######## stack_unit ########
`config.mk`:
```
export PLATFORM = sky130hd
export DESIGN_NAME = stack_unit
export DESIGN_NICKNAME = d
export VERILOG_FILES = /design/src/rtl/stack_unit_pkg.sv /design/src/rtl/stack_unit_regfile.sv /design/src/rtl/stack_unit.sv
export SDC_FILE = /design/constraint.sdc
export NUM_CORES = 1
export LEC_CHECK = 0
export ABC_CLOCK_PERIOD_IN_PS = 4400
export CAP_MARGIN = 20
export CORE_ASPECT_RATIO = 0.6
export CORE_UTILIZATION = 40
export CTS_BUF_LIST = sky130_fd_sc_hd__clkbuf_8
export DETAILED_ROUTE_END_ITERATION = 8
export PLACE_DENSITY_LB_ADDON = 0.25
export SYNTH_ARGS = -nofsm -noshare
export SYNTH_HDL_FRONTEND = slang
export SYNTH_HIERARCHICAL = 1
export SYNTH_SLANG_ARGS = --single-unit
```
`constraint.sdc`:
```
create_clock -name CLK -period 4.4 [get_ports CLK]
set_clock_uncertainty 0.1 [all_clocks]
set_input_delay 0.66 -clock CLK [delete_from_list [all_inputs] [get_ports CLK]]
set_output_delay 0.66 -clock CLK [all_outputs]
set_load 0.05 [all_outputs]
```
`src/rtl/stack_unit_pkg.sv`:
```
// Shared definitions for the hardware stack: default word width, default depth
// and the decoded strobe operation used by the control logic.
package stack_unit_pkg;

   localparam int STACK_DATA_W = 16;
   localparam int STACK_DEPTH  = 16;

   typedef enum logic [1:0] {
      OP_IDLE = 2'b00,
      OP_POP  = 2'b01,
      OP_PUSH = 2'b10,
      OP_SWAP = 2'b11
   } stack_op_e;

endpackage

```
`src/rtl/stack_unit_regfile.sv`:
```
// Stack storage: DEPTH x DATA_W registers with one synchronous write port and
// one asynchronous read port. Contents are deliberately never reset.
module stack_regfile
   import stack_unit_pkg::*;
#(
   parameter int DATA_W = STACK_DATA_W,
   parameter int DEPTH  = STACK_DEPTH
) (
   input  logic                       CLK,
   input  logic                       we,
   input  logic [$clog2(DEPTH)-1:0]   waddr,
   input  logic [DATA_W-1:0]          wdata,
   input  logic [$clog2(DEPTH)-1:0]   raddr,
   output logic [DATA_W-1:0]          rdata
);

   logic [DATA_W-1:0] mem [DEPTH];

   always_ff @(posedge CLK) begin
      if (we) begin
         mem[waddr] <= wdata;
      end
   end

   assign rdata = mem[raddr];

endmodule

```
`src/rtl/stack_unit.sv`:
```
// Hardware call/data stack: push/pop strobes, zero-latency top-of-stack read,
// sticky overflow/underflow flags. All control lives here; storage is stack_regfile.
module stack_unit
   import stack_unit_pkg::*;
#(
   parameter int DATA_W = STACK_DATA_W,
   parameter int DEPTH  = STACK_DEPTH
) (
   input  logic                       CLK,
   input  logic                       RESET,
   input  logic                       stack_read_data,
   input  logic                       stack_write_data,
   input  logic [DATA_W-1:0]          DATA_IN,
   output logic [DATA_W-1:0]          DATA_OUT,
   output logic                       DATA_OE,
   output logic [$clog2(DEPTH):0]     SP,
   output logic                       EMPTY,
   output logic                       FULL,
   output logic                       OVF,
   output logic                       UNF
);

   localparam int AW = $clog2(DEPTH);
   localparam logic [AW:0] SP_FULL = (AW+1)'(DEPTH);

   stack_op_e         op;
   logic [AW:0]       sp_nxt;
   logic              ovf_set;
   logic              unf_set;
   logic              pop_ok;
   logic              we;
   logic [AW-1:0]     waddr;
   logic [AW-1:0]     top_addr;
   logic [DATA_W-1:0] rdata;

   assign EMPTY    = (SP == '0);
   assign FULL     = (SP == SP_FULL);
   assign top_addr = AW'(SP - 1'b1);

   always_comb begin
      unique case ({stack_read_data, stack_write_data})
         2'b10:   op = OP_PUSH;
         2'b01:   op = OP_POP;
         2'b11:   op = OP_SWAP;
         default: op = OP_IDLE;
      endcase
   end

   // A simultaneous push+pop on an empty stack is an underflow; the push is dropped.
   always_comb begin
      sp_nxt  = SP;
      ovf_set = 1'b0;
      unf_set = 1'b0;
      pop_ok  = 1'b0;
      we      = 1'b0;
      waddr   = SP[AW-1:0];
      case (op)
         OP_PUSH: begin
            if (FULL) begin
               ovf_set = 1'b1;
            end else begin
               we     = 1'b1;
               sp_nxt = SP + 1'b1;
            end
         end
         OP_POP: begin
            if (EMPTY) begin
               unf_set = 1'b1;
            end else begin
               pop_ok = 1'b1;
               sp_nxt = SP - 1'b1;
            end
         end
         OP_SWAP: begin
            if (EMPTY) begin
               unf_set = 1'b1;
            end else begin
               pop_ok = 1'b1;
               we     = 1'b1;
               waddr  = top_addr;
            end
         end
         default: ;
      endcase
   end

   always_ff @(posedge CLK or negedge RESET) begin
      if (!RESET) begin
         SP  <= '0;
         OVF <= 1'b0;
         UNF <= 1'b0;
      end else begin
         SP  <= sp_nxt;
         OVF <= OVF | ovf_set;
         UNF <= UNF | unf_set;
      end
   end

   // Reset gates both the storage write and the output, so nothing moves while it is low.
   stack_regfile #(
      .DATA_W (DATA_W),
      .DEPTH  (DEPTH)
   ) u_regfile (
      .CLK   (CLK),
      .we    (we & RESET),
      .waddr (waddr),
      .wdata (DATA_IN),
      .raddr (top_addr),
      .rdata (rdata)
   );

   assign DATA_OE  = pop_ok & RESET;
   assign DATA_OUT = DATA_OE ? rdata : '0;

endmodule

```
==> results.txt <==
The layout was made with Yosys and OpenROAD.

The flow ran to the end, and the final reports show no timing, DRC or antenna violations. RePlAce ended its routability-driven mode at a weighted congestion of approximately 0.80. The maximum fanout count along the critical path is 17.

The setup slack after layout is 0.448 ns. The horizontal die dimension is approximately 210 um. The detail route stage leaves a number of antenna-violating nets equal to 0. The DRC marker count from the first detailed-route iteration is around 410. The cell sequence reported for the critical path is inv_1 > ha_1 > inv_2 > buf_4 > mux4_1 > a22oi_1 > nand2_1 > and2_1 > buf_12. The area after detailed placement is 0.0116 mm^2. The maximum number of buffers from clock root to sink is 3. The die covers about 0.027 mm^2. The worst min-delay path class is in2async.

The sequential group share of total power is 36.1%. The number of cells reported by Yosys stat comes to ~500. The number of distinct standard cells referenced by the synthesized netlist is 41. The total of buffers placed on input and output ports is 45. At the floorplan stage, the core utilization is reported as 41.0%. The root buffer cell is sky130_fd_sc_hd__clkbuf_8. Global routing consumed, on the met3 layer, roughly 4% of the routing resources.

The length of routed met2 wiring is just over 10 mm. Of the total synthesized cell area, the portion taken by XOR and XNOR cells is 0.587%. The residual DRC count is 0. Setup repair after global routing left no endpoint under its margin. Ranked by instance count, the synthesized netlist is headed by 256 x sky130_fd_sc_hd__edfxtp_1, 54 x sky130_fd_sc_hd__mux4_2, 32 x sky130_fd_sc_hd__a22oi_1.

Looking at the power breakdown, the clock network takes a little over a fifth of the total. The most used flip-flop cell is sky130_fd_sc_hd__edfxtp_1. The delay of the slowest critical-path stage is about 0.5 ns. The peak supply drop is about 460 uV. The share of total power consumed by net switching is roughly 36%. Yosys reported a register bit count of between 200 and 300. For this run, the post-layout net count is 606. The fraction of the mapped netlist area in simple logic gates is under 10%. In the final layout, the multi-input gates occupy ~0.0024 mm^2. The maximum number of pins on one net before global-route repair is 67. The worst setup path is launched from a flip-flop.

The group with the largest share of power is combinational cells. The worst-case setup slack after placement is 0.547 ns. The timing report attributes the biggest portion of critical-path delay to buffers and inverters. The layout report lists the combined flip-flop and latch area as 0.00786 mm^2. The number of nets in the synthesized netlist is around 520.

The TritonCTS clock tree is yes. The total number of yosys warnings is 6.
[area by class of cell]
class	count	area share, %
clock buffers	41	4.59
repair buffers	73	6.88
clock inverters	24	0.967
multi-input cells	203	19.9
flip-flops and latches	263	64.0
inverters	3	0.112
well taps	352	3.58
[state kept, by name, summed over array words and instances, names as in the netlist]
register	cells
OVF	1
SP	5
UNF	1
u_regfile/mem	256
[per-stage QoR]
stage                     cells  hold WS, ns  utilization (%)
after global routing        959        0.337             48.3
after CTS                   959        0.309             48.3
after detailed placement    894        0.357             45.6
final                       959        0.332             48.3
after floorplan             496        0.264                -
after global placement      894        0.355             45.6
Fig. 1: stack_unit, cell outlines without signal wires
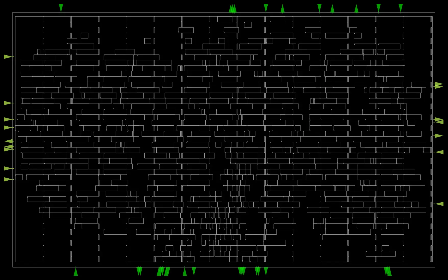
fillcell total: 2107
seq_cells: 263
post-route insts no fill: 959
share of cell area taken by flip-flops and latches: 64.0%

Fig. 2: stack_unit, M2 wires
Cells faint in the background.
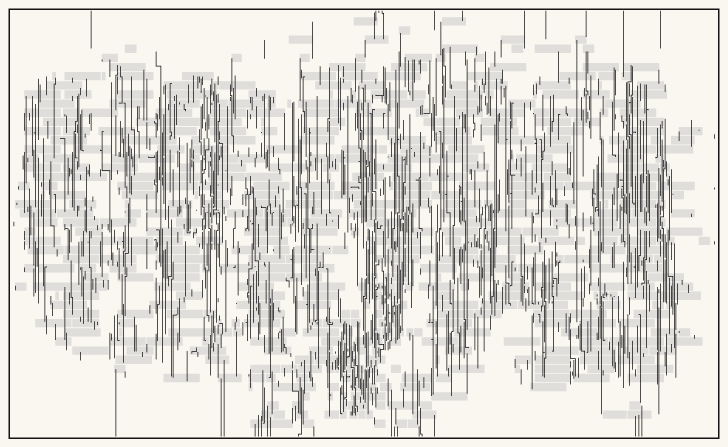
wire length on this layer: 10300 um
share of all routed wire: 45%
longest straight run: 83.8 um
main direction: vertical
nets with wire on the layer: 551


######## noc_router_rr ########
Fig. 3: noc_router_rr, cells coloured by class
Fill, decap, tap and diode cells in grey.
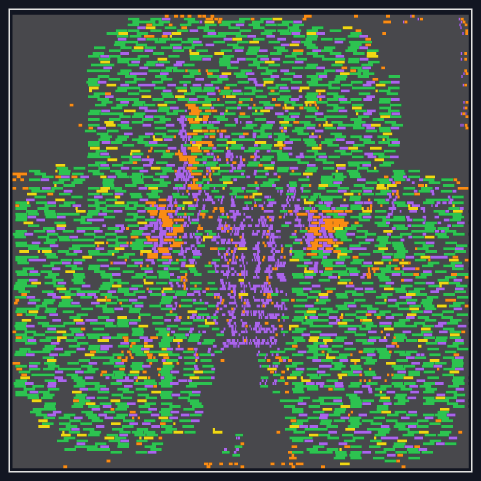
Fig. 4: noc_router_rr, M2 wires
Cells faint in the background.
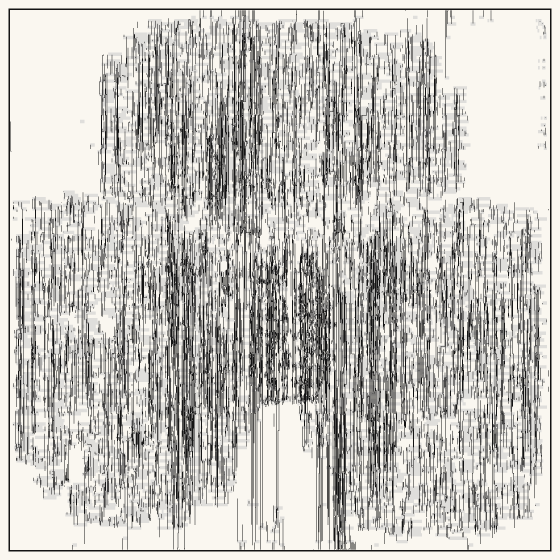
**config.mk**
```make
export PLATFORM = sky130hd
export DESIGN_NAME = noc_router_rr
export DESIGN_NICKNAME = d
export VERILOG_FILES = /design/src/rtl/noc_pkg.sv /design/src/rtl/noc_sync_fifo.sv /design/src/rtl/noc_router_rr.sv
export SDC_FILE = /design/constraint.sdc
export NUM_CORES = 2
export LEC_CHECK = 0
export CAP_MARGIN = 40
export CORE_MARGIN = 2
export CORE_UTILIZATION = 35
export CTS_CLUSTER_SIZE = 10
export DETAILED_ROUTE_END_ITERATION = 7
export GPL_TIMING_DRIVEN = 0
export HOLD_SLACK_MARGIN = 0.02
export PLACE_DENSITY = 0.47
export SKIP_CTS_REPAIR_TIMING = 1
export SKIP_LAST_GASP = 1
export SYNTH_ARGS = -nofsm -noshare
export SYNTH_HDL_FRONTEND = slang
export SYNTH_SLANG_ARGS = --single-unit
```
**constraint.sdc**
```tcl
create_clock -name clk -period 8.33 [get_ports clk]
set_input_delay 1.666 -clock clk [delete_from_list [all_inputs] [get_ports clk]]
set_output_delay 1.666 -clock clk [all_outputs]
set_load 0.01 [all_outputs]
```
**src/rtl/noc_pkg.sv**
```systemverilog
// Shared constants and helpers for the 1D NoC line router: port indices,
// flit field offsets, the destination routing rule and round-robin stepping.
package noc_pkg;

    localparam int PORT_E    = 0;
    localparam int PORT_W    = 1;
    localparam int PORT_L    = 2;
    localparam int NUM_PORTS = 3;

    localparam int VALID_BIT = 0;
    localparam int ADDR_LSB  = 1;

    // Destinations above this node travel east, below travel west.
    function automatic logic [1:0] route(input int unsigned dst, input int unsigned local_ip);
        if (dst == local_ip) begin
            return 2'(PORT_L);
        end else if (dst > local_ip) begin
            return 2'(PORT_E);
        end else begin
            return 2'(PORT_W);
        end
    endfunction

    // (base + step) mod NUM_PORTS for base, step in 0..2.
    function automatic logic [1:0] rr_next(input logic [1:0] base, input logic [1:0] step);
        logic [2:0] sum;
        sum = {1'b0, base} + {1'b0, step};
        return (sum >= 3'd3) ? 2'(sum - 3'd3) : sum[1:0];
    endfunction

endpackage

```
**src/rtl/noc_sync_fifo.sv**
```systemverilog
// First-word-fall-through FIFO: dout shows the oldest entry whenever !empty.
// Pointers carry one extra wrap bit so full and empty are distinguishable.
module noc_sync_fifo #(
    parameter int WIDTH = 16,
    parameter int DEPTH = 32
) (
    input  logic             clk,
    input  logic             reset,
    input  logic             push,
    input  logic             pop,
    input  logic [WIDTH-1:0] din,
    output logic [WIDTH-1:0] dout,
    output logic             full,
    output logic             empty
);

    localparam int AW = $clog2(DEPTH);

    logic [WIDTH-1:0] mem [DEPTH];
    logic [AW:0]      wr_ptr;
    logic [AW:0]      rd_ptr;
    logic             do_push;
    logic             do_pop;

    assign empty   = (wr_ptr == rd_ptr);
    assign full    = (wr_ptr[AW] != rd_ptr[AW]) && (wr_ptr[AW-1:0] == rd_ptr[AW-1:0]);
    assign dout    = mem[rd_ptr[AW-1:0]];
    assign do_push = push && !full;
    assign do_pop  = pop && !empty;

    always_ff @(posedge clk) begin
        if (reset) begin
            wr_ptr <= '0;
            rd_ptr <= '0;
        end else begin
            if (do_push) begin
                wr_ptr <= wr_ptr + {{AW{1'b0}}, 1'b1};
            end
            if (do_pop) begin
                rd_ptr <= rd_ptr + {{AW{1'b0}}, 1'b1};
            end
        end
    end

    // Storage needs no reset: the pointers alone define what is valid.
    always_ff @(posedge clk) begin
        if (do_push) begin
            mem[wr_ptr[AW-1:0]] <= din;
        end
    end

endmodule

```
**src/rtl/noc_router_rr.sv**
```systemverilog
// Three-port (E, W, L) line router: one FIFO per input, one round-robin
// arbiter plus output register per output, u-turn flits dropped and flagged.
module noc_router_rr
    import noc_pkg::*;
#(
    parameter int          WIDTH    = 16,
    parameter int          DEPTH    = 32,
    parameter int          ADDR_W   = 2,
    parameter int unsigned LOCAL_IP = 0
) (
    input  logic                           clk,
    input  logic                           reset,
    input  logic [NUM_PORTS-1:0]           in_valid,
    input  logic [NUM_PORTS*WIDTH-1:0]     in_data,
    output logic [NUM_PORTS-1:0]           in_ready,
    output logic [NUM_PORTS-1:0]           out_valid,
    output logic [NUM_PORTS*WIDTH-1:0]     out_data,
    input  logic [NUM_PORTS-1:0]           out_ready,
    output logic [NUM_PORTS-1:0]           err_uturn
);

    // Every link is valid/ready: a flit moves on a cycle where both are high,
    // the sender holds valid and data stable until then, and ready never
    // depends combinationally on valid (in_ready comes only from FIFO state).

    logic [NUM_PORTS-1:0] fifo_full;
    logic [NUM_PORTS-1:0] fifo_empty;
    logic [NUM_PORTS-1:0] push;
    logic [NUM_PORTS-1:0] pop;
    logic [NUM_PORTS-1:0] uturn;
    logic [WIDTH-1:0]     head [NUM_PORTS];
    logic [1:0]           dest [NUM_PORTS];
    logic [NUM_PORTS-1:0] req  [NUM_PORTS];
    logic [NUM_PORTS-1:0] grant [NUM_PORTS];
    logic [NUM_PORTS-1:0] can_load;

    assign in_ready = ~fifo_full;

    for (genvar p = 0; p < NUM_PORTS; p++) begin : g_in
        logic err_q;

        assign push[p] = in_valid[p] && !fifo_full[p] && in_data[p*WIDTH + VALID_BIT];

        noc_sync_fifo #(
            .WIDTH(WIDTH),
            .DEPTH(DEPTH)
        ) u_fifo (
            .clk  (clk),
            .reset(reset),
            .push (push[p]),
            .pop  (pop[p]),
            .din  (in_data[p*WIDTH +: WIDTH]),
            .dout (head[p]),
            .full (fifo_full[p]),
            .empty(fifo_empty[p])
        );

        assign dest[p]  = route(32'(head[p][ADDR_W:ADDR_LSB]), LOCAL_IP);
        assign uturn[p] = !fifo_empty[p] &&
                          ((p == PORT_E && dest[p] == 2'(PORT_E)) ||
                           (p == PORT_W && dest[p] == 2'(PORT_W)));

        for (genvar o = 0; o < NUM_PORTS; o++) begin : g_req
            assign req[o][p] = !fifo_empty[p] && !uturn[p] && (dest[p] == 2'(o));
        end

        // A u-turn head leaves without a grant; each input requests one output only.
        assign pop[p] = uturn[p] || grant[PORT_E][p] || grant[PORT_W][p] || grant[PORT_L][p];

        always_ff @(posedge clk) begin
            if (reset) begin
                err_q <= 1'b0;
            end else if (uturn[p]) begin
                err_q <= 1'b1;
            end
        end

        assign err_uturn[p] = err_q;
    end

    for (genvar o = 0; o < NUM_PORTS; o++) begin : g_out
        logic [1:0]           ptr_q;
        logic [NUM_PORTS-1:0] gnt;
        logic                 ld;
        logic [1:0]           win;
        logic [WIDTH-1:0]     ld_data;
        logic                 valid_q;
        logic [WIDTH-1:0]     data_q;

        assign can_load[o] = !valid_q || out_ready[o];

        // Scan from ptr_q upward with wrap; the first requester wins.
        always_comb begin
            gnt     = '0;
            ld      = 1'b0;
            win     = 2'd0;
            ld_data = '0;
            for (int k = 0; k < NUM_PORTS; k++) begin
                if (can_load[o] && !ld && req[o][rr_next(ptr_q, 2'(k))]) begin
                    ld       = 1'b1;
                    win      = rr_next(ptr_q, 2'(k));
                    gnt[win] = 1'b1;
                    ld_data  = head[win];
                end
            end
        end

        assign grant[o] = gnt;

        always_ff @(posedge clk) begin
            if (reset) begin
                ptr_q   <= 2'd0;
                valid_q <= 1'b0;
                data_q  <= '0;
            end else if (ld) begin
                ptr_q   <= rr_next(win, 2'd1);
                valid_q <= 1'b1;
                data_q  <= ld_data;
            end else if (out_ready[o]) begin
                valid_q <= 1'b0;
            end
        end

        assign out_valid[o]                = valid_q;
        assign out_data[o*WIDTH +: WIDTH]  = data_q;
    end

endmodule

```
==> results.txt <==
The layout was made with Yosys and OpenROAD.

The overall chip area is between 0.15 and 0.2 mm^2. The layout summary lists the proportion of cells stronger than drive strength 1 as 26.9%. The headroom to the max-slew limit is ~36%. The total of fill cells in the finished design is ~16000. In this run the worst path has a maximum fanout of 10.

The synthesized netlist contains 82 unique library cells. The power dissipated in the clock network is roughly 0.0074 W. The area taken by sequential standard cells is reported as roughly 0.048 mm^2. The vertical extent of the die is around 440 um. The sequential group share of total power is a little under half. The met2 track utilization from global routing is 33.7%. Along the worst hold path, the cell count comes to 2. The mean post-synth cell area is between 15 and 20 um^2. From left edge to right edge, the die measures approximately 440 um. Note that the worst hold path type here is reg2reg. The share of total power consumed by net switching is 26.3%. The endpoint arrival time on the critical path is 5.72 ns. The global-route usage over all layers is roughly 20%.

The worst path buffer plus inverter count is 5. The count of standard-cell rows is around 160. For this configuration, the core starts out at a cell density of a little over a third. The final clock period utilization by the worst path is 60.6%. sky130_fd_sc_hd__edfxtp_1 is the most common cell in the netlist. In the final layout, the multi-input gates occupy between 0.015 and 0.02 mm^2. By area, the class that comes first in the final layout consists of flip-flops and latches. Per the hold report, the tightest min-delay path originates at g_out[0].data_q[8].

Of the total standard cell area in the layout, the multi-input combinational portion is between 20% and 30%. The switching power total is roughly 0.0053 W. After routing the design area is just under 0.08 mm^2. The adder-cell area share of the yosys netlist is 0.477%. The post-detailed-route via-to-cell ratio is about 5.4. The clock network area share is under 10%.

The dominant kind of combinational cell is multiplexers. The global routing report lists met1 layer usage as between 20% and 30%. Per the CTS log, the root buffer master is sky130_fd_sc_hd__clkbuf_16.

The core area is roughly 0.19 mm^2. In this run the layout overhead on the synthesized area is reported as 20.6%. The count of plain and timing-repair buffers in the layout is between 500 and 600. The setup skew after layout is between 0.05 and 0.06 ns.

The setup slack after layout is 3.28 ns. The run finished with clean final reports. The count of tool warnings is roughly 43. The detailed placement HPWL is ~130 mm.

The report lists the cells along the critical path as buf_4 > buf_2 > buf_1 > buf_6 > clkbuf_1 > mux4_2 > mux4_2 > mux2i_1 > nor2_1 > a21oi_1 > o22ai_1 > o21ai_0 > a21oi_1. STA classifies the critical path endpoint as a flip-flop. Looking at the max-slew report, the worst-margin pin has a slew of between 0.9 and 1 ns.
About Fig. 3:
| class | colour | cells | share of their area |
|---|---|---|---|
| combinational and other logic | purple | 1536 | 23% |
| other buffers and delay cells | orange | 506 | 7.1% |
| flops | green | 1626 | 63% |
| clock drivers and dummy loads | yellow | 281 | 7.0% |

About Fig. 4:
main direction: vertical
share of all routed wire: 50%
nets with wire on the layer: 3403
wire length on this layer: 95.3 mm

-- how the worst max path moves through the flow --
stage                start  depth (start not counted)  slack, ns                   endpoint
6_report         flip-flop                         13       3.28         g_out[0].data_q[0]
5_1_grt          flip-flop                         13       2.97         g_out[2].data_q[9]
4_1_cts          flip-flop                         13       3.25         g_out[2].data_q[9]
3_5_place_dp   in_data[16]                          7       2.95  g_in[1].u_fifo.mem[14][9]
3_3_place_gp   in_data[16]                          5       1.63  g_in[1].u_fifo.mem[24][3]
2_1_floorplan  in_data[32]                          4       4.86  g_in[2].u_fifo.mem[15][0]

######## xvga_timing_rx ########
[src/rtl/xvga_timing_rx.sv]
// xvga_timing_rx: recovers raster position and frame geometry from an
// incoming active-low hsync/vsync plus blank stream.
//
// Ports
//   vclock            pixel clock (single domain)
//   reset_n           asynchronous active-low reset
//   hsync, vsync      active-low syncs
//   blank             high outside the active area
//   hcount, vcount    position, 0 at the first active pixel / line
//   active            current pixel visible (aligned with hcount)
//   frame_start       pulse on the first active pixel of a frame
//   locked            geometry stable for LOCK_FRAMES frames
//   error             one-cycle pulse on a timing violation
//   h_total, h_active measured clocks / active pixels per line
//   v_total, v_active measured lines / active lines per frame
// Every input sample reaches the outputs two cycles later.
module xvga_timing_rx #(
  parameter int LOCK_FRAMES = 2,
  parameter int TIMEOUT     = 4095
) (
  input  logic        vclock,
  input  logic        reset_n,
  input  logic        hsync,
  input  logic        vsync,
  input  logic        blank,
  output logic [10:0] hcount,
  output logic [9:0]  vcount,
  output logic        active,
  output logic        frame_start,
  output logic        locked,
  output logic        error,
  output logic [11:0] h_total,
  output logic [11:0] h_active,
  output logic [10:0] v_total,
  output logic [10:0] v_active
);

  typedef enum logic [1:0] {
    SEARCH  = 2'd0,
    ACQUIRE = 2'd1,
    LOCKED  = 2'd2
  } state_e;

  localparam logic [11:0] TIMEOUT_M1 = 12'(TIMEOUT - 1);
  localparam logic [7:0]  LOCK_M1    = 8'(LOCK_FRAMES - 1);

  logic hsync_q, hsync_qq, vsync_q, vsync_qq, blank_q, blank_qq;
  logic hs_assert_s, vs_assert_s, als_s, blank_rise_s;

  state_e      state_q, state_d;
  logic [11:0] line_cnt_q, line_cnt_d;
  logic [11:0] pix_cnt_q, pix_cnt_d;
  logic [10:0] hcount_q, hcount_d;
  logic [9:0]  vcount_q, vcount_d;
  logic        active_q, active_d;
  logic        frame_start_q, frame_start_d;
  logic        vs_pend_q, vs_pend_d;
  logic        locked_q, locked_d;
  logic        error_q, error_d;
  logic [11:0] h_total_q, h_total_d;
  logic [11:0] h_active_q, h_active_d;
  logic [10:0] v_total_q, v_total_d;
  logic [10:0] v_active_q, v_active_d;
  logic [10:0] hs_frm_q, hs_frm_d;
  logic [10:0] als_frm_q, als_frm_d;
  logic [7:0]  match_cnt_q, match_cnt_d;
  logic [11:0] line_ref_q, line_ref_d;
  logic        line_first_q, line_first_d;
  logic        frame_ok_q, frame_ok_d;
  logic        vref_valid_q, vref_valid_d;

  logic [10:0] hs_frm_s, als_frm_s;
  logic        frame_ok_s, frame_match_s, timeout_s, line_err_s;

  // Input sample and delay registers; idle (all high) out of reset so no false edges.
  always_ff @(posedge vclock or negedge reset_n) begin
    if (!reset_n) begin
      hsync_q  <= 1'b1;
      hsync_qq <= 1'b1;
      vsync_q  <= 1'b1;
      vsync_qq <= 1'b1;
      blank_q  <= 1'b1;
      blank_qq <= 1'b1;
    end else begin
      hsync_q  <= hsync;
      hsync_qq <= hsync_q;
      vsync_q  <= vsync;
      vsync_qq <= vsync_q;
      blank_q  <= blank;
      blank_qq <= blank_q;
    end
  end

  assign hs_assert_s  = hsync_qq & ~hsync_q;
  assign vs_assert_s  = vsync_qq & ~vsync_q;
  assign als_s        = blank_qq & ~blank_q;
  assign blank_rise_s = ~blank_qq & blank_q;

  // Next-state logic: counters, measurements and lock state machine.
  always_comb begin
    state_d       = state_q;
    line_cnt_d    = line_cnt_q;
    pix_cnt_d     = pix_cnt_q;
    hcount_d      = hcount_q;
    vcount_d      = vcount_q;
    active_d      = ~blank_q;
    frame_start_d = 1'b0;
    vs_pend_d     = vs_pend_q;
    error_d       = 1'b0;
    h_total_d     = h_total_q;
    h_active_d    = h_active_q;
    v_total_d     = v_total_q;
    v_active_d    = v_active_q;
    hs_frm_d      = hs_frm_q;
    als_frm_d     = als_frm_q;
    match_cnt_d   = match_cnt_q;
    line_ref_d    = line_ref_q;
    line_first_d  = line_first_q;
    frame_ok_d    = frame_ok_q;
    vref_valid_d  = vref_valid_q;

    // Line counter and line-length capture.
    if (hs_assert_s) begin
      line_cnt_d = 12'd1;
      h_total_d  = line_cnt_q;
    end else if (line_cnt_q != 12'hFFF) begin
      line_cnt_d = line_cnt_q + 12'd1;
    end else begin
      line_cnt_d = line_cnt_q;
    end
    timeout_s  = !hs_assert_s && (line_cnt_q == TIMEOUT_M1);
    line_err_s = hs_assert_s && (line_cnt_q != h_total_q);

    // Per-frame line-length consistency; the first line of a frame sets the reference.
    frame_ok_s = frame_ok_q;
    if (hs_assert_s) begin
      if (line_first_q) begin
        line_ref_d   = line_cnt_q;
        line_first_d = 1'b0;
      end else if (line_cnt_q != line_ref_q) begin
        frame_ok_s = 1'b0;
      end else begin
        frame_ok_s = frame_ok_q;
      end
    end
    frame_ok_d = frame_ok_s;

    // Active pixels since the last active-line start.
    if (als_s) begin
      pix_cnt_d = 12'd1;
    end else if (!blank_q && pix_cnt_q != 12'hFFF) begin
      pix_cnt_d = pix_cnt_q + 12'd1;
    end else begin
      pix_cnt_d = pix_cnt_q;
    end
    if (blank_rise_s && vsync_q) begin
      h_active_d = pix_cnt_q;
    end

    // Raster position.
    if (als_s) begin
      hcount_d = 11'd0;
    end else if (hcount_q != 11'h7FF) begin
      hcount_d = hcount_q + 11'd1;
    end else begin
      hcount_d = hcount_q;
    end
    if (als_s) begin
      if (vs_pend_q) begin
        vcount_d      = 10'd0;
        frame_start_d = 1'b1;
        vs_pend_d     = 1'b0;
      end else if (vcount_q != 10'h3FF) begin
        vcount_d = vcount_q + 10'd1;
      end else begin
        vcount_d = vcount_q;
      end
    end

    // Frame counts include this cycle's hsync so a closing line belongs to the old frame.
    hs_frm_s  = (hs_assert_s && hs_frm_q != 11'h7FF) ? hs_frm_q + 11'd1 : hs_frm_q;
    als_frm_s = (als_s && als_frm_q != 11'h7FF) ? als_frm_q + 11'd1 : als_frm_q;
    frame_match_s = frame_ok_s && (!vref_valid_q || (hs_frm_s == v_total_q));
    if (vs_assert_s) begin
      vs_pend_d    = 1'b1;
      v_total_d    = hs_frm_s;
      v_active_d   = als_frm_s;
      hs_frm_d     = 11'd0;
      als_frm_d    = 11'd0;
      line_first_d = 1'b1;
      frame_ok_d   = 1'b1;
      // A frame that closes in SEARCH is partial and cannot serve as a reference.
      vref_valid_d = (state_q != SEARCH);
    end else begin
      hs_frm_d  = hs_frm_s;
      als_frm_d = als_frm_s;
    end

    case (state_q)
      SEARCH: begin
        if (vs_assert_s) begin
          state_d     = ACQUIRE;
          match_cnt_d = 8'd0;
        end
      end
      ACQUIRE: begin
        if (vs_assert_s) begin
          if (!frame_match_s) begin
            match_cnt_d = 8'd0;
          end else if (match_cnt_q >= LOCK_M1) begin
            state_d     = LOCKED;
            match_cnt_d = 8'd0;
          end else begin
            match_cnt_d = match_cnt_q + 8'd1;
          end
        end
      end
      LOCKED: begin
        if (line_err_s || (vs_assert_s && hs_frm_s != v_total_q)) begin
          error_d     = 1'b1;
          state_d     = ACQUIRE;
          match_cnt_d = 8'd0;
        end
      end
      default: begin
        state_d     = SEARCH;
        match_cnt_d = 8'd0;
      end
    endcase

    if (timeout_s) begin
      error_d     = 1'b1;
      state_d     = SEARCH;
      match_cnt_d = 8'd0;
    end
    locked_d = (state_d == LOCKED);
  end

  // State and output registers.
  always_ff @(posedge vclock or negedge reset_n) begin
    if (!reset_n) begin
      state_q       <= SEARCH;
      line_cnt_q    <= 12'd0;
      pix_cnt_q     <= 12'd0;
      hcount_q      <= 11'd0;
      vcount_q      <= 10'd0;
      active_q      <= 1'b0;
      frame_start_q <= 1'b0;
      vs_pend_q     <= 1'b0;
      locked_q      <= 1'b0;
      error_q       <= 1'b0;
      h_total_q     <= 12'd0;
      h_active_q    <= 12'd0;
      v_total_q     <= 11'd0;
      v_active_q    <= 11'd0;
      hs_frm_q      <= 11'd0;
      als_frm_q     <= 11'd0;
      match_cnt_q   <= 8'd0;
      line_ref_q    <= 12'd0;
      line_first_q  <= 1'b1;
      frame_ok_q    <= 1'b1;
      vref_valid_q  <= 1'b0;
    end else begin
      state_q       <= state_d;
      line_cnt_q    <= line_cnt_d;
      pix_cnt_q     <= pix_cnt_d;
      hcount_q      <= hcount_d;
      vcount_q      <= vcount_d;
      active_q      <= active_d;
      frame_start_q <= frame_start_d;
      vs_pend_q     <= vs_pend_d;
      locked_q      <= locked_d;
      error_q       <= error_d;
      h_total_q     <= h_total_d;
      h_active_q    <= h_active_d;
      v_total_q     <= v_total_d;
      v_active_q    <= v_active_d;
      hs_frm_q      <= hs_frm_d;
      als_frm_q     <= als_frm_d;
      match_cnt_q   <= match_cnt_d;
      line_ref_q    <= line_ref_d;
      line_first_q  <= line_first_d;
      frame_ok_q    <= frame_ok_d;
      vref_valid_q  <= vref_valid_d;
    end
  end

  assign hcount      = hcount_q;
  assign vcount      = vcount_q;
  assign active      = active_q;
  assign frame_start = frame_start_q;
  assign locked      = locked_q;
  assign error       = error_q;
  assign h_total     = h_total_q;
  assign h_active    = h_active_q;
  assign v_total     = v_total_q;
  assign v_active    = v_active_q;

endmodule

[config.mk]
export PLATFORM = sky130hd
export DESIGN_NAME = xvga_timing_rx
export DESIGN_NICKNAME = d
export VERILOG_FILES = /design/src/rtl/xvga_timing_rx.sv
export SDC_FILE = /design/constraint.sdc
export NUM_CORES = 1
export LEC_CHECK = 0
export CAP_MARGIN = 30
export CORE_MARGIN = 2
export CORE_UTILIZATION = 63
export CTS_BUF_LIST = sky130_fd_sc_hd__clkbuf_4 sky130_fd_sc_hd__clkbuf_8
export DETAILED_ROUTE_END_ITERATION = 8
export PLACE_DENSITY = 0.95
export SLEW_MARGIN = 20
export SYNTH_ARGS = -nofsm -noshare
export SYNTH_HDL_FRONTEND = slang
export SYNTH_SLANG_ARGS = --single-unit
export TNS_END_PERCENT = 20
[constraint.sdc]
create_clock -name vclock -period 6.38 [get_ports vclock]
set_input_delay 1.276 -clock vclock [delete_from_list [all_inputs] [get_ports vclock]]
set_output_delay 1.276 -clock vclock [all_outputs]
set_load 0.01 [all_outputs]
==> results.txt <==
The layout was made with Yosys and OpenROAD.

The flow ran to the end, and the final reports show no timing, DRC or antenna violations. The fmax is slightly above 300 MHz. Per the repair_timing log after CTS, setup buffers inserted total 0. The buffer share of cell area is a little under a tenth. At the pin with the least slew margin, the transition time is between 0.9 and 1 ns. The analysis reports a worst IR drop on VDD of roughly 240 uV. The core region is roughly 0.011 mm^2.

The worst register-to-register path ends at match_cnt_q[2]. The number of maximum-capacitance violations recorded for the run is 0. The ratio of cells with drive above 1 in the final layout is 10.5%. The cell depth of the worst hold path is 0. The total CTS buffers is 17.

Per the final report, max-transition violations number 0. The clock buffer instance count of the final layout is 23. Dividing the detail-routed wire length by the instance count gives roughly 17 um. The clock tree synthesis step divided the H-tree into 4 levels. Adding up every negative setup slack in the final design gives 0 ns.

The worst min-delay path class is reg2reg. The routed design shows a via density per instance of roughly 6.0. The cell area after technology mapping is approximately 0.0072 mm^2. The most instantiated logic cell after routing is sky130_fd_sc_hd__dfrtp_1. The power density normalized to cell area is 277 mW/mm^2. The flow reports that the clock network draws between 20% and 30% of the design power. The root buffer cell is sky130_fd_sc_hd__clkbuf_8. The total congestion overflow after global routing is 0.
## per-stage QoR
step	std cells	hold slack [ns]
finish	945	0.391
global route	945	0.393
CTS	945	0.389
detailed placement	913	0.374
global placement	913	0.372
floorplan	730	0.365
## how the worst max path moves through the flow
stage	start	to
after floorplan	hs_frm_q[1]	match_cnt_q[2]
after global placement	hsync_q	match_cnt_q[2]
after detailed placement	hsync_q	match_cnt_q[2]
after CTS	hsync_q	match_cnt_q[2]
after global routing	hsync_q	match_cnt_q[2]
final	hsync_q	match_cnt_q[2]
Fig. 5: xvga_timing_rx, cells coloured by class
Fill, decap, tap and diode cells in grey.
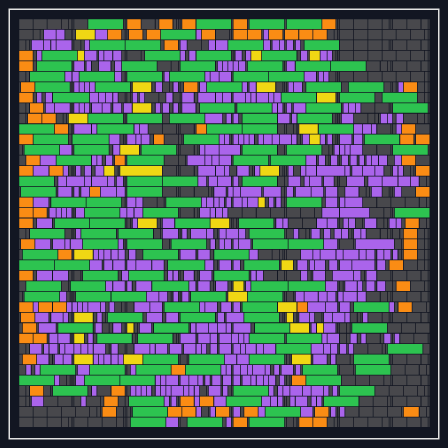
| class | colour | cells | share of their area |
|---|---|---|---|
| clock drivers and dummy loads | yellow | 32 | 4.5% |
| combinational and other logic | purple | 541 | 40% |
| other buffers and delay cells | orange | 80 | 9.6% |
| flops | green | 149 | 46% |

Fig. 6: xvga_timing_rx, M2 wires
Cells faint in the background.
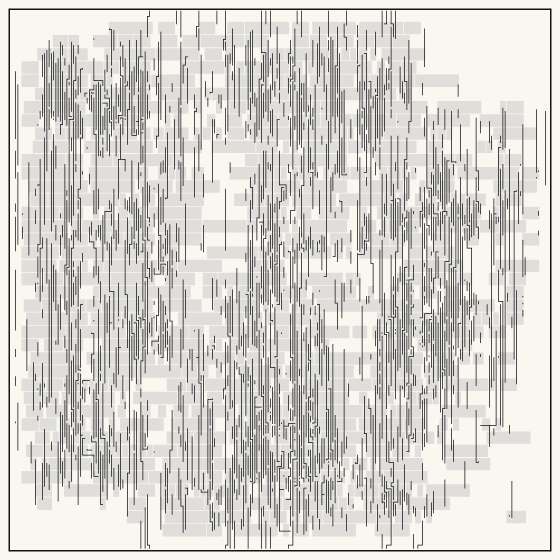
nets with wire on the layer: 730
share of all routed wire: 50%
main direction: vertical
longest straight run: 39.4 um
GR met2 Demand/Resource: 45.4%
vias after detailed routing: 5688


######## lpc_host_sched ########
### config.mk
export PLATFORM = sky130hd
export DESIGN_NAME = lpc_host_sched
export DESIGN_NICKNAME = d
export VERILOG_FILES = /design/src/rtl/lpc_host_sched_pkg.sv /design/src/rtl/lpc_rr_arbiter.sv /design/src/rtl/lpc_host_sched.sv
export SDC_FILE = /design/constraint.sdc
export NUM_CORES = 1
export LEC_CHECK = 0
export CORE_AREA = 2 2 92 130
export CTS_BUF_LIST = sky130_fd_sc_hd__clkbuf_4 sky130_fd_sc_hd__clkbuf_8
export DETAILED_ROUTE_END_ITERATION = 8
export DIE_AREA = 0 0 94 132
export HOLD_SLACK_MARGIN = 0.02
export PLACE_DENSITY = 0.84
export SLEW_MARGIN = 20
export SYNTH_ARGS = -nofsm -noshare
export SYNTH_HDL_FRONTEND = slang
export SYNTH_SLANG_ARGS = --single-unit
### constraint.sdc
create_clock -name clk_i -period 6.24 [get_ports clk_i]
set_clock_uncertainty 0.1 [all_clocks]
set_input_delay 0.624 -clock clk_i [delete_from_list [all_inputs] [get_ports clk_i]]
set_output_delay 0.624 -clock clk_i [all_outputs]
set_load 0.01 [all_outputs]
### src/rtl/lpc_host_sched_pkg.sv
// Shared codes for the LPC host scheduler: host state decodes, scheduler states, helpers.
package lpc_host_sched_pkg;

  // lpc_host state codes the scheduler decodes
  localparam logic [4:0] LPC_ST_IDLE        = 5'h00;
  localparam logic [4:0] LPC_ST_START       = 5'h01;
  localparam logic [4:0] LPC_ST_FORCE_RESET = 5'h1f;

  typedef enum logic [2:0] {
    LPC_SCHED_ST_RST_HOLD,
    LPC_SCHED_ST_SETTLE,
    LPC_SCHED_ST_IDLE,
    LPC_SCHED_ST_FRAME,
    LPC_SCHED_ST_CYC,
    LPC_SCHED_ST_WAIT,
    LPC_SCHED_ST_RSP,
    LPC_SCHED_ST_RECOVER
  } sched_state_t;

  function automatic int max_int(input int a, input int b);
    return (a > b) ? a : b;
  endfunction

endpackage

### src/rtl/lpc_rr_arbiter.sv
// Combinational round-robin pick: lowest requester index at or after the pointer.
module lpc_rr_arbiter #(
  parameter int NUM_REQ = 4,
  parameter int PW      = $clog2(NUM_REQ)
) (
  input  logic [NUM_REQ-1:0] req,
  input  logic [PW-1:0]      ptr,
  input  logic               en,
  output logic [NUM_REQ-1:0] grant,
  output logic [PW-1:0]      idx
);

  // position ptr+k folded back into 0..NUM_REQ-1
  function automatic logic [PW-1:0] rr_pos(input logic [PW-1:0] p, input int k);
    int j;
    j = int'(p) + k;
    if (j >= NUM_REQ) j = j - NUM_REQ;
    return PW'(j);
  endfunction

  // scan from farthest to nearest so the nearest requester overwrites the pick
  always_comb begin
    grant = '0;
    idx   = '0;
    for (int k = NUM_REQ-1; k >= 0; k--) begin
      if (en && req[rr_pos(ptr, k)]) begin
        grant                 = '0;
        grant[rr_pos(ptr, k)] = 1'b1;
        idx                   = rr_pos(ptr, k);
      end
    end
  end

endmodule

### src/rtl/lpc_host_sched.sv
// Round-robin scheduler sharing one lpc_host between NUM_REQ requesters, with
// error/timeout detection and host recovery through ctrl_nrst. All outputs registered.
module lpc_host_sched
  import lpc_host_sched_pkg::*;
#(
  parameter int NUM_REQ    = 4,
  parameter int TIMEOUT    = 64,
  parameter int RST_CYCLES = 4
) (
  input  logic                 clk_i,
  input  logic                 nrst_i,
  input  logic [NUM_REQ-1:0]   req_valid_i,
  input  logic [NUM_REQ-1:0]   req_write_i,
  input  logic [NUM_REQ-1:0]   req_mem_i,
  input  logic [16*NUM_REQ-1:0] req_addr_i,
  input  logic [8*NUM_REQ-1:0] req_wdata_i,
  output logic [NUM_REQ-1:0]   req_ack_o,
  output logic [NUM_REQ-1:0]   rsp_valid_o,
  output logic                 rsp_err_o,
  output logic [7:0]           rsp_rdata_o,
  output logic [15:0]          ctrl_addr_o,
  output logic [7:0]           ctrl_data_o,
  output logic                 ctrl_nrst_o,
  output logic                 ctrl_lframe_o,
  output logic                 ctrl_rd_status_o,
  output logic                 ctrl_wr_status_o,
  output logic                 ctrl_memory_cycle_o,
  input  logic [7:0]           ctrl_data_i,
  input  logic                 ctrl_ready_i,
  input  logic [4:0]           ctrl_host_state_i
);

  localparam int PW    = $clog2(NUM_REQ);
  localparam int CNT_W = $clog2(max_int(TIMEOUT, RST_CYCLES)) + 1;

  // every registered bit of the scheduler, outputs included
  typedef struct packed {
    sched_state_t       st;
    logic [CNT_W-1:0]   cnt;
    logic [PW-1:0]      ptr;
    logic [PW-1:0]      owner;
    logic               wr;
    logic               err;
    logic [NUM_REQ-1:0] ack;
    logic [NUM_REQ-1:0] rsp;
    logic [15:0]        addr;
    logic [7:0]         wdata;
    logic [7:0]         rdata;
    logic               nrst;
    logic               lframe;
    logic               rd_strb;
    logic               wr_strb;
    logic               mem;
  } regs_t;

  regs_t q, d;
  logic [NUM_REQ-1:0] grant;
  logic [PW-1:0]      gidx;

  lpc_rr_arbiter #(.NUM_REQ(NUM_REQ), .PW(PW)) u_arb (
    .req   (req_valid_i),
    .ptr   (q.ptr),
    .en    (q.st == LPC_SCHED_ST_IDLE),
    .grant (grant),
    .idx   (gidx)
  );

  // state and output register; reset holds the host in reset with lframe idle
  always_ff @(posedge clk_i or negedge nrst_i) begin
    if (!nrst_i) begin
      q        <= '0;
      q.st     <= LPC_SCHED_ST_RST_HOLD;
      q.lframe <= 1'b1;
    end else begin
      q <= d;
    end
  end

  // next state and next registered outputs; ack/rsp are single-cycle pulses
  always_comb begin
    d     = q;
    d.ack = '0;
    d.rsp = '0;
    case (q.st)
      LPC_SCHED_ST_RST_HOLD, LPC_SCHED_ST_RECOVER: begin
        if (q.cnt == CNT_W'(RST_CYCLES-1)) begin
          d.nrst = 1'b1;
          d.cnt  = '0;
          d.st   = LPC_SCHED_ST_SETTLE;
        end else begin
          d.cnt = q.cnt + 1'b1;
        end
      end
      LPC_SCHED_ST_SETTLE:
        if (ctrl_host_state_i == LPC_ST_IDLE) d.st = LPC_SCHED_ST_IDLE;
      LPC_SCHED_ST_IDLE:
        if (|req_valid_i) begin
          d.owner  = gidx;
          d.ack    = grant;
          d.addr   = req_addr_i[int'(gidx)*16 +: 16];
          d.wdata  = req_wdata_i[int'(gidx)*8 +: 8];
          d.wr     = req_write_i[gidx];
          d.mem    = req_mem_i[gidx];
          d.ptr    = (int'(gidx) == NUM_REQ-1) ? '0 : gidx + 1'b1;
          d.lframe = 1'b0;
          d.st     = LPC_SCHED_ST_FRAME;
        end
      LPC_SCHED_ST_FRAME:
        if (ctrl_host_state_i == LPC_ST_START) begin
          d.lframe  = 1'b1;
          d.wr_strb = q.wr;
          d.rd_strb = ~q.wr;
          d.st      = LPC_SCHED_ST_CYC;
        end
      LPC_SCHED_ST_CYC:
        if (ctrl_host_state_i != LPC_ST_START) begin
          d.wr_strb = 1'b0;
          d.rd_strb = 1'b0;
          d.cnt     = '0;
          d.st      = LPC_SCHED_ST_WAIT;
        end
      LPC_SCHED_ST_WAIT: begin
        d.cnt = q.cnt + 1'b1;
        if (ctrl_host_state_i == LPC_ST_FORCE_RESET) begin
          d.rsp[q.owner] = 1'b1;
          d.err          = 1'b1;
          d.st           = LPC_SCHED_ST_RSP;
        end else if (ctrl_ready_i) begin
          d.rsp[q.owner] = 1'b1;
          d.err          = 1'b0;
          if (!q.wr) d.rdata = ctrl_data_i;
          d.st           = LPC_SCHED_ST_RSP;
        end else if (q.cnt == CNT_W'(TIMEOUT-1)) begin
          d.rsp[q.owner] = 1'b1;
          d.err          = 1'b1;
          d.st           = LPC_SCHED_ST_RSP;
        end
      end
      LPC_SCHED_ST_RSP: begin
        if (q.err) begin
          d.nrst = 1'b0;
          d.cnt  = '0;
          d.st   = LPC_SCHED_ST_RECOVER;
        end else begin
          d.st = LPC_SCHED_ST_IDLE;
        end
      end
      default: d.st = LPC_SCHED_ST_RST_HOLD;
    endcase
  end

  assign req_ack_o           = q.ack;
  assign rsp_valid_o         = q.rsp;
  assign rsp_err_o           = q.err;
  assign rsp_rdata_o         = q.rdata;
  assign ctrl_addr_o         = q.addr;
  assign ctrl_data_o         = q.wdata;
  assign ctrl_nrst_o         = q.nrst;
  assign ctrl_lframe_o       = q.lframe;
  assign ctrl_rd_status_o    = q.rd_strb;
  assign ctrl_wr_status_o    = q.wr_strb;
  assign ctrl_memory_cycle_o = q.mem;

endmodule

==> results.txt <==
The layout was made with Yosys and OpenROAD.

The number of distinct standard cells referenced by the synthesized netlist is 63. The commonest cells after synthesis are 119 x sky130_fd_sc_hd__nor2_1, 65 x sky130_fd_sc_hd__a21oi_1, 60 x sky130_fd_sc_hd__dfrtp_1. With fillers left out, the area of the finished cells amounts to around 0.0073 mm^2. The proportion of synthesized area in mux cells is 9.25%. The maximum number of pins on one net before global-route repair is between 60 and 70.

OpenSTA lists the critical path endpoint as ctrl_addr_o[10]. The number of nets in the layout is a little under 1000. Global routing used 28.1% of the available tracks. For the worst reg-to-reg path, the endpoint reported by OpenROAD is ctrl_addr_o[10]. Among cell families on the critical path, the largest total delay comes from simple AND/OR/NAND/NOR gates. The delay of the slowest critical-path stage is approximately 0.89 ns.

The power attributed to sequential cells is around 0.00071 W. The timing report gives the worst reg2reg path a setup slack of slightly above 2 ns. The average routed wire per standard cell is roughly 18 um. The run finished with clean final reports. The post-synthesis sequential area ratio is 27.0%. In this run, CTS created clock tree buffers numbering 9. The growth of design area from synthesis to finish is 29.1%. The maximum fanout count along the critical path is roughly 50. Counting flops with a built-in enable in the synthesized netlist gives 0. The root buffer cell is sky130_fd_sc_hd__clkbuf_8. The sequential group share of total power is 23.0%.

Sorting the synthesized cells by area gives the leading types as sky130_fd_sc_hd__dfrtp_1 27%, sky130_fd_sc_hd__nor2_1 7.9%, sky130_fd_sc_hd__a21oi_1 5.8%. The number of tap cells inserted is about 140. The area taken by multi-input combinational cells is reported as between 0.003 and 0.004 mm^2. The clock network accounts for 11.0% of the total power.

The skew report gives the latency at the later pin of the worst-skew pair as between 0.3 and 0.4 ns. The number of max-cap violations is 0. Per the OpenROAD floorplan log, the area of the core is approximately 0.011 mm^2. The report puts the cell count of the worst reg-to-reg path at 9.

In the final report, the number of pins over their slew limit comes to 0. Across all hold checks on the routed design, the worst slack comes to approximately 0.35 ns. The horizontal die dimension is between 90 and 100 um.

At the end of the flow the core is filled with cells to between 60% and 70%. By instance count, the leading cell after synthesis is sky130_fd_sc_hd__nor2_1. The endpoint required time on the critical path is about 6.4 ns.
## routing by layer
metal	global-route usage (%)	wire length [um]	vias to the layer above
li1	-	-	2894
met1	32.9	6530	2865
met2	49.7	9100	326
met3	5.20	1530	34
met4	10.9	416	0
met5	0	0	-
## flip-flops by register name (all words and copies together) (netlist names)
name,cells
ctrl_addr_o,16
ctrl_data_o,8
ctrl_lframe_o,1
ctrl_memory_cycle_o,1
ctrl_nrst_o,1
ctrl_rd_status_o,1
ctrl_wr_status_o,1
q,15
req_ack_o,4
rsp_err_o,1
rsp_rdata_o,8
rsp_valid_o,4
Fig. 7: lpc_host_sched, M2 wires
Cells faint in the background.
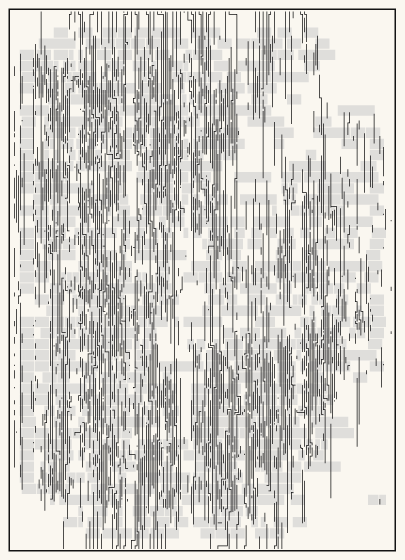
wire length on this layer: 9100 um
share of all routed wire: 52%
GR met2 Demand/Resource: 49.7%
vias after detailed routing: 6119
post-detailed-routing wire length: 17.6 mm

Fig. 8: lpc_host_sched, I/O nets highlighted
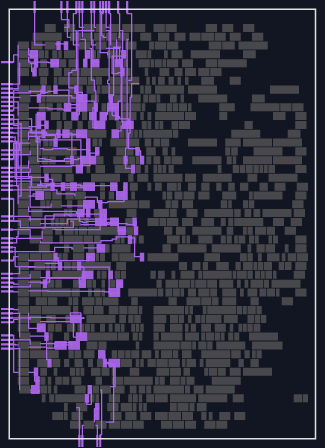
| port | colour | bits | direction | end cells | buffers | wire |
|---|---|---|---|---|---|---|
| req_addr_i | purple | 64 | input | 112 | 64 | 1840 um |


######## dmem_access_unit ########
**config.mk**
```make
export PLATFORM = sky130hd
export DESIGN_NAME = dmem_access_unit
export DESIGN_NICKNAME = d
export VERILOG_FILES = /design/src/rtl/dmem_access_unit_pkg.sv /design/src/rtl/dmem_access_unit.sv
export SDC_FILE = /design/constraint.sdc
export NUM_CORES = 1
export LEC_CHECK = 0
export CAP_MARGIN = 0
export CORE_MARGIN = 2
export CORE_UTILIZATION = 40
export CTS_BUF_LIST = sky130_fd_sc_hd__clkbuf_2
export DETAILED_ROUTE_END_ITERATION = 7
export GPL_ROUTABILITY_DRIVEN = 0
export GPL_TIMING_DRIVEN = 0
export PLACE_DENSITY = 0.77
export SYNTH_ARGS = -nofsm -noshare
export SYNTH_HDL_FRONTEND = slang
export SYNTH_SLANG_ARGS = --single-unit
```
**constraint.sdc**
```tcl
create_clock -name clk -period 2.46 [get_ports clk]
set_input_delay 0.738 -clock clk [delete_from_list [all_inputs] [get_ports clk]]
set_output_delay 0.738 -clock clk [all_outputs]
set_load 0.05 [all_outputs]
```
**src/rtl/dmem_access_unit_pkg.sv**
```systemverilog
// Shared memory-stage definitions: access FSM states, memory bus request/response
// fields and the result-select encoding that m_is_load is decoded from.
package dmem_access_unit_pkg;

  localparam int XLEN                 = 32;
  localparam int DMEM_TIMEOUT_DEFAULT = 255;

  typedef enum logic [1:0] {
    DMEM_IDLE     = 2'd0,
    DMEM_REQ      = 2'd1,
    DMEM_WAIT_RSP = 2'd2,
    DMEM_DONE     = 2'd3
  } dmem_state_t;

  // Writeback result source; RES_MEM marks a load.
  typedef enum logic [1:0] {
    RES_ALU = 2'd0,
    RES_MEM = 2'd1,
    RES_PC4 = 2'd2,
    RES_IMM = 2'd3
  } result_sel_t;

  typedef struct packed {
    logic            valid;
    logic            we;
    logic [XLEN-1:0] addr;
    logic [XLEN-1:0] wdata;
  } mem_req_t;

  typedef struct packed {
    logic            valid;
    logic [XLEN-1:0] rdata;
  } mem_rsp_t;

  function automatic logic is_load_sel(input result_sel_t sel);
    return sel == RES_MEM;
  endfunction

  function automatic logic [XLEN-1:0] word_align(input logic [XLEN-1:0] addr);
    return {addr[XLEN-1:2], 2'b00};
  endfunction

endpackage

```
**src/rtl/dmem_access_unit.sv**
```systemverilog
// Memory-stage data-memory controller: issues one valid/ready request per load or
// store, stalls the pipeline while it is in flight, and registers the load result.
//
// state    | meaning
// IDLE     | no access in flight; detect a new access
// REQ      | mem_req_valid high, waiting for mem_req_ready
// WAIT_RSP | load accepted, waiting for mem_rsp_valid or timeout
// DONE     | one un-stalled cycle so the pipeline advances
module dmem_access_unit
  import dmem_access_unit_pkg::*;
#(
  parameter int          TIMEOUT_CYCLES = DMEM_TIMEOUT_DEFAULT,
  parameter logic [31:0] ERR_RDATA      = 32'h0000_0000
) (
  input  logic        clk,
  input  logic        rstn,
  input  logic        m_valid,
  input  logic        m_is_load,
  input  logic        m_dmem_we,
  input  logic [31:0] m_alu_out,
  input  logic [31:0] m_dmem_wd,
  output logic        mem_req_valid,
  input  logic        mem_req_ready,
  output logic        mem_req_we,
  output logic [31:0] mem_req_addr,
  output logic [31:0] mem_req_wdata,
  input  logic        mem_rsp_valid,
  input  logic [31:0] mem_rsp_rdata,
  output logic [31:0] m_dmem_rd,
  output logic        stall,
  output logic        err_misaligned,
  output logic        err_timeout
);

  localparam logic [7:0] CNT_LAST = 8'(TIMEOUT_CYCLES - 1);

  dmem_state_t state_q, state_d;
  mem_req_t    req_q, req_d;
  logic [7:0]  cnt_q, cnt_d;
  logic [31:0] rd_q, rd_d;
  logic        err_mis_q, err_mis_d;
  logic        err_to_q, err_to_d;

  logic access;
  logic aligned;

  assign access  = m_valid & (m_is_load | m_dmem_we);
  assign aligned = (m_alu_out[1:0] == 2'b00);

  always_comb begin
    state_d   = state_q;
    req_d     = req_q;
    cnt_d     = cnt_q;
    rd_d      = rd_q;
    err_mis_d = 1'b0;
    err_to_d  = 1'b0;

    case (state_q)
      DMEM_IDLE: begin
        if (access) begin
          if (aligned) begin
            // A store wins when both load and store are flagged.
            req_d.valid = 1'b1;
            req_d.we    = m_dmem_we;
            req_d.addr  = word_align(m_alu_out);
            req_d.wdata = m_dmem_wd;
            state_d     = DMEM_REQ;
          end else begin
            err_mis_d = 1'b1;
            if (!m_dmem_we) begin
              rd_d = ERR_RDATA;
            end
            state_d = DMEM_DONE;
          end
        end
      end

      DMEM_REQ: begin
        if (mem_req_ready) begin
          req_d.valid = 1'b0;
          cnt_d       = 8'd0;
          state_d     = req_q.we ? DMEM_DONE : DMEM_WAIT_RSP;
        end
      end

      DMEM_WAIT_RSP: begin
        cnt_d = cnt_q + 8'd1;
        // A response in the final counted cycle still wins over the abort.
        if (mem_rsp_valid) begin
          rd_d    = mem_rsp_rdata;
          state_d = DMEM_DONE;
        end else if (cnt_q == CNT_LAST) begin
          rd_d     = ERR_RDATA;
          err_to_d = 1'b1;
          state_d  = DMEM_DONE;
        end
      end

      DMEM_DONE: begin
        state_d = DMEM_IDLE;
      end

      default: begin
        state_d = DMEM_IDLE;
      end
    endcase
  end

  always_ff @(posedge clk or negedge rstn) begin
    if (!rstn) begin
      state_q   <= DMEM_IDLE;
      req_q     <= '0;
      cnt_q     <= 8'd0;
      rd_q      <= 32'h0000_0000;
      err_mis_q <= 1'b0;
      err_to_q  <= 1'b0;
    end else begin
      state_q   <= state_d;
      req_q     <= req_d;
      cnt_q     <= cnt_d;
      rd_q      <= rd_d;
      err_mis_q <= err_mis_d;
      err_to_q  <= err_to_d;
    end
  end

  // Stall rises in the detect cycle itself so the access instruction stays put.
  assign stall = ((state_q == DMEM_IDLE) & access & aligned)
               | (state_q == DMEM_REQ)
               | (state_q == DMEM_WAIT_RSP);

  assign mem_req_valid  = req_q.valid;
  assign mem_req_we     = req_q.we;
  assign mem_req_addr   = req_q.addr;
  assign mem_req_wdata  = req_q.wdata;
  assign m_dmem_rd      = rd_q;
  assign err_misaligned = err_mis_q;
  assign err_timeout    = err_to_q;

endmodule

```
Fig. 9: dmem_access_unit, I/O nets highlighted
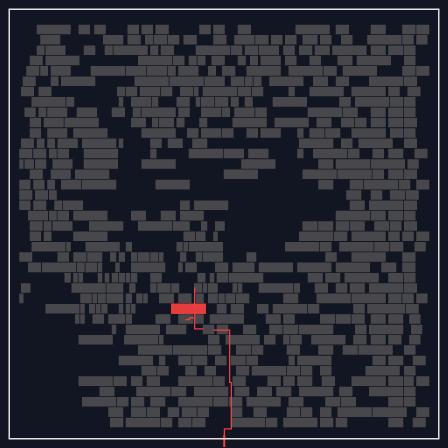
| port | colour | bits | direction | end cells | buffers | wire |
|---|---|---|---|---|---|---|
| mem_req_we | red | 1 | output | 1 | 1 | 53.2 um |

==> results.txt <==
The layout was made with Yosys and OpenROAD.

The sequential share of cell area is between 30 and 40%. The layer with the highest usage is met2. STA shows the worst reg2reg path with a cell count of 8.

Counting I/O delays and the setup requirement, the final critical path takes 2.72 ns. The switching power total is ~0.0050 W. Summed over all failing endpoints, the final setup total negative slack is -0.263 ns.

The final timing report lists a hold violation count of 0. The final clock period utilization by the worst path is 111%. Cells with a size suffix above 1 make up roughly 25% of the layout. TritonCTS built the clock tree. The cell total in the yosys stat output is between 300 and 400. Setup repair after global routing could not meet its margin everywhere. The number of distinct standard cells referenced by the synthesized netlist is 34. Per the OpenROAD floorplan log, the area of the core is between 0.01 and 0.015 mm^2. The cell family contributing the most delay on the critical path is flip-flops.

The power attributed to sequential cells is 0.00299 W. During tapcell insertion the tool placed 143 well taps. The peak supply drop is between 1000 and 1500 uV. In the post-route analysis, the smallest setup slack over all paths is -0.263 ns. Cells fill around three fifths of the core in the end.

The number of antenna violations at the first check in global routing is 0. In the synthesized netlist, the cells that appear most often are 108 x sky130_fd_sc_hd__dfrtp_1, 62 x sky130_fd_sc_hd__mux2_2, 32 x sky130_fd_sc_hd__and3_1. The total of fill cells in the finished design is 926. The number of routed nets with antenna violations is 0. The delay of the slowest critical-path stage is 0.48 ns.

The area of the multi-input gates is roughly 0.0019 mm^2. The count of plain and timing-repair buffers in the layout is about 230. The routed via count is roughly 3400.

The via count of the first global-routing pass is about 3600. The fraction of synthesis flops using an asynchronous set or reset pin is 100%. The combinational power share is between 60% and 70%. The worst register-to-register path ends at cnt_q[4]. The final timing report lists clock skew as around 0.034 ns. The capturing element type of the critical path is an output pin. Using the TritonRoute via totals, the vias-per-cell ratio works out to slightly below 5. The total count of max-transition violations in the final report is 0. The cell with the most instances after synthesis is sky130_fd_sc_hd__dfrtp_1. The setup check on the worst reg-to-reg path leaves a slack of between 0.3 and 0.4 ns. Entering global routing, the biggest net connects between 50 and 60 pins. By area the synthesized netlist is led by sky130_fd_sc_hd__dfrtp_1 57%, sky130_fd_sc_hd__mux2_2 15%, sky130_fd_sc_hd__mux2_4 9.6%. The detailed router reports a met3 wire length of 696 um. The highest clock rate this design can be run at is around 370 MHz. The area after detailed placement is around 0.007 mm^2.

Synthesis produced roughly 330 cells. The final reports fail on setup timing. The OpenROAD report gives the critical path a data arrival time of 1.99 ns.

The maximum number of buffers from clock root to sink is 2. For this run the aggregate overflow at the end of global routing stands at 0. The total number of yosys warnings is 0. The sequential group share of total power is 30.6%. The flow ran to the end, but the final reports show violations. The post-synthesis sequential area ratio is a little under three fifths. The DRC marker count from the first detailed-route iteration is 145.

The worst-case setup slack after placement is -1.41 ns. The worst path buffer plus inverter count is 3. The layout report gives the multi-input gate share of total cell area as 27.0%. The buffer_ports step reported a buffer count of 201. The startpoint of the worst register-to-register path is state_q[1].

The total non-filler cell area in the finished layout is 0.00696 mm^2. The synthesis area per yosys is 0.00471 mm^2. The last timing report of the flow puts the setup violation total at 1. The die covers 0.0127 mm^2.
Fig. 10: dmem_access_unit, M2 wires
Cells faint in the background.
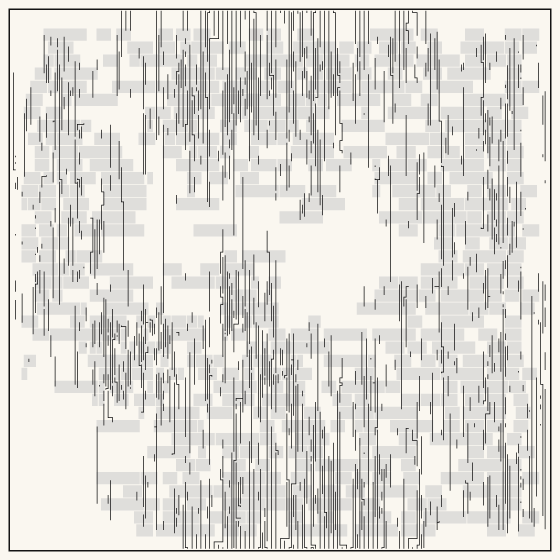
nets with wire on the layer: 604
share of all routed wire: 50%
post-detailed-routing wire length: 11.4 mm
GR met2 Demand/Resource: 31.4%

==> registers in the layout, summed over array words and instances (netlist names) <==
name            count
err_timeout         1
mem_req_addr       30
m_dmem_rd          32
state_q             2
err_misaligned      1
cnt_q               8
mem_req_valid       1
mem_req_we          1
mem_req_wdata      32
==> kinds of logic after synthesis <==
group                    count (synthesis)  synth area share [%]
flip-flops                             108                  57.3
multiplexers                            99                  26.0
AND/OR/NAND/NOR                         69                  8.52
buffers and inverters                   24                  3.50
AND-OR/OR-AND                           19                  2.63
adder cells (fa/ha/maj)                  6                  1.59
XOR/XNOR                                 2                 0.372
other                                    1                0.0795

######## bt_move_ctrl_flat ########
--- config.mk ---
export PLATFORM = sky130hd
export DESIGN_NAME = bt_move_ctrl_flat
export DESIGN_NICKNAME = d
export VERILOG_FILES = /design/src/rtl/bt_move_ctrl_if.sv /design/src/rtl/bt_move_ctrl.sv /design/src/flat_wrapper.sv
export SDC_FILE = /design/constraint.sdc
export NUM_CORES = 1
export LEC_CHECK = 0
export ABC_CLOCK_PERIOD_IN_PS = 4480
export CORE_AREA = 2 2 122 77
export DETAILED_ROUTE_END_ITERATION = 8
export DIE_AREA = 0 0 124 79
export PLACE_DENSITY_LB_ADDON = 0.05
export SYNTH_ARGS = -nofsm -noshare
export SYNTH_HDL_FRONTEND = slang
export SYNTH_SLANG_ARGS = --single-unit
export TNS_END_PERCENT = 5
--- constraint.sdc ---
create_clock -name clk -period 4.48 [get_ports clk]
set_input_delay 0.896 -clock clk [delete_from_list [all_inputs] [get_ports clk]]
set_output_delay 0.896 -clock clk [all_outputs]
set_load 0.05 [all_outputs]
--- src/rtl/bt_move_ctrl_if.sv ---
// Command/position bundle between the UART receiver,
// the move controller and the VGA drawing logic.
interface bt_move_ctrl_if;
  logic [3:0] dir;
  logic [9:0] pos_x;
  logic [9:0] pos_y;
  logic [2:0] cmd;
  logic       moving;
  logic       cmd_valid;
  logic       hit_edge;

  modport master (
    output dir,
    input  pos_x, pos_y, cmd, moving,
    input  cmd_valid, hit_edge
  );

  modport slave (
    input  dir,
    output pos_x, pos_y, cmd, moving,
    output cmd_valid, hit_edge
  );
endinterface

--- src/rtl/bt_move_ctrl.sv ---
// Bluetooth command filter/decoder and clamped
// fixed-rate position stepper for the VGA object.
module bt_move_ctrl #(
  parameter int STABLE_CYC = 20000,
  parameter int STEP_DIV   = 1000000,
  parameter int STEP       = 4,
  parameter int X_MIN      = 0,
  parameter int X_MAX      = 624,
  parameter int Y_MIN      = 0,
  parameter int Y_MAX      = 464,
  parameter int X_INIT     = 320,
  parameter int Y_INIT     = 240
) (
  input logic           clk,
  input logic           rst,
  bt_move_ctrl_if.slave bus
);

  localparam int SW = $clog2(STABLE_CYC);
  localparam int TW = $clog2(STEP_DIV);

  localparam logic [SW-1:0] S_ACC = SW'(STABLE_CYC - 2);
  localparam logic [SW-1:0] S_MAX = SW'(STABLE_CYC - 1);
  localparam logic [TW-1:0] T_MAX = TW'(STEP_DIV - 1);

  localparam logic [9:0] STP = 10'(STEP);
  localparam logic [9:0] XMN = 10'(X_MIN);
  localparam logic [9:0] XMX = 10'(X_MAX);
  localparam logic [9:0] YMN = 10'(Y_MIN);
  localparam logic [9:0] YMX = 10'(Y_MAX);
  localparam logic [9:0] XLO = 10'(X_MIN + STEP);
  localparam logic [9:0] XHI = 10'(X_MAX - STEP);
  localparam logic [9:0] YLO = 10'(Y_MIN + STEP);
  localparam logic [9:0] YHI = 10'(Y_MAX - STEP);
  localparam logic [9:0] XI  = 10'(X_INIT);
  localparam logic [9:0] YI  = 10'(Y_INIT);

  typedef enum logic [2:0] {
    IDLE  = 3'd0,
    UP    = 3'd1,
    DOWN  = 3'd2,
    LEFT  = 3'd3,
    RIGHT = 3'd4
  } cmd_e;

  logic [3:0]    dir_q, dir_d;
  logic [SW-1:0] scnt_q, scnt_d;
  logic [TW-1:0] tcnt_q, tcnt_d;
  cmd_e          cmd_q, cmd_d;
  logic [9:0]    x_q, x_d;
  logic [9:0]    y_q, y_d;
  logic          cv_q, cv_d;
  logic          he_q, he_d;
  logic          mv_q;
  logic          acc;

  // Accept only a decodable value that just became stable.
  assign acc = (bus.dir == dir_q) && (scnt_q == S_ACC)
            && (dir_q <= 4'd5);

  // Next state: filter, decode, step timer, clamped step.
  always_comb begin
    dir_d  = dir_q;
    scnt_d = scnt_q;
    tcnt_d = tcnt_q;
    cmd_d  = cmd_q;
    x_d    = x_q;
    y_d    = y_q;
    cv_d   = 1'b0;
    he_d   = 1'b0;

    if (bus.dir != dir_q) begin
      dir_d  = bus.dir;
      scnt_d = '0;
    end else if (scnt_q < S_MAX) begin
      scnt_d = scnt_q + 1'b1;
    end

    if (acc) begin
      cv_d   = 1'b1;
      tcnt_d = '0;
      unique case (dir_q)
        4'd0: cmd_d = IDLE;
        4'd1: cmd_d = UP;
        4'd2: cmd_d = DOWN;
        4'd3: cmd_d = LEFT;
        4'd4: cmd_d = RIGHT;
        default: begin
          cmd_d = IDLE;
          x_d   = XI;
          y_d   = YI;
        end
      endcase
    end else if (cmd_q != IDLE) begin
      if (tcnt_q == T_MAX) begin
        tcnt_d = '0;
        unique case (cmd_q)
          UP:
            if (y_q >= YLO) y_d = y_q - STP;
            else begin y_d = YMN; he_d = 1'b1; end
          DOWN:
            if (y_q <= YHI) y_d = y_q + STP;
            else begin y_d = YMX; he_d = 1'b1; end
          LEFT:
            if (x_q >= XLO) x_d = x_q - STP;
            else begin x_d = XMN; he_d = 1'b1; end
          RIGHT:
            if (x_q <= XHI) x_d = x_q + STP;
            else begin x_d = XMX; he_d = 1'b1; end
          default: ;
        endcase
      end else begin
        tcnt_d = tcnt_q + 1'b1;
      end
    end else begin
      tcnt_d = '0;
    end
  end

  // State and registered outputs.
  always_ff @(posedge clk) begin
    if (rst) begin
      dir_q  <= '0;
      scnt_q <= '0;
      tcnt_q <= '0;
      cmd_q  <= IDLE;
      x_q    <= XI;
      y_q    <= YI;
      cv_q   <= 1'b0;
      he_q   <= 1'b0;
      mv_q   <= 1'b0;
    end else begin
      dir_q  <= dir_d;
      scnt_q <= scnt_d;
      tcnt_q <= tcnt_d;
      cmd_q  <= cmd_d;
      x_q    <= x_d;
      y_q    <= y_d;
      cv_q   <= cv_d;
      he_q   <= he_d;
      mv_q   <= (cmd_d != IDLE);
    end
  end

  assign bus.pos_x     = x_q;
  assign bus.pos_y     = y_q;
  assign bus.cmd       = cmd_q;
  assign bus.moving    = mv_q;
  assign bus.cmd_valid = cv_q;
  assign bus.hit_edge  = he_q;

endmodule

--- src/flat_wrapper.sv ---
// flat-port wrapper written by rule: the top's interface ports become plain ports
module bt_move_ctrl_flat 
#(
  parameter int STABLE_CYC = 20000,
  parameter int STEP_DIV   = 1000000,
  parameter int STEP       = 4,
  parameter int X_MIN      = 0,
  parameter int X_MAX      = 624,
  parameter int Y_MIN      = 0,
  parameter int Y_MAX      = 464,
  parameter int X_INIT     = 320,
  parameter int Y_INIT     = 240
)
  (clk, rst, bus_dir, bus_pos_x, bus_pos_y, bus_cmd, bus_moving, bus_cmd_valid, bus_hit_edge);
  bt_move_ctrl_if bus_i ();
  input logic clk;
  input logic rst;
  input wire logic [$bits(bus_i.dir)-1:0] bus_dir;
  output wire logic [$bits(bus_i.pos_x)-1:0] bus_pos_x;
  output wire logic [$bits(bus_i.pos_y)-1:0] bus_pos_y;
  output wire logic [$bits(bus_i.cmd)-1:0] bus_cmd;
  output wire logic [$bits(bus_i.moving)-1:0] bus_moving;
  output wire logic [$bits(bus_i.cmd_valid)-1:0] bus_cmd_valid;
  output wire logic [$bits(bus_i.hit_edge)-1:0] bus_hit_edge;
  assign bus_i.dir = bus_dir;
  assign bus_pos_x = bus_i.pos_x;
  assign bus_pos_y = bus_i.pos_y;
  assign bus_cmd = bus_i.cmd;
  assign bus_moving = bus_i.moving;
  assign bus_cmd_valid = bus_i.cmd_valid;
  assign bus_hit_edge = bus_i.hit_edge;
  bt_move_ctrl #(.STABLE_CYC(STABLE_CYC), .STEP_DIV(STEP_DIV), .STEP(STEP), .X_MIN(X_MIN), .X_MAX(X_MAX), .Y_MIN(Y_MIN), .Y_MAX(Y_MAX), .X_INIT(X_INIT), .Y_INIT(Y_INIT)) u_core (.clk(clk), .rst(rst), .bus(bus_i));
endmodule
Fig. 11: bt_move_ctrl_flat, M2 wires
Cells faint in the background.
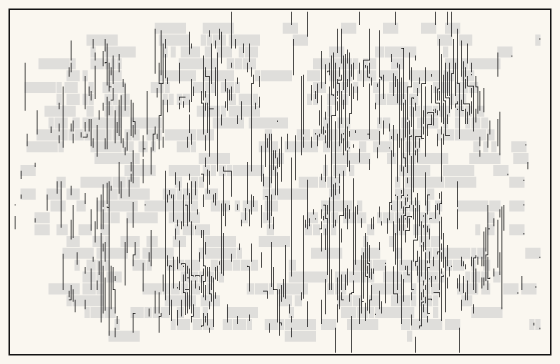
wire length on this layer: 3290 um
share of all routed wire: 38%
longest straight run: 35.4 um
main direction: vertical
GR met2 Demand/Resource: 24.1%
vias after detailed routing: 3227
post-detailed-routing wire length: 8.58 mm

Fig. 12: bt_move_ctrl_flat, cells coloured by class
Fill, decap, tap and diode cells in grey.
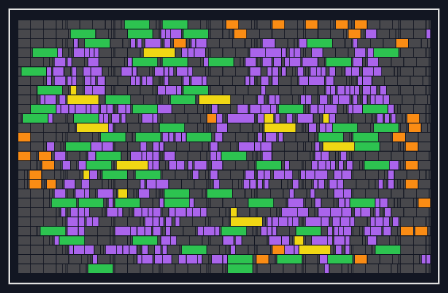
| class | colour | cells | share of their area |
|---|---|---|---|
| flops | green | 61 | 31% |
| combinational and other logic | purple | 375 | 56% |
| clock drivers and dummy loads | yellow | 16 | 6.7% |
| other buffers and delay cells | orange | 29 | 7.2% |
final design instance area without fill: 0.00413 mm^2
share of cell area taken by flip-flops and latches: 29.5%
Core ar.: 0.00878 mm^2
number of placement rows: 27
final cell utilization of the core: 47.1%

==> results.txt <==
The layout was made with Yosys and OpenROAD.

Per the OpenROAD power report, switching power amounts to 0.000277 W. By instance count after routing, the leading logic cell types are 68 x sky130_fd_sc_hd__nor2_1, 61 x sky130_fd_sc_hd__dfxtp_1, 44 x sky130_fd_sc_hd__nand2_1. The count of tool warnings is 33. Per the synthesis report, the AND-OR/OR-AND share of the synthesized area is about 16%. The fmax is ~290 MHz.

The final clock period utilization by the worst path is around four fifths. The post-placement cell count is between 500 and 600. The timing report gives the worst reg2reg path a setup slack of 1.61 ns. The max-slew check reports its worst relative slack as between 20 and 30%.

The worst path buffer plus inverter count is 1. Adding up every negative setup slack in the final design gives 0 ns. TritonCTS built the clock tree. Per the synthesis report, the single largest cell type by area occupies 34.6% of cell area.

Yosys mapped a number of flops with a built-in enable equal to 0. The detailed placement HPWL is slightly above 6 mm. At the worst endpoint, the arrival time is 3.72 ns. The number of distinct standard cells referenced by the synthesized netlist is 58. For this run, the chip area from Yosys synthesis comes to 0.00353 mm^2. The top routing layer in use is met4. The number of antenna violations at the first check in global routing was 0. The internal power is 0.000924 W. After synthesis, the cell types taking the most area are sky130_fd_sc_hd__dfxtp_1 35%, sky130_fd_sc_hd__nor2_1 7.2%, sky130_fd_sc_hd__nand3_1 5.2%. The floorplan core density is 40.2%. In this run the horizontal extent of the chip is 124 um. The final tally of setup violations is 0. The detailed router reports a met3 wire length of roughly 520 um.

The number of routed nets with antenna violations is 0. For reference, the critical path cell chain is clkdlybuf4s50_1 > xor2_1 > nor4_1 > nand3_1 > a21oi_1 > a21oi_1 > a21o_1. The cell area after technology mapping is 0.00353 mm^2.

The length of routed met2 wiring is ~3.3 mm. The clock H-tree reported by CTS has 3 levels. Entering global routing, the biggest net connects 21 pins. The total CTS buffers is 9.

The worst hold-check slack is ~0.49 ns. The met1 global-route usage is about 28%. Of the total power, the clock network draws approximately half. The total number of yosys warnings is 0.

The group that draws the most power in this run is clock. Sequential cells consume a total of about 0.00055 W. The ratio of cells with drive above 1 in the final layout is under 10%.

Counting flops with an async set or reset pin after synthesis yields a share of 0%. Per the OpenROAD floorplan log, the height of the die is a little under 80 um. Among the stages of the critical path, the cell type that occurs most often is sky130_fd_sc_hd__a21oi_1. The total of buffers placed on input and output ports is 27. Looking at the cell usage after synthesis, the top flip-flop cell is sky130_fd_sc_hd__dfxtp_1.

The first global-routing pass estimated about 14 mm of wire. The cell type with the largest total area is sky130_fd_sc_hd__dfxtp_1. The maximum number of buffers from clock root to sink is 2.

The number of standard cells after synthesis is between 400 and 500. The time the final worst path needs with I/O delays and setup is ~3.5 ns. The CTS log lists the clock sinks for this run as 61.

The total design power is around 0.0012 W. The post-CTS setup-driven buffer insertion count is 0. The endpoint required time on the critical path is around 4.7 ns.

The most common logic cell in the final layout is sky130_fd_sc_hd__nor2_1. In this run, the number of DRC markers left after iteration 0 of detailed routing was ~300. The setup skew after layout is around 0.0060 ns. The run finished with clean final reports. The maximum fanout count along the critical path is 11. Of the combinational cells, the family taking the most area is simple AND/OR/NAND/NOR gates.

During I/O placement, the number of pins put on the boundary was 32. The mean post-synth cell area is slightly below 8 um^2. Of the total synthesized cell area, the portion taken by AND, OR, NAND and NOR gates is between 30% and 40%.

TritonRoute reported its final design rule violation total as 0. The routability-driven placement congestion ratio is approximately 0.85. Looking at the setup timing report, the critical path kind is in2reg.
Fig. 13: bt_move_ctrl_flat, the metal 3 layer
The bar under the picture is 20 um long.
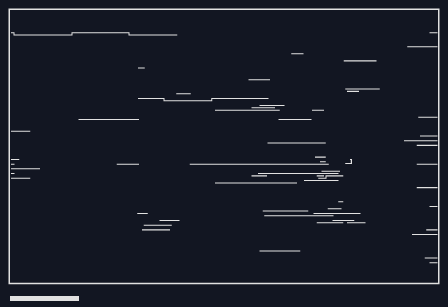
nets with wire on the layer: 48
longest straight run: 40.0 um
main direction: horizontal
share of all routed wire: 6.1%

[layout make-up]
type	instances	area (um^2)
Fill cell	899	4650
Multi-Input combinational cell	364	2170
Sequential cell	61	1220
Timing Repair Buffer	29	285
Clock buffer	9	225
Tap cell	116	145
Clock inverter	7	42.5
Inverter	11	41.3
[flip-flops by register name, indices dropped and copies added (netlist names)]
signal,flops
u_core.bus.cmd,3
u_core.bus.hit_edge,1
u_core.tcnt_q,20
u_core.bus.pos_y,8
u_core.dir_q,4
u_core.bus.moving,1
u_core.bus.cmd_valid,1
u_core.scnt_q,15
u_core.bus.pos_x,8

######## watch_date_bcd ########
<file path="src/rtl/watch_date_bcd.sv">
// watch_date_bcd
// ----------------------------------------------------------------------------
// Sequential binary-to-BCD converter for the watch calendar/time fields.
// The six fields are snapshotted on a start-accept edge. Each field is then
// converted one bit per clock with the shift/add-3 (double-dabble) method.
// The 14-digit result is handed off with a valid/ready handshake.
//
// Handshake: bcd_date is meaningful only while out_valid is high. The result
// is held stable until out_valid && out_ready is sampled at a rising edge.
// On that edge it is consumed.
//
// Parameters:
//   AUTO_RUN  0: only start begins a conversion.
//             1: IDLE always begins a conversion and start is ignored. The
//                next conversion therefore follows each handshake directly.
// Optional build macro:
//   WATCH_BCD_BLANK_EN  leading zero year digits (Y3..Y1) are output as 4'hF.
//                       Y0 and the other fields are never blanked.
//
// Ports:
//   clk        clock
//   rst        synchronous active-high reset
//   start      conversion request, acted on only in IDLE
//   year       12-bit binary year
//   month      4-bit binary month
//   day        5-bit binary day
//   hour       5-bit binary hour
//   minute     6-bit binary minute
//   second     6-bit binary second
//   busy       high whenever the FSM is not in IDLE
//   out_valid  bcd_date holds a completed result
//   out_ready  consumer accepts the result
//   bcd_date   {Y3,Y2,Y1,Y0,Mo1,Mo0,D1,D0,H1,H0,Mi1,Mi0,S1,S0}
// ----------------------------------------------------------------------------
module watch_date_bcd #(
    parameter int AUTO_RUN = 0
) (
    input  logic        clk,
    input  logic        rst,
    input  logic        start,
    input  logic [11:0] year,
    input  logic [3:0]  month,
    input  logic [4:0]  day,
    input  logic [4:0]  hour,
    input  logic [5:0]  minute,
    input  logic [5:0]  second,
    output logic        busy,
    output logic        out_valid,
    input  logic        out_ready,
    output logic [55:0] bcd_date
);

    typedef enum logic [1:0] {IDLE, CONV, STORE, VALID} state_t;
    state_t state;

    // The year snapshot lives directly in the bit shifter, because year is
    // the first field converted. The other fields wait in their own registers.
    logic [3:0]  s_month;
    logic [4:0]  s_day;
    logic [4:0]  s_hour;
    logic [5:0]  s_minute;
    logic [5:0]  s_second;

    logic [2:0]  fld;      // 0 year, 1 month, 2 day, 3 hour, 4 minute, 5 second
    logic [3:0]  cnt;      // bits of the current field still to shift in
    logic [15:0] scratch;  // BCD accumulator, up to 4 digits
    logic [11:0] bits;     // current field, MSB-aligned at bit 11

    logic        go;
    logic [15:0] adj;
    logic [11:0] nxt_bits;
    logic [3:0]  nxt_width;
    logic [15:0] year_digits;

    assign go = (AUTO_RUN != 0) ? 1'b1 : start;

    // Add 3 to every digit >= 5, so the next shift carries correctly into
    // the digit above.
    always_comb begin
        adj = scratch;
        for (int i = 0; i < 4; i++) begin
            if (scratch[4*i +: 4] >= 4'd5) begin
                adj[4*i +: 4] = scratch[4*i +: 4] + 4'd3;
            end
        end
    end

    // Load value for the field after the current one. Fields are MSB-aligned
    // so the shifter always takes bit 11.
    always_comb begin
        nxt_bits  = '0;
        nxt_width = 4'd4;
        case (fld)
            3'd0: begin nxt_bits = {s_month,  8'd0}; nxt_width = 4'd4; end
            3'd1: begin nxt_bits = {s_day,    7'd0}; nxt_width = 4'd5; end
            3'd2: begin nxt_bits = {s_hour,   7'd0}; nxt_width = 4'd5; end
            3'd3: begin nxt_bits = {s_minute, 6'd0}; nxt_width = 4'd6; end
            3'd4: begin nxt_bits = {s_second, 6'd0}; nxt_width = 4'd6; end
            default: begin nxt_bits = '0; nxt_width = 4'd4; end
        endcase
    end

`ifdef WATCH_BCD_BLANK_EN
    // Blank leading zeros of the year from the top digit down. Stop at the
    // first nonzero digit. Y0 always shows.
    always_comb begin
        year_digits = scratch;
        if (scratch[15:12] == 4'd0) begin
            year_digits[15:12] = 4'hF;
            if (scratch[11:8] == 4'd0) begin
                year_digits[11:8] = 4'hF;
                if (scratch[7:4] == 4'd0) begin
                    year_digits[7:4] = 4'hF;
                end
            end
        end
    end
`else
    assign year_digits = scratch;
`endif

    always_ff @(posedge clk) begin
        if (rst) begin
            state     <= IDLE;
            busy      <= 1'b0;
            out_valid <= 1'b0;
            bcd_date  <= '0;
            s_month   <= '0;
            s_day     <= '0;
            s_hour    <= '0;
            s_minute  <= '0;
            s_second  <= '0;
            fld       <= '0;
            cnt       <= '0;
            scratch   <= '0;
            bits      <= '0;
        end else begin
            case (state)
                IDLE: begin
                    if (go) begin
                        bits     <= year;
                        s_month  <= month;
                        s_day    <= day;
                        s_hour   <= hour;
                        s_minute <= minute;
                        s_second <= second;
                        fld      <= 3'd0;
                        cnt      <= 4'd12;
                        scratch  <= '0;
                        busy     <= 1'b1;
                        state    <= CONV;
                    end
                end
                CONV: begin
                    scratch <= {adj[14:0], bits[11]};
                    bits    <= {bits[10:0], 1'b0};
                    cnt     <= cnt - 4'd1;
                    if (cnt == 4'd1) begin
                        state <= STORE;
                    end
                end
                STORE: begin
                    case (fld)
                        3'd0:    bcd_date[55:40] <= year_digits;
                        3'd1:    bcd_date[39:32] <= scratch[7:0];
                        3'd2:    bcd_date[31:24] <= scratch[7:0];
                        3'd3:    bcd_date[23:16] <= scratch[7:0];
                        3'd4:    bcd_date[15:8]  <= scratch[7:0];
                        default: bcd_date[7:0]   <= scratch[7:0];
                    endcase
                    if (fld == 3'd5) begin
                        out_valid <= 1'b1;
                        state     <= VALID;
                    end else begin
                        fld     <= fld + 3'd1;
                        cnt     <= nxt_width;
                        bits    <= nxt_bits;
                        scratch <= '0;
                        state   <= CONV;
                    end
                end
                VALID: begin
                    if (out_ready) begin
                        out_valid <= 1'b0;
                        busy      <= 1'b0;
                        state     <= IDLE;
                    end
                end
                default: state <= IDLE;
            endcase
        end
    end

endmodule

</file>
<file path="config.mk">
export PLATFORM = sky130hd
export DESIGN_NAME = watch_date_bcd
export DESIGN_NICKNAME = d
export VERILOG_FILES = /design/src/rtl/watch_date_bcd.sv
export SDC_FILE = /design/constraint.sdc
export NUM_CORES = 1
export LEC_CHECK = 0
export CORE_MARGIN = 4
export CORE_UTILIZATION = 55
export DETAILED_ROUTE_END_ITERATION = 8
export GPL_TIMING_DRIVEN = 1
export PLACE_DENSITY = 0.84
export RECOVER_POWER = 50
export SLEW_MARGIN = 20
export SYNTH_ARGS = -nofsm -noshare
export SYNTH_HDL_FRONTEND = slang
export SYNTH_SLANG_ARGS = --single-unit
export TNS_END_PERCENT = 1
</file>
<file path="constraint.sdc">
create_clock -name clk -period 4.4 [get_ports clk]
set_input_delay 0.44 -clock clk [delete_from_list [all_inputs] [get_ports clk]]
set_output_delay 0.44 -clock clk [all_outputs]
set_load 0.02 [all_outputs]
</file>
Fig. 14: watch_date_bcd, M2 wires
Cells faint in the background.
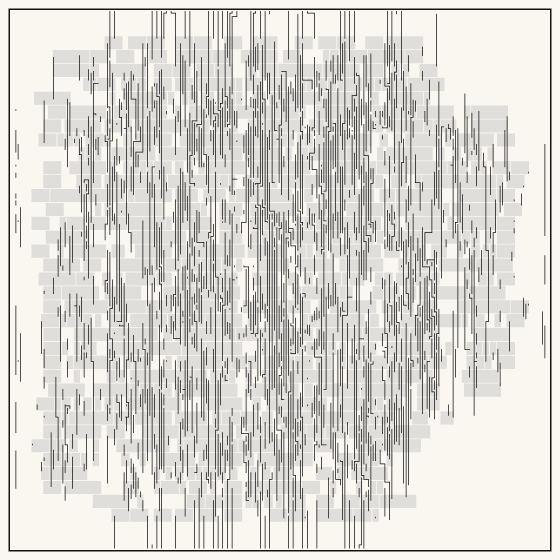
nets with wire on the layer: 655
longest straight run: 44.7 um
wire length on this layer: 6880 um
share of all routed wire: 50%
post-detailed-routing wire length: 13.6 mm
vias after detailed routing: 4896
GR met2 Demand/Resource: 41.8%

==> results.txt <==
The layout was made with Yosys and OpenROAD.

The flow ran to the end, and the final reports show no timing, DRC or antenna violations. The proportion of power drawn by the clock network is roughly two fifths. Buffers inserted during clock tree synthesis total 17. Summing the sequential cell areas from Yosys gives a little under half of the chip area. The fraction of final cell area spent on non-clock buffers in this run is between 10 and 15%. The total overflow left after global routing is 0.

The power density normalized to cell area is just over 500 mW/mm^2. On met3, the global router reports a usage of 6.12%. The peak supply drop is 354 uV. The cell with the most instances after synthesis is sky130_fd_sc_hd__nand2_1. At the pin with the least slew margin, the transition time is approximately 1.2 ns. The total number of multi-input combinational cells is 457.

The total non-filler cell area in the finished layout is a little under 0.007 mm^2. Adding up every negative setup slack in the final design gives 0 ns. Timing analysis after detailed placement gives a worst setup slack of 1.38 ns. Fill cells in the final layout number 688. The net count after synthesis is just over 700.

The skew report gives the latency at the later pin of the worst-skew pair as 0.52 ns. No sink is reached through more buffers than the 2 on the longest clock path.
==> through the flow <==
step	hold WS (ns)	cells
finish	0.375	862
global route	0.395	862
CTS	0.365	861
detailed placement	0.447	829
global placement	0.441	829
floorplan	0.432	649
==> state kept, by name, indices dropped and copies added (netlist names) <==
register,flops
bcd_date,56
s_minute,6
busy,1
s_day,5
scratch,16
s_month,4
cnt,4
fld,3
s_hour,5
out_valid,1
bits,12
s_second,6
state,2

######## rx_fsm_mvc ########
--- src/rtl/chiplet_types_pkg.sv ---
// Shared types and constants for the endpoint receive path.
package chiplet_types_pkg;

  localparam int PKT_LENGTH_WIDTH = 8;
  localparam int META_VC_W        = 4;
  localparam int META_IDX_W       = 16;

  localparam logic [31:0] CRC32_POLY = 32'hEDB88320;  // reflected 0x04C11DB7
  localparam logic [31:0] CRC32_INIT = 32'hFFFFFFFF;

  typedef enum logic [2:0] {
    ST_IDLE,
    ST_BODY,
    ST_CRC,
    ST_COMMIT,
    ST_DROP
  } rx_state_e;

  typedef struct packed {
    logic [4:0]                  id;
    logic [1:0]                  req;
    logic [META_VC_W-1:0]        vc;
    logic [META_IDX_W-1:0]       start_idx;
    logic [PKT_LENGTH_WIDTH-1:0] body_len;
  } rx_meta_t;

  function automatic logic [PKT_LENGTH_WIDTH-1:0] body_words(input logic [31:0] hdr);
    return hdr[PKT_LENGTH_WIDTH-1:0];
  endfunction

endpackage

--- src/rtl/rx_crc32_word.sv ---
// Reflected CRC-32 accumulator folding one DW-bit word per cycle, LSB first.
module rx_crc32_word
  import chiplet_types_pkg::*;
#(
  parameter int DW = 32
) (
  input  logic          clk,
  input  logic          n_rst,
  input  logic          clr_i,
  input  logic          upd_i,
  input  logic [DW-1:0] data_i,
  output logic [31:0]   crc_o
);

  logic [31:0] acc_q, acc_d;

  // clr_i together with upd_i folds the word into a fresh seed.
  always_comb begin
    acc_d = clr_i ? CRC32_INIT : acc_q;
    if (upd_i) begin
      for (int i = 0; i < DW; i++) begin
        acc_d = (acc_d >> 1) ^ ((acc_d[0] ^ data_i[i]) ? CRC32_POLY : 32'h0);
      end
    end
  end

  always_ff @(posedge clk) begin
    if (n_rst) acc_q <= CRC32_INIT;
    else if (clr_i || upd_i) acc_q <= acc_d;
  end

  assign crc_o = ~acc_q;

endmodule

--- src/rtl/rx_fsm_mvc.sv ---
// Endpoint receive FSM: CRC-checked flits into a ring buffer, per-VC credits,
// descriptor push on commit. DATA_WIDTH must be at least 32.
module rx_fsm_mvc
  import chiplet_types_pkg::*;
#(
  parameter  int NUM_VC         = 2,
  parameter  int DATA_WIDTH     = 32,
  parameter  int BUF_WORDS      = 512,
  parameter  int MAX_BODY_WORDS = 128,
  parameter  int CNT_WIDTH      = 16,
  localparam int VC_W           = (NUM_VC > 1) ? $clog2(NUM_VC) : 1,
  localparam int AW             = $clog2(BUF_WORDS)
) (
  input  logic                  clk,
  input  logic                  n_rst,
  input  logic                  flit_valid,
  output logic                  flit_ready,
  input  logic [VC_W-1:0]       flit_vc,
  input  logic [4:0]            flit_id,
  input  logic [1:0]            flit_req,
  input  logic [DATA_WIDTH-1:0] flit_payload,
  output logic [NUM_VC-1:0]     credit_granted,
  output logic                  buf_wen,
  output logic [AW-1:0]         buf_waddr,
  output logic [DATA_WIDTH-1:0] buf_wdata,
  input  logic [AW:0]           buf_free_words,
  output logic [AW-1:0]         wptr_commit,
  output logic                  meta_push,
  input  logic                  meta_full,
  output rx_meta_t              meta_data,
  output logic                  crc_error,
  output logic                  len_error,
  output logic                  space_drop,
  output logic [CNT_WIDTH-1:0]  pkt_ok_cnt,
  output logic [CNT_WIDTH-1:0]  pkt_err_cnt
);

  localparam int REM_W = PKT_LENGTH_WIDTH + 1;

  rx_state_e                   state_q, state_d;
  logic [AW-1:0]               wptr_q, wptr_d, wcommit_q, wcommit_d, start_q, start_d;
  logic [VC_W-1:0]             vc_q, vc_d;
  logic [4:0]                  id_q, id_d;
  logic [1:0]                  req_q, req_d;
  logic [PKT_LENGTH_WIDTH-1:0] len_q, len_d, hdr_len;
  logic [REM_W-1:0]            rem_q, rem_d;
  logic [CNT_WIDTH-1:0]        ok_q, ok_d, err_q, err_d;
  logic                        accept, crc_clr, crc_upd, crc_match;
  logic                        ok_inc, err_inc, too_long, no_space;
  logic [31:0]                 crc_val;

  assign flit_ready = !n_rst && (state_q != ST_COMMIT);
  assign accept     = flit_valid && flit_ready;
  assign hdr_len    = body_words(flit_payload[31:0]);
  assign too_long   = int'(hdr_len) > MAX_BODY_WORDS;
  assign no_space   = int'(buf_free_words) < int'(hdr_len) + 1;
  assign crc_match  = flit_payload[31:0] == crc_val;

  rx_crc32_word #(.DW(DATA_WIDTH)) u_crc (
    .clk    (clk),
    .n_rst  (n_rst),
    .clr_i  (crc_clr),
    .upd_i  (crc_upd),
    .data_i (flit_payload),
    .crc_o  (crc_val)
  );

  always_comb begin
    state_d        = state_q;
    wptr_d         = wptr_q;
    wcommit_d      = wcommit_q;
    start_d        = start_q;
    vc_d           = vc_q;
    id_d           = id_q;
    req_d          = req_q;
    len_d          = len_q;
    rem_d          = rem_q;
    ok_d           = ok_q;
    err_d          = err_q;
    credit_granted = '0;
    buf_wen        = 1'b0;
    meta_push      = 1'b0;
    crc_error      = 1'b0;
    len_error      = 1'b0;
    space_drop     = 1'b0;
    crc_clr        = 1'b0;
    crc_upd        = 1'b0;
    ok_inc         = 1'b0;
    err_inc        = 1'b0;

    unique case (state_q)
      ST_IDLE: if (accept) begin
        credit_granted[flit_vc] = 1'b1;
        vc_d    = flit_vc;
        id_d    = flit_id;
        req_d   = flit_req;
        len_d   = hdr_len;
        start_d = wptr_q;
        crc_clr = 1'b1;
        crc_upd = 1'b1;
        if (too_long || no_space) begin
          // Drain body plus CRC flit without touching the ring.
          len_error  = too_long;
          space_drop = !too_long;
          err_inc    = 1'b1;
          rem_d      = REM_W'(hdr_len) + REM_W'(1);
          state_d    = ST_DROP;
        end else begin
          buf_wen = 1'b1;
          wptr_d  = wptr_q + AW'(1);
          rem_d   = REM_W'(hdr_len);
          state_d = (hdr_len == '0) ? ST_CRC : ST_BODY;
        end
      end
      ST_BODY: if (accept) begin
        credit_granted[vc_q] = 1'b1;
        buf_wen = 1'b1;
        crc_upd = 1'b1;
        wptr_d  = wptr_q + AW'(1);
        rem_d   = rem_q - REM_W'(1);
        if (rem_q == REM_W'(1)) state_d = ST_CRC;
      end
      ST_CRC: if (accept) begin
        credit_granted[vc_q] = 1'b1;
        if (crc_match) begin
          state_d = ST_COMMIT;
        end else begin
          crc_error = 1'b1;
          err_inc   = 1'b1;
          wptr_d    = start_q;
          state_d   = ST_IDLE;
        end
      end
      ST_COMMIT: if (!meta_full && !n_rst) begin
        meta_push = 1'b1;
        wcommit_d = wptr_q;
        ok_inc    = 1'b1;
        state_d   = ST_IDLE;
      end
      ST_DROP: if (accept) begin
        credit_granted[vc_q] = 1'b1;
        rem_d = rem_q - REM_W'(1);
        if (rem_q == REM_W'(1)) state_d = ST_IDLE;
      end
      default: state_d = ST_IDLE;
    endcase

    if (ok_inc && (ok_q != '1))   ok_d  = ok_q + CNT_WIDTH'(1);
    if (err_inc && (err_q != '1)) err_d = err_q + CNT_WIDTH'(1);
  end

  always_ff @(posedge clk) begin
    if (n_rst) begin
      state_q   <= ST_IDLE;
      wptr_q    <= '0;
      wcommit_q <= '0;
      start_q   <= '0;
      vc_q      <= '0;
      id_q      <= '0;
      req_q     <= '0;
      len_q     <= '0;
      rem_q     <= '0;
      ok_q      <= '0;
      err_q     <= '0;
    end else begin
      state_q   <= state_d;
      wptr_q    <= wptr_d;
      wcommit_q <= wcommit_d;
      start_q   <= start_d;
      vc_q      <= vc_d;
      id_q      <= id_d;
      req_q     <= req_d;
      len_q     <= len_d;
      rem_q     <= rem_d;
      ok_q      <= ok_d;
      err_q     <= err_d;
    end
  end

  assign buf_waddr   = wptr_q;
  assign buf_wdata   = flit_payload;
  assign wptr_commit = wcommit_q;
  assign pkt_ok_cnt  = ok_q;
  assign pkt_err_cnt = err_q;
  assign meta_data   = '{id: id_q, req: req_q, vc: META_VC_W'(vc_q),
                         start_idx: META_IDX_W'(start_q), body_len: len_q};

endmodule

--- config.mk ---
export PLATFORM = sky130hd
export DESIGN_NAME = rx_fsm_mvc
export DESIGN_NICKNAME = d
export VERILOG_FILES = /design/src/rtl/chiplet_types_pkg.sv /design/src/rtl/rx_crc32_word.sv /design/src/rtl/rx_fsm_mvc.sv
export SDC_FILE = /design/constraint.sdc
export NUM_CORES = 1
export LEC_CHECK = 0
export ABC_AREA = 1
export CORE_MARGIN = 2
export CORE_UTILIZATION = 50
export DETAILED_ROUTE_END_ITERATION = 8
export GPL_ROUTABILITY_DRIVEN = 0
export PLACE_DENSITY = 0.75
export SLEW_MARGIN = 25
export SYNTH_ARGS = -nofsm -noshare
export SYNTH_HDL_FRONTEND = slang
export SYNTH_SLANG_ARGS = --single-unit
--- constraint.sdc ---
create_clock -name clk -period 5.3 [get_ports clk]
set_clock_uncertainty 0.2 [all_clocks]
set_input_delay 0.53 -clock clk [delete_from_list [all_inputs] [get_ports clk]]
set_output_delay 0.53 -clock clk [all_outputs]
set_load 0.05 [all_outputs]
Fig. 15: rx_fsm_mvc, I/O nets highlighted
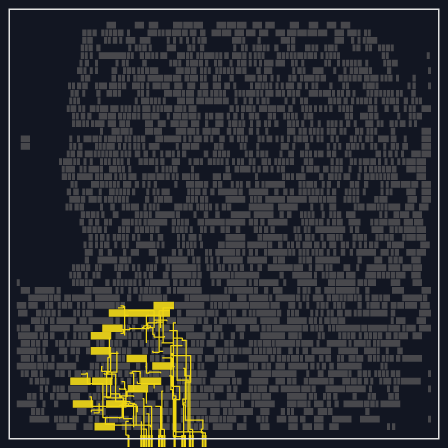
| port | colour | bits | direction | end cells | buffers | wire |
|---|---|---|---|---|---|---|
| pkt_err_cnt | yellow | 16 | output | 16 | 16 | 799 um |
IO Pins: 179
count of input and output buffers: 168

==> results.txt <==
The layout was made with Yosys and OpenROAD.

The run finished with clean final reports. The number of cells on the worst reg-to-reg path is 30. The number of routed nets with antenna violations is 0. The register bit count reported by yosys is 119. Per the OpenROAD floorplan log, the width of the die is 154 um. The worst path buffer plus inverter count is 3. Setup repair after global routing left no endpoint under its margin. The maximum number of pins on one net before global-route repair is about 65. Per the TritonCTS log, the buffer count is 17.

After synthesis, the netlist uses ~48 different library cells. The final route contains 13000 vias.

Across all setup checks in the final design, the least slack found is slightly above 0.5 ns. Final hold analysis gives a worst-case slack of ~0.22 ns. The startpoint kind of the worst setup timing path is a flip-flop. Pins over their slew limit in the final report were tallied at 0. The post-detailed-route via-to-cell ratio is roughly 5.6. For this run the top cell type by instance count after synthesis was sky130_fd_sc_hd__nand2_1. The number of antenna violations at the first check in global routing was 0. The clock transition at the register clock pins on the worst setup and hold paths after CTS is approximately 0.06 ns.

The worst reg2reg path endpoint is u_crc.acc_q[20]. In the synthesized netlist, the number of instances is between 1500 and 2000. The launch point of the critical path was reported as state_q[1]. Gates resized during post-CTS repair numbered 0. The highest clock rate this design can be run at is approximately 210 MHz.

The DRC violation total left in the routed layout is recorded as 0. The overall chip area is 0.0236 mm^2. By instance count after routing, the leading logic cell type is sky130_fd_sc_hd__nand2_1. Clock tree buffers and inverters occupy ~4.5% of the routed design's cell area.

The cell type with the largest total area is sky130_fd_sc_hd__dfxtp_1. The mean post-synth cell area is between 5 and 6 um^2. The maximum fanout count along the critical path is 15. Per the OpenROAD floorplan log, the area of the core is between 0.02 and 0.025 mm^2. The post-CTS setup-driven buffer insertion count is 0. In the final layout, excluding clock inverters the inverter count is between 200 and 250. STA puts the critical path data arrival time at between 4 and 5 ns.

The floorplan has between 50 and 60 rows. During synthesis, Yosys emitted a total of 0 warnings. The average routed wire per standard cell is 16.5 um. According to the timing report, the critical path is captured at u_crc.acc_q[20]. The max-slew check reports its worst relative slack as 49.3%. The post-route utilization of the core is recorded as 61.6%. In the synthesized netlist the dominant register cell turns out to be sky130_fd_sc_hd__dfxtp_1. The post-synthesis sequential area ratio is 21.3%.
-- cell families (layout without fill, tap and decap cells) --
| kind of cell | count (synthesis) | count (layout) | synth area share (%) |
|---|---|---|---|
| other | 1 | 10 | 0.0335 |
| XOR/XNOR | 113 | 113 | 9.13 |
| adder cells (fa/ha/maj) | 15 | 15 | 1.67 |
| buffers and inverters | 292 | 421 | 11.6 |
| AND-OR/OR-AND | 234 | 234 | 11.2 |
| flip-flops | 119 | 119 | 21.3 |
| multiplexers | 1 | 1 | 0.0893 |
| AND/OR/NAND/NOR | 1117 | 1117 | 45.0 |

######## drsstc_cfg_ctrl ########
Fig. 16: drsstc_cfg_ctrl, the metal 3 layer
The bar under the picture is 50 um long.
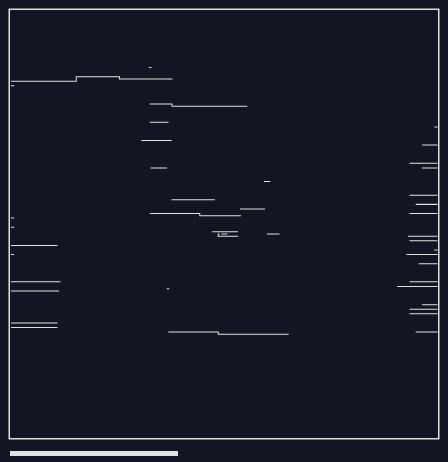
Fig. 17: drsstc_cfg_ctrl, I/O nets highlighted
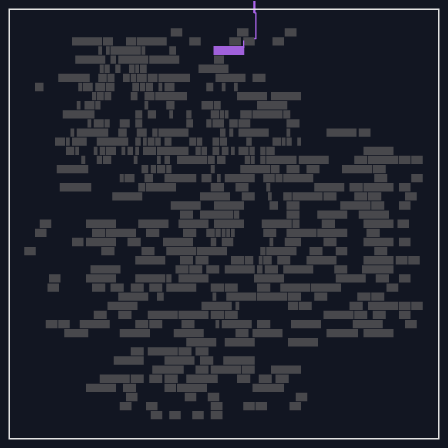
`src/rtl/drsstc_cfg_ctrl_pkg.sv`:
```
// drsstc_cfg_ctrl_pkg: parser states, frame sync byte, register addresses and error codes
package drsstc_cfg_ctrl_pkg;
   typedef enum logic [2:0] {
      S_IDLE,
      S_ADDR,
      S_LO,
      S_HI,
      S_CHK,
      S_CHECK,
      S_COMMIT
   } state_t;
   localparam logic [7:0] SYNC_BYTE   = 8'hA5;
   localparam logic [1:0] ADDR_ONTIME = 2'd0;
   localparam logic [1:0] ADDR_PERIOD = 2'd1;
   localparam logic [1:0] ADDR_EN     = 2'd2;
   localparam logic [1:0] ERR_TIMEOUT = 2'd0;
   localparam logic [1:0] ERR_ADDR    = 2'd1;
   localparam logic [1:0] ERR_RANGE   = 2'd2;
   localparam logic [1:0] ERR_CHK     = 2'd3;
endpackage

```
`src/rtl/drsstc_cfg_ctrl_cfg_shadow.sv`:
```
// drsstc_cfg_ctrl_cfg_shadow: pending value register that writes the live interrupter registers only between bursts
module drsstc_cfg_ctrl_cfg_shadow
   import drsstc_cfg_ctrl_pkg::*;
#(
   parameter int STOR_W     = 16,
   parameter int PERIOD_DEF = 50000
) (
   input  logic              clk,
   input  logic              rst_n,
   input  logic              load,
   input  logic [1:0]        load_addr,
   input  logic [STOR_W-1:0] load_val,
   input  logic              burst_idle,
   output logic [STOR_W-1:0] ontime,
   output logic [STOR_W-1:0] period,
   output logic              out_en,
   output logic              cfg_update,
   output logic              applied
);
   logic              pend_vld;
   logic [1:0]        pend_addr;
   logic [STOR_W-1:0] pend_val;

   // enable writes never wait; timing writes wait until no burst can be in flight
   assign applied = pend_vld && (burst_idle || !out_en || pend_addr == ADDR_EN);

   // stage the checked value, then apply it and pulse cfg_update on the same edge
   always_ff @(posedge clk or negedge rst_n) begin
      if (!rst_n) begin
         pend_vld   <= 1'b0;
         pend_addr  <= ADDR_ONTIME;
         pend_val   <= '0;
         ontime     <= '0;
         period     <= STOR_W'(PERIOD_DEF);
         out_en     <= 1'b0;
         cfg_update <= 1'b0;
      end else begin
         cfg_update <= applied;
         if (load) begin
            pend_vld  <= 1'b1;
            pend_addr <= load_addr;
            pend_val  <= load_val;
         end else if (applied) begin
            pend_vld <= 1'b0;
         end
         if (applied && pend_addr == ADDR_ONTIME) ontime <= pend_val;
         if (applied && pend_addr == ADDR_PERIOD) period <= pend_val;
         if (applied && pend_addr == ADDR_EN) out_en <= pend_val[0];
      end
   end
endmodule

```
`src/rtl/drsstc_cfg_ctrl.sv`:
```
// drsstc_cfg_ctrl: UART frame parser that range-checks settings and hands them to the burst-safe shadow
// Build option: define CFG_CHECKSUM_EN for 5-byte frames ending in an ADDR^LO^HI check byte
module drsstc_cfg_ctrl
   import drsstc_cfg_ctrl_pkg::*;
#(
   parameter int STOR_W      = 16,
   parameter int ONTIME_MAX  = 400,
   parameter int PERIOD_MIN  = 1000,
   parameter int PERIOD_DEF  = 50000,
   parameter int TIMEOUT_CYC = 100000
) (
   input  logic              clk,
   input  logic              rst_n,
   input  logic [7:0]        rx_data,
   input  logic              rx_valid,
   output logic              rx_ready,
   input  logic              burst_idle,
   output logic [STOR_W-1:0] ontime,
   output logic [STOR_W-1:0] period,
   output logic              out_en,
   output logic              cfg_update,
   output logic              err,
   output logic [1:0]        err_code
);
   localparam int               CNT_W    = $clog2(TIMEOUT_CYC + 1);
   localparam logic [CNT_W-1:0] CNT_LOAD = CNT_W'(TIMEOUT_CYC - 1);
`ifdef CFG_CHECKSUM_EN
   localparam state_t HI_NEXT = S_CHK;
`else
   localparam state_t HI_NEXT = S_CHECK;
`endif

   state_t            state, state_nx;
   logic [7:0]        addr, data_lo, data_hi;
   logic [CNT_W-1:0]  cnt;
   logic [STOR_W-1:0] value;
   logic [1:0]        reject_code;
   logic              take, in_frame, expire;
   logic              bad_addr, bad_range, bad_chk, reject, load, applied;

   assign rx_ready    = !(state inside {S_CHECK, S_COMMIT});
   assign take        = rx_valid && rx_ready;
   assign in_frame    = state inside {S_ADDR, S_LO, S_HI, S_CHK};
   assign expire      = in_frame && !take && cnt == '0;
   assign value       = STOR_W'({data_hi, data_lo});
   assign bad_addr    = addr > 8'(ADDR_EN);
   assign bad_range   = (addr == 8'(ADDR_ONTIME) && value > STOR_W'(ONTIME_MAX)) ||
                        (addr == 8'(ADDR_PERIOD) && value < STOR_W'(PERIOD_MIN));
`ifdef CFG_CHECKSUM_EN
   logic [7:0] data_chk;
   assign bad_chk     = data_chk != (addr ^ data_lo ^ data_hi);
`else
   assign bad_chk     = 1'b0;
`endif
   assign reject_code = bad_addr ? ERR_ADDR : bad_range ? ERR_RANGE : ERR_CHK;
   assign reject      = state == S_CHECK && (bad_addr || bad_range || bad_chk);
   assign load        = state == S_CHECK && !reject;

   // state register
   always_ff @(posedge clk or negedge rst_n) begin
      if (!rst_n) state <= S_IDLE;
      else        state <= state_nx;
   end

   // frame walk; a stalled frame is abandoned regardless of which byte it was waiting for
   always_comb begin
      state_nx = state;
      case (state)
         S_IDLE:   state_nx = (take && rx_data == SYNC_BYTE) ? S_ADDR : S_IDLE;
         S_ADDR:   state_nx = take ? S_LO : S_ADDR;
         S_LO:     state_nx = take ? S_HI : S_LO;
         S_HI:     state_nx = take ? HI_NEXT : S_HI;
         S_CHK:    state_nx = take ? S_CHECK : S_CHK;
         S_CHECK:  state_nx = reject ? S_IDLE : S_COMMIT;
         S_COMMIT: state_nx = applied ? S_IDLE : S_COMMIT;
         default:  state_nx = S_IDLE;
      endcase
      if (expire) state_nx = S_IDLE;
   end

   // byte capture, inter-byte timeout and error reporting
   always_ff @(posedge clk or negedge rst_n) begin
      if (!rst_n) begin
         addr     <= '0;
         data_lo  <= '0;
         data_hi  <= '0;
`ifdef CFG_CHECKSUM_EN
         data_chk <= '0;
`endif
         cnt      <= CNT_LOAD;
         err      <= 1'b0;
         err_code <= ERR_TIMEOUT;
      end else begin
         err <= reject || expire;
         if (reject) err_code <= reject_code;
         else if (expire) err_code <= ERR_TIMEOUT;
         if (take) cnt <= CNT_LOAD;
         else if (in_frame && cnt != '0) cnt <= cnt - CNT_W'(1);
         if (take && state == S_ADDR) addr <= rx_data;
         if (take && state == S_LO) data_lo <= rx_data;
         if (take && state == S_HI) data_hi <= rx_data;
`ifdef CFG_CHECKSUM_EN
         if (take && state == S_CHK) data_chk <= rx_data;
`endif
      end
   end

   drsstc_cfg_ctrl_cfg_shadow #(
      .STOR_W    (STOR_W),
      .PERIOD_DEF(PERIOD_DEF)
   ) u_shadow (
      .clk       (clk),
      .rst_n     (rst_n),
      .load      (load),
      .load_addr (addr[1:0]),
      .load_val  (value),
      .burst_idle(burst_idle),
      .ontime    (ontime),
      .period    (period),
      .out_en    (out_en),
      .cfg_update(cfg_update),
      .applied   (applied)
   );
endmodule

```
`config.mk`:
```
export PLATFORM = sky130hd
export DESIGN_NAME = drsstc_cfg_ctrl
export DESIGN_NICKNAME = d
export VERILOG_FILES = /design/src/rtl/drsstc_cfg_ctrl_pkg.sv /design/src/rtl/drsstc_cfg_ctrl_cfg_shadow.sv /design/src/rtl/drsstc_cfg_ctrl.sv
export SDC_FILE = /design/constraint.sdc
export NUM_CORES = 1
export LEC_CHECK = 0
export CAP_MARGIN = 20
export CORE_MARGIN = 4
export CORE_UTILIZATION = 30
export DETAILED_ROUTE_END_ITERATION = 6
export PLACE_DENSITY = 0.58
export SLEW_MARGIN = 5
export SYNTH_ARGS = -nofsm -noshare
export SYNTH_HDL_FRONTEND = slang
export SYNTH_SLANG_ARGS = --single-unit
```
`constraint.sdc`:
```
create_clock -name clk -period 3.3 [get_ports clk]
set_clock_uncertainty 0.05 [all_clocks]
set_input_delay 0.99 -clock clk [delete_from_list [all_inputs] [get_ports clk]]
set_output_delay 0.99 -clock clk [all_outputs]
set_load 0.01 [all_outputs]
```
==> results.txt <==
The layout was made with Yosys and OpenROAD.

The setup slack on the worst flop-to-flop path is around 0.92 ns. The register bit count reported by yosys is approximately 100. The capturing element type of the critical path is an output pin.

The longest incremental delay of any stage on the critical path is reported as a little over 0.6 ns. The wire length on met3 is 392 um. The global-route usage over all layers is between 10% and 20%.

Looking at the power breakdown, sequential logic takes 50.2% of the total. The data required time reported for the critical path is about 2.3 ns. The flow reports power dissipated in sequential cells as between 0.0015 and 0.002 W. The number of gates on the worst path with buffers counted is 3.

The ratio of cells with drive above 1 in the final layout is about a quarter. The cell family with the largest share of critical-path delay is buffers and inverters. Once layout is done, the placed cells without fillers occupy 0.00531 mm^2. The number of cells reported by Yosys stat comes to between 300 and 400.

By area the synthesized netlist is led by sky130_fd_sc_hd__dfrtp_1 49%, sky130_fd_sc_hd__mux2_2 13%, sky130_fd_sc_hd__dfstp_2 9.8%. The floorplan core density is approximately 31%. For the combinational group, total power comes out at 0.000675 W. Once layout is complete, the cells apart from fillers number between 500 and 600.

The post-synthesis sequential area ratio is 58.7%. The detailed-router iteration count before antenna repair is 4. The detail route stage leaves a number of antenna-violating nets equal to 0. The synthesis log from Yosys contains 0 warnings.

The startpoint kind of the worst setup timing path is a flip-flop. The most instantiated logic cell after routing is sky130_fd_sc_hd__dfrtp_1. After synthesis, the chip area reported by Yosys is around 0.0043 mm^2.

The final timing report counts setup violations totalling 0. The time the final worst path needs with I/O delays and setup is 3.03 ns. The actual transition at the worst max-transition pin is ~0.67 ns.

Once the clock tree was built, the setup fixing pass inserted 0 buffers. The adder-cell area share of the yosys netlist is less than 1%. Summing every instance area after synthesis gives between 0.004 and 0.005 mm^2. The internal power is between 0.002 and 0.0025 W. Per the final report, max-transition violations number 0. For this run, the detailed router reports a per-instance via density of 4.78. In this run the tightest slew margin relative to its limit is between 50 and 60%. Between the synthesized netlist and the finished layout, the area growth was recorded as 23.5%. The first global-routing pass estimated 14.9 mm of wire. The count of standard-cell rows is about 43. The combinational power share is between 10% and 20%. The proportion of power drawn by the clock network is between 30% and 40%.

The clock drives roughly 100 sinks. The post-synth count of flops with an enable pin is 0. According to the timing report, the arrival time at the worst endpoint equals roughly 2.0 ns. The number of cells on the worst hold path is listed as 1. The clock H-tree reported by CTS has 3 levels. After detailed routing, the average wire length per cell comes to between 15 and 20 um.

met1 track demand over resource after global routing is around 16%. The worst register-to-register path ends at u_shadow.pend_val[6]. The worst path buffer plus inverter count is 1. The longest clock path from root to sink contains 2 buffers. Looking at the reg2reg group, the worst path starts from addr[7]. cnt holds more flip-flops than any other register. Final hold analysis gives a worst-case slack of about 0.44 ns.

Clock network power for this build is 0.00104 W. At the end of the flow, the number of nets in the layout was 401. The routability-driven placement congestion ratio is 0.758. The design draws ~0.0035 W. The detailed placement HPWL is 6.21 mm. Measured along the y axis, the die boundary spans between 100 and 150 um. The residual DRC count is 0. The switching power total is about 0.0010 W. The highest layer touched by signal routing is met4.

Once placement finished, the instance area stood at between 0.005 and 0.006 mm^2. The run finished with clean final reports. In this run the horizontal extent of the chip is approximately 130 um. The setup TNS is 0 ns.

The report puts the hold buffer count at CTS at 0. The total leakage power is about 2.3 nW. In this run, post-CTS repair resized a total of 0 instances.
## Picture notes: Fig. 16
nets with wire on the layer: 34
share of all routed wire: 4.4%
main direction: horizontal
met3 usage: 3.33%
post-detailed-routing wire length: 8.84 mm
vias after detailed routing: 2738

## Picture notes: Fig. 17
| port | colour | bits | direction | end cells | buffers | wire |
|---|---|---|---|---|---|---|
| err | purple | 1 | output | 1 | 1 | 11.3 um |
IO Pins: 50
count of input and output buffers: 49

==> cells in the mapped netlist (all sizes together) (2+ instances only) <==
cell	count
dfrtp	84
or3	5
o21ai	8
nor4	7
nand3	9
and2	2
xnor2	4
clkbuf	7
nand2	22
inv	5
nor3	14
nor2b	3
o211a	2
nor2	18
a21oi	6
and3	2
buf	4
or4	4
nor3b	4
nand4	6
mux2	74
xor2	9
dfstp	16
o31ai	2
==> cell type report <==
type	count	area, um^2
flip-flops and latches	100	2520
well taps	180	225
clock inverters	6	52.6
inverters	5	18.8
multi-input cells	217	1710
clock buffers	10	239
repair buffers	55	546
fillers	1361	8630

######## conv_window_feeder ########
Fig. 18: conv_window_feeder, I/O nets highlighted
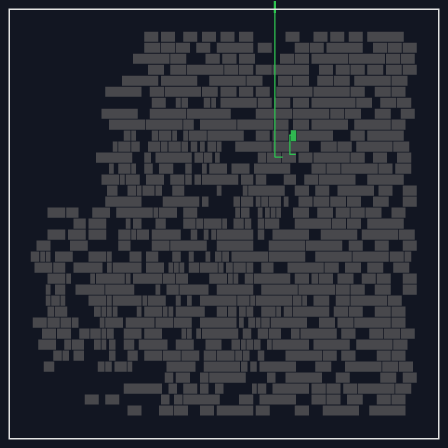
### src/rtl/alexnet_pkg.sv
// rtl/alexnet_pkg.sv - shared pixel width, feeder state encoding and layer geometry
package alexnet_pkg;

  localparam int DATA_W = 16;

  // Geometry of the layer the window feeder serves by default (27x27 map, 3x3 kernel)
  localparam int FEED_IMG_W  = 27;
  localparam int FEED_IMG_H  = 27;
  localparam int FEED_K      = 3;
  localparam int FEED_STRIDE = 1;
  localparam int FEED_ADDR_W = 10;

  typedef enum logic [2:0] {
    ST_IDLE,
    ST_FETCH,
    ST_DRAIN,
    ST_WAIT_ACK,
    ST_NEXT,
    ST_DONE
  } feed_state_t;

  // Number of window positions along one axis
  function automatic int out_dim(input int img, input int k, input int stride);
    return (img - k) / stride + 1;
  endfunction

  // Counter width for a bound, never narrower than one bit
  function automatic int cnt_w(input int bound);
    return (bound > 1) ? $clog2(bound) : 1;
  endfunction

endpackage

### src/rtl/window_addr_gen.sv
// rtl/window_addr_gen.sv - window/tap counters, RAM address and weight tap index
module window_addr_gen import alexnet_pkg::*; #(
  parameter int IMG_W  = FEED_IMG_W,
  parameter int IMG_H  = FEED_IMG_H,
  parameter int K      = FEED_K,
  parameter int STRIDE = FEED_STRIDE,
  parameter int ADDR_W = FEED_ADDR_W
) (
  input  logic              clk,
  input  logic              rst,
  input  logic              clear,
  input  logic              tap_step,
  input  logic              win_step,
  output logic [ADDR_W-1:0] addr,
  output logic [7:0]        tap_idx,
  output logic              last_tap,
  output logic              last_window
);

  localparam int OW = out_dim(IMG_W, K, STRIDE);
  localparam int OH = out_dim(IMG_H, K, STRIDE);
  localparam int KW = cnt_w(K);
  localparam int XW = cnt_w(OW);
  localparam int YW = cnt_w(OH);

  localparam logic [KW-1:0] K_LAST  = KW'(K - 1);
  localparam logic [XW-1:0] OX_LAST = XW'(OW - 1);
  localparam logic [YW-1:0] OY_LAST = YW'(OH - 1);

  logic [KW-1:0]     kx, ky;
  logic [XW-1:0]     ox;
  logic [YW-1:0]     oy;
  logic [7:0]        tap;
  logic [ADDR_W-1:0] row, col;

  assign last_tap    = (kx == K_LAST) && (ky == K_LAST);
  assign last_window = (ox == OX_LAST) && (oy == OY_LAST);
  assign tap_idx     = tap;

  // Pixel address of the current tap: row-major, top-left of window plus kernel offset
  assign row  = ADDR_W'(oy) * ADDR_W'(STRIDE) + ADDR_W'(ky);
  assign col  = ADDR_W'(ox) * ADDR_W'(STRIDE) + ADDR_W'(kx);
  assign addr = row * ADDR_W'(IMG_W) + col;

  // Kernel tap walk, kx fastest; wraps back to the window origin after the last tap
  always_ff @(posedge clk or posedge rst) begin
    if (rst) begin
      kx  <= '0;
      ky  <= '0;
      tap <= '0;
    end else if (clear) begin
      kx  <= '0;
      ky  <= '0;
      tap <= '0;
    end else if (tap_step) begin
      if (kx == K_LAST) begin
        kx <= '0;
        ky <= (ky == K_LAST) ? '0 : ky + 1'b1;
      end else begin
        kx <= kx + 1'b1;
      end
      tap <= last_tap ? 8'd0 : tap + 8'd1;
    end
  end

  // Output position walk, ox fastest then oy
  always_ff @(posedge clk or posedge rst) begin
    if (rst) begin
      ox <= '0;
      oy <= '0;
    end else if (clear) begin
      ox <= '0;
      oy <= '0;
    end else if (win_step) begin
      if (ox == OX_LAST) begin
        ox <= '0;
        oy <= (oy == OY_LAST) ? '0 : oy + 1'b1;
      end else begin
        ox <= ox + 1'b1;
      end
    end
  end

endmodule

### src/rtl/conv_window_feeder.sv
// rtl/conv_window_feeder.sv - streams KxK feature-map windows from RAM into a CONV layer
module conv_window_feeder import alexnet_pkg::*; #(
  parameter int IMG_W  = FEED_IMG_W,
  parameter int IMG_H  = FEED_IMG_H,
  parameter int K      = FEED_K,
  parameter int STRIDE = FEED_STRIDE,
  parameter int DATA_W = alexnet_pkg::DATA_W,
  parameter int ADDR_W = FEED_ADDR_W
) (
  input  logic              clk,
  input  logic              rst,
  input  logic              start,
  output logic              mem_rd_en,
  output logic [ADDR_W-1:0] mem_addr,
  input  logic [DATA_W-1:0] mem_rdata_R,
  input  logic [DATA_W-1:0] mem_rdata_G,
  input  logic [DATA_W-1:0] mem_rdata_B,
  output logic [7:0]        wgt_idx,
  output logic              conv_en,
  output logic [DATA_W-1:0] D_in_R,
  output logic [DATA_W-1:0] D_in_G,
  output logic [DATA_W-1:0] D_in_B,
  input  logic              conv_ack,
  output logic              busy,
  output logic              done
);

  feed_state_t       state, state_next;
  logic              clear, tap_step, win_step;
  logic              last_tap, last_window;
  logic [ADDR_W-1:0] gen_addr;
  logic [7:0]        tap_idx;
  logic [DATA_W-1:0] hold_R, hold_G, hold_B;

  window_addr_gen #(
    .IMG_W  (IMG_W),
    .IMG_H  (IMG_H),
    .K      (K),
    .STRIDE (STRIDE),
    .ADDR_W (ADDR_W)
  ) u_addr_gen (
    .clk         (clk),
    .rst         (rst),
    .clear       (clear),
    .tap_step    (tap_step),
    .win_step    (win_step),
    .addr        (gen_addr),
    .tap_idx     (tap_idx),
    .last_tap    (last_tap),
    .last_window (last_window)
  );

  // FSM state register
  always_ff @(posedge clk or posedge rst) begin
    if (rst) state <= ST_IDLE;
    else     state <= state_next;
  end

  // Next state and per-state strobes; start and conv_ack are only heard in IDLE / WAIT_ACK
  always_comb begin
    state_next = state;
    mem_rd_en  = 1'b0;
    tap_step   = 1'b0;
    win_step   = 1'b0;
    clear      = 1'b0;
    busy       = 1'b0;
    done       = 1'b0;
    case (state)
      ST_IDLE: begin
        if (start) begin
          clear      = 1'b1;
          state_next = ST_FETCH;
        end
      end
      ST_FETCH: begin
        busy      = 1'b1;
        mem_rd_en = 1'b1;
        tap_step  = 1'b1;
        if (last_tap) state_next = ST_DRAIN;
      end
      ST_DRAIN: begin
        busy       = 1'b1;
        state_next = ST_WAIT_ACK;
      end
      ST_WAIT_ACK: begin
        busy = 1'b1;
        if (conv_ack) state_next = ST_NEXT;
      end
      ST_NEXT: begin
        busy = 1'b1;
        if (last_window) begin
          state_next = ST_DONE;
        end else begin
          win_step   = 1'b1;
          state_next = ST_FETCH;
        end
      end
      ST_DONE: begin
        done       = 1'b1;
        clear      = 1'b1;
        state_next = ST_IDLE;
      end
      default: state_next = ST_IDLE;
    endcase
  end

  assign mem_addr = mem_rd_en ? gen_addr : '0;

  // Window strobe and tap index trail the RAM read by one cycle so they line up with read data
  always_ff @(posedge clk or posedge rst) begin
    if (rst) begin
      conv_en <= 1'b0;
      wgt_idx <= 8'd0;
    end else begin
      conv_en <= mem_rd_en;
      wgt_idx <= mem_rd_en ? tap_idx : 8'd0;
    end
  end

  // Remember the last delivered pixel so D_in stays stable between window runs
  always_ff @(posedge clk or posedge rst) begin
    if (rst) begin
      hold_R <= '0;
      hold_G <= '0;
      hold_B <= '0;
    end else if (conv_en) begin
      hold_R <= mem_rdata_R;
      hold_G <= mem_rdata_G;
      hold_B <= mem_rdata_B;
    end
  end

  // Read data is valid in the conv_en cycle itself, so it bypasses straight to the CONV
  assign D_in_R = conv_en ? mem_rdata_R : hold_R;
  assign D_in_G = conv_en ? mem_rdata_G : hold_G;
  assign D_in_B = conv_en ? mem_rdata_B : hold_B;

endmodule
### config.mk
export PLATFORM = sky130hd
export DESIGN_NAME = conv_window_feeder
export DESIGN_NICKNAME = d
export VERILOG_FILES = /design/src/rtl/alexnet_pkg.sv /design/src/rtl/window_addr_gen.sv /design/src/rtl/conv_window_feeder.sv
export SDC_FILE = /design/constraint.sdc
export NUM_CORES = 1
export LEC_CHECK = 0
export CORE_MARGIN = 5
export CORE_UTILIZATION = 49
export CTS_BUF_LIST = sky130_fd_sc_hd__clkbuf_16
export CTS_CLUSTER_DIAMETER = 30
export DETAILED_ROUTE_END_ITERATION = 10
export PLACE_DENSITY_LB_ADDON = 0.3
export SKIP_CTS_REPAIR_TIMING = 1
export SLEW_MARGIN = 20
export SYNTH_ARGS = -nofsm -noshare
export SYNTH_HDL_FRONTEND = slang
export SYNTH_SLANG_ARGS = --single-unit
export TNS_END_PERCENT = 10
### constraint.sdc
create_clock -name clk -period 5.9 [get_ports clk]
set_input_delay 0.59 -clock clk [delete_from_list [all_inputs] [get_ports clk]]
set_output_delay 0.59 -clock clk [all_outputs]
set_load 0.02 [all_outputs]
==> results.txt <==
The layout was made with Yosys and OpenROAD.

The sequential share of cell area is 33.5%. The growth of design area from synthesis to finish is 35.9%. The setup slack on the worst flop-to-flop path is between 3 and 4 ns.

The power attributed to sequential cells is around 0.00085 W. In this run the top signal layer used is met4. The setup TNS is 0 ns. In this run the remaining antenna-violating nets after routing total 0. Per the OpenROAD floorplan log, the width of the die is around 110 um.

The largest cell class by area is combinational gates. The tree is rooted in a sky130_fd_sc_hd__clkbuf_16. The flow ran to the end, and the final reports show no timing, DRC or antenna violations. The transition time recorded at the tightest slew-check pin is roughly 1.0 ns. The most common logic cells in the final layout are 119 x sky130_fd_sc_hd__clkdlybuf4s50_1, 81 x sky130_fd_sc_hd__dfrtp_1, 49 x sky130_fd_sc_hd__mux2_2. Post-route period utilization is reported as a little over nine tenths. The final cell count without fillers is 629. The synthesis run shows multiplexers occupying roughly an eighth of the cell area. Wire segments on met2 add up to 4.96 mm in the final route.

For reference, the critical path is launched at u_addr_gen.oy[0]. Summed over all layers, the routed wires come to 10.1 mm. The worst-case setup slack after placement is between 0.4 and 0.5 ns. In the final report, the number of hold violations comes to 0.

The cell area after technology mapping is around 0.0045 mm^2. The routed design could run at a clock period as short as 5.62 ns. The finished design was reported to have a net count of 610. The standard cell with the maximum stage delay on the critical path is sky130_fd_sc_hd__clkdlybuf4s50_1. The combinational power share is around 49%. Per the synthesis report, the AND-OR/OR-AND share of the synthesized area is 7.61%. The count of standard-cell rows is 35. The peak supply drop is between 300 and 400 uV. For this run the top cell type by instance count after synthesis was sky130_fd_sc_hd__dfrtp_1.

The count of plain and timing-repair buffers in the layout is between 100 and 150. In this run the standard cell core region covers 0.00911 mm^2. The most used flip-flop cell after synthesis is sky130_fd_sc_hd__dfrtp_1. Grouping non-sequential cells by family puts the most area in adder cells.

The sequential group share of total power is 30.0%. For the combinational group, total power comes out at 0.00139 W. In the final report, the number of pins over their slew limit comes to 0. Averaged over all synthesized cells, the footprint is around 11 um^2.

Entering global routing, the biggest net connects about 83 pins. Non-clock buffers make up 20.0% of the layout cell area. The post-detailed-route via-to-cell ratio is between 5 and 6. The average routed wire per standard cell is ~16 um.

In this run the tools logged warnings totalling 31. The net count of the mapped netlist is 492. The group with the largest share of power is combinational cells. The pre-antenna-repair detailed-routing pass consisted of 4 iterations.

Across the routed clock network, the largest skew measured is 0.00285 ns. The area fraction of the largest cell type after synthesis is 45.5%. The number of maximum-capacitance violations recorded for the run is 0.

The netlist uses 51 different library cells. The synthesized netlist has a Yosys-reported chip area of 0.00451 mm^2. The vertical extent of the die is 106 um. The final tally of setup violations is 0. The hold path startpoint is hold_B[3].

The detailed placement HPWL is about 7.5 mm. Per the synth stats, the proportion of register bits with asynchronous set or reset is 100%. The residual DRC count is 0. The worst setup path category is reg2out.
Notes on Fig. 18 above:
| port | colour | bits | direction | end cells | buffers | wire |
|---|---|---|---|---|---|---|
| conv_ack | green | 1 | input | 1 | 1 | 44.6 um |
count of input and output buffers: 121
IO Pins: 122

==> through the flow <==
stage	utilization [%]	power, W
after global placement	63.6	0.00223
after floorplan	-	0.00172
after global routing	67.2	0.00303
final	67.2	0.00282
after CTS	67.1	0.00287
after detailed placement	63.6	0.00227
==> flip-flops by register name, indices dropped and copies added (netlist names) <==
register / flops
u_addr_gen.kx: 2
conv_en: 1
state: 3
u_addr_gen.oy: 5
u_addr_gen.ky: 2
hold_B: 16
u_addr_gen.tap_idx: 8
wgt_idx: 8
hold_R: 16
hold_G: 16
u_addr_gen.ox: 5

######## pc_gen ########
Fig. 19: pc_gen, M2 wires
Cells faint in the background.
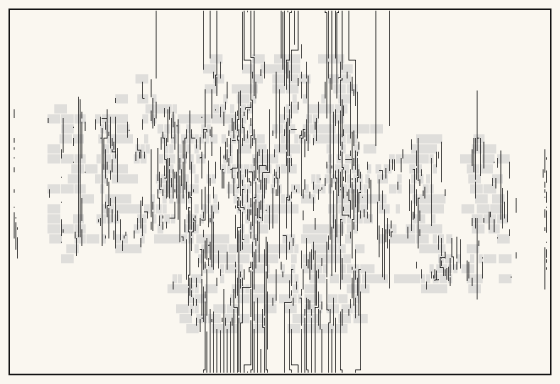
Fig. 20: pc_gen, cell outlines without signal wires
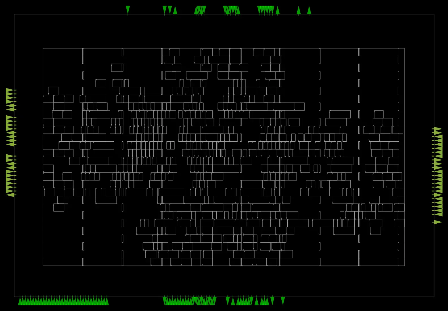
[config.mk]
export PLATFORM = sky130hd
export DESIGN_NAME = pc_gen
export DESIGN_NICKNAME = d
export VERILOG_FILES = /design/src/rtl/pc_gen_pkg.sv /design/src/rtl/pc_ras.sv /design/src/rtl/pc_gen.sv
export SDC_FILE = /design/constraint.sdc
export NUM_CORES = 1
export LEC_CHECK = 0
export ABC_AREA = 1
export CORE_AREA = 10 10 137 89
export CTS_CLUSTER_SIZE = 25
export DETAILED_ROUTE_END_ITERATION = 10
export DIE_AREA = 0 0 147 99
export HOLD_SLACK_MARGIN = 0.03
export PLACE_DENSITY = 0.63
export SLEW_MARGIN = 0
export SYNTH_ARGS = -nofsm -noshare
export SYNTH_HDL_FRONTEND = slang
export SYNTH_SLANG_ARGS = --single-unit
[constraint.sdc]
create_clock -name clk -period 1.8 [get_ports clk]
set_input_delay 0.36 -clock clk [delete_from_list [all_inputs] [get_ports clk]]
set_output_delay 0.36 -clock clk [all_outputs]
set_load 0.01 [all_outputs]
[src/rtl/pc_gen_pkg.sv]
// Shared types and default constants for the fetch PC generator.
package pc_gen_pkg;

  typedef enum logic [1:0] {
    BOOT,
    RUN,
    HALT
  } pcgen_state_e;

  localparam int unsigned XLEN_DEF     = 32;
  localparam logic [31:0] RESET_PC_DEF = '0;
  localparam int unsigned INC_DEF      = 4;

endpackage

[src/rtl/pc_ras.sv]
// Circular return-address stack: push/pop/top/empty with a flush that empties it.
module pc_ras #(
  parameter int unsigned XLEN      = 32,
  parameter int unsigned RAS_DEPTH = 4
) (
  input  logic            clk_i,
  input  logic            rst_i,
  input  logic            flush_i,
  input  logic            push_i,
  input  logic [XLEN-1:0] push_addr_i,
  input  logic            pop_i,
  output logic [XLEN-1:0] top_o,
  output logic            empty_o
);

  localparam int unsigned PW = $clog2(RAS_DEPTH);
  localparam logic [PW:0] FULL = (PW+1)'(RAS_DEPTH);

  logic [XLEN-1:0] mem_q [RAS_DEPTH];
  logic [PW-1:0]   top_q;
  logic [PW:0]     cnt_q;
  logic            wr_en;
  logic [PW-1:0]   wr_idx;
  logic            repl;

  assign empty_o = (cnt_q == '0);
  assign top_o   = mem_q[top_q];
  assign repl    = push_i && pop_i && !empty_o;

  always_comb begin
    wr_en  = 1'b0;
    wr_idx = top_q;
    if (!rst_i && !flush_i) begin
      if (repl) begin
        wr_en  = 1'b1;
        wr_idx = top_q;
      end else if (push_i) begin
        wr_en  = 1'b1;
        wr_idx = top_q + 1'b1;
      end
    end
  end

  always_ff @(posedge clk_i) begin
    if (wr_en) mem_q[wr_idx] <= push_addr_i;
  end

  // A push onto a full stack advances top over the oldest entry; count saturates.
  always_ff @(posedge clk_i) begin
    if (rst_i) begin
      top_q <= '0;
      cnt_q <= '0;
    end else if (flush_i) begin
      cnt_q <= '0;
    end else if (repl) begin
      top_q <= top_q;
    end else if (push_i) begin
      top_q <= top_q + 1'b1;
      if (cnt_q != FULL) cnt_q <= cnt_q + 1'b1;
    end else if (pop_i && !empty_o) begin
      top_q <= top_q - 1'b1;
      cnt_q <= cnt_q - 1'b1;
    end
  end

endmodule

[src/rtl/pc_gen.sv]
// Fetch PC generator: prioritised redirects, optional RAS prediction, BOOT/RUN/HALT FSM.
// Define PC_GEN_RAS_EN to build the return-address stack and pop prediction.
module pc_gen
  import pc_gen_pkg::*;
#(
  parameter int unsigned XLEN      = XLEN_DEF,
  parameter logic [XLEN-1:0] RESET_PC = XLEN'(RESET_PC_DEF),
  parameter int unsigned N_REDIR   = 2,
  parameter int unsigned INC       = INC_DEF,
  parameter int unsigned RAS_DEPTH = 4
) (
  input  logic                    clk,
  input  logic                    rst,
  input  logic [N_REDIR-1:0]      redir_valid,
  input  logic [N_REDIR*XLEN-1:0] redir_target,
  input  logic                    stall,
  input  logic                    halt_req,
  input  logic                    resume,
  output logic [XLEN-1:0]         pc,
  output logic                    pc_valid,
  input  logic                    pc_ready,
  input  logic                    ras_push,
  input  logic [XLEN-1:0]         ras_push_addr,
  input  logic                    ras_pop,
  output logic                    ras_empty
);

  localparam logic [XLEN-1:0] INC_X = XLEN'(INC);

  pcgen_state_e    state_q;
  logic [XLEN-1:0] pc_q;
  logic            pc_valid_q;
  logic            boot_wait_q;

  logic            redir_any;
  logic [XLEN-1:0] redir_pc;
  logic            acc;
  logic            halt_hold;
  logic            ras_hit;
  logic [XLEN-1:0] ras_top;

  assign pc       = pc_q;
  assign pc_valid = pc_valid_q;
  assign acc      = pc_valid_q & pc_ready & ~stall;
  assign halt_hold = (state_q == RUN) && halt_req;

  always_comb begin
    redir_any = 1'b0;
    redir_pc  = '0;
    for (int unsigned i = 0; i < N_REDIR; i++) begin
      if (redir_valid[i] && !redir_any) begin
        redir_any = 1'b1;
        redir_pc  = redir_target[i*XLEN +: XLEN];
      end
    end
  end

`ifdef PC_GEN_RAS_EN
  pc_ras #(
    .XLEN      (XLEN),
    .RAS_DEPTH (RAS_DEPTH)
  ) u_ras (
    .clk_i       (clk),
    .rst_i       (rst),
    .flush_i     (redir_valid[0]),
    .push_i      (ras_push),
    .push_addr_i (ras_push_addr),
    .pop_i       (ras_pop),
    .top_o       (ras_top),
    .empty_o     (ras_empty)
  );
  assign ras_hit = acc & ras_pop & ~ras_empty;
`else
  logic unused_ras;
  assign unused_ras = ^{ras_push, ras_push_addr, ras_pop};
  assign ras_empty  = 1'b1;
  assign ras_top    = '0;
  assign ras_hit    = 1'b0;
`endif

  // BOOT spends one full cycle after reset release before fetching starts.
  always_ff @(posedge clk) begin
    if (rst) begin
      state_q     <= BOOT;
      pc_q        <= RESET_PC;
      pc_valid_q  <= 1'b0;
      boot_wait_q <= 1'b1;
    end else begin
      if (redir_any)      pc_q <= redir_pc;
      else if (halt_hold) pc_q <= pc_q;
      else if (ras_hit)   pc_q <= ras_top;
      else if (acc)       pc_q <= pc_q + INC_X;

      case (state_q)
        BOOT: begin
          if (boot_wait_q) begin
            boot_wait_q <= 1'b0;
          end else begin
            state_q    <= RUN;
            pc_valid_q <= 1'b1;
          end
        end
        RUN: begin
          if (halt_req && !redir_any) begin
            state_q    <= HALT;
            pc_valid_q <= 1'b0;
          end
        end
        HALT: begin
          if (resume && !redir_any) begin
            state_q    <= RUN;
            pc_valid_q <= 1'b1;
          end
        end
        default: begin
          state_q    <= BOOT;
          pc_valid_q <= 1'b0;
        end
      endcase
    end
  end

endmodule

==> results.txt <==
The layout was made with Yosys and OpenROAD.

The flow ran to the end, and the final reports show no timing, DRC or antenna violations. Per STA, the worst path is made up of clkdlybuf4s50_1. Nets still carrying antenna violations after routing amount to 0. The startpoint of the worst register-to-register path is pc[3]. Per the Yosys statistics, synthesis produced 417 cells. The TritonCTS clock tree is yes. Per the detail_route report, DRC violations left total 0.

Per the detail_route log, met2 wirelength is 4.10 mm. Combinational cells account for around 27% of the total power. The via count of the first global-routing pass came to between 3000 and 4000. The end point of the critical path is pc[18]. The portion of synthesized area spent on multiplexers is 0%. The worst hold-check slack is between 0.4 and 0.5 ns. The endpoint required time on the critical path is between 1 and 1.5 ns. The final tally of setup violations is 0. Per STA, the highest per-stage delay on the worst path measures roughly 0.6 ns.

The top-level I/O count is roughly 140. Across every metal layer, demand over resource in global routing totals between 10% and 20%. The routed via count is 3067. The later-pin clock latency in the skew report is 0.28 ns. When the netlist entered floorplanning its net count stood at approximately 520. The die is approximately 100 um tall. The total non-filler cell area in the finished layout is ~0.004 mm^2. The biggest slice of the area belongs to combinational gates.

The detailed placer reported the number of placed instances as approximately 650. TritonCTS reports the number of clock sinks as 35. The number of standard cells after synthesis is between 400 and 500.

The maximum number of buffers from clock root to sink is 2. The setup skew after layout is between 0.006 and 0.007 ns. Combinational cells consume a total of 0.000664 W. The time the final worst path needs with I/O delays and setup is 1.70 ns.

Looking at the post-CTS report, the setup buffer insertion count equals 0. The detailed placement HPWL is ~7.6 mm. The setup slack on the worst flop-to-flop path is roughly 0.2 ns. After global routing, the most crowded layer is met2.

The highest layer touched by signal routing is met4. The adder-cell area share of the yosys netlist is less than 1%. Total power normalized to cell area comes to between 600 and 700 mW/mm^2. Cells fill 41.6% of the core in the end. The tool flagged a number of max-cap violations equal to 0. The worst setup path category is reg2out. The startpoint kind of the worst setup timing path is a flip-flop. The total design power is between 0.002 and 0.0025 W. The number of logic inverters in the finished layout is 33. The first global-routing pass estimated around 16 mm of wire. The count of tool warnings is approximately 60.

The core area is about 0.0096 mm^2. The final layout contains routed wiring with a total length of 9.50 mm. The most common logic cells in the final layout are 104 x sky130_fd_sc_hd__clkdlybuf4s50_1, 92 x sky130_fd_sc_hd__nand2_1, 59 x sky130_fd_sc_hd__nor2_1. The register area is between 700 and 800 um^2.

At the end of the flow, the number of nets in the layout was about 630. The total of fill cells in the finished design is ~1000.
## Picture notes: Fig. 19
share of all routed wire: 43%
wire length on this layer: 4100 um
main direction: vertical
nets with wire on the layer: 459
longest straight run: 43.9 um

## Picture notes: Fig. 20
post-route insts no fill: 656
share of cell area taken by flip-flops and latches: 17.5%
tap cells: 135
seq_cells: 35

==> synthesized netlist by cell type (all sizes together) <==
cell type / number / area [um^2]
or2: 2 / 12.5
nand2: 99 / 399
and2: 2 / 12.5
buf: 13 / 88.8
clkbuf: 6 / 22.5
nor2: 73 / 339
xnor2: 2 / 17.5
ha: 1 / 12.5
o21ai: 33 / 165
a21oi: 33 / 165
nor3: 1 / 5.00
nand3b: 2 / 15.0
inv: 33 / 129
nand4: 4 / 31.3
conb: 1 / 3.75
xor2: 1 / 8.76
dfxtp: 35 / 701
nand3: 39 / 195
o311ai: 1 / 8.76
o21bai: 8 / 60.1
a22o: 28 / 245

######## delay_pipe_arbiter ########
$ cat config.mk
export PLATFORM = sky130hd
export DESIGN_NAME = delay_pipe_arbiter
export DESIGN_NICKNAME = d
export VERILOG_FILES = /design/src/rtl/delay_pipe_arbiter.sv
export SDC_FILE = /design/constraint.sdc
export NUM_CORES = 1
export LEC_CHECK = 0
export ABC_CLOCK_PERIOD_IN_PS = 3310
export CAP_MARGIN = 20
export CORE_UTILIZATION = 31
export CTS_CLUSTER_DIAMETER = 50
export DETAILED_ROUTE_END_ITERATION = 8
export GPL_TIMING_DRIVEN = 0
export PLACE_DENSITY = 0.47
export SKIP_CTS_REPAIR_TIMING = 1
export SLEW_MARGIN = 20
export SYNTH_ARGS = -nofsm -noshare
export SYNTH_HDL_FRONTEND = slang
export SYNTH_SLANG_ARGS = --single-unit
$ cat constraint.sdc
create_clock -name clk -period 3.31 [get_ports clk]
set_clock_uncertainty 0.05 [all_clocks]
set_input_delay 0.993 -clock clk [delete_from_list [all_inputs] [get_ports clk]]
set_output_delay 0.993 -clock clk [all_outputs]
set_load 0.1 [all_outputs]
$ cat src/rtl/delay_pipe_arbiter.sv
// Round-robin issue of 1-bit tokens onto a shared external delay line, with per-requester
// in-flight limits and completion routing. DELAY_PIPE_ARBITER_CHECK_EN adds a dout/tag check.
module delay_pipe_arbiter #(
  parameter int N_REQ   = 4,
  parameter int DELAY   = 8,
  parameter int MAX_OUT = 3
) (
  input  logic             clk,
  input  logic             reset_n,
  input  logic             en,
  input  logic [N_REQ-1:0] req,
  output logic [N_REQ-1:0] gnt,
  output logic [N_REQ-1:0] done,
  output logic             pipe_din,
  input  logic             pipe_dout,
  output logic             busy,
  output logic             err
);

  localparam int IDX_W = $clog2(N_REQ);
  localparam int CNT_W = $clog2(MAX_OUT + 1);
  localparam logic [IDX_W-1:0] LAST_IDX = IDX_W'(N_REQ - 1);
  localparam logic [CNT_W-1:0] CNT_MAX  = CNT_W'(MAX_OUT);

  logic [IDX_W-1:0] ptr_q, ptr_d;
  logic [N_REQ-1:0] gnt_q, gnt_d;
  logic [N_REQ-1:0] done_q, done_d;
  logic [IDX_W-1:0] gnt_idx_q, gnt_idx_d;
  logic             pipe_din_q, pipe_din_d;
  logic             busy_q, busy_d;
  logic [CNT_W-1:0] cnt_q [N_REQ];
  logic [CNT_W-1:0] cnt_d [N_REQ];
  logic [DELAY-1:0] vld_q, vld_d;
  logic [IDX_W-1:0] tag_q [DELAY];
  logic [IDX_W-1:0] tag_d [DELAY];
  logic [N_REQ-1:0] elig_s;
  logic             win_found_s;
  logic [IDX_W-1:0] win_idx_s;
  int               cand_s;

  // Eligibility: requesting, below the in-flight limit, and arbitration enabled.
  // cnt_q already includes the grant currently on gnt, so the limit is never overshot.
  always_comb begin
    for (int i = 0; i < N_REQ; i++) begin
      elig_s[i] = req[i] && (cnt_q[i] < CNT_MAX) && en;
    end
  end

  // Round-robin search starting at ptr, wrapping past the last requester.
  always_comb begin
    win_found_s = 1'b0;
    win_idx_s   = '0;
    cand_s      = 0;
    for (int k = 0; k < N_REQ; k++) begin
      cand_s = int'(ptr_q) + k;
      if (cand_s >= N_REQ) begin
        cand_s = cand_s - N_REQ;
      end else begin
        cand_s = cand_s;
      end
      if (!win_found_s && elig_s[cand_s]) begin
        win_found_s = 1'b1;
        win_idx_s   = IDX_W'(cand_s);
      end else begin
        win_found_s = win_found_s;
      end
    end
  end

  // Issue stage: one-hot grant, delay-line input and pointer advance.
  always_comb begin
    gnt_d      = '0;
    gnt_idx_d  = win_idx_s;
    pipe_din_d = win_found_s;
    ptr_d      = ptr_q;
    if (win_found_s) begin
      gnt_d[win_idx_s] = 1'b1;
      ptr_d = (win_idx_s == LAST_IDX) ? '0 : win_idx_s + IDX_W'(1);
    end else begin
      ptr_d = ptr_q;
    end
  end

  // Tag pipeline mirrors the external delay line; its last stage lines up with pipe_dout.
  always_comb begin
    vld_d    = {vld_q[DELAY-2:0], |gnt_q};
    tag_d[0] = gnt_idx_q;
    for (int s = 1; s < DELAY; s++) begin
      tag_d[s] = tag_q[s-1];
    end
  end

  // Completion routing from the tag pipe output.
  always_comb begin
    done_d = '0;
    if (vld_q[DELAY-1]) begin
      done_d[tag_q[DELAY-1]] = 1'b1;
    end else begin
      done_d = '0;
    end
  end

  // In-flight counters move together with the gnt/done registers; busy lags them by one.
  always_comb begin
    busy_d = 1'b0;
    for (int i = 0; i < N_REQ; i++) begin
      cnt_d[i] = cnt_q[i] + CNT_W'(gnt_d[i]) - CNT_W'(done_d[i]);
      busy_d   = busy_d | (cnt_q[i] != '0);
    end
  end

  // Main state registers.
  always_ff @(posedge clk or negedge reset_n) begin
    if (!reset_n) begin
      ptr_q      <= '0;
      gnt_q      <= '0;
      gnt_idx_q  <= '0;
      done_q     <= '0;
      pipe_din_q <= 1'b0;
      busy_q     <= 1'b0;
      vld_q      <= '0;
      for (int i = 0; i < N_REQ; i++) begin
        cnt_q[i] <= '0;
      end
      for (int s = 0; s < DELAY; s++) begin
        tag_q[s] <= '0;
      end
    end else begin
      ptr_q      <= ptr_d;
      gnt_q      <= gnt_d;
      gnt_idx_q  <= gnt_idx_d;
      done_q     <= done_d;
      pipe_din_q <= pipe_din_d;
      busy_q     <= busy_d;
      vld_q      <= vld_d;
      for (int i = 0; i < N_REQ; i++) begin
        cnt_q[i] <= cnt_d[i];
      end
      for (int s = 0; s < DELAY; s++) begin
        tag_q[s] <= tag_d[s];
      end
    end
  end

  assign gnt      = gnt_q;
  assign done     = done_q;
  assign pipe_din = pipe_din_q;
  assign busy     = busy_q;

`ifdef DELAY_PIPE_ARBITER_CHECK_EN
  localparam int MASK_W = $clog2(DELAY + 1);
  localparam logic [MASK_W-1:0] MASK_END = MASK_W'(DELAY);

  logic [MASK_W-1:0] mask_q, mask_d;
  logic              err_q, err_d;

  // The delay line is not reset, so its first DELAY outputs after reset are not trusted.
  always_comb begin
    mask_d = (mask_q == MASK_END) ? mask_q : mask_q + MASK_W'(1);
    err_d  = err_q | ((mask_q == MASK_END) & (pipe_dout != vld_q[DELAY-1]));
  end

  // Mask counter and sticky error flag.
  always_ff @(posedge clk or negedge reset_n) begin
    if (!reset_n) begin
      mask_q <= '0;
      err_q  <= 1'b0;
    end else begin
      mask_q <= mask_d;
      err_q  <= err_d;
    end
  end

  assign err = err_q;
`else
  logic unused_pipe_dout_s;
  assign unused_pipe_dout_s = pipe_dout;
  assign err                = 1'b0;
`endif

endmodule

Fig. 21: delay_pipe_arbiter, the metal 3 layer
The bar under the picture is 20 um long.
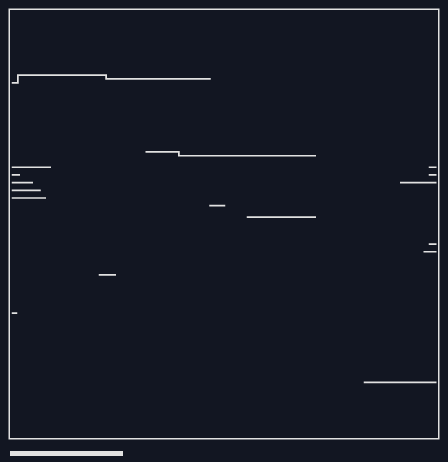
wire length on this layer: 131 um
share of all routed wire: 4.9%
longest straight run: 24.1 um
main direction: horizontal
nets with wire on the layer: 15

Fig. 22: delay_pipe_arbiter, M2 wires
Cells faint in the background.
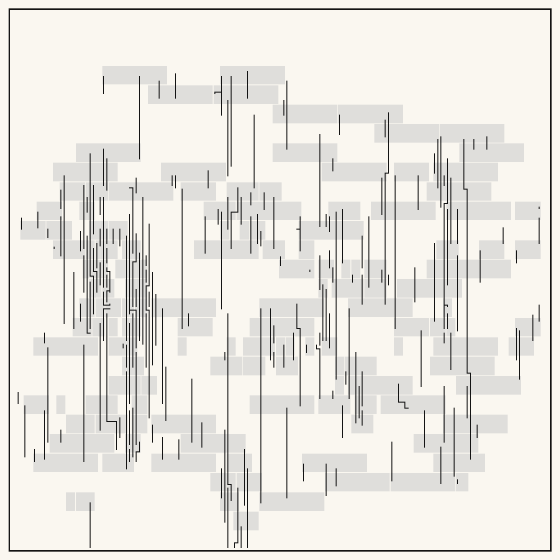
wire length on this layer: 1320 um
share of all routed wire: 49%
main direction: vertical

Fig. 23: delay_pipe_arbiter, cell outlines without signal wires
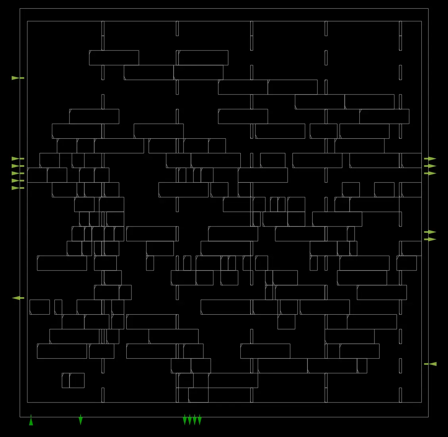
final cell utilization of the core: 39.2%
tap cells: 70
seq_cells: 46
fillcell total: 495
share of cell area taken by flip-flops and latches: 56.7%

==> results.txt <==
The layout was made with Yosys and OpenROAD.

Timing would allow up to around 320 MHz. The worst setup path is captured at a flip-flop. The power density normalized to cell area is roughly 930 mW/mm^2. The startpoint kind of the worst setup timing path is an input pin. The critical path goes through clkdlybuf4s50_1 > nand2_2 > or3_1 > a21o_1 > and3_1 > ha_1 > nor2b_1 > ha_1 > xnor2_1 > xnor2_1.

The delay of the slowest critical-path stage is about 0.47 ns. The commonest cells after synthesis are 46 x sky130_fd_sc_hd__dfrtp_1, 12 x sky130_fd_sc_hd__ha_1, 11 x sky130_fd_sc_hd__inv_1. In the post-route report, total wirelength is listed as approximately 2.7 mm. Summed over all instances, the cell type with the most area after synthesis is sky130_fd_sc_hd__dfrtp_1. The post-synthesis sequential area ratio is between 60% and 70%. The worst path buffer plus inverter count is 1. The TritonCTS clock tree is yes.

The top cell types in the final layout, fill and taps aside, are 46 x sky130_fd_sc_hd__dfrtp_1, 14 x sky130_fd_sc_hd__clkdlybuf4s50_1, 12 x sky130_fd_sc_hd__ha_1. The setup check on the worst reg-to-reg path leaves a slack of ~0.82 ns. The run finished with clean final reports.

The routed via count is between 900 and 1000. The cell family with the largest share of critical-path delay is simple AND/OR/NAND/NOR gates. The count of standard-cell rows is 26. Per the post-synthesis stats, the area per cell is 14.3 um^2. The combinational power share is a little over a third.

Setup repair after global routing left no endpoint under its margin. The startpoint of the worst register-to-register path is cnt_q[7]. In this run, the synthesized area fraction spent on xor and xnor cells is recorded as around 4.2%. The clock H-tree reported by CTS has 2 levels. The number of flip-flops under the largest register name is 14. Of all nets on the critical path, the largest fanout is 4. The number of routed nets with antenna violations is 0. The headroom to the max-slew limit is a little over a third. The worst-case IR drop observed on VDD is 323 uV.

The net count of the mapped netlist is about 140. The number of antenna violations at the first check in global routing is 0. The final layout reports a setup TNS of 0 ns. The total count of max-transition violations in the final report is 0. The final cell count without fillers is ~210. Buffers placed on the I/O ports in this run total 16. The compound-cell area share of the yosys netlist is 4.89%. Yosys reported a register bit count of ~46. In the power breakdown, the internal column shows 0.00116 W. The detailed placement HPWL is 2.03 mm.

The number of cells on the worst reg-to-reg path is 9. The flow reports power dissipated in sequential cells as roughly 0.00089 W. The registers of the reported paths see a clock transition of approximately 0.07 ns. The top-level I/O count is 19. The first global-routing pass estimated between 4 and 5 mm of wire. Counting flops with an async set or reset pin after synthesis yields a share of 100%. 0 antenna diodes ended up in the layout. The number of synthesized flops with an enable pin is 0. The endpoint arrival time on the critical path is about 3.3 ns.

Grouping non-sequential cells by family puts the most area in simple AND/OR/NAND/NOR gates. The total number of yosys warnings is 0. The proportion of power drawn by the clock network is around 16%. Ranked by total cell area, the synthesized netlist is headed by sky130_fd_sc_hd__dfrtp_1 68%, sky130_fd_sc_hd__ha_1 8.9%, sky130_fd_sc_hd__xnor2_1 4.2%. Once the floorplan was initialized, standard cells occupied approximately a third of the core. The ratio of cells with drive above 1 in the final layout is under 10%. The cell with the most instances after synthesis is sky130_fd_sc_hd__dfrtp_1.

Summed over all cells, the static leakage comes to between 0.9 and 1 nW. Including well taps, the total number of placed cells is 205. The area recorded from the Yosys report for this design is roughly 0.0017 mm^2. The growth of design area from synthesis to finish is 20.2%.

At the placement stage, the worst setup path has a slack of -0.304 ns. The combinational cell power is 0.000687 W. The final tally of setup violations is 0. The overall chip area is roughly 0.0057 mm^2. The actual transition at the worst max-transition pin is ~0.97 ns. Along the worst hold path, the cell count comes to 0.

Checking hold timing, the worst path is listed with class reg2reg. The worst path meets setup with 0.185 ns of slack. The maximum number of pins on one net before global-route repair is 30. The cell total in the yosys stat output is ~120. In the log, the iteration count for the first detailed-route pass is 4.
-- area by class of cell --
cell class	instances	area [um^2]	area share [%]
buffer	1	7.51	0.370
multi-input combinational	60	488	24.0
sequential	46	1150	56.7
tap	70	87.6	4.32
clock buffer	7	76.3	3.76
inverter	11	41.3	2.03
timing repair buffer	17	178	8.75
-- per-layer routing --
layer  vias up  routed length, um  GRT usage (%)
li1        439                  -              -
met1       464               1240           12.8
met2        19               1320           17.5
met3         2                131           5.42
met4         0                 22           5.14
met5         -                  0              0

######## bus_firewall_mr_flat ########
--- src/rtl/fw_mr_pkg.sv ---
// Shared types for the multi-region bus firewall.
// The struct field widths follow the package widths below. The top-level
// parameters default to the same values, so change both together.
// Optional feature macro used by the block: FW_STATS_EN.
package fw_mr_pkg;
  localparam int FW_ADDR_W      = 32;
  localparam int FW_ID_W        = 4;
  localparam int FW_NUM_REGIONS = 8;
  localparam int FW_RIDX_W      = $clog2(FW_NUM_REGIONS);

  // bit positions inside the {W,R} permission field
  localparam int PERM_R = 0;
  localparam int PERM_W = 1;

  typedef struct packed {
    logic [FW_ADDR_W-1:0]   base;
    logic [FW_ADDR_W-1:0]   limit;
    logic [2**FW_ID_W-1:0]  id_mask;
    logic [1:0]             min_priv;
    logic [1:0]             perm;
    logic                   enable;
    logic                   lock;
  } region_cfg_t;

  // region MSB set = no enabled region matched
  typedef struct packed {
    logic [FW_ADDR_W-1:0] addr;
    logic [FW_ID_W-1:0]   id;
    logic                 write;
    logic [FW_RIDX_W:0]   region;
  } log_entry_t;
endpackage

--- src/rtl/bus_firewall_mr_if.sv ---
// Bus bundle for bus_firewall_mr: config, inbound, outbound and log ports.
// The stat_* read port exists only when FW_STATS_EN is defined.
interface bus_firewall_mr_if #(
  parameter int ADDR_WIDTH  = 32,
  parameter int ID_WIDTH    = 4,
  parameter int NUM_REGIONS = 8
);
  localparam int RIDX_W = $clog2(NUM_REGIONS);

  logic                   cfg_valid;
  logic [RIDX_W-1:0]      cfg_region;
  logic [ADDR_WIDTH-1:0]  cfg_base;
  logic [ADDR_WIDTH-1:0]  cfg_limit;
  logic [2**ID_WIDTH-1:0] cfg_id_mask;
  logic [1:0]             cfg_min_priv;
  logic [1:0]             cfg_perm;
  logic                   cfg_enable;
  logic                   cfg_lock;
  logic                   cfg_err;

  logic                   txn_valid;
  logic                   txn_ready;
  logic [ADDR_WIDTH-1:0]  txn_addr;
  logic [ID_WIDTH-1:0]    txn_id;
  logic [1:0]             txn_priv;
  logic                   txn_write;

  logic                   out_valid;
  logic                   out_ready;
  logic [ADDR_WIDTH-1:0]  out_addr;
  logic [ID_WIDTH-1:0]    out_id;
  logic                   out_write;
  logic                   out_blocked;

  logic                   log_valid;
  logic                   log_ready;
  logic [ADDR_WIDTH-1:0]  log_addr;
  logic [ID_WIDTH-1:0]    log_id;
  logic                   log_write;
  logic [RIDX_W:0]        log_region;
  logic                   log_overflow;
  logic                   log_clr;
  logic                   irq;

`ifdef FW_STATS_EN
  logic [RIDX_W-1:0]      stat_region;
  logic [15:0]            stat_count;
`endif

  modport slave (
`ifdef FW_STATS_EN
    input  stat_region,
    output stat_count,
`endif
    input  cfg_valid, cfg_region, cfg_base, cfg_limit, cfg_id_mask,
           cfg_min_priv, cfg_perm, cfg_enable, cfg_lock,
    output cfg_err,
    input  txn_valid, txn_addr, txn_id, txn_priv, txn_write,
    output txn_ready,
    output out_valid, out_addr, out_id, out_write, out_blocked,
    input  out_ready,
    output log_valid, log_addr, log_id, log_write, log_region,
           log_overflow, irq,
    input  log_ready, log_clr
  );

  modport master (
`ifdef FW_STATS_EN
    output stat_region,
    input  stat_count,
`endif
    output cfg_valid, cfg_region, cfg_base, cfg_limit, cfg_id_mask,
           cfg_min_priv, cfg_perm, cfg_enable, cfg_lock,
    input  cfg_err,
    output txn_valid, txn_addr, txn_id, txn_priv, txn_write,
    input  txn_ready,
    input  out_valid, out_addr, out_id, out_write, out_blocked,
    output out_ready,
    input  log_valid, log_addr, log_id, log_write, log_region,
           log_overflow, irq,
    output log_ready, log_clr
  );
endinterface

--- src/rtl/fw_log_fifo.sv ---
// Violation log FIFO. A push into a full FIFO is dropped even when a pop
// happens in the same cycle, so the caller can flag overflow from full alone.
module fw_log_fifo
  import fw_mr_pkg::*;
#(
  parameter int DEPTH = 4,
  localparam int AW = $clog2(DEPTH),
  localparam int CW = $clog2(DEPTH + 1)
) (
  input  logic       clk,
  input  logic       rst,
  input  logic       push,
  input  log_entry_t wdata,
  input  logic       pop,
  output log_entry_t rdata,
  output logic       full,
  output logic       empty,
  output logic [CW-1:0] count
);
  log_entry_t    mem [DEPTH];
  logic [AW-1:0] wr_ptr, rd_ptr;
  logic          do_push, do_pop;

  assign full    = (count == CW'(DEPTH));
  assign empty   = (count == '0);
  assign do_push = push && !full;
  assign do_pop  = pop && !empty;
  assign rdata   = mem[rd_ptr];

  // storage needs no reset; count gates visibility
  always_ff @(posedge clk) begin
    if (do_push) mem[wr_ptr] <= wdata;
  end

  // pointers wrap naturally since DEPTH is a power of two
  always_ff @(posedge clk) begin
    if (rst) begin
      wr_ptr <= '0;
      rd_ptr <= '0;
      count  <= '0;
    end else begin
      if (do_push) wr_ptr <= wr_ptr + 1'b1;
      if (do_pop)  rd_ptr <= rd_ptr + 1'b1;
      case ({do_push, do_pop})
        2'b10:   count <= count + 1'b1;
        2'b01:   count <= count - 1'b1;
        default: count <= count;
      endcase
    end
  end
endmodule

--- src/rtl/bus_firewall_mr.sv ---
// Multi-region, multi-master bus firewall. Each beat is matched against the
// programmable regions (lowest index wins), judged against that region's ID
// mask, privilege floor and R/W permission, and forwarded one cycle later
// with a blocked flag. Denied beats are pushed into a violation log FIFO.
// Optional macro FW_STATS_EN adds per-region saturating violation counters.
module bus_firewall_mr
  import fw_mr_pkg::*;
#(
  parameter int ADDR_WIDTH    = FW_ADDR_W,
  parameter int NUM_REGIONS   = FW_NUM_REGIONS,
  parameter int ID_WIDTH      = FW_ID_W,
  parameter int LOG_DEPTH     = 4,
  parameter int DEFAULT_ALLOW = 0
) (
  input logic clk,
  input logic rst,
  bus_firewall_mr_if.slave bus
);
  localparam int RIDX_W = $clog2(NUM_REGIONS);
  localparam int CNT_W  = $clog2(LOG_DEPTH + 1);

  region_cfg_t            cfg_q [NUM_REGIONS];
  logic                   cfg_err_q;
  logic                   cfg_idx_ok;

  logic [NUM_REGIONS-1:0] match;
  logic                   hit;
  logic [RIDX_W-1:0]      hit_idx;
  logic                   perm_ok;
  logic                   allow;
  logic                   txn_ready;
  logic                   accept;
  logic                   push;

  logic                   out_valid_q;
  logic                   out_blocked_q;
  logic [ADDR_WIDTH-1:0]  out_addr_q;
  logic [ID_WIDTH-1:0]    out_id_q;
  logic                   out_write_q;

  log_entry_t             push_entry, head_entry;
  logic                   fifo_full, fifo_empty;
  logic [CNT_W-1:0]       fifo_count;
  logic                   overflow_q;

  assign cfg_idx_ok = (int'(bus.cfg_region) < NUM_REGIONS);

  // region config writes; a locked region rejects writes until reset
  always_ff @(posedge clk) begin
    if (rst) begin
      for (int i = 0; i < NUM_REGIONS; i++) cfg_q[i] <= '0;
      cfg_err_q <= 1'b0;
    end else begin
      cfg_err_q <= 1'b0;
      if (bus.cfg_valid && cfg_idx_ok) begin
        if (cfg_q[bus.cfg_region].lock) begin
          cfg_err_q <= 1'b1;
        end else begin
          cfg_q[bus.cfg_region] <= '{base:     bus.cfg_base,
                                     limit:    bus.cfg_limit,
                                     id_mask:  bus.cfg_id_mask,
                                     min_priv: bus.cfg_min_priv,
                                     perm:     bus.cfg_perm,
                                     enable:   bus.cfg_enable,
                                     lock:     bus.cfg_lock};
        end
      end
    end
  end

  // per-region range match; base > limit can never satisfy both compares
  always_comb begin
    for (int i = 0; i < NUM_REGIONS; i++)
      match[i] = cfg_q[i].enable && (bus.txn_addr >= cfg_q[i].base) &&
                 (bus.txn_addr <= cfg_q[i].limit);
  end

  // priority encode: scanning downward leaves the lowest matching index
  always_comb begin
    hit     = 1'b0;
    hit_idx = '0;
    for (int i = NUM_REGIONS - 1; i >= 0; i--) begin
      if (match[i]) begin
        hit     = 1'b1;
        hit_idx = RIDX_W'(i);
      end
    end
  end

  // allow decision against the winning region, or the default on a miss
  always_comb begin
    perm_ok = bus.txn_write ? cfg_q[hit_idx].perm[PERM_W] : cfg_q[hit_idx].perm[PERM_R];
    if (hit)
      allow = cfg_q[hit_idx].id_mask[bus.txn_id] &&
              (bus.txn_priv >= cfg_q[hit_idx].min_priv) && perm_ok;
    else
      allow = (DEFAULT_ALLOW != 0);
  end

  assign txn_ready = !out_valid_q || bus.out_ready;
  assign accept    = bus.txn_valid && txn_ready;
  assign push      = accept && !allow;

  // one-stage output register, held while downstream stalls
  always_ff @(posedge clk) begin
    if (rst) begin
      out_valid_q   <= 1'b0;
      out_blocked_q <= 1'b0;
      out_addr_q    <= '0;
      out_id_q      <= '0;
      out_write_q   <= 1'b0;
    end else if (accept) begin
      out_valid_q   <= 1'b1;
      out_blocked_q <= !allow;
      out_addr_q    <= bus.txn_addr;
      out_id_q      <= bus.txn_id;
      out_write_q   <= bus.txn_write;
    end else if (bus.out_ready) begin
      out_valid_q   <= 1'b0;
    end
  end

  assign push_entry = '{addr:   bus.txn_addr,
                        id:     bus.txn_id,
                        write:  bus.txn_write,
                        region: {!hit, hit_idx}};

  fw_log_fifo #(.DEPTH(LOG_DEPTH)) u_log (
    .clk   (clk),
    .rst   (rst),
    .push  (push),
    .wdata (push_entry),
    .pop   (bus.log_ready),
    .rdata (head_entry),
    .full  (fifo_full),
    .empty (fifo_empty),
    .count (fifo_count)
  );

  // sticky overflow; a dropped push wins over a same-cycle clear
  always_ff @(posedge clk) begin
    if (rst)                    overflow_q <= 1'b0;
    else if (push && fifo_full) overflow_q <= 1'b1;
    else if (bus.log_clr)       overflow_q <= 1'b0;
  end

  assign bus.cfg_err      = cfg_err_q;
  assign bus.txn_ready    = txn_ready;
  assign bus.out_valid    = out_valid_q;
  assign bus.out_blocked  = out_blocked_q;
  assign bus.out_addr     = out_addr_q;
  assign bus.out_id       = out_id_q;
  assign bus.out_write    = out_write_q;
  assign bus.log_valid    = (fifo_count != '0);
  assign bus.log_addr     = head_entry.addr;
  assign bus.log_id       = head_entry.id;
  assign bus.log_write    = head_entry.write;
  assign bus.log_region   = head_entry.region;
  assign bus.log_overflow = overflow_q;
  assign bus.irq          = !fifo_empty || overflow_q;

`ifdef FW_STATS_EN
  logic [15:0] stat_q [NUM_REGIONS];

  // saturating per-region violation counters; misses are not counted
  always_ff @(posedge clk) begin
    if (rst) begin
      for (int i = 0; i < NUM_REGIONS; i++) stat_q[i] <= '0;
    end else if (push && hit && (stat_q[hit_idx] != 16'hFFFF)) begin
      stat_q[hit_idx] <= stat_q[hit_idx] + 16'd1;
    end
  end

  assign bus.stat_count = stat_q[bus.stat_region];
`endif
endmodule
--- src/flat_wrapper.sv ---
// flat-port wrapper written by rule: the top's interface ports become plain ports
module bus_firewall_mr_flat import fw_mr_pkg::*;
#(
  parameter int ADDR_WIDTH    = FW_ADDR_W,
  parameter int NUM_REGIONS   = FW_NUM_REGIONS,
  parameter int ID_WIDTH      = FW_ID_W,
  parameter int LOG_DEPTH     = 4,
  parameter int DEFAULT_ALLOW = 0
)
  (clk, rst, bus_cfg_valid, bus_cfg_region, bus_cfg_base, bus_cfg_limit, bus_cfg_id_mask, bus_cfg_min_priv, bus_cfg_perm, bus_cfg_enable, bus_cfg_lock, bus_cfg_err, bus_txn_valid, bus_txn_addr, bus_txn_id, bus_txn_priv, bus_txn_write, bus_txn_ready, bus_out_valid, bus_out_addr, bus_out_id, bus_out_write, bus_out_blocked, bus_out_ready, bus_log_valid, bus_log_addr, bus_log_id, bus_log_write, bus_log_region, bus_log_overflow, bus_irq, bus_log_ready, bus_log_clr);
  bus_firewall_mr_if #(.ADDR_WIDTH(ADDR_WIDTH), .ID_WIDTH(ID_WIDTH), .NUM_REGIONS(NUM_REGIONS)) bus_i ();
  input logic clk;
  input logic rst;
  input wire logic [$bits(bus_i.cfg_valid)-1:0] bus_cfg_valid;
  input wire logic [$bits(bus_i.cfg_region)-1:0] bus_cfg_region;
  input wire logic [$bits(bus_i.cfg_base)-1:0] bus_cfg_base;
  input wire logic [$bits(bus_i.cfg_limit)-1:0] bus_cfg_limit;
  input wire logic [$bits(bus_i.cfg_id_mask)-1:0] bus_cfg_id_mask;
  input wire logic [$bits(bus_i.cfg_min_priv)-1:0] bus_cfg_min_priv;
  input wire logic [$bits(bus_i.cfg_perm)-1:0] bus_cfg_perm;
  input wire logic [$bits(bus_i.cfg_enable)-1:0] bus_cfg_enable;
  input wire logic [$bits(bus_i.cfg_lock)-1:0] bus_cfg_lock;
  output wire logic [$bits(bus_i.cfg_err)-1:0] bus_cfg_err;
  input wire logic [$bits(bus_i.txn_valid)-1:0] bus_txn_valid;
  input wire logic [$bits(bus_i.txn_addr)-1:0] bus_txn_addr;
  input wire logic [$bits(bus_i.txn_id)-1:0] bus_txn_id;
  input wire logic [$bits(bus_i.txn_priv)-1:0] bus_txn_priv;
  input wire logic [$bits(bus_i.txn_write)-1:0] bus_txn_write;
  output wire logic [$bits(bus_i.txn_ready)-1:0] bus_txn_ready;
  output wire logic [$bits(bus_i.out_valid)-1:0] bus_out_valid;
  output wire logic [$bits(bus_i.out_addr)-1:0] bus_out_addr;
  output wire logic [$bits(bus_i.out_id)-1:0] bus_out_id;
  output wire logic [$bits(bus_i.out_write)-1:0] bus_out_write;
  output wire logic [$bits(bus_i.out_blocked)-1:0] bus_out_blocked;
  input wire logic [$bits(bus_i.out_ready)-1:0] bus_out_ready;
  output wire logic [$bits(bus_i.log_valid)-1:0] bus_log_valid;
  output wire logic [$bits(bus_i.log_addr)-1:0] bus_log_addr;
  output wire logic [$bits(bus_i.log_id)-1:0] bus_log_id;
  output wire logic [$bits(bus_i.log_write)-1:0] bus_log_write;
  output wire logic [$bits(bus_i.log_region)-1:0] bus_log_region;
  output wire logic [$bits(bus_i.log_overflow)-1:0] bus_log_overflow;
  output wire logic [$bits(bus_i.irq)-1:0] bus_irq;
  input wire logic [$bits(bus_i.log_ready)-1:0] bus_log_ready;
  input wire logic [$bits(bus_i.log_clr)-1:0] bus_log_clr;
  assign bus_i.cfg_valid = bus_cfg_valid;
  assign bus_i.cfg_region = bus_cfg_region;
  assign bus_i.cfg_base = bus_cfg_base;
  assign bus_i.cfg_limit = bus_cfg_limit;
  assign bus_i.cfg_id_mask = bus_cfg_id_mask;
  assign bus_i.cfg_min_priv = bus_cfg_min_priv;
  assign bus_i.cfg_perm = bus_cfg_perm;
  assign bus_i.cfg_enable = bus_cfg_enable;
  assign bus_i.cfg_lock = bus_cfg_lock;
  assign bus_cfg_err = bus_i.cfg_err;
  assign bus_i.txn_valid = bus_txn_valid;
  assign bus_i.txn_addr = bus_txn_addr;
  assign bus_i.txn_id = bus_txn_id;
  assign bus_i.txn_priv = bus_txn_priv;
  assign bus_i.txn_write = bus_txn_write;
  assign bus_txn_ready = bus_i.txn_ready;
  assign bus_out_valid = bus_i.out_valid;
  assign bus_out_addr = bus_i.out_addr;
  assign bus_out_id = bus_i.out_id;
  assign bus_out_write = bus_i.out_write;
  assign bus_out_blocked = bus_i.out_blocked;
  assign bus_i.out_ready = bus_out_ready;
  assign bus_log_valid = bus_i.log_valid;
  assign bus_log_addr = bus_i.log_addr;
  assign bus_log_id = bus_i.log_id;
  assign bus_log_write = bus_i.log_write;
  assign bus_log_region = bus_i.log_region;
  assign bus_log_overflow = bus_i.log_overflow;
  assign bus_irq = bus_i.irq;
  assign bus_i.log_ready = bus_log_ready;
  assign bus_i.log_clr = bus_log_clr;
  bus_firewall_mr #(.ADDR_WIDTH(ADDR_WIDTH), .NUM_REGIONS(NUM_REGIONS), .ID_WIDTH(ID_WIDTH), .LOG_DEPTH(LOG_DEPTH), .DEFAULT_ALLOW(DEFAULT_ALLOW)) u_core (.clk(clk), .rst(rst), .bus(bus_i));
endmodule
--- config.mk ---
export PLATFORM = sky130hd
export DESIGN_NAME = bus_firewall_mr_flat
export DESIGN_NICKNAME = d
export VERILOG_FILES = /design/src/rtl/fw_mr_pkg.sv /design/src/rtl/bus_firewall_mr_if.sv /design/src/rtl/fw_log_fifo.sv /design/src/rtl/bus_firewall_mr.sv /design/src/flat_wrapper.sv
export SDC_FILE = /design/constraint.sdc
export NUM_CORES = 2
export LEC_CHECK = 0
export ABC_CLOCK_PERIOD_IN_PS = 10350
export CORE_ASPECT_RATIO = 0.5
export CORE_MARGIN = 2
export CORE_UTILIZATION = 61
export DETAILED_ROUTE_END_ITERATION = 12
export PLACE_DENSITY = 0.8
export SLEW_MARGIN = 25
export SYNTH_ARGS = -nofsm -noshare
export SYNTH_HDL_FRONTEND = slang
export SYNTH_SLANG_ARGS = --single-unit
--- constraint.sdc ---
create_clock -name clk -period 10.35 [get_ports clk]
set_input_delay 1.035 -clock clk [delete_from_list [all_inputs] [get_ports clk]]
set_output_delay 1.035 -clock clk [all_outputs]
set_load 0.02 [all_outputs]
==> results.txt <==
The layout was made with Yosys and OpenROAD.

The via count of the first global-routing pass is around 34000. The standard cell with the maximum stage delay on the critical path is sky130_fd_sc_hd__clkdlybuf4s50_1. The number of standard cells after synthesis is between 3000 and 4000.

The number of synthesized flops with an enable pin is between 800 and 900. The number of logic inverters in the finished layout is approximately 520. The buffer share of cell area is under 10%. The area recorded from the Yosys report for this design is 0.0479 mm^2. According to the floorplan report, the total die area is about 0.08 mm^2. The floorplan core density is between 60% and 70%.

The warning tally printed by Yosys for this design is 0. For this run, the detailed router reports a per-instance via density of slightly above 6. For reference, simple AND, OR, NAND and NOR cells occupy between 10% and 20% of the area reported after synthesis. The cell type with the largest total area is sky130_fd_sc_hd__edfxtp_1. The setup slack after layout is ~1.5 ns. The synthesized design contains 902 register bits. The startpoint kind of the worst setup timing path is an input pin. In this run the tightest slew margin relative to its limit is 26.5%. The hold path startpoint is u_core.bus.out_addr[5]. The run finished with clean final reports.

The number of flip-flops under the largest register name is between 600 and 700. After filler insertion, the fill cell instance count of the layout stands at 5312. The number of antenna violations at the first check in global routing is 8. The count of hold-fix buffers inserted at cts is 0. In this run the mean area of a mapped cell was around 12 um^2. The total leakage power is 22.0 nW. The most common logic cell in the final layout is sky130_fd_sc_hd__edfxtp_1. The post-synthesis sequential area ratio is around 56%.

The largest register by flop count is u_core.cfg_q. The number of max-cap violations is 0. The maximum number of pins on one net before global-route repair is 88. Per the layout report, the design carries 113 clock buffers. The cell depth of the worst hold path is 2.

The net count after synthesis is around 4600. Ranking logic cells in the layout by count gives the top entries 852 x sky130_fd_sc_hd__edfxtp_1, 696 x sky130_fd_sc_hd__and2_1, 520 x sky130_fd_sc_hd__inv_1. Non-clock buffers in the final layout number between 200 and 300.

Counting distinct cell types in the post-synthesis netlist gives 83. The die is between 400 and 500 um wide. The post-placement cell count is 5203. The worst path needs around 8.9 ns of the cycle, external delays included.

The clock network area share is 5.00%. The number of routed nets with antenna violations is 0. The OpenROAD report gives the critical path a required time of between 10 and 15 ns.

The setup skew after layout is ~0.035 ns. The final report lists the setup-violating endpoint count as 0. The global-route wire length before repair is a little over 200 mm. For this block, the routed nets add up to about 130 mm of wire. Endpoints failing hold in the final report were tallied at 0. The design draws between 0.009 and 0.01 W.

The worst register-to-register path begins at u_core.cfg_q[0][71]. The clock transition at the register clock pins on the worst setup and hold paths after CTS is around 0.07 ns. The routed via count is 33100. The area after detailed placement is 0.0516 mm^2. The average routed wire per standard cell is 25.0 um. The final report lists a non-filler cell total of ~5400. The synthesized netlist devotes 6.94% of its cell area to compound gates. The worst hold-check slack is approximately 0.46 ns. The path with the worst hold slack has its endpoint at u_core.bus.out_addr[5]. The TritonCTS clock tree is yes.
critical path, delay by kind of cell:
kind,cells,cell delay [ns]
compound gates,10,2.40
xor+xnor,1,0.16
fa+ha+maj,4,1.12
buf+inv,5,1.94
simple gates,12,2.78
power breakdown:
part / internal (W) / switching, W
clock: 0.00174 / 0.00141
sequential: 0.00419 / 0.000112
combinational: 0.000638 / 0.000921
total: 0.00657 / 0.00244
routing by layer:
layer  vias up  global-route usage [%]  share of wire [%]
met5         -                       0             0.0097
li1      14700                       -                  -
met1     16300                    44.7                 39
met3       313                    7.05                 11
met4         2                    13.7                3.9
met2      1806                    53.6                 46
Fig. 24: bus_firewall_mr_flat, cells coloured by class
Fill, decap, tap and diode cells in grey.
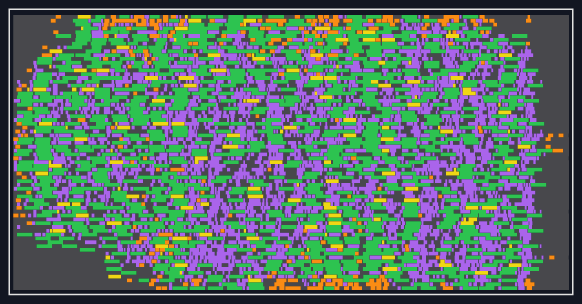
| class | colour | cells | share of their area |
|---|---|---|---|
| other buffers and delay cells | orange | 295 | 5.3% |
| clock drivers and dummy loads | yellow | 152 | 5.1% |
| combinational and other logic | purple | 2972 | 39% |
| flops | green | 902 | 50% |
Core ar.: 0.0775 mm^2
final design instance area without fill: 0.0543 mm^2
share of cell area taken by flip-flops and latches: 48.9%
final cell utilization of the core: 70.2%
number of placement rows: 72

Fig. 25: bus_firewall_mr_flat, M2 wires
Cells faint in the background.
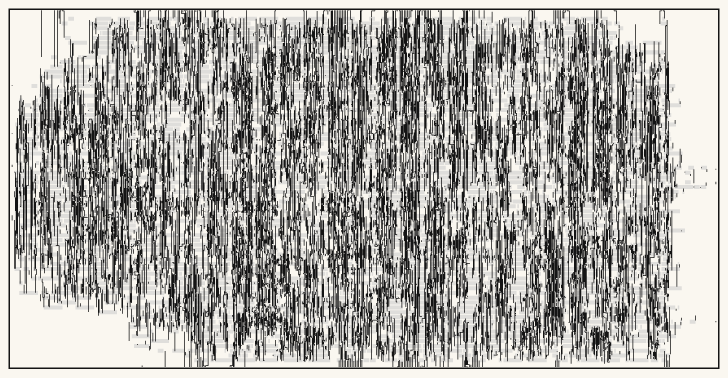
main direction: vertical
nets with wire on the layer: 4115

Fig. 26: bus_firewall_mr_flat, cell outlines without signal wires
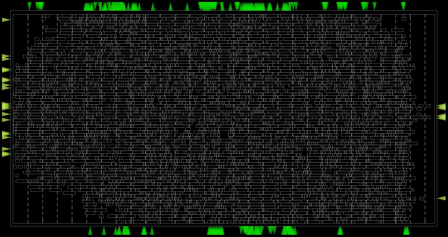
tap cells: 1036
seq_cells: 902


######## heartbeat_capture_ctrl ########
===== config.mk =====
export PLATFORM = sky130hd
export DESIGN_NAME = heartbeat_capture_ctrl
export DESIGN_NICKNAME = d
export VERILOG_FILES = /design/src/rtl/heartbeat_capture_ctrl.sv
export SDC_FILE = /design/constraint.sdc
export NUM_CORES = 1
export LEC_CHECK = 0
export CORE_MARGIN = 5
export CORE_UTILIZATION = 35
export CTS_CLUSTER_DIAMETER = 50
export DETAILED_ROUTE_END_ITERATION = 8
export PLACE_DENSITY = 0.71
export SYNTH_ARGS = -nofsm -noshare
export SYNTH_HDL_FRONTEND = slang
export SYNTH_SLANG_ARGS = --single-unit

===== constraint.sdc =====
create_clock -name clock -period 1.8 [get_ports clock]
set_input_delay 0.27 -clock clock [delete_from_list [all_inputs] [get_ports clock]]
set_output_delay 0.27 -clock clock [all_outputs]
set_load 0.05 [all_outputs]

===== src/rtl/heartbeat_capture_ctrl.sv =====
`timescale 1ns/1ps
// heartbeat_capture_ctrl
//   Sequences one DEPTH-sample heartbeat frame through an external buffer:
//   clear the buffer, arm, capture DEPTH ADC samples after a beat trigger,
//   arbitrate round-robin between two readout consumers and replay the frame
//   to the grantee, then clear again.
// Ports
//   clock, reset              : system clock, asynchronous active-low reset
//   adc_valid, adc_data       : incoming sample strobe and value
//   trigger                   : beat-detect pulse, honoured only when armed
//   req[1:0] / gnt[1:0]       : consumer requests (0=display, 1=UART) / one-hot grant
//   buf_reset_n, buf_sample,
//   buf_data, buf_read        : controls toward the heartbeat buffer
//   buf_full, buf_dataout     : status and registered read data from the buffer
//   out_valid/out_data/out_last : replayed frame toward the granted consumer
//   busy                      : low only while armed
//   drop_count                : saturating count of samples seen outside capture
module heartbeat_capture_ctrl #(
    parameter int DEPTH = 100,
    parameter int DW    = 16,
    parameter int IW    = 7
) (
    input  logic          clock,
    input  logic          reset,
    input  logic          adc_valid,
    input  logic [DW-1:0] adc_data,
    input  logic          trigger,
    input  logic [1:0]    req,
    output logic [1:0]    gnt,
    output logic          buf_reset_n,
    output logic          buf_sample,
    output logic [DW-1:0] buf_data,
    output logic          buf_read,
    input  logic          buf_full,
    input  logic [DW-1:0] buf_dataout,
    output logic          out_valid,
    output logic [DW-1:0] out_data,
    output logic          out_last,
    output logic          busy,
    output logic [7:0]    drop_count
);

    typedef enum logic [2:0] {
        S_CLEAR,
        S_ARMED,
        S_FILL,
        S_ARB,
        S_READ
    } state_t;

    localparam logic [IW-1:0] LAST_IDX = IW'(DEPTH - 1);

    state_t        state_q, state_d;
    logic [IW-1:0] wcount_q, wcount_d;
    logic [IW-1:0] rcount_q, rcount_d;
    logic [1:0]    gnt_q, gnt_d;
    logic          rr_q, rr_d;
    logic          buf_read_q, buf_read_d;
    logic          out_valid_q, out_valid_d;
    logic          out_last_q, out_last_d;
    logic [7:0]    drop_q, drop_d;
    logic          sample;
    logic          grant_idx;

    always_comb begin
        state_d     = state_q;
        wcount_d    = wcount_q;
        rcount_d    = rcount_q;
        gnt_d       = gnt_q;
        rr_d        = rr_q;
        buf_read_d  = 1'b0;
        grant_idx   = 1'b0;
        // The buffer registers its read data, so the beat trails the read by one cycle.
        out_valid_d = buf_read_q;
        out_last_d  = buf_read_q && (rcount_q == LAST_IDX);
        drop_d      = drop_q;

        // buf_full can only rise once DEPTH samples are in, by which time FILL
        // has already been left; gating on it is a guard against overfill.
        sample = (state_q == S_FILL) && adc_valid && !buf_full;

        if (adc_valid && (state_q != S_FILL) && (drop_q != 8'hFF)) begin
            drop_d = drop_q + 8'd1;
        end

        case (state_q)
            S_CLEAR: begin
                wcount_d = '0;
                rcount_d = '0;
                state_d  = S_ARMED;
            end
            S_ARMED: begin
                if (trigger) begin
                    state_d = S_FILL;
                end
            end
            S_FILL: begin
                if (sample) begin
                    wcount_d = wcount_q + 1'b1;
                    if (wcount_q == LAST_IDX) begin
                        state_d = S_ARB;
                    end
                end
            end
            S_ARB: begin
                if (req != 2'b00) begin
                    // rr_q holds the index that wins the next tie.
                    grant_idx  = (req == 2'b11) ? rr_q : req[1];
                    gnt_d      = grant_idx ? 2'b10 : 2'b01;
                    rr_d       = ~grant_idx;
                    buf_read_d = 1'b1;
                    rcount_d   = '0;
                    state_d    = S_READ;
                end
            end
            S_READ: begin
                if (buf_read_q) begin
                    rcount_d   = rcount_q + 1'b1;
                    buf_read_d = (rcount_q != LAST_IDX);
                end else begin
                    // Reads are done and the final beat is on the output this cycle.
                    gnt_d   = '0;
                    state_d = S_CLEAR;
                end
            end
            default: state_d = S_CLEAR;
        endcase
    end

    always_ff @(posedge clock or negedge reset) begin
        if (!reset) begin
            state_q     <= S_CLEAR;
            wcount_q    <= '0;
            rcount_q    <= '0;
            gnt_q       <= '0;
            rr_q        <= 1'b0;
            buf_read_q  <= 1'b0;
            out_valid_q <= 1'b0;
            out_last_q  <= 1'b0;
            drop_q      <= '0;
        end else begin
            state_q     <= state_d;
            wcount_q    <= wcount_d;
            rcount_q    <= rcount_d;
            gnt_q       <= gnt_d;
            rr_q        <= rr_d;
            buf_read_q  <= buf_read_d;
            out_valid_q <= out_valid_d;
            out_last_q  <= out_last_d;
            drop_q      <= drop_d;
        end
    end

    assign gnt         = gnt_q;
    assign buf_reset_n = (state_q != S_CLEAR);
    assign buf_sample  = sample;
    assign buf_data    = (state_q == S_FILL) ? adc_data : '0;
    assign buf_read    = buf_read_q;
    assign out_valid   = out_valid_q;
    assign out_data    = out_valid_q ? buf_dataout : '0;
    assign out_last    = out_last_q;
    assign busy        = (state_q != S_ARMED);
    assign drop_count  = drop_q;

endmodule


Fig. 27: heartbeat_capture_ctrl, cell outlines without signal wires
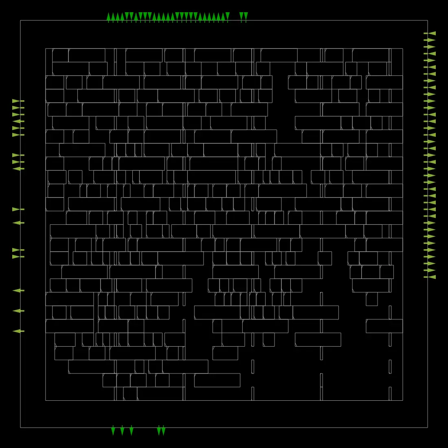
fillcell total: 417
Core ar.: 0.00507 mm^2

==> results.txt <==
The layout was made with Yosys and OpenROAD.

Across every metal layer, demand over resource in global routing totals between 10 and 15%. The finished design was reported to have a net count of roughly 340. The final cell count without fillers is about 370. The top routing layer in use is met4. Synthesis instantiated roughly 46 different standard cells from the library. Global routing consumed, on the met2 layer, between 20% and 30% of the routing resources.

Per the layout area report, the combinational fraction of cell area is roughly a third. Summing the areas of all fa, ha and maj instances in the mapped netlist gives under 10% of the synthesized area. The area fraction of the largest cell type after synthesis is 43.0%. The warning tally printed by Yosys for this design is 0. The final tally of setup violations is 0. The pin closest to its max-slew limit shows a slew of between 0.5 and 0.6 ns. Yosys reported a register bit count of 31.

The origin of the worst setup path is state_q[2]. In the final layout, clock buffers and inverters account for between 2 and 3% of the cell area. The routed layout has between 1500 and 2000 vias. Entering global routing, the biggest net connects 32 pins. The top cell types in the final layout, fill and taps aside, are 40 x sky130_fd_sc_hd__clkdlybuf4s50_1, 34 x sky130_fd_sc_hd__buf_12, 26 x sky130_fd_sc_hd__dfrtp_1, 26 x sky130_fd_sc_hd__buf_4, 20 x sky130_fd_sc_hd__and2_1. The total non-filler cell area in the finished layout is between 0.003 and 0.004 mm^2. Detailed placement finished with a half-perimeter wire length of a little under 4 mm. Endpoints failing hold in the final report were tallied at 0. For this run, global-route usage on met3 was measured as ~5.3%. The number of antenna violations at the first check in global routing is 0.

The end point of the critical path is buf_data[15]. The portion of synthesized area spent on multiplexers is under 10%. After technology mapping, the gate count stands at 190. The run finished with clean final reports. Of the cells placed in the final design, the portion with a size suffix greater than 1 is approximately 37%.

The endpoint arrival time on the critical path is 1.50 ns. After detailed placement, the design holds a cell count of between 300 and 400. The worst path in the final design needs a cycle of roughly 1.8 ns, including I/O delays and setup. Compared with the post-synthesis result, the final layout area differs by 85.2%. In this run the most used layer during global routing was met2.

The via count of the first global-routing pass is between 1500 and 2000. For reference, the placement row count at floorplan is 26. The area of the multi-input gates is 0.00105 mm^2. On the final layout, the worst hold slack is ~0.37 ns.

The residual DRC count is 0. STA lists the maximum fanout along the critical path as 8. The iteration count recorded for the first detailed-route pass is 4. The setup slack after layout is a little over 0.03 ns. The number of inserted diodes is 0. In the synthesis report, Yosys lists the chip area as about 0.0018 mm^2. The total count of max-transition violations in the final report is 0. The number of nets handed over by synthesis was between 200 and 250.

The STA report counts the stages on the worst setup path as 4. Recorded from the global router log, the overflow total was 0. As logged by OpenROAD, the buffers inserted on ports number between 80 and 90. The H-tree was split into 2 levels.

The fraction of the mapped netlist area in simple logic gates is 34.9%. The global-route wire length before repair is between 7 and 8 mm. The timing report gives the biggest stage delay along the critical path as 0.45 ns. Looking at the setup timing report, the critical path kind is reg2out.

The routability-driven placement congestion ratio is 0.797. The count of tool warnings is 27. The placement stage leaves a total instance area of about 0.0031 mm^2. Among cell families on the critical path, the largest total delay comes from flip-flops. The detailed router reports a met3 wire length of between 400 and 500 um. CTS reports a maximum clock tree buffer depth of 2.

The critical path contains buffers and inverters numbering 2 combined. The number of max-cap violations is 0. After synthesis, flip-flops and latches occupy a little over two fifths of the total area.

Per the timing report, the most critical flop-to-flop path finishes at drop_count[6].
## power breakdown
group	internal, W	switching (W)
logic	0.00160	0.00191
clock network	0.000264	0.000264
registers	0.000882	0.000207
## registers in the layout, indices dropped and copies added, names as in the netlist
| name | flops |
|---|---|
| rcount_q | 7 |
| drop_count | 8 |
| state_q | 3 |
| gnt | 2 |
| out_valid | 1 |
| wcount_q | 7 |
| buf_read | 1 |
| out_last | 1 |
| rr_q | 1 |

######## frame_tx ########
Fig. 28: frame_tx, cell outlines without signal wires
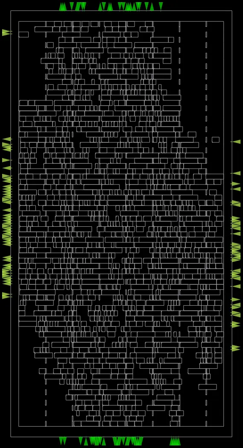
Fig. 29: frame_tx, M2 wires
Cells faint in the background.
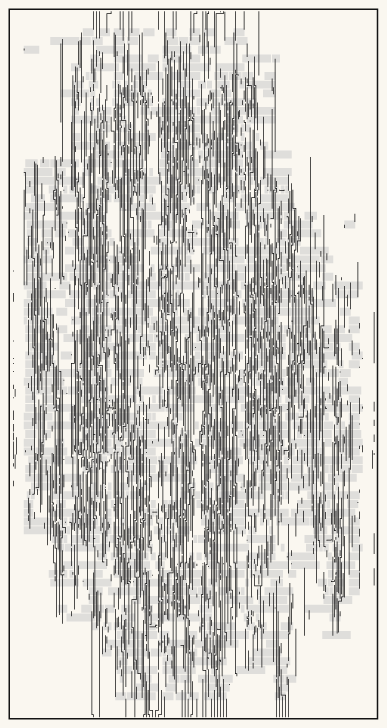
[src/rtl/frame_tx_pkg.sv]
// frame_tx_pkg: shared types and constants for the frame transmitter.
//   state_t       - packet FSM states
//   *_DEF         - default header / end-marker / pad words
//   TAG_LSB/LOW_LSB - field positions inside header and end-marker words
//   tag_word()    - builds a {tag, low-half} word from the field positions
//   sat_inc16()   - saturating 16-bit increment for error counters
package frame_tx_pkg;

  typedef enum logic [2:0] {
    ST_IDLE,
    ST_HDR,
    ST_CNT,
    ST_PAY,
    ST_PAD,
    ST_SUM,
    ST_END
  } state_t;

  localparam logic [15:0] SYNC_WORD_DEF = 16'hA55A;
  localparam logic [15:0] END_WORD_DEF  = 16'h5AA5;
  localparam logic [31:0] PAD_WORD_DEF  = 32'h0000_0000;

  // Header: tag in [31:16], length in [15:0].
  // End marker: tag in [31:16], truncation flag in bit 0.
  localparam int unsigned TAG_LSB = 16;
  localparam int unsigned LOW_LSB = 0;

  function automatic logic [31:0] tag_word(input logic [15:0] tag,
                                           input logic [15:0] low);
    logic [31:0] w;
    w = '0;
    w[TAG_LSB +: 16] = tag;
    w[LOW_LSB +: 16] = low;
    return w;
  endfunction

  function automatic logic [15:0] sat_inc16(input logic [15:0] v);
    return (v == '1) ? v : v + 16'd1;
  endfunction

endpackage

[src/rtl/frame_tx_word_to_bytes.sv]
// word_to_bytes: 32-bit to 8-bit MSB-first serialiser with valid/ready output.
//   clk, rst_n   - clock, asynchronous active-low reset
//   load, word   - load request and word; taken only when can_load is high
//   can_load     - register empty, or its last byte is accepted this cycle
//   last_accept  - last byte of the held word is accepted this cycle
//   byte_out     - current byte (0 when empty), stable until accepted
//   byte_valid   - byte_out is valid
//   byte_ready   - sink accepts byte_out
module word_to_bytes (
  input  logic        clk,
  input  logic        rst_n,
  input  logic        load,
  input  logic [31:0] word,
  output logic        can_load,
  output logic        last_accept,
  output logic [7:0]  byte_out,
  output logic        byte_valid,
  input  logic        byte_ready
);

  logic        full;
  logic [31:0] hold;
  logic [1:0]  idx;

  assign last_accept = full & byte_ready & (idx == 2'd3);
  assign can_load    = ~full | last_accept;
  assign byte_valid  = full;

  always_comb begin
    byte_out = '0;
    if (full) begin
      case (idx)
        2'd0:    byte_out = hold[31:24];
        2'd1:    byte_out = hold[23:16];
        2'd2:    byte_out = hold[15:8];
        default: byte_out = hold[7:0];
      endcase
    end
  end

  always_ff @(posedge clk or negedge rst_n) begin
    if (!rst_n) begin
      full <= 1'b0;
      hold <= '0;
      idx  <= '0;
    end else if (load && can_load) begin
      full <= 1'b1;
      hold <= word;
      idx  <= '0;
    end else if (full && byte_ready) begin
      idx <= idx + 2'd1;
      if (idx == 2'd3) full <= 1'b0;
    end
  end

endmodule

[src/rtl/frame_tx.sv]
// frame_tx: wraps each sync period's payload into a packet
//   {SYNC_WORD,len}, frame count, payload (len words), checksum, {END_WORD,trunc}
// and serialises it MSB-first onto an 8-bit valid/ready link.
//   clk, rst_n              - clock, asynchronous active-low reset
//   i_sync_pulse            - one-cycle frame-start pulse
//   i_data_len              - payload word count, valid the cycle after the pulse
//   i_data, i_valid, o_ready- payload word stream
//   o_byte, o_byte_valid,
//   i_byte_ready            - output byte link
//   o_frame_cnt             - completed frames
//   o_trunc_cnt, o_drop_cnt - truncated / dropped frames (saturating)
//   o_busy                  - FSM not idle
module frame_tx
  import frame_tx_pkg::*;
#(
  parameter logic [15:0] SYNC_WORD = SYNC_WORD_DEF,
  parameter logic [15:0] END_WORD  = END_WORD_DEF,
  parameter logic [31:0] PAD_WORD  = PAD_WORD_DEF
) (
  input  logic        clk,
  input  logic        rst_n,
  input  logic        i_sync_pulse,
  input  logic [15:0] i_data_len,
  input  logic [31:0] i_data,
  input  logic        i_valid,
  output logic        o_ready,
  output logic [7:0]  o_byte,
  output logic        o_byte_valid,
  input  logic        i_byte_ready,
  output logic [31:0] o_frame_cnt,
  output logic [15:0] o_trunc_cnt,
  output logic [15:0] o_drop_cnt,
  output logic        o_busy
);

  state_t      state, nxt_state;
  logic        sync_d;
  logic [15:0] len, nxt_len;
  logic [15:0] wcnt, nxt_wcnt;
  logic [15:0] wcnt_inc;
  logic        pending, nxt_pending;
  logic [15:0] pend_len, nxt_pend_len;
  logic        trunc, nxt_trunc;
  logic [31:0] checksum, nxt_checksum;
  logic        end_loaded, nxt_end_loaded;
  logic [31:0] nxt_frame_cnt;
  logic [15:0] nxt_trunc_cnt, nxt_drop_cnt;

  logic        ser_load;
  logic [31:0] ser_word;
  logic        ser_can_load;
  logic        ser_last;

  assign wcnt_inc = wcnt + 16'd1;
  assign o_busy   = (state != ST_IDLE);

  word_to_bytes u_ser (
    .clk         (clk),
    .rst_n       (rst_n),
    .load        (ser_load),
    .word        (ser_word),
    .can_load    (ser_can_load),
    .last_accept (ser_last),
    .byte_out    (o_byte),
    .byte_valid  (o_byte_valid),
    .byte_ready  (i_byte_ready)
  );

  always_comb begin
    nxt_state      = state;
    nxt_len        = len;
    nxt_wcnt       = wcnt;
    nxt_pending    = pending;
    nxt_pend_len   = pend_len;
    nxt_trunc      = trunc;
    nxt_checksum   = checksum;
    nxt_end_loaded = end_loaded;
    nxt_frame_cnt  = o_frame_cnt;
    nxt_trunc_cnt  = o_trunc_cnt;
    nxt_drop_cnt   = o_drop_cnt;
    ser_load       = 1'b0;
    ser_word       = '0;
    o_ready        = 1'b0;

    case (state)
      ST_IDLE: begin
        // A sync seen directly in IDLE starts the frame from i_data_len
        // without a trip through pend_len; this keeps first-byte latency at
        // three cycles while behaving exactly like latch-then-start.
        if (sync_d || pending) begin
          nxt_len        = sync_d ? i_data_len : pend_len;
          nxt_wcnt       = '0;
          nxt_trunc      = 1'b0;
          nxt_checksum   = '0;
          nxt_end_loaded = 1'b0;
          nxt_pending    = 1'b0;
          nxt_state      = ST_HDR;
          if (sync_d) begin
            nxt_pend_len = i_data_len;
            if (pending) nxt_drop_cnt = sat_inc16(o_drop_cnt);
          end
        end
      end

      ST_HDR: begin
        ser_word = tag_word(SYNC_WORD, len);
        if (ser_can_load) begin
          ser_load  = 1'b1;
          nxt_state = ST_CNT;
        end
      end

      ST_CNT: begin
        ser_word = o_frame_cnt;
        if (ser_can_load) begin
          ser_load = 1'b1;
          if (len == '0)  nxt_state = ST_SUM;
          else if (trunc) nxt_state = ST_PAD;
          else            nxt_state = ST_PAY;
        end
      end

      ST_PAY: begin
        // Once truncated, stop taking payload; the remaining words
        // (wcnt < len here) are padded.
        if (trunc) begin
          nxt_state = ST_PAD;
        end else begin
          o_ready  = ser_can_load;
          ser_word = i_data;
          if (i_valid && ser_can_load) begin
            ser_load     = 1'b1;
            nxt_checksum = checksum + i_data;
            nxt_wcnt     = wcnt_inc;
            if (wcnt_inc == len) nxt_state = ST_SUM;
          end
        end
      end

      ST_PAD: begin
        ser_word = PAD_WORD;
        if (ser_can_load) begin
          ser_load = 1'b1;
          nxt_wcnt = wcnt_inc;
          if (wcnt_inc == len) nxt_state = ST_SUM;
        end
      end

      ST_SUM: begin
        ser_word = checksum;
        if (ser_can_load) begin
          ser_load  = 1'b1;
          nxt_state = ST_END;
        end
      end

      ST_END: begin
        ser_word = tag_word(END_WORD, {15'd0, trunc});
        if (!end_loaded) begin
          if (ser_can_load) begin
            ser_load       = 1'b1;
            nxt_end_loaded = 1'b1;
          end
        end else if (ser_last) begin
          nxt_frame_cnt = o_frame_cnt + 32'd1;
          nxt_state     = ST_IDLE;
        end
      end

      default: nxt_state = ST_IDLE;
    endcase

    // Sync arriving while a frame is in flight: queue it, truncating the
    // current frame if its payload is not yet complete.
    if (sync_d && (state != ST_IDLE)) begin
      nxt_pend_len = i_data_len;
      nxt_pending  = 1'b1;
      if (pending) begin
        nxt_drop_cnt = sat_inc16(o_drop_cnt);
      end else if ((state == ST_HDR) || (state == ST_CNT) || (state == ST_PAY)) begin
        nxt_trunc     = 1'b1;
        nxt_trunc_cnt = sat_inc16(o_trunc_cnt);
      end
    end
  end

  always_ff @(posedge clk or negedge rst_n) begin
    if (!rst_n) begin
      state       <= ST_IDLE;
      sync_d      <= 1'b0;
      len         <= '0;
      wcnt        <= '0;
      pending     <= 1'b0;
      pend_len    <= '0;
      trunc       <= 1'b0;
      checksum    <= '0;
      end_loaded  <= 1'b0;
      o_frame_cnt <= '0;
      o_trunc_cnt <= '0;
      o_drop_cnt  <= '0;
    end else begin
      state       <= nxt_state;
      sync_d      <= i_sync_pulse;
      len         <= nxt_len;
      wcnt        <= nxt_wcnt;
      pending     <= nxt_pending;
      pend_len    <= nxt_pend_len;
      trunc       <= nxt_trunc;
      checksum    <= nxt_checksum;
      end_loaded  <= nxt_end_loaded;
      o_frame_cnt <= nxt_frame_cnt;
      o_trunc_cnt <= nxt_trunc_cnt;
      o_drop_cnt  <= nxt_drop_cnt;
    end
  end

endmodule

[config.mk]
export PLATFORM = sky130hd
export DESIGN_NAME = frame_tx
export DESIGN_NICKNAME = d
export VERILOG_FILES = /design/src/rtl/frame_tx_pkg.sv /design/src/rtl/frame_tx_word_to_bytes.sv /design/src/rtl/frame_tx.sv
export SDC_FILE = /design/constraint.sdc
export NUM_CORES = 1
export LEC_CHECK = 0
export CORE_ASPECT_RATIO = 2
export CORE_MARGIN = 4
export CORE_UTILIZATION = 47
export DETAILED_ROUTE_END_ITERATION = 16
export PLACE_DENSITY = 0.76
export SLEW_MARGIN = 20
export SYNTH_ARGS = -nofsm -noshare
export SYNTH_HDL_FRONTEND = slang
export SYNTH_SLANG_ARGS = --single-unit
[constraint.sdc]
create_clock -name clk -period 5.8 [get_ports clk]
set_input_delay 0.58 -clock clk [delete_from_list [all_inputs] [get_ports clk]]
set_output_delay 0.58 -clock clk [all_outputs]
set_load 0.01 [all_outputs]
==> results.txt <==
The layout was made with Yosys and OpenROAD.

The power attributed to sequential cells is between 0.002 and 0.0025 W. The number of nets in the layout is 1334. The largest cell class by area is combinational gates. Counting the inverters off the clock network in the layout gives 25. The synthesis run shows the most used standard cells to be 186 x sky130_fd_sc_hd__dfrtp_1, 151 x sky130_fd_sc_hd__nand2_1, 113 x sky130_fd_sc_hd__nor2_1. The wire-length estimate of the detail-placed layout is about 24 mm. The overall chip area is roughly 0.025 mm^2. OpenROAD emitted warnings numbering 30. The combinational power share is a little under half. The average routed wire per standard cell is around 21 um. The number of antenna violations at the first check in global routing was 0. The final clock period utilization by the worst path is roughly three fifths. The clock network area share is around 4.6%. The proportion of synthesized area in mux cells is approximately 3.9%. TritonCTS built the clock tree. The dominant cell type by count on the critical path is sky130_fd_sc_hd__o21ai_0. The global routing report lists met2 layer usage as between 40% and 50%.

The fraction of synthesis flops using an asynchronous set or reset pin is 100%. The total leakage power is approximately 5.5 nW. The post-CTS setup-driven buffer insertion count is 0. The core region is approximately 0.022 mm^2. The share of the Yosys chip area taken by registers is between 40% and 50%. The total non-filler cell area in the finished layout is 0.0127 mm^2. The horizontal die dimension is 114 um.

The first global-routing pass estimated a little over 50 mm of wire. The final weighted congestion recorded by global placement is 0.946. The routed wirelength on the met1 layer is recorded as 10.9 mm. The worst path buffer plus inverter count is 1. After layout, the buffer instance count without clock buffers stands at between 100 and 150.

The clock transition at the register clock pins on the worst setup and hold paths after CTS is around 0.07 ns. The residual DRC count is 0. The total number of multi-input combinational cells is between 800 and 900. The layer with the highest usage is met2. The fraction of the core area covered by cells at the end of the flow is between 50% and 60%. After clock tree synthesis, the repair step resized 0 gates. The run finished with clean final reports. The cell with the most instances after synthesis is sky130_fd_sc_hd__dfrtp_1. The root buffer cell is sky130_fd_sc_hd__clkbuf_16. The total of fill cells in the finished design is slightly below 2000. The routed via count is about 9100. Sequential cells account for roughly 34% of the total power. The endpoint arrival time on the critical path is ~3.8 ns. The wire length on met3 is around 1.5 mm.

In the global route stage, overall resource usage came out at a little over a quarter. Post-synth the commonest register cell is sky130_fd_sc_hd__dfrtp_1. The sequential cells in the finished layout cover a total of 0.00465 mm^2. For this design the total switching power over the nets is approximately 0.0026 W.

After technology mapping, the gate count stands at roughly 1100.
About Fig. 28:
seq_cells: 186
tap cells: 276
post-route insts no fill: 1529
number of placement rows: 77
share of cell area taken by flip-flops and latches: 36.5%

About Fig. 29:
wire length on this layer: 17100 um
main direction: vertical

[worst paths after layout]
path / start / end / slack, ns / cells past startpoint
max: i_data[3] / checksum[29] / 2.36 / 11
min: rst_n / o_frame_cnt[30] / 0.14 / 1
max reg2reg: state[1] / o_frame_cnt[31] / 2.38 / 9
min reg2reg: o_trunc_cnt[9] / o_trunc_cnt[9] / 0.49 / 1
max in group asynchronous: rst_n / o_drop_cnt[14] / 4.43 / 2
min in group clk: o_trunc_cnt[9] / o_trunc_cnt[9] / 0.49 / 1

######## compute_unit_pbf ########
$ cat src/rtl/compute_unit_pbf.sv
// Modular butterfly unit: input FIFO, 3-stage CT/GS/pointwise core, output FIFO.
// Issue is throttled so every in-flight result is guaranteed a slot in the output FIFO.
module compute_unit_pbf #(
    parameter int DW    = 12,
    parameter int Q     = 3329,
    parameter int DEPTH = 4
) (
    input  logic          clk,
    input  logic          rst,
    input  logic [DW-1:0] idat1,
    input  logic [DW-1:0] idat2,
    input  logic [DW-1:0] itw,
    input  logic [1:0]    imode,
    input  logic          idatwr,
    output logic          inrdy,
    output logic [DW-1:0] odat1,
    output logic [DW-1:0] odat2,
    input  logic          odatrd,
    output logic          outrdy,
    output logic          busy,
    output logic          ovf,
    output logic          udf
);
    localparam int PW  = $clog2(DEPTH);
    localparam int CW  = PW + 1;
    localparam int OW  = CW + 1;
    localparam int IW  = 3 * DW + 2;
    localparam int XW  = DW + 1;
    localparam int PDW = 2 * DW;

    localparam logic [DW-1:0]  QD       = DW'(Q);
    localparam logic [XW-1:0]  QX       = XW'(Q);
    localparam logic [PDW-1:0] QP       = PDW'(Q);
    localparam logic [CW-1:0]  FULL_CNT = CW'(DEPTH);
    localparam logic [OW-1:0]  DEPTH_O  = OW'(DEPTH);

    localparam logic [1:0] MODE_CT  = 2'd0;
    localparam logic [1:0] MODE_GS  = 2'd1;
    localparam logic [1:0] MODE_PW  = 2'd2;
    localparam logic [1:0] MODE_BYP = 2'd3;

    logic [IW-1:0]   r_in_mem [DEPTH];
    logic [PW-1:0]   r_in_wp;
    logic [PW-1:0]   r_in_rp;
    logic [CW-1:0]   r_in_cnt;
    logic            r_rdy_en;

    logic            r_s1_v;
    logic [DW-1:0]   r_s1_a;
    logic [DW-1:0]   r_s1_b;
    logic [DW-1:0]   r_s1_w;
    logic [1:0]      r_s1_mode;

    logic            r_s2_v;
    logic [DW-1:0]   r_s2_a;
    logic [DW-1:0]   r_s2_b;
    logic [PDW-1:0]  r_s2_prod;
    logic [1:0]      r_s2_mode;

    logic            r_s3_v;
    logic [DW-1:0]   r_s3_o1;
    logic [DW-1:0]   r_s3_o2;

    logic [PDW-1:0]  r_out_mem [DEPTH];
    logic [PW-1:0]   r_out_wp;
    logic [PW-1:0]   r_out_rp;
    logic [CW-1:0]   r_out_cnt;

    logic            r_ovf;
    logic            r_udf;

    logic            w_in_wr;
    logic            w_pop;
    logic            w_issue;
    logic [OW-1:0]   w_occ;
    logic [IW-1:0]   w_head;
    logic [PDW-1:0]  w_out_head;
    logic [DW-1:0]   w_diff;
    logic [PDW-1:0]  w_prod;
    logic [DW-1:0]   w_t;
    logic [XW-1:0]   w_sum;
    logic [DW-1:0]   w_o1_add;
    logic [DW-1:0]   w_sub;
    logic [DW-1:0]   w_o1;
    logic [DW-1:0]   w_o2;

    assign inrdy   = r_rdy_en && (r_in_cnt != FULL_CNT);
    assign outrdy  = (r_out_cnt != {CW{1'b0}});
    assign w_in_wr = idatwr && inrdy;
    assign w_pop   = odatrd && outrdy;
    // A pop on this edge frees a slot, so it is credited before the issue decision.
    assign w_occ   = OW'(r_out_cnt) + OW'(r_s1_v) + OW'(r_s2_v) + OW'(r_s3_v) - OW'(w_pop);
    assign w_issue = (r_in_cnt != {CW{1'b0}}) && (w_occ < DEPTH_O);
    assign w_head  = r_in_mem[r_in_rp];

    assign w_out_head = r_out_mem[r_out_rp];
    assign odat1      = outrdy ? w_out_head[DW-1:0]   : {DW{1'b0}};
    assign odat2      = outrdy ? w_out_head[PDW-1:DW] : {DW{1'b0}};
    assign busy       = (r_in_cnt != {CW{1'b0}}) || r_s1_v || r_s2_v || r_s3_v || outrdy;
    assign ovf        = r_ovf;
    assign udf        = r_udf;

    // Input FIFO storage.
    always_ff @(posedge clk) begin
        if (w_in_wr) begin
            r_in_mem[r_in_wp] <= {imode, itw, idat2, idat1};
        end
    end

    // Input FIFO pointers, occupancy and post-reset ready enable.
    always_ff @(posedge clk or negedge rst) begin
        if (!rst) begin
            r_in_wp  <= {PW{1'b0}};
            r_in_rp  <= {PW{1'b0}};
            r_in_cnt <= {CW{1'b0}};
            r_rdy_en <= 1'b0;
        end else begin
            r_rdy_en <= 1'b1;
            if (w_in_wr) begin
                r_in_wp <= r_in_wp + PW'(1'b1);
            end
            if (w_issue) begin
                r_in_rp <= r_in_rp + PW'(1'b1);
            end
            r_in_cnt <= r_in_cnt + CW'(w_in_wr) - CW'(w_issue);
        end
    end

    // Stage 1: capture the issued tuple.
    always_ff @(posedge clk or negedge rst) begin
        if (!rst) begin
            r_s1_v    <= 1'b0;
            r_s1_a    <= {DW{1'b0}};
            r_s1_b    <= {DW{1'b0}};
            r_s1_w    <= {DW{1'b0}};
            r_s1_mode <= MODE_CT;
        end else begin
            r_s1_v <= w_issue;
            if (w_issue) begin
                {r_s1_mode, r_s1_w, r_s1_b, r_s1_a} <= w_head;
            end
        end
    end

    // Stage 2 datapath: full-width product per mode; a-b+Q wraps correctly in DW bits.
    always_comb begin
        w_diff = {DW{1'b0}};
        w_prod = {PDW{1'b0}};
        if (r_s1_a >= r_s1_b) begin
            w_diff = r_s1_a - r_s1_b;
        end else begin
            w_diff = r_s1_a - r_s1_b + QD;
        end
        case (r_s1_mode)
            MODE_CT: w_prod = PDW'(r_s1_b) * PDW'(r_s1_w);
            MODE_GS: w_prod = PDW'(w_diff) * PDW'(r_s1_w);
            MODE_PW: w_prod = PDW'(r_s1_a) * PDW'(r_s1_b);
            default: w_prod = {PDW{1'b0}};
        endcase
    end

    // Stage 2 register.
    always_ff @(posedge clk or negedge rst) begin
        if (!rst) begin
            r_s2_v    <= 1'b0;
            r_s2_a    <= {DW{1'b0}};
            r_s2_b    <= {DW{1'b0}};
            r_s2_prod <= {PDW{1'b0}};
            r_s2_mode <= MODE_CT;
        end else begin
            r_s2_v <= r_s1_v;
            if (r_s1_v) begin
                r_s2_a    <= r_s1_a;
                r_s2_b    <= r_s1_b;
                r_s2_prod <= w_prod;
                r_s2_mode <= r_s1_mode;
            end
        end
    end

    // Stage 3 datapath: exact reduction of the product, then modular add/subtract.
    always_comb begin
        w_t   = DW'(r_s2_prod % QP);
        w_sum = {1'b0, r_s2_a} + {1'b0, ((r_s2_mode == MODE_GS) ? r_s2_b : w_t)};
        if (w_sum >= QX) begin
            w_o1_add = DW'(w_sum - QX);
        end else begin
            w_o1_add = w_sum[DW-1:0];
        end
        if (r_s2_a >= w_t) begin
            w_sub = r_s2_a - w_t;
        end else begin
            w_sub = r_s2_a - w_t + QD;
        end
        case (r_s2_mode)
            MODE_CT: begin
                w_o1 = w_o1_add;
                w_o2 = w_sub;
            end
            MODE_GS: begin
                w_o1 = w_o1_add;
                w_o2 = w_t;
            end
            MODE_PW: begin
                w_o1 = w_t;
                w_o2 = {DW{1'b0}};
            end
            default: begin
                w_o1 = r_s2_a;
                w_o2 = r_s2_b;
            end
        endcase
    end

    // Stage 3 register.
    always_ff @(posedge clk or negedge rst) begin
        if (!rst) begin
            r_s3_v  <= 1'b0;
            r_s3_o1 <= {DW{1'b0}};
            r_s3_o2 <= {DW{1'b0}};
        end else begin
            r_s3_v <= r_s2_v;
            if (r_s2_v) begin
                r_s3_o1 <= w_o1;
                r_s3_o2 <= w_o2;
            end
        end
    end

    // Output FIFO storage; stage 3 retires straight into it.
    always_ff @(posedge clk) begin
        if (r_s3_v) begin
            r_out_mem[r_out_wp] <= {r_s3_o2, r_s3_o1};
        end
    end

    // Output FIFO pointers and occupancy.
    always_ff @(posedge clk or negedge rst) begin
        if (!rst) begin
            r_out_wp  <= {PW{1'b0}};
            r_out_rp  <= {PW{1'b0}};
            r_out_cnt <= {CW{1'b0}};
        end else begin
            if (r_s3_v) begin
                r_out_wp <= r_out_wp + PW'(1'b1);
            end
            if (w_pop) begin
                r_out_rp <= r_out_rp + PW'(1'b1);
            end
            r_out_cnt <= r_out_cnt + CW'(r_s3_v) - CW'(w_pop);
        end
    end

    // Sticky overflow / underflow flags.
    always_ff @(posedge clk or negedge rst) begin
        if (!rst) begin
            r_ovf <= 1'b0;
            r_udf <= 1'b0;
        end else begin
            if (idatwr && !inrdy) begin
                r_ovf <= 1'b1;
            end
            if (odatrd && !outrdy) begin
                r_udf <= 1'b1;
            end
        end
    end

endmodule

$ cat config.mk
export PLATFORM = sky130hd
export DESIGN_NAME = compute_unit_pbf
export DESIGN_NICKNAME = d
export VERILOG_FILES = /design/src/rtl/compute_unit_pbf.sv
export SDC_FILE = /design/constraint.sdc
export NUM_CORES = 2
export LEC_CHECK = 0
export ABC_AREA = 0
export CORE_ASPECT_RATIO = 0.8
export CORE_UTILIZATION = 30
export CTS_BUF_LIST = sky130_fd_sc_hd__clkbuf_16
export CTS_CLUSTER_DIAMETER = 100
export DETAILED_ROUTE_END_ITERATION = 16
export PLACE_DENSITY = 0.51
export SLEW_MARGIN = 20
export SYNTH_ARGS = -nofsm -noshare
export SYNTH_HDL_FRONTEND = slang
export SYNTH_SLANG_ARGS = --single-unit
$ cat constraint.sdc
create_clock -name clk -period 15.3 [get_ports clk]
set_input_delay 2.295 -clock clk [delete_from_list [all_inputs] [get_ports clk]]
set_output_delay 2.295 -clock clk [all_outputs]
set_load 0.01 [all_outputs]
==> results.txt <==
The layout was made with Yosys and OpenROAD.

The chip occupies 0.127 mm^2. In this run the critical register-to-register path is captured at r_s3_o1[3]. The fraction of the mapped netlist area in simple logic gates is 14.0%. The routed layout reports a DRC error count of 0. The setup slack after layout is just under 0.003 ns. At the end of the flow the core is filled with cells to roughly 39%. The number of antenna violations at the first check in global routing is 0. Entering global routing, the biggest net connects approximately 80 pins.

The total of buffers placed on input and output ports is 70. In the final layout, the fill cell count is 12200. The xor and xnor fraction of the mapped netlist area is between 4 and 5%. The OpenROAD report gives the critical path a required time of 15.75 ns.

Per Yosys stat, the portion of area used by sequential elements is 28.6%. The growth of design area from synthesis to finish is 27.1%. By area the synthesized netlist is led by sky130_fd_sc_hd__edfxtp_1 20%, sky130_fd_sc_hd__fa_1 16%, sky130_fd_sc_hd__dfrtp_1 8.8%. According to the floorplan report, the placeable core area is approximately 0.12 mm^2. The total CTS buffers is 39.

In the final report, the number of hold violations comes to 0. The compound-cell area share of the yosys netlist is about 14%. The number of logic inverters in the finished layout is 474. The cell depth of the worst hold path is 1. The clock net in this run drives a total of between 300 and 400 sinks. In this run the cell area measured after placement is approximately 0.044 mm^2. The clock buffers instantiated in the layout total 39.

The met3 track demand over resource is between 1.5 and 2%. In the synthesized netlist, the number of instances is around 3800. The flow ran to the end, and the final reports show no timing, DRC or antenna violations. In the synthesized netlist the dominant register cell turns out to be sky130_fd_sc_hd__edfxtp_1.

STA classifies the critical path startpoint as a flip-flop. The cell family contributing the most delay on the critical path is AND-OR/OR-AND gates. The register bit count reported by yosys is ~380. Looking at the clock tree report, the root buffer type is sky130_fd_sc_hd__clkbuf_16.

Multi-input gates account for 54.6% of the area. Counting the warning lines in the Yosys log gives 0. For this block, the via count after detailed routing is 29900. The number of synthesized flops with an enable pin is between 200 and 250. The worst pin sits at a relative slew slack of slightly below 30%. Per the layout area report, the register area comes to between 0.01 and 0.015 mm^2. The smallest clock period supported by the final layout is computed as 15.30 ns. Per the repair_timing log after CTS, setup buffers inserted total 17. Tracing the worst setup path back leads to its startpoint at r_s2_prod[17].
## sequential cells by signal (all words and copies together) (netlist names), 2 cells and up
register	flops
r_out_wp	2
r_in_rp	2
r_out_cnt	3
r_in_mem	152
r_in_cnt	3
r_s1_b	12
r_out_mem	96
r_s1_mode	2
r_s2_mode	2
r_s1_w	12
r_s3_o2	12
r_s1_a	12
r_s3_o1	12
r_s2_prod	24
r_s2_a	12
r_s2_b	12
r_out_rp	2
r_in_wp	2
Fig. 30: compute_unit_pbf, cells coloured by class
Fill, decap, tap and diode cells in grey.
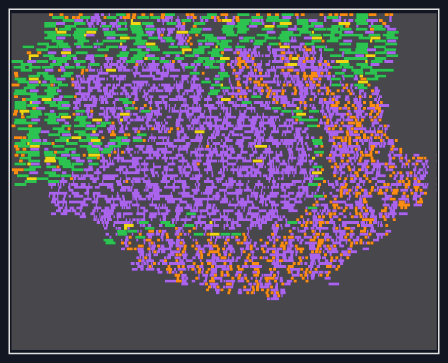
| class | colour | cells | share of their area |
|---|---|---|---|
| combinational and other logic | purple | 3237 | 61% |
| flops | green | 380 | 24% |
| other buffers and delay cells | orange | 729 | 13% |
| clock drivers and dummy loads | yellow | 72 | 2.8% |

Fig. 31: compute_unit_pbf, M2 wires
Cells faint in the background.
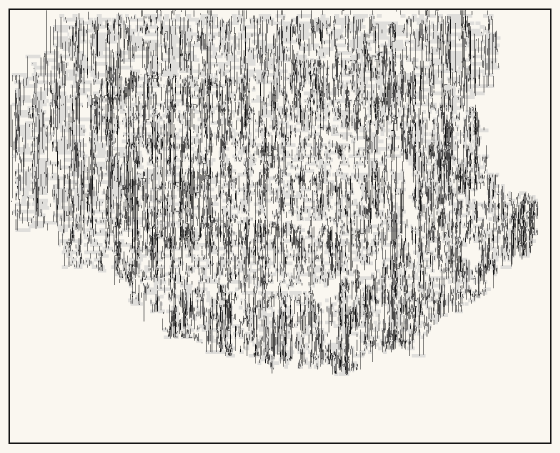
wire length on this layer: 44.9 mm
share of all routed wire: 43%
nets with wire on the layer: 4256


######## pc_sequencer_flat ########
Fig. 32: pc_sequencer_flat, cell outlines without signal wires
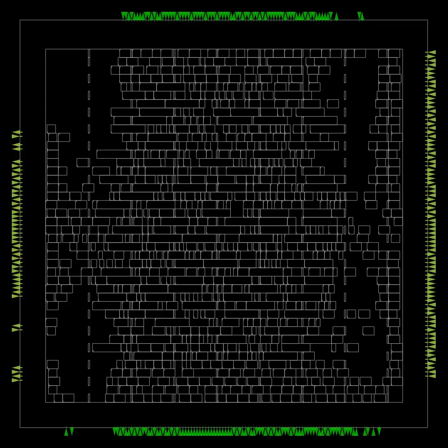
$ cat config.mk
export PLATFORM = sky130hd
export DESIGN_NAME = pc_sequencer_flat
export DESIGN_NICKNAME = d
export VERILOG_FILES = /design/src/rtl/cpu_defs.sv /design/src/rtl/pc_sequencer_if.sv /design/src/rtl/redirect_arbiter.sv /design/src/rtl/pc_sequencer.sv /design/src/flat_wrapper.sv
export SDC_FILE = /design/constraint.sdc
export NUM_CORES = 1
export LEC_CHECK = 0
export CORE_MARGIN = 8
export CORE_UTILIZATION = 41
export DETAILED_ROUTE_END_ITERATION = 16
export GPL_TIMING_DRIVEN = 0
export PLACE_DENSITY = 0.88
export SLEW_MARGIN = 10
export SYNTH_ARGS = -nofsm -noshare
export SYNTH_HDL_FRONTEND = slang
export SYNTH_HIERARCHICAL = 1
export SYNTH_SLANG_ARGS = --single-unit
$ cat constraint.sdc
create_clock -name clk -period 2.8 [get_ports clk]
set_input_delay 0.42 -clock clk [delete_from_list [all_inputs] [get_ports clk]]
set_output_delay 0.42 -clock clk [all_outputs]
set_load 0.05 [all_outputs]
$ cat src/rtl/cpu_defs.sv
// ---------------------------------------------------------------------------
// cpu_defs: definitions shared by the fetch-stage PC sequencer.
//   CPU_RESET_PC   : PC loaded while reset is asserted
//   CPU_EXC_VECTOR : exception handler entry
//   PCEX_BEQ/JAL   : op encodings understood by the next-PC extension unit
//   pcs_state_t    : pc_sequencer FSM states
//   pc_misaligned  : word-alignment test on the low two PC bits
// ---------------------------------------------------------------------------
package cpu_defs;

    localparam logic [31:0] CPU_RESET_PC   = 32'h0000_3000;
    localparam logic [31:0] CPU_EXC_VECTOR = 32'h0000_4180;

    localparam logic PCEX_BEQ = 1'b0;
    localparam logic PCEX_JAL = 1'b1;

    typedef enum logic [1:0] {
        ST_BOOT  = 2'd0,
        ST_FETCH = 2'd1,
        ST_HOLD  = 2'd2
    } pcs_state_t;

    function automatic logic pc_misaligned(input logic [1:0] pc_lo);
        return pc_lo != 2'b00;
    endfunction

endpackage

$ cat src/rtl/pc_sequencer_if.sv
// ---------------------------------------------------------------------------
// pc_sequencer_if: buses between the PC sequencer and its neighbours.
//   Instruction memory : imem_req_o, imem_addr_o (out), imem_ack_i (in)
//   Next-PC unit       : pcex_op_o, pcex_pc4_o, pcex_imm26_o (out),
//                        pcex_npc_i (in, combinational target)
//   master = sequencer side, slave = memory / next-PC unit side.
// ---------------------------------------------------------------------------
interface pc_sequencer_if;

    logic        imem_req_o;
    logic [31:0] imem_addr_o;
    logic        imem_ack_i;

    logic        pcex_op_o;
    logic [31:0] pcex_pc4_o;
    logic [25:0] pcex_imm26_o;
    logic [31:0] pcex_npc_i;

    modport master (
        output imem_req_o, imem_addr_o, pcex_op_o, pcex_pc4_o, pcex_imm26_o,
        input  imem_ack_i, pcex_npc_i
    );

    modport slave (
        input  imem_req_o, imem_addr_o, pcex_op_o, pcex_pc4_o, pcex_imm26_o,
        output imem_ack_i, pcex_npc_i
    );

endinterface

$ cat src/rtl/redirect_arbiter.sv
// ---------------------------------------------------------------------------
// redirect_arbiter: combinational next-PC priority select.
//   Inputs : exception/eret requests, jr and branch redirects, the pending
//            delay-slot target and the sequential PC.
//   Outputs: next_pc  - PC to load at the next advance
//            redirect - some source other than the fallthrough wants the PC
//            squash   - exception or eret: kill the current word now
// Priority: exception > eret > jr > taken branch > pending > pc+4.
// ---------------------------------------------------------------------------
module redirect_arbiter (
    input  logic        exc_req,
    input  logic [31:0] exc_vector,
    input  logic        eret_req,
    input  logic [31:0] epc,
    input  logic        jr_valid,
    input  logic [31:0] jr_target,
    input  logic        br_valid,
    input  logic        br_taken,
    input  logic [31:0] br_target,
    input  logic        pend_valid,
    input  logic [31:0] pend_target,
    input  logic [31:0] seq_pc,
    output logic [31:0] next_pc,
    output logic        redirect,
    output logic        squash
);

    always_comb begin
        next_pc  = seq_pc + 32'd4;
        redirect = 1'b1;
        squash   = exc_req || eret_req;
        if (exc_req) begin
            next_pc = exc_vector;
        end else if (eret_req) begin
            next_pc = epc;
        end else if (jr_valid) begin
            next_pc = jr_target;
        end else if (br_valid && br_taken) begin
            next_pc = br_target;
        end else begin
            // Fallthrough paths are not new redirects and must not
            // overwrite the pending target.
            redirect = 1'b0;
            if (pend_valid) begin
                next_pc = pend_target;
            end
        end
    end

endmodule

$ cat src/rtl/pc_sequencer.sv
// ---------------------------------------------------------------------------
// pc_sequencer: fetch-stage program counter controller.
//   clk, reset (async, active-low)
//   stall_i                 : hazard stall, holds the fetched word
//   br_*_i                  : D-stage branch/jump (target via next-PC unit)
//   jr_valid_i/jr_target_i  : register-indirect redirect
//   exc_req_i, eret_req_i, epc_i : exception entry / return
//   bus (master)            : imem request/ack and next-PC unit drive
//   pc_o, fetch_valid_o, adel_o : F-stage PC, word valid, misaligned fetch
// ---------------------------------------------------------------------------
module pc_sequencer
    import cpu_defs::*;
#(
    parameter logic [31:0] RESET_PC   = CPU_RESET_PC,
    parameter logic [31:0] EXC_VECTOR = CPU_EXC_VECTOR
) (
    input  logic        clk,
    input  logic        reset,
    input  logic        stall_i,
    input  logic        br_valid_i,
    input  logic        br_taken_i,
    input  logic        br_kind_i,
    input  logic [31:0] br_pc4_i,
    input  logic [25:0] br_imm26_i,
    input  logic        jr_valid_i,
    input  logic [31:0] jr_target_i,
    input  logic        exc_req_i,
    input  logic        eret_req_i,
    input  logic [31:0] epc_i,
    pc_sequencer_if.master bus,
    output logic [31:0] pc_o,
    output logic        fetch_valid_o,
    adel_o
);

    pcs_state_t  state;
    logic [31:0] pc;
    logic [31:0] pend_target;
    logic        pend_valid;
    logic        discard;      // an ack is still owed for a squashed fetch

    logic [31:0] next_pc;
    logic        redirect;
    logic        squash;
    logic        misaligned;
    logic        word_here;    // the word at pc is available this cycle
    logic        advance;

    assign bus.pcex_op_o    = br_kind_i ? PCEX_JAL : PCEX_BEQ;
    assign bus.pcex_pc4_o   = br_pc4_i;
    assign bus.pcex_imm26_o = br_imm26_i;
    assign bus.imem_addr_o  = pc;
    assign pc_o             = pc;

    redirect_arbiter u_arb (
        .exc_req     (exc_req_i),
        .exc_vector  (EXC_VECTOR),
        .eret_req    (eret_req_i),
        .epc         (epc_i),
        .jr_valid    (jr_valid_i),
        .jr_target   (jr_target_i),
        .br_valid    (br_valid_i),
        .br_taken    (br_taken_i),
        .br_target   (bus.pcex_npc_i),
        .pend_valid  (pend_valid),
        .pend_target (pend_target),
        .seq_pc      (pc),
        .next_pc     (next_pc),
        .redirect    (redirect),
        .squash      (squash)
    );

    assign misaligned = pc_misaligned(pc[1:0]);

    // A misaligned PC is never sent to memory; it is delivered as if acked
    // so the D stage can raise the address error.
    always_comb begin
        word_here = 1'b0;
        case (state)
            ST_FETCH: word_here = !discard && (misaligned || bus.imem_ack_i);
            ST_HOLD:  word_here = 1'b1;
            default:  word_here = 1'b0;
        endcase
    end

    assign bus.imem_req_o = (state == ST_FETCH) && !discard && !misaligned;
    assign fetch_valid_o  = word_here && !squash;
    assign adel_o         = fetch_valid_o && misaligned;
    assign advance        = word_here && !stall_i && !squash;

    always_ff @(posedge clk or negedge reset) begin
        if (!reset) begin
            state      <= ST_BOOT;
            pc         <= RESET_PC;
            pend_valid <= 1'b0;
            discard    <= 1'b0;
        end else begin
            case (state)
                ST_BOOT: state <= ST_FETCH;
                default: begin
                    if (squash) begin
                        pc         <= next_pc;
                        pend_valid <= 1'b0;
                        state      <= ST_FETCH;
                        // A request already on the bus (or an earlier
                        // squashed one) still owes us an ack to throw away.
                        discard    <= (state == ST_FETCH) && !bus.imem_ack_i &&
                                      (discard || !misaligned);
                    end else begin
                        if (discard && bus.imem_ack_i) begin
                            discard <= 1'b0;
                        end
                        if (advance) begin
                            pc         <= next_pc;
                            pend_valid <= 1'b0;
                            state      <= ST_FETCH;
                        end else begin
                            // Current word is the delay slot: remember the
                            // redirect until it is consumed.
                            if (redirect) begin
                                pend_valid <= 1'b1;
                            end
                            if (word_here) begin
                                state <= ST_HOLD;
                            end
                        end
                    end
                end
            endcase
        end
    end

    // Target storage is qualified by pend_valid, so it needs no reset.
    always_ff @(posedge clk) begin
        if (state != ST_BOOT && !squash && !advance && redirect) begin
            pend_target <= next_pc;
        end
    end

endmodule

$ cat src/flat_wrapper.sv
// flat-port wrapper written by rule: the top's interface ports become plain ports
module pc_sequencer_flat import cpu_defs::*;
#(
    parameter logic [31:0] RESET_PC   = CPU_RESET_PC,
    parameter logic [31:0] EXC_VECTOR = CPU_EXC_VECTOR
)
  (clk, reset, stall_i, br_valid_i, br_taken_i, br_kind_i, br_pc4_i, br_imm26_i, jr_valid_i, jr_target_i, exc_req_i, eret_req_i, epc_i, pc_o, fetch_valid_o, adel_o, bus_imem_req_o, bus_imem_addr_o, bus_pcex_op_o, bus_pcex_pc4_o, bus_pcex_imm26_o, bus_imem_ack_i, bus_pcex_npc_i);
  pc_sequencer_if bus_i ();
  input  logic clk;
  input  logic reset;
  input  logic stall_i;
  input  logic br_valid_i;
  input  logic br_taken_i;
  input  logic br_kind_i;
  input  logic [31:0] br_pc4_i;
  input  logic [25:0] br_imm26_i;
  input  logic jr_valid_i;
  input  logic [31:0] jr_target_i;
  input  logic exc_req_i;
  input  logic eret_req_i;
  input  logic [31:0] epc_i;
  output logic [31:0] pc_o;
  output logic fetch_valid_o;
  output logic adel_o;
  output wire logic [$bits(bus_i.imem_req_o)-1:0] bus_imem_req_o;
  output wire logic [$bits(bus_i.imem_addr_o)-1:0] bus_imem_addr_o;
  output wire logic [$bits(bus_i.pcex_op_o)-1:0] bus_pcex_op_o;
  output wire logic [$bits(bus_i.pcex_pc4_o)-1:0] bus_pcex_pc4_o;
  output wire logic [$bits(bus_i.pcex_imm26_o)-1:0] bus_pcex_imm26_o;
  input wire logic [$bits(bus_i.imem_ack_i)-1:0] bus_imem_ack_i;
  input wire logic [$bits(bus_i.pcex_npc_i)-1:0] bus_pcex_npc_i;
  assign bus_imem_req_o = bus_i.imem_req_o;
  assign bus_imem_addr_o = bus_i.imem_addr_o;
  assign bus_pcex_op_o = bus_i.pcex_op_o;
  assign bus_pcex_pc4_o = bus_i.pcex_pc4_o;
  assign bus_pcex_imm26_o = bus_i.pcex_imm26_o;
  assign bus_i.imem_ack_i = bus_imem_ack_i;
  assign bus_i.pcex_npc_i = bus_pcex_npc_i;
  pc_sequencer #(.RESET_PC(RESET_PC), .EXC_VECTOR(EXC_VECTOR)) u_core (.clk(clk), .reset(reset), .stall_i(stall_i), .br_valid_i(br_valid_i), .br_taken_i(br_taken_i), .br_kind_i(br_kind_i), .br_pc4_i(br_pc4_i), .br_imm26_i(br_imm26_i), .jr_valid_i(jr_valid_i), .jr_target_i(jr_target_i), .exc_req_i(exc_req_i), .eret_req_i(eret_req_i), .epc_i(epc_i), .bus(bus_i), .pc_o(pc_o), .fetch_valid_o(fetch_valid_o), .adel_o(adel_o));
endmodule
==> results.txt <==
The layout was made with Yosys and OpenROAD.

The total count of max-transition violations in the final report is 0. The cell area after technology mapping is about 0.0055 mm^2. The group with the largest share of power is combinational cells. The report puts the hold buffer count at CTS at 1. The startpoint of the worst register-to-register path is u_core/bus.imem_addr_o[2]. The flow ran to the end, and the final reports show no timing, DRC or antenna violations. The detailed-router iteration count before antenna repair is 5. For this design, the slowest cell found on the critical path is sky130_fd_sc_hd__clkbuf_1.

The total number of yosys warnings is 6. The main area contributors are sky130_fd_sc_hd__edfxtp_1 17%, sky130_fd_sc_hd__dfrtp_1 15%, sky130_fd_sc_hd__buf_4 12%. The later-pin clock latency in the skew report is 0.33 ns.

In the final design database the tool counted ~1000 nets. The number of inserted diodes is 0. The post-CTS setup-driven buffer insertion count is 0. Measured against the total synthesized area, the mux share comes to under 10%. The top-level I/O count is around 290. The analysis attributes to cell leakage a power of ~3.4 nW.

The number of routed nets with antenna violations is 0. The power dissipated in the clock network is 0.00122 W. The cell with the most instances after synthesis is sky130_fd_sc_hd__buf_4.

The worst pin sits at a relative slew slack of around 44%. Per the detail_route report, routed wire per instance is around 22 um. Yosys reported a register bit count of around 70.

The OpenROAD report gives the critical path a data arrival time of about 2.9 ns. Per the layout area report, the combinational fraction of cell area is between 30% and 40%.
## Picture notes: Fig. 32
tap cells: 176
final cell utilization of the core: 64.3%
post-route insts no fill: 1056

[per-stage QoR]
stage | hold slack, ns | instance area (um^2) | cells
3_3_place_gp | 0.508 | 8120 | 1038
2_1_floorplan | 0.124 | 5620 | 634
6_report | 0.486 | 8480 | 1056
3_5_place_dp | 0.307 | 8140 | 1039
4_1_cts | 0.512 | 8480 | 1056
5_1_grt | 0.525 | 8480 | 1056
[layer usage]
layer  GRT usage, %  vias to the layer above  share of wire, %
met3           6.55                       94                12
met4           12.3                        0               4.7
met2           41.9                      534                47
li1               -                     2656                 -
met1           28.3                     2766                36
met5              0                        -                 0

######## core_ctrl ########
Fig. 33: core_ctrl, cells coloured by class
Fill, decap, tap and diode cells in grey.
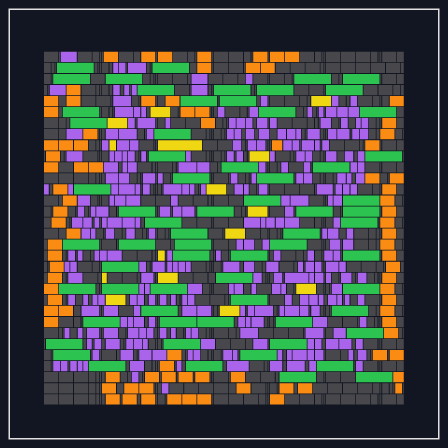
Fig. 34: core_ctrl, M2 wires
Cells faint in the background.
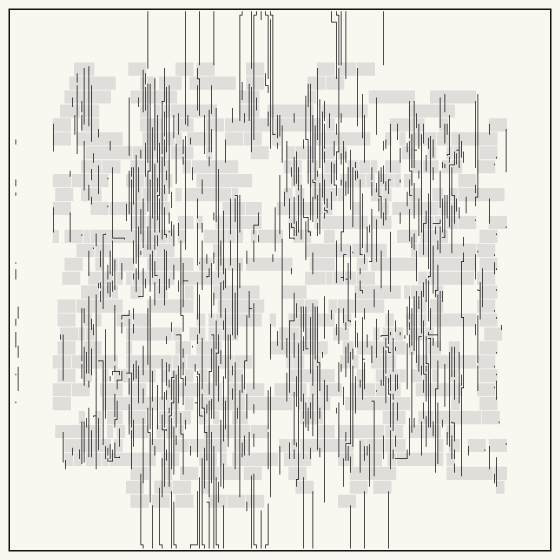
===== src/rtl/core_ctrl_pkg.sv =====
`default_nettype none
// ============================================================================
// Module      : definitions (package)
// Description : Shared types for the accumulator core control path: the
//               instruction opcode enum, the control sequencer state enum and
//               opcode-class helpers used to decode write enables.
// Revision    : 1.0 - initial release
// ============================================================================
package definitions;

    // Upper five bits of the 9-bit instruction word.
    typedef enum logic [4:0] {
        OP_NOP   = 5'd0,
        OP_MOV   = 5'd1,
        OP_IMOV  = 5'd2,
        OP_MOVTO = 5'd3,
        OP_CMP   = 5'd4,
        OP_ICMP  = 5'd5,
        OP_LSL   = 5'd6,
        OP_LSR   = 5'd7,
        OP_AND   = 5'd8,
        OP_OR    = 5'd9,
        OP_XOR   = 5'd10,
        OP_ADD   = 5'd11,
        OP_IADD  = 5'd12,
        OP_SUB   = 5'd13,
        OP_ISUB  = 5'd14,
        OP_MOD   = 5'd15,
        OP_ABS   = 5'd16,
        OP_LDR   = 5'd17,
        OP_RLDR  = 5'd18,
        OP_STR   = 5'd19,
        OP_LDROV = 5'd20,
        OP_CLROV = 5'd21,
        OP_B     = 5'd22,
        OP_BEQ   = 5'd23,
        OP_BLE   = 5'd24,
        OP_BGE   = 5'd25,
        OP_HALT  = 5'd31
    } op_code;

    typedef enum logic [2:0] {
        S_IDLE  = 3'd0,
        S_FETCH = 3'd1,
        S_EXEC  = 3'd2,
        S_MEM   = 3'd3,
        S_WB    = 3'd4,
        S_DONE  = 3'd5
    } ctrl_state_e;

    // Instructions that need a data-memory transaction.
    function automatic logic is_mem(input logic [4:0] op);
        logic r;
        case (op)
            OP_LDR, OP_RLDR, OP_STR: r = 1'b1;
            default:                 r = 1'b0;
        endcase
        return r;
    endfunction

    // Instructions that update the accumulator in writeback.
    function automatic logic writes_acc(input logic [4:0] op);
        logic r;
        case (op)
            OP_MOV, OP_IMOV, OP_CMP, OP_ICMP, OP_LSL, OP_LSR,
            OP_AND, OP_OR, OP_XOR, OP_ADD, OP_IADD, OP_SUB, OP_ISUB,
            OP_MOD, OP_ABS, OP_LDR, OP_RLDR, OP_LDROV: r = 1'b1;
            default:                                   r = 1'b0;
        endcase
        return r;
    endfunction

    // Instructions that update the overflow flag in writeback.
    function automatic logic writes_ov(input logic [4:0] op);
        logic r;
        case (op)
            OP_ADD, OP_IADD, OP_SUB, OP_ISUB, OP_CLROV: r = 1'b1;
            default:                                    r = 1'b0;
        endcase
        return r;
    endfunction

endpackage
`default_nettype wire


===== src/rtl/core_ctrl_counters.sv =====
`default_nettype none
// ============================================================================
// Module      : ctrl_counters
// Description : Per-run cycle and retired-instruction counters. Both are
//               synchronously cleared, count when enabled and hold at
//               all-ones instead of wrapping.
// Ports       : CLK, reset_n      - clock, async active-low reset
//               clear             - zero both counters (start of a run)
//               cyc_en / ins_en   - increment enables
//               cycle_cnt/instr_cnt - counter values
// Revision    : 1.0 - initial release
// ============================================================================
module ctrl_counters #(
    parameter int CNT_W = 16
) (
    input  logic             CLK,
    input  logic             reset_n,
    input  logic             clear,
    input  logic             cyc_en,
    input  logic             ins_en,
    output logic [CNT_W-1:0] cycle_cnt,
    output logic [CNT_W-1:0] instr_cnt
);

    logic [CNT_W-1:0] r_cycle_cnt;
    logic [CNT_W-1:0] r_instr_cnt;

    always_ff @(posedge CLK or negedge reset_n) begin
        if (!reset_n) begin
            r_cycle_cnt <= '0;
            r_instr_cnt <= '0;
        end else if (clear) begin
            r_cycle_cnt <= '0;
            r_instr_cnt <= '0;
        end else begin
            if (cyc_en && (r_cycle_cnt != '1)) begin
                r_cycle_cnt <= r_cycle_cnt + 1'b1;
            end
            if (ins_en && (r_instr_cnt != '1)) begin
                r_instr_cnt <= r_instr_cnt + 1'b1;
            end
        end
    end

    assign cycle_cnt = r_cycle_cnt;
    assign instr_cnt = r_instr_cnt;

endmodule
`default_nettype wire


===== src/rtl/core_ctrl.sv =====
`default_nettype none
// ============================================================================
// Module      : core_ctrl
// Description : Multi-cycle control sequencer for the accumulator core.
//               Fetches an instruction into the instruction register, then
//               steps it through EXEC, optional MEM and WB. Owns the PC,
//               the start/done run handshake and per-run counters.
// Ports       : CLK, reset_n                 - clock, async active-low reset
//               start, start_addr            - run request and entry PC
//               instr                        - ROM data at pc_o
//               jump_bit, alu_result         - ALU branch decision / target
//               mem_ack                      - data memory completion
//               pc_o, ir_o                   - PC and instruction register
//               mem_req, mem_we              - data memory request / write
//               acc_we, reg_we, ov_we        - writeback enables
//               done, err                    - run finished / memory timeout
//               cycle_cnt, instr_cnt         - per-run counters
// Revision    : 1.0 - initial release
// ============================================================================
module core_ctrl
    import definitions::*;
#(
    parameter int PC_W        = 8,
    parameter int MEM_TIMEOUT = 15,
    parameter int CNT_W       = 16
) (
    input  logic             CLK,
    input  logic             reset_n,
    input  logic             start,
    input  logic [PC_W-1:0]  start_addr,
    input  logic [8:0]       instr,
    input  logic             jump_bit,
    input  logic [7:0]       alu_result,
    input  logic             mem_ack,
    output logic [PC_W-1:0]  pc_o,
    output logic [8:0]       ir_o,
    output logic             mem_req,
    output logic             mem_we,
    output logic             acc_we,
    output logic             reg_we,
    output logic             ov_we,
    output logic             done,
    output logic             err,
    output logic [CNT_W-1:0] cycle_cnt,
    output logic [CNT_W-1:0] instr_cnt
);

    localparam int c_WAIT_W = $clog2(MEM_TIMEOUT + 1);
    // r_wait counts completed MEM cycles, so the MEM_TIMEOUT-th cycle sees
    // MEM_TIMEOUT-1. An ack on that cycle still wins over the timeout.
    localparam logic [c_WAIT_W-1:0] c_WAIT_LAST = c_WAIT_W'(MEM_TIMEOUT - 1);

    ctrl_state_e     r_state;
    ctrl_state_e     w_state_nxt;
    logic [PC_W-1:0] r_pc;
    logic [PC_W-1:0] r_next_pc;
    logic [PC_W-1:0] w_branch_pc;
    logic [8:0]      r_ir;
    logic            r_err;
    logic [c_WAIT_W-1:0] r_wait;
    logic [4:0]      w_op;
    logic            w_start_acc;
    logic            w_mem_timeout;
    logic            w_retire;
    logic            w_cyc_en;

    assign w_op = r_ir[8:4];

    generate
        if (PC_W <= 8) begin : g_pc_narrow
            assign w_branch_pc = alu_result[PC_W-1:0];
        end else begin : g_pc_wide
            assign w_branch_pc = {{(PC_W-8){1'b0}}, alu_result};
        end
    endgenerate

    // ------------------------------------------------------------------
    // State register
    // ------------------------------------------------------------------
    always_ff @(posedge CLK or negedge reset_n) begin
        if (!reset_n) begin
            r_state <= S_IDLE;
        end else begin
            r_state <= w_state_nxt;
        end
    end

    // ------------------------------------------------------------------
    // Next-state and sequencing strobes
    // ------------------------------------------------------------------
    always_comb begin
        w_state_nxt   = r_state;
        w_start_acc   = 1'b0;
        w_mem_timeout = 1'b0;
        w_retire      = 1'b0;
        case (r_state)
            S_IDLE, S_DONE: begin
                if (start) begin
                    w_state_nxt = S_FETCH;
                    w_start_acc = 1'b1;
                end
            end
            S_FETCH: begin
                w_state_nxt = S_EXEC;
            end
            S_EXEC: begin
                if (w_op == OP_HALT) begin
                    w_state_nxt = S_DONE;
                    w_retire    = 1'b1;
                end else if (is_mem(w_op)) begin
                    w_state_nxt = S_MEM;
                end else begin
                    w_state_nxt = S_WB;
                end
            end
            S_MEM: begin
                if (mem_ack) begin
                    w_state_nxt = S_WB;
                end else if (r_wait == c_WAIT_LAST) begin
                    w_state_nxt   = S_DONE;
                    w_mem_timeout = 1'b1;
                end
            end
            S_WB: begin
                w_state_nxt = S_FETCH;
                w_retire    = 1'b1;
            end
            default: begin
                w_state_nxt = S_IDLE;
            end
        endcase
    end

    // ------------------------------------------------------------------
    // PC, instruction register, error flag and MEM wait counter
    // ------------------------------------------------------------------
    always_ff @(posedge CLK or negedge reset_n) begin
        if (!reset_n) begin
            r_pc      <= '0;
            r_next_pc <= '0;
            r_ir      <= '0;
            r_err     <= 1'b0;
            r_wait    <= '0;
        end else begin
            if (w_start_acc) begin
                r_pc  <= start_addr;
                r_err <= 1'b0;
            end
            if (r_state == S_FETCH) begin
                r_ir <= instr;
            end
            // The redirect is captured in EXEC so that the ALU inputs only
            // need to be valid for that one cycle; WB commits it.
            if (r_state == S_EXEC) begin
                r_next_pc <= jump_bit ? w_branch_pc : (r_pc + 1'b1);
            end
            if (r_state == S_WB) begin
                r_pc <= r_next_pc;
            end
            if (w_mem_timeout) begin
                r_err <= 1'b1;
            end
            r_wait <= (r_state == S_MEM) ? (r_wait + 1'b1) : '0;
        end
    end

    assign w_cyc_en = (r_state == S_FETCH) || (r_state == S_EXEC) ||
                      (r_state == S_MEM)   || (r_state == S_WB);

    ctrl_counters #(
        .CNT_W (CNT_W)
    ) u_counters (
        .CLK       (CLK),
        .reset_n   (reset_n),
        .clear     (w_start_acc),
        .cyc_en    (w_cyc_en),
        .ins_en    (w_retire),
        .cycle_cnt (cycle_cnt),
        .instr_cnt (instr_cnt)
    );

    // ------------------------------------------------------------------
    // Outputs: decoded from state and the instruction register only
    // ------------------------------------------------------------------
    assign pc_o    = r_pc;
    assign ir_o    = r_ir;
    assign mem_req = (r_state == S_MEM);
    assign mem_we  = (r_state == S_MEM) && (w_op == OP_STR);
    assign acc_we  = (r_state == S_WB) && writes_acc(w_op);
    assign reg_we  = (r_state == S_WB) && (w_op == OP_MOVTO);
    assign ov_we   = (r_state == S_WB) && writes_ov(w_op);
    assign done    = (r_state == S_DONE);
    assign err     = r_err;

endmodule
`default_nettype wire


===== config.mk =====
export PLATFORM = sky130hd
export DESIGN_NAME = core_ctrl
export DESIGN_NICKNAME = d
export VERILOG_FILES = /design/src/rtl/core_ctrl_pkg.sv /design/src/rtl/core_ctrl_counters.sv /design/src/rtl/core_ctrl.sv
export SDC_FILE = /design/constraint.sdc
export NUM_CORES = 1
export LEC_CHECK = 0
export CORE_MARGIN = 8
export CORE_UTILIZATION = 45
export DETAILED_ROUTE_END_ITERATION = 6
export PLACE_DENSITY = 0.73
export SYNTH_ARGS = -nofsm -noshare
export SYNTH_HDL_FRONTEND = slang
export SYNTH_HIERARCHICAL = 1
export SYNTH_SLANG_ARGS = --single-unit

===== constraint.sdc =====
create_clock -name CLK -period 7.4 [get_ports CLK]
set_input_delay 1.48 -clock CLK [delete_from_list [all_inputs] [get_ports CLK]]
set_output_delay 1.48 -clock CLK [all_outputs]
set_load 0.01 [all_outputs]

==> results.txt <==
The layout was made with Yosys and OpenROAD.

The hold path startpoint is r_next_pc[5]. The count of hold-fix buffers inserted at cts is 0. The run finished with clean final reports. 286 cells are multi-input combinational gates.

The worst setup path is launched from a flip-flop. The buffer share of cell area is between 10% and 20%. The proportion of synthesized area in mux cells is 7.13%.

After synthesis, the largest area contributor takes up 45.2% of total cell area. Yosys printed 6 warnings. The time the final worst path needs with I/O delays and setup is approximately 3.9 ns.

The detailed-router iteration count before antenna repair is 4. The actual transition at the worst max-transition pin is approximately 1.1 ns. The setup skew after layout is around 0.013 ns.

The fraction of the mapped netlist area in simple logic gates is between 20% and 30%. Each instance of the synthesized netlist takes up on average 9.44 um^2. The growth of design area from synthesis to finish is 30.7%.

The number of antenna violations at the first check in global routing was 0. In the post-synthesis netlist, the biggest area contributors are sky130_fd_sc_hd__dfrtp_1 45%, sky130_fd_sc_hd__a21oi_1 4.9%, sky130_fd_sc_hd__mux2i_1 3.9%. After detailed routing, the number of remaining DRC violations is 0. The critical path goes through nor2_1 > nand2_1 > and4b_1 > clkdlybuf4s50_1.

The critical path starts at r_state[1]. The floorplan has 32 rows. The most instantiated logic cell after routing is sky130_fd_sc_hd__clkdlybuf4s50_1. All stages included, the depth of the critical timing path comes to 4. The endpoint arrival time on the critical path is ~2.4 ns. The worst hold path endpoint is r_next_pc[5]. As logged by OpenROAD, the buffers inserted on ports number roughly 85.

The later-pin clock latency in the skew report is ~0.34 ns. The count of tool warnings is 31. The plain and repair buffers instantiated in the layout total 87. The power report puts the leakage power at 1.91 nW. At the end of the flow, the number of nets in the layout was about 500. In this run, the synthesized area fraction spent on xor and xnor cells is recorded as under 10%. The number of inserted diodes is 0.

The floorplan core density is 46.5%. The core area is slightly below 0.008 mm^2. For this design, the sink count on the clock tree is around 65. The setup TNS is 0 ns. The total non-filler cell area in the finished layout is ~0.0047 mm^2. Ranked by instance count, the synthesized netlist is headed by 65 x sky130_fd_sc_hd__dfrtp_1, 35 x sky130_fd_sc_hd__a21oi_1, 35 x sky130_fd_sc_hd__nor2_1.

Along the worst hold path, the cell count comes to 2. Setup repair after global routing left no endpoint under its margin. The net count of the mapped netlist is 421.

The worst min-delay path class is reg2reg. The cell area after technology mapping is about 0.0036 mm^2. The number of standard cells after synthesis is roughly 380. The sequential cells in the finished layout cover a total of around 0.0016 mm^2. Max-slew check failures listed in the final report amount to 0.

In the final layout, the share of cells above drive strength 1 is 7.48%. ~86 I/O pins were placed. Per the final timing report, the hold violations number 0. The count of nets left with antenna violations once routing finished came out at 0. The TritonCTS clock tree is yes. The root buffer cell is sky130_fd_sc_hd__clkbuf_8. Once layout is complete, the utilization of the core stands at approximately 60%. The congestion estimate from routability-driven global placement came to 0.826. The report counts max-capacitance violations totalling 0. The post-detailed-route via-to-cell ratio is between 5 and 6. The critical path in this run is classified as reg2out.

The number of distinct standard cells referenced by the synthesized netlist is between 50 and 60. Detailed-route iteration 0 reported a violation count of about 120. The number of cells on the worst reg-to-reg path is 7. The via count of the first global-routing pass is 3227.
## Picture notes: Fig. 33
| class | colour | cells | share of their area |
|---|---|---|---|
| clock drivers and dummy loads | yellow | 15 | 4.3% |
| flops | green | 65 | 36% |
| combinational and other logic | purple | 301 | 41% |
| other buffers and delay cells | orange | 87 | 19% |

## Picture notes: Fig. 34
share of all routed wire: 49%
main direction: vertical
post-detailed-routing wire length: 8.86 mm
vias after detailed routing: 3189
GR met2 Demand/Resource: 26.7%

power by group:
group / leakage [nW] / switching, W / internal, W
combinational: 0.965 / 0.000294 / 0.000289
sequential: 0.843 / 0.000114 / 0.000449
clock: 0.102 / 0.000131 / 0.000171
total: 1.91 / 0.000539 / 0.000909
routing by layer:
layer	part of all wire (%)	GRT usage (%)
met5	0	0
met4	0.45	4.08
met3	7.9	6.88
met2	49	26.7
met1	42	19.4
state kept, by name, indices dropped and copies added (netlist names):
name / flops
u_counters/instr_cnt: 16
r_next_pc: 8
r_state: 3
u_counters/cycle_cnt: 16
ir_o: 9
err: 1
pc_o: 8
r_wait: 4

######## stream_to_axi_ax ########
Fig. 35: stream_to_axi_ax, cell outlines without signal wires
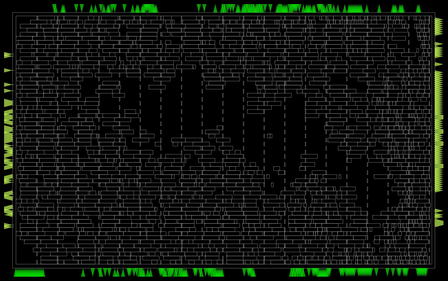
`config.mk`:
```
export PLATFORM = sky130hd
export DESIGN_NAME = stream_to_axi_ax
export DESIGN_NICKNAME = d
export VERILOG_FILES = /design/src/rtl/stream_axi_pkg.sv /design/src/rtl/ax_cmd_fifo.sv /design/src/rtl/stream_to_axi_ax.sv
export SDC_FILE = /design/constraint.sdc
export NUM_CORES = 1
export LEC_CHECK = 0
export CAP_MARGIN = 20
export CORE_ASPECT_RATIO = 0.6
export CORE_MARGIN = 2
export CORE_UTILIZATION = 48
export DETAILED_ROUTE_END_ITERATION = 8
export GPL_TIMING_DRIVEN = 0
export MAX_ROUTING_LAYER = met4
export PLACE_DENSITY = 0.76
export SKIP_LAST_GASP = 1
export SLEW_MARGIN = 30
export SYNTH_ARGS = -nofsm -noshare
export SYNTH_HDL_FRONTEND = slang
export SYNTH_SLANG_ARGS = --single-unit
```
`constraint.sdc`:
```
create_clock -name clk -period 4.6 [get_ports clk]
set_input_delay 0.92 -clock clk [delete_from_list [all_inputs] [get_ports clk]]
set_output_delay 0.92 -clock clk [all_outputs]
set_load 0.02 [all_outputs]
```
`src/rtl/stream_axi_pkg.sv`:
```
// Shared constants for the stream-encoded AXI address channel: type tags,
// fixed burst/cache attributes and the presenter FSM state type.
package stream_axi_pkg;
  localparam int STREAM_TYPE_W = 3;
  localparam logic [STREAM_TYPE_W-1:0] STREAM_TYPE_AR = 3'b000;
  localparam logic [STREAM_TYPE_W-1:0] STREAM_TYPE_AW = 3'b001;

  localparam logic [1:0] AXBURST_INCR    = 2'b01;
  localparam logic [3:0] AXCACHE_MOD_BUF = 4'b0011;

  typedef enum logic {AX_IDLE, AX_PRESENT} ax_state_e;
endpackage

```
`src/rtl/ax_cmd_fifo.sv`:
```
// Single-clock command buffer; pointers carry one extra wrap bit so that
// full and empty are distinguished without a separate counter.
module ax_cmd_fifo #(
  parameter int WIDTH = 8,
  parameter int DEPTH = 4
) (
  input  logic                       clk,
  input  logic                       rst_n,
  input  logic                       push_i,
  input  logic [WIDTH-1:0]           wdata_i,
  input  logic                       pop_i,
  output logic [WIDTH-1:0]           rdata_o,
  output logic                       full_o,
  output logic                       empty_o,
  output logic [$clog2(DEPTH):0]     level_o
);
  localparam int AW = $clog2(DEPTH);

  logic [WIDTH-1:0] mem_q [DEPTH];
  logic [AW:0]      wptr_q, wptr_d, rptr_q, rptr_d;
  logic             do_push, do_pop;

  assign level_o = wptr_q - rptr_q;
  assign full_o  = (level_o == (AW+1)'(DEPTH));
  assign empty_o = (level_o == '0);
  assign rdata_o = mem_q[rptr_q[AW-1:0]];

  assign do_push = push_i & ~full_o;
  assign do_pop  = pop_i & ~empty_o;

  always_comb begin
    wptr_d = wptr_q;
    rptr_d = rptr_q;
    if (do_push) wptr_d = wptr_q + 1'b1;
    if (do_pop)  rptr_d = rptr_q + 1'b1;
  end

  always_ff @(posedge clk) begin
    if (do_push) mem_q[wptr_q[AW-1:0]] <= wdata_i;
  end

  always_ff @(posedge clk or negedge rst_n) begin
    if (!rst_n) begin
      wptr_q <= '0;
      rptr_q <= '0;
    end else begin
      wptr_q <= wptr_d;
      rptr_q <= rptr_d;
    end
  end
endmodule

```
`src/rtl/stream_to_axi_ax.sv`:
```
// Decodes Ax commands carried on a stream, buffers them, and replays them
// on an AXI4 AR/AW master at up to one command per cycle.
module stream_to_axi_ax
  import stream_axi_pkg::*;
#(
  parameter int                           DATA_WIDTH        = 128,
  parameter int                           ADDR_WIDTH        = 64,
  parameter int                           ID_WIDTH          = 32,
  parameter int                           BURST_LEN         = 8,
  parameter int                           LOCK_WIDTH        = 2,
  parameter int                           USER_WIDTH        = 64,
  parameter int                           STREAM_TYPE_WIDTH = STREAM_TYPE_W,
  parameter logic [STREAM_TYPE_WIDTH-1:0] STREAM_TYPE       = STREAM_TYPE_AR,
  parameter int                           FIFO_DEPTH        = 4,
  parameter logic [2:0]                   AXSIZE            = 3'b100
) (
  input  logic                            clk,
  input  logic                            resetn,
  input  logic [DATA_WIDTH-1:0]           s_tdata,
  input  logic                            s_tvalid,
  input  logic                            s_tlast,
  output logic                            s_tready,
  input  logic                            enable,
  output logic [ID_WIDTH-1:0]             AXIM_axid,
  output logic [ADDR_WIDTH-1:0]           AXIM_axaddr,
  output logic [BURST_LEN-1:0]            AXIM_axlen,
  output logic [2:0]                      AXIM_axsize,
  output logic [1:0]                      AXIM_axburst,
  output logic [LOCK_WIDTH-1:0]           AXIM_axlock,
  output logic [3:0]                      AXIM_axcache,
  output logic [2:0]                      AXIM_axprot,
  output logic [3:0]                      AXIM_axregion,
  output logic [3:0]                      AXIM_axqos,
  output logic [USER_WIDTH-1:0]           AXIM_axuser,
  output logic                            AXIM_axvalid,
  input  logic                            AXIM_axready,
  output logic [15:0]                     drop_count,
  output logic [31:0]                     issued_count,
  output logic [$clog2(FIFO_DEPTH):0]     fifo_level
);
  typedef struct packed {
    logic [ID_WIDTH-1:0]   id;
    logic [BURST_LEN-1:0]  len;
    logic [ADDR_WIDTH-1:0] addr;
  } ax_cmd_t;

  localparam int ID_MSB  = DATA_WIDTH - STREAM_TYPE_WIDTH - 1;
  localparam int LEN_MSB = ID_MSB - ID_WIDTH;

  ax_cmd_t                      beat_cmd, head_cmd, cmd_q;
  logic [STREAM_TYPE_WIDTH-1:0] beat_type;
  logic                         accept, beat_ok, push, pop, fire;
  logic                         fifo_full, fifo_empty;
  ax_state_e                    state_q, state_d;
  logic [15:0]                  drop_q, drop_d;
  logic [31:0]                  issued_q, issued_d;
  logic                         unused_tdata;

  // Bits between len and addr carry nothing for us.
  assign unused_tdata = ^s_tdata;

  assign beat_type     = s_tdata[DATA_WIDTH-1 -: STREAM_TYPE_WIDTH];
  assign beat_cmd.id   = s_tdata[ID_MSB -: ID_WIDTH];
  assign beat_cmd.len  = s_tdata[LEN_MSB -: BURST_LEN];
  assign beat_cmd.addr = s_tdata[ADDR_WIDTH-1:0];

  assign s_tready = resetn & ~fifo_full;
  assign accept   = s_tvalid & s_tready;
  assign beat_ok  = (beat_type == STREAM_TYPE) & s_tlast;
  assign push     = accept & beat_ok;

  ax_cmd_fifo #(
    .WIDTH ($bits(ax_cmd_t)),
    .DEPTH (FIFO_DEPTH)
  ) u_fifo (
    .clk     (clk),
    .rst_n   (resetn),
    .push_i  (push),
    .wdata_i (beat_cmd),
    .pop_i   (pop),
    .rdata_o (head_cmd),
    .full_o  (fifo_full),
    .empty_o (fifo_empty),
    .level_o (fifo_level)
  );

  assign AXIM_axvalid = (state_q == AX_PRESENT);
  assign fire         = AXIM_axvalid & AXIM_axready;

  // enable only gates loading a new command; a presented one stays until taken.
  always_comb begin
    state_d = state_q;
    pop     = 1'b0;
    unique case (state_q)
      AX_IDLE: begin
        if (enable && !fifo_empty) begin
          pop     = 1'b1;
          state_d = AX_PRESENT;
        end
      end
      AX_PRESENT: begin
        if (AXIM_axready) begin
          if (enable && !fifo_empty) pop = 1'b1;
          else                       state_d = AX_IDLE;
        end
      end
      default: state_d = AX_IDLE;
    endcase
  end

  always_comb begin
    drop_d   = drop_q;
    issued_d = issued_q;
    if (accept && !beat_ok && drop_q != 16'hFFFF) drop_d = drop_q + 16'd1;
    if (fire) issued_d = issued_q + 32'd1;
  end

  always_ff @(posedge clk or negedge resetn) begin
    if (!resetn) begin
      state_q  <= AX_IDLE;
      cmd_q    <= '0;
      drop_q   <= '0;
      issued_q <= '0;
    end else begin
      state_q  <= state_d;
      drop_q   <= drop_d;
      issued_q <= issued_d;
      if (pop) cmd_q <= head_cmd;
    end
  end

  assign AXIM_axid     = cmd_q.id;
  assign AXIM_axlen    = cmd_q.len;
  assign AXIM_axaddr   = cmd_q.addr;
  // Constant attributes still read as zero while held in reset.
  assign AXIM_axsize   = resetn ? AXSIZE          : 3'b000;
  assign AXIM_axburst  = resetn ? AXBURST_INCR    : 2'b00;
  assign AXIM_axcache  = resetn ? AXCACHE_MOD_BUF : 4'b0000;
  assign AXIM_axlock   = '0;
  assign AXIM_axprot   = '0;
  assign AXIM_axregion = '0;
  assign AXIM_axqos    = '0;
  assign AXIM_axuser   = '0;

  assign drop_count   = drop_q;
  assign issued_count = issued_q;
endmodule

```
==> results.txt <==
The layout was made with Yosys and OpenROAD.

Buffers added to address setup during post-CTS repair amount to 0. Combinational cells account for 33.0% of the total power. Summed over all failing endpoints, the final setup total negative slack is 0 ns.

The via count of the first global-routing pass came to 11600. The fraction of synthesis flops using an asynchronous set or reset pin is 27.7%. OpenROAD reports that the post-layout worst path occupies 79.3% of the period. After floorplanning, the die was sized to cover between 0.04 and 0.05 mm^2. The number of routed nets with antenna violations is 0. For reference, the critical path cell chain is inv_1 > ha_1 > fa_1 > nand2_1 > o21a_1 > clkdlybuf4s50_1. The largest individual stage delay along the critical path comes from the cell sky130_fd_sc_hd__fa_1. In the post-route analysis, the smallest setup slack over all paths is 0.953 ns. The total congestion overflow after global routing is 0. The total non-filler cell area in the finished layout is 0.0282 mm^2. The area taken by sequential standard cells is reported as ~0.016 mm^2. At the end of the flow the core is filled with cells to between 60% and 70%. The kind of cell with the highest combined delay along the critical path is adder cells. The global-route usage over all layers is between 10% and 20%. The setup slack on the worst flop-to-flop path is roughly 1.0 ns.

Cells with a size suffix above 1 make up between 20 and 30% of the layout. Per the final report, max-transition violations number 0. The netlist uses 42 different library cells. The headroom to the max-slew limit is ~38%. The vertical extent of the die is ~170 um. The growth of design area from synthesis to finish is 26.7%.

The synthesized netlist handed to floorplanning was reported with a cell count of roughly 1100. At the worst endpoint, the required time is 3.68 ns. The run finished with clean final reports. After the last flow step, the layout net total stands at around 1700. After synthesis, the cell types taking the most area are sky130_fd_sc_hd__edfxtp_1 56%, sky130_fd_sc_hd__dfrtp_1 18%, sky130_fd_sc_hd__mux4_2 11%.

The routed via count is roughly 11000. Counting endpoints that fail hold in the final report gives 0. Sequential power for this build is 0.00657 W.

The pre-CTS setup check shows a worst slack of approximately 0.52 ns. On met1, the global router reports a usage of 24.8%. The top cell types in the final layout, fill and taps aside, are 416 x sky130_fd_sc_hd__edfxtp_1, 272 x sky130_fd_sc_hd__clkdlybuf4s50_1, 159 x sky130_fd_sc_hd__dfrtp_1.

The most used flip-flop cell is sky130_fd_sc_hd__edfxtp_1. In this run the critical register-to-register path is launched from u_fifo.wptr_q[0]. Power comes to ~0.017 W. For reference, the top logic cell family by area is multiplexers. The total CTS buffers is approximately 50. The worst path in the final design needs a cycle of 3.65 ns, including I/O delays and setup. Entering global routing, the biggest net connects around 72 pins.
## Picture notes: Fig. 35
number of placement rows: 61
seq_cells: 575
Core ar.: 0.0461 mm^2

## logic make-up after synthesis
kind of cell	after synthesis
flip-flops	575
multiplexers	211
AND/OR/NAND/NOR	103
AND-OR/OR-AND	7
XOR/XNOR	50
buffers and inverters	135
other	1
adder cells (fa/ha/maj)	9
## layout make-up
class | count | area share [%]
sequential | 575 | 58.3
multi-input combinational | 462 | 18.6
timing repair buffer | 284 | 10.7
clock buffer | 64 | 4.94
buffer | 124 | 3.01
tap | 630 | 2.79
clock inverter | 31 | 1.50
inverter | 11 | 0.146
antenna | 3 | 0.0266


==> screenshots <==
M2 wires.
Cells faint in the background.
panel A
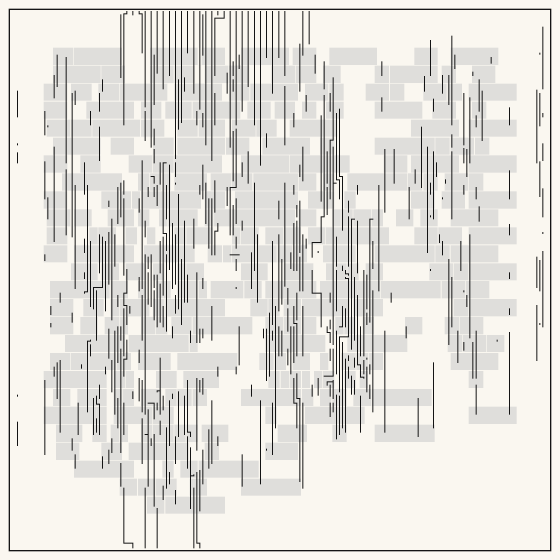
panel B
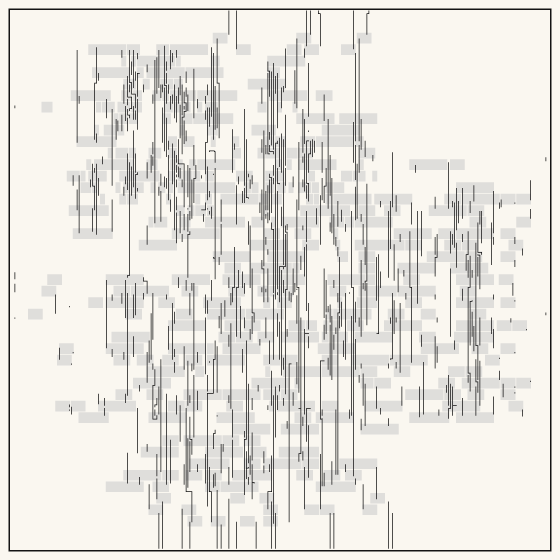
panel C
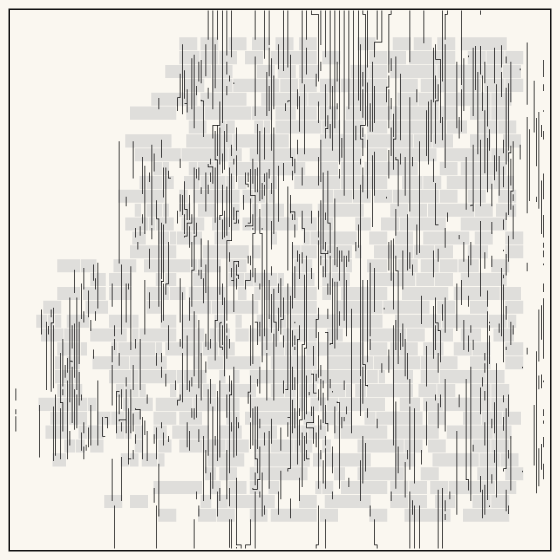
panel D
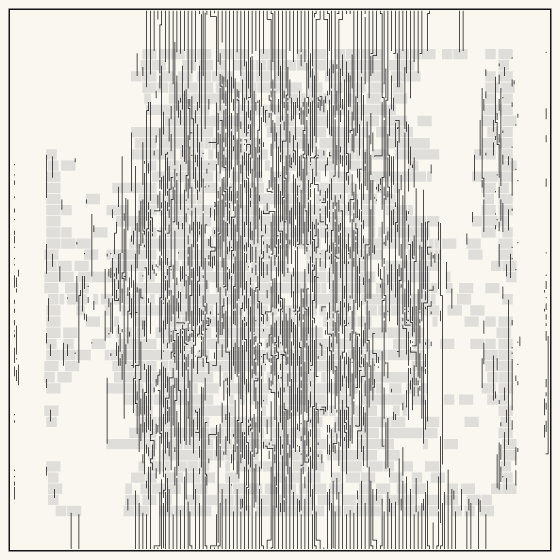
panel E
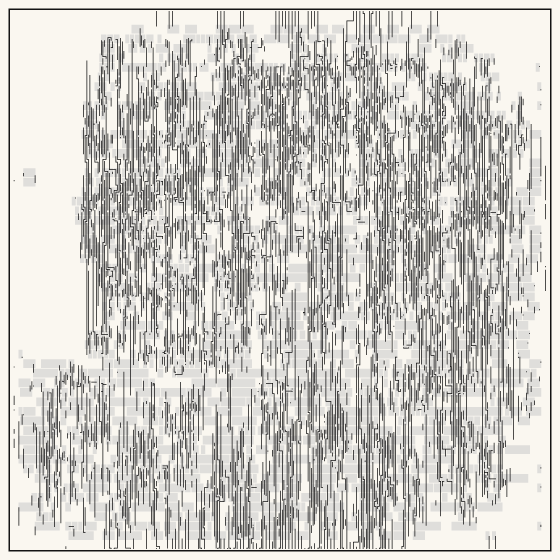
panel F
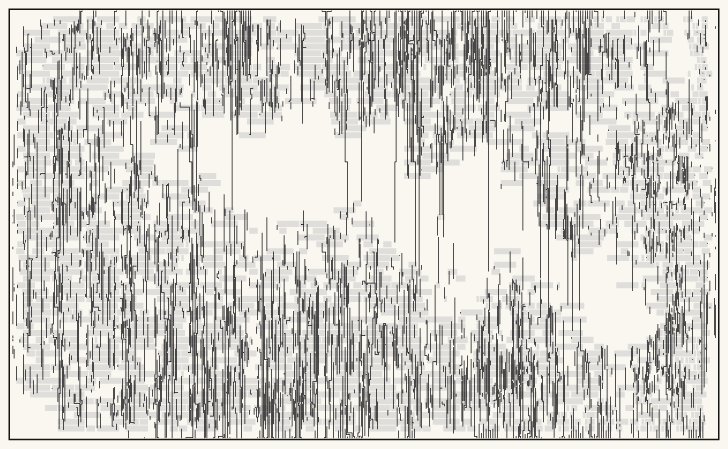
- panel C = conv_window_feeder
- panel B = drsstc_cfg_ctrl
- panel E = rx_fsm_mvc
- panel A = heartbeat_capture_ctrl
- panel D = pc_sequencer_flat
- panel F = stream_to_axi_ax

Key to panel F:
main direction: vertical
wire length on this layer: 22.4 mm
longest straight run: 104 um


==> notes/layouts.md <==
Pictures saved along the way, in no particular order.

The metal 3 layer.
picture 1
The bar under the picture is 100 um long.
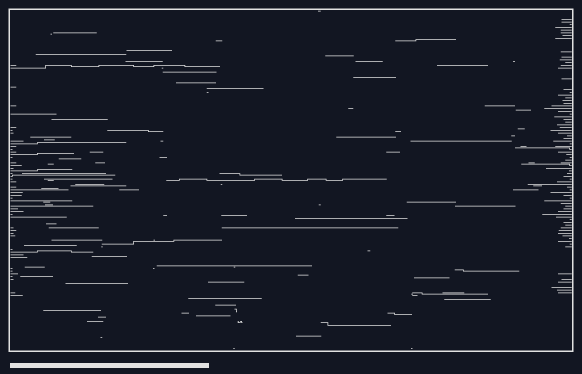
picture 2
The bar under the picture is 20 um long.
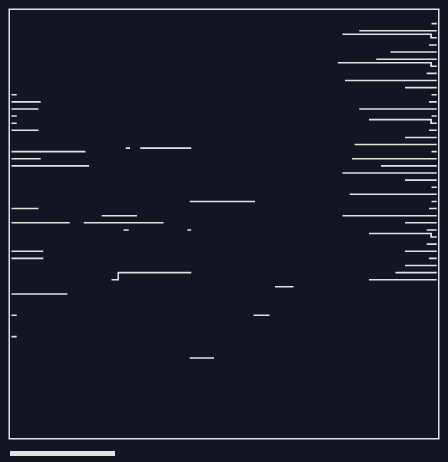
picture 3
The bar under the picture is 50 um long.
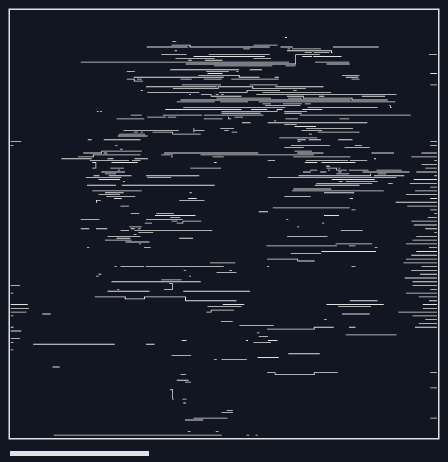
picture 4
The bar under the picture is 100 um long.
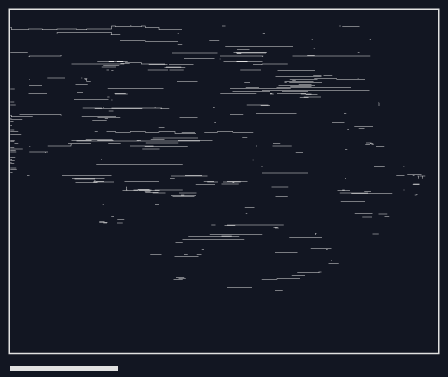
picture 5
The bar under the picture is 50 um long.
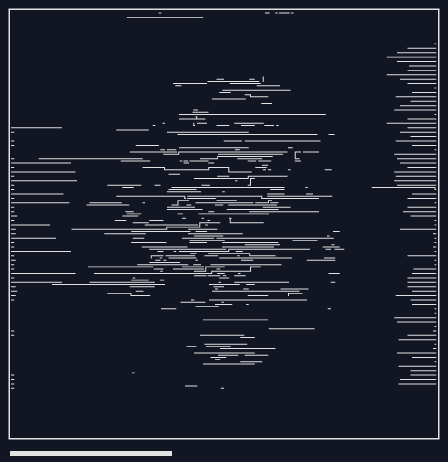
picture 6
The bar under the picture is 20 um long.
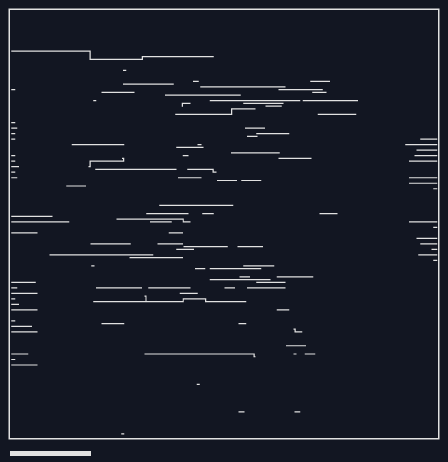
| from | picture |
|---|---|
| stream_to_axi_ax | picture 1 |
| watch_date_bcd | picture 6 |
| heartbeat_capture_ctrl | picture 2 |
| rx_fsm_mvc | picture 3 |
| pc_sequencer_flat | picture 5 |
| compute_unit_pbf | picture 4 |

Power is estimated from default activity; no workload was simulated.
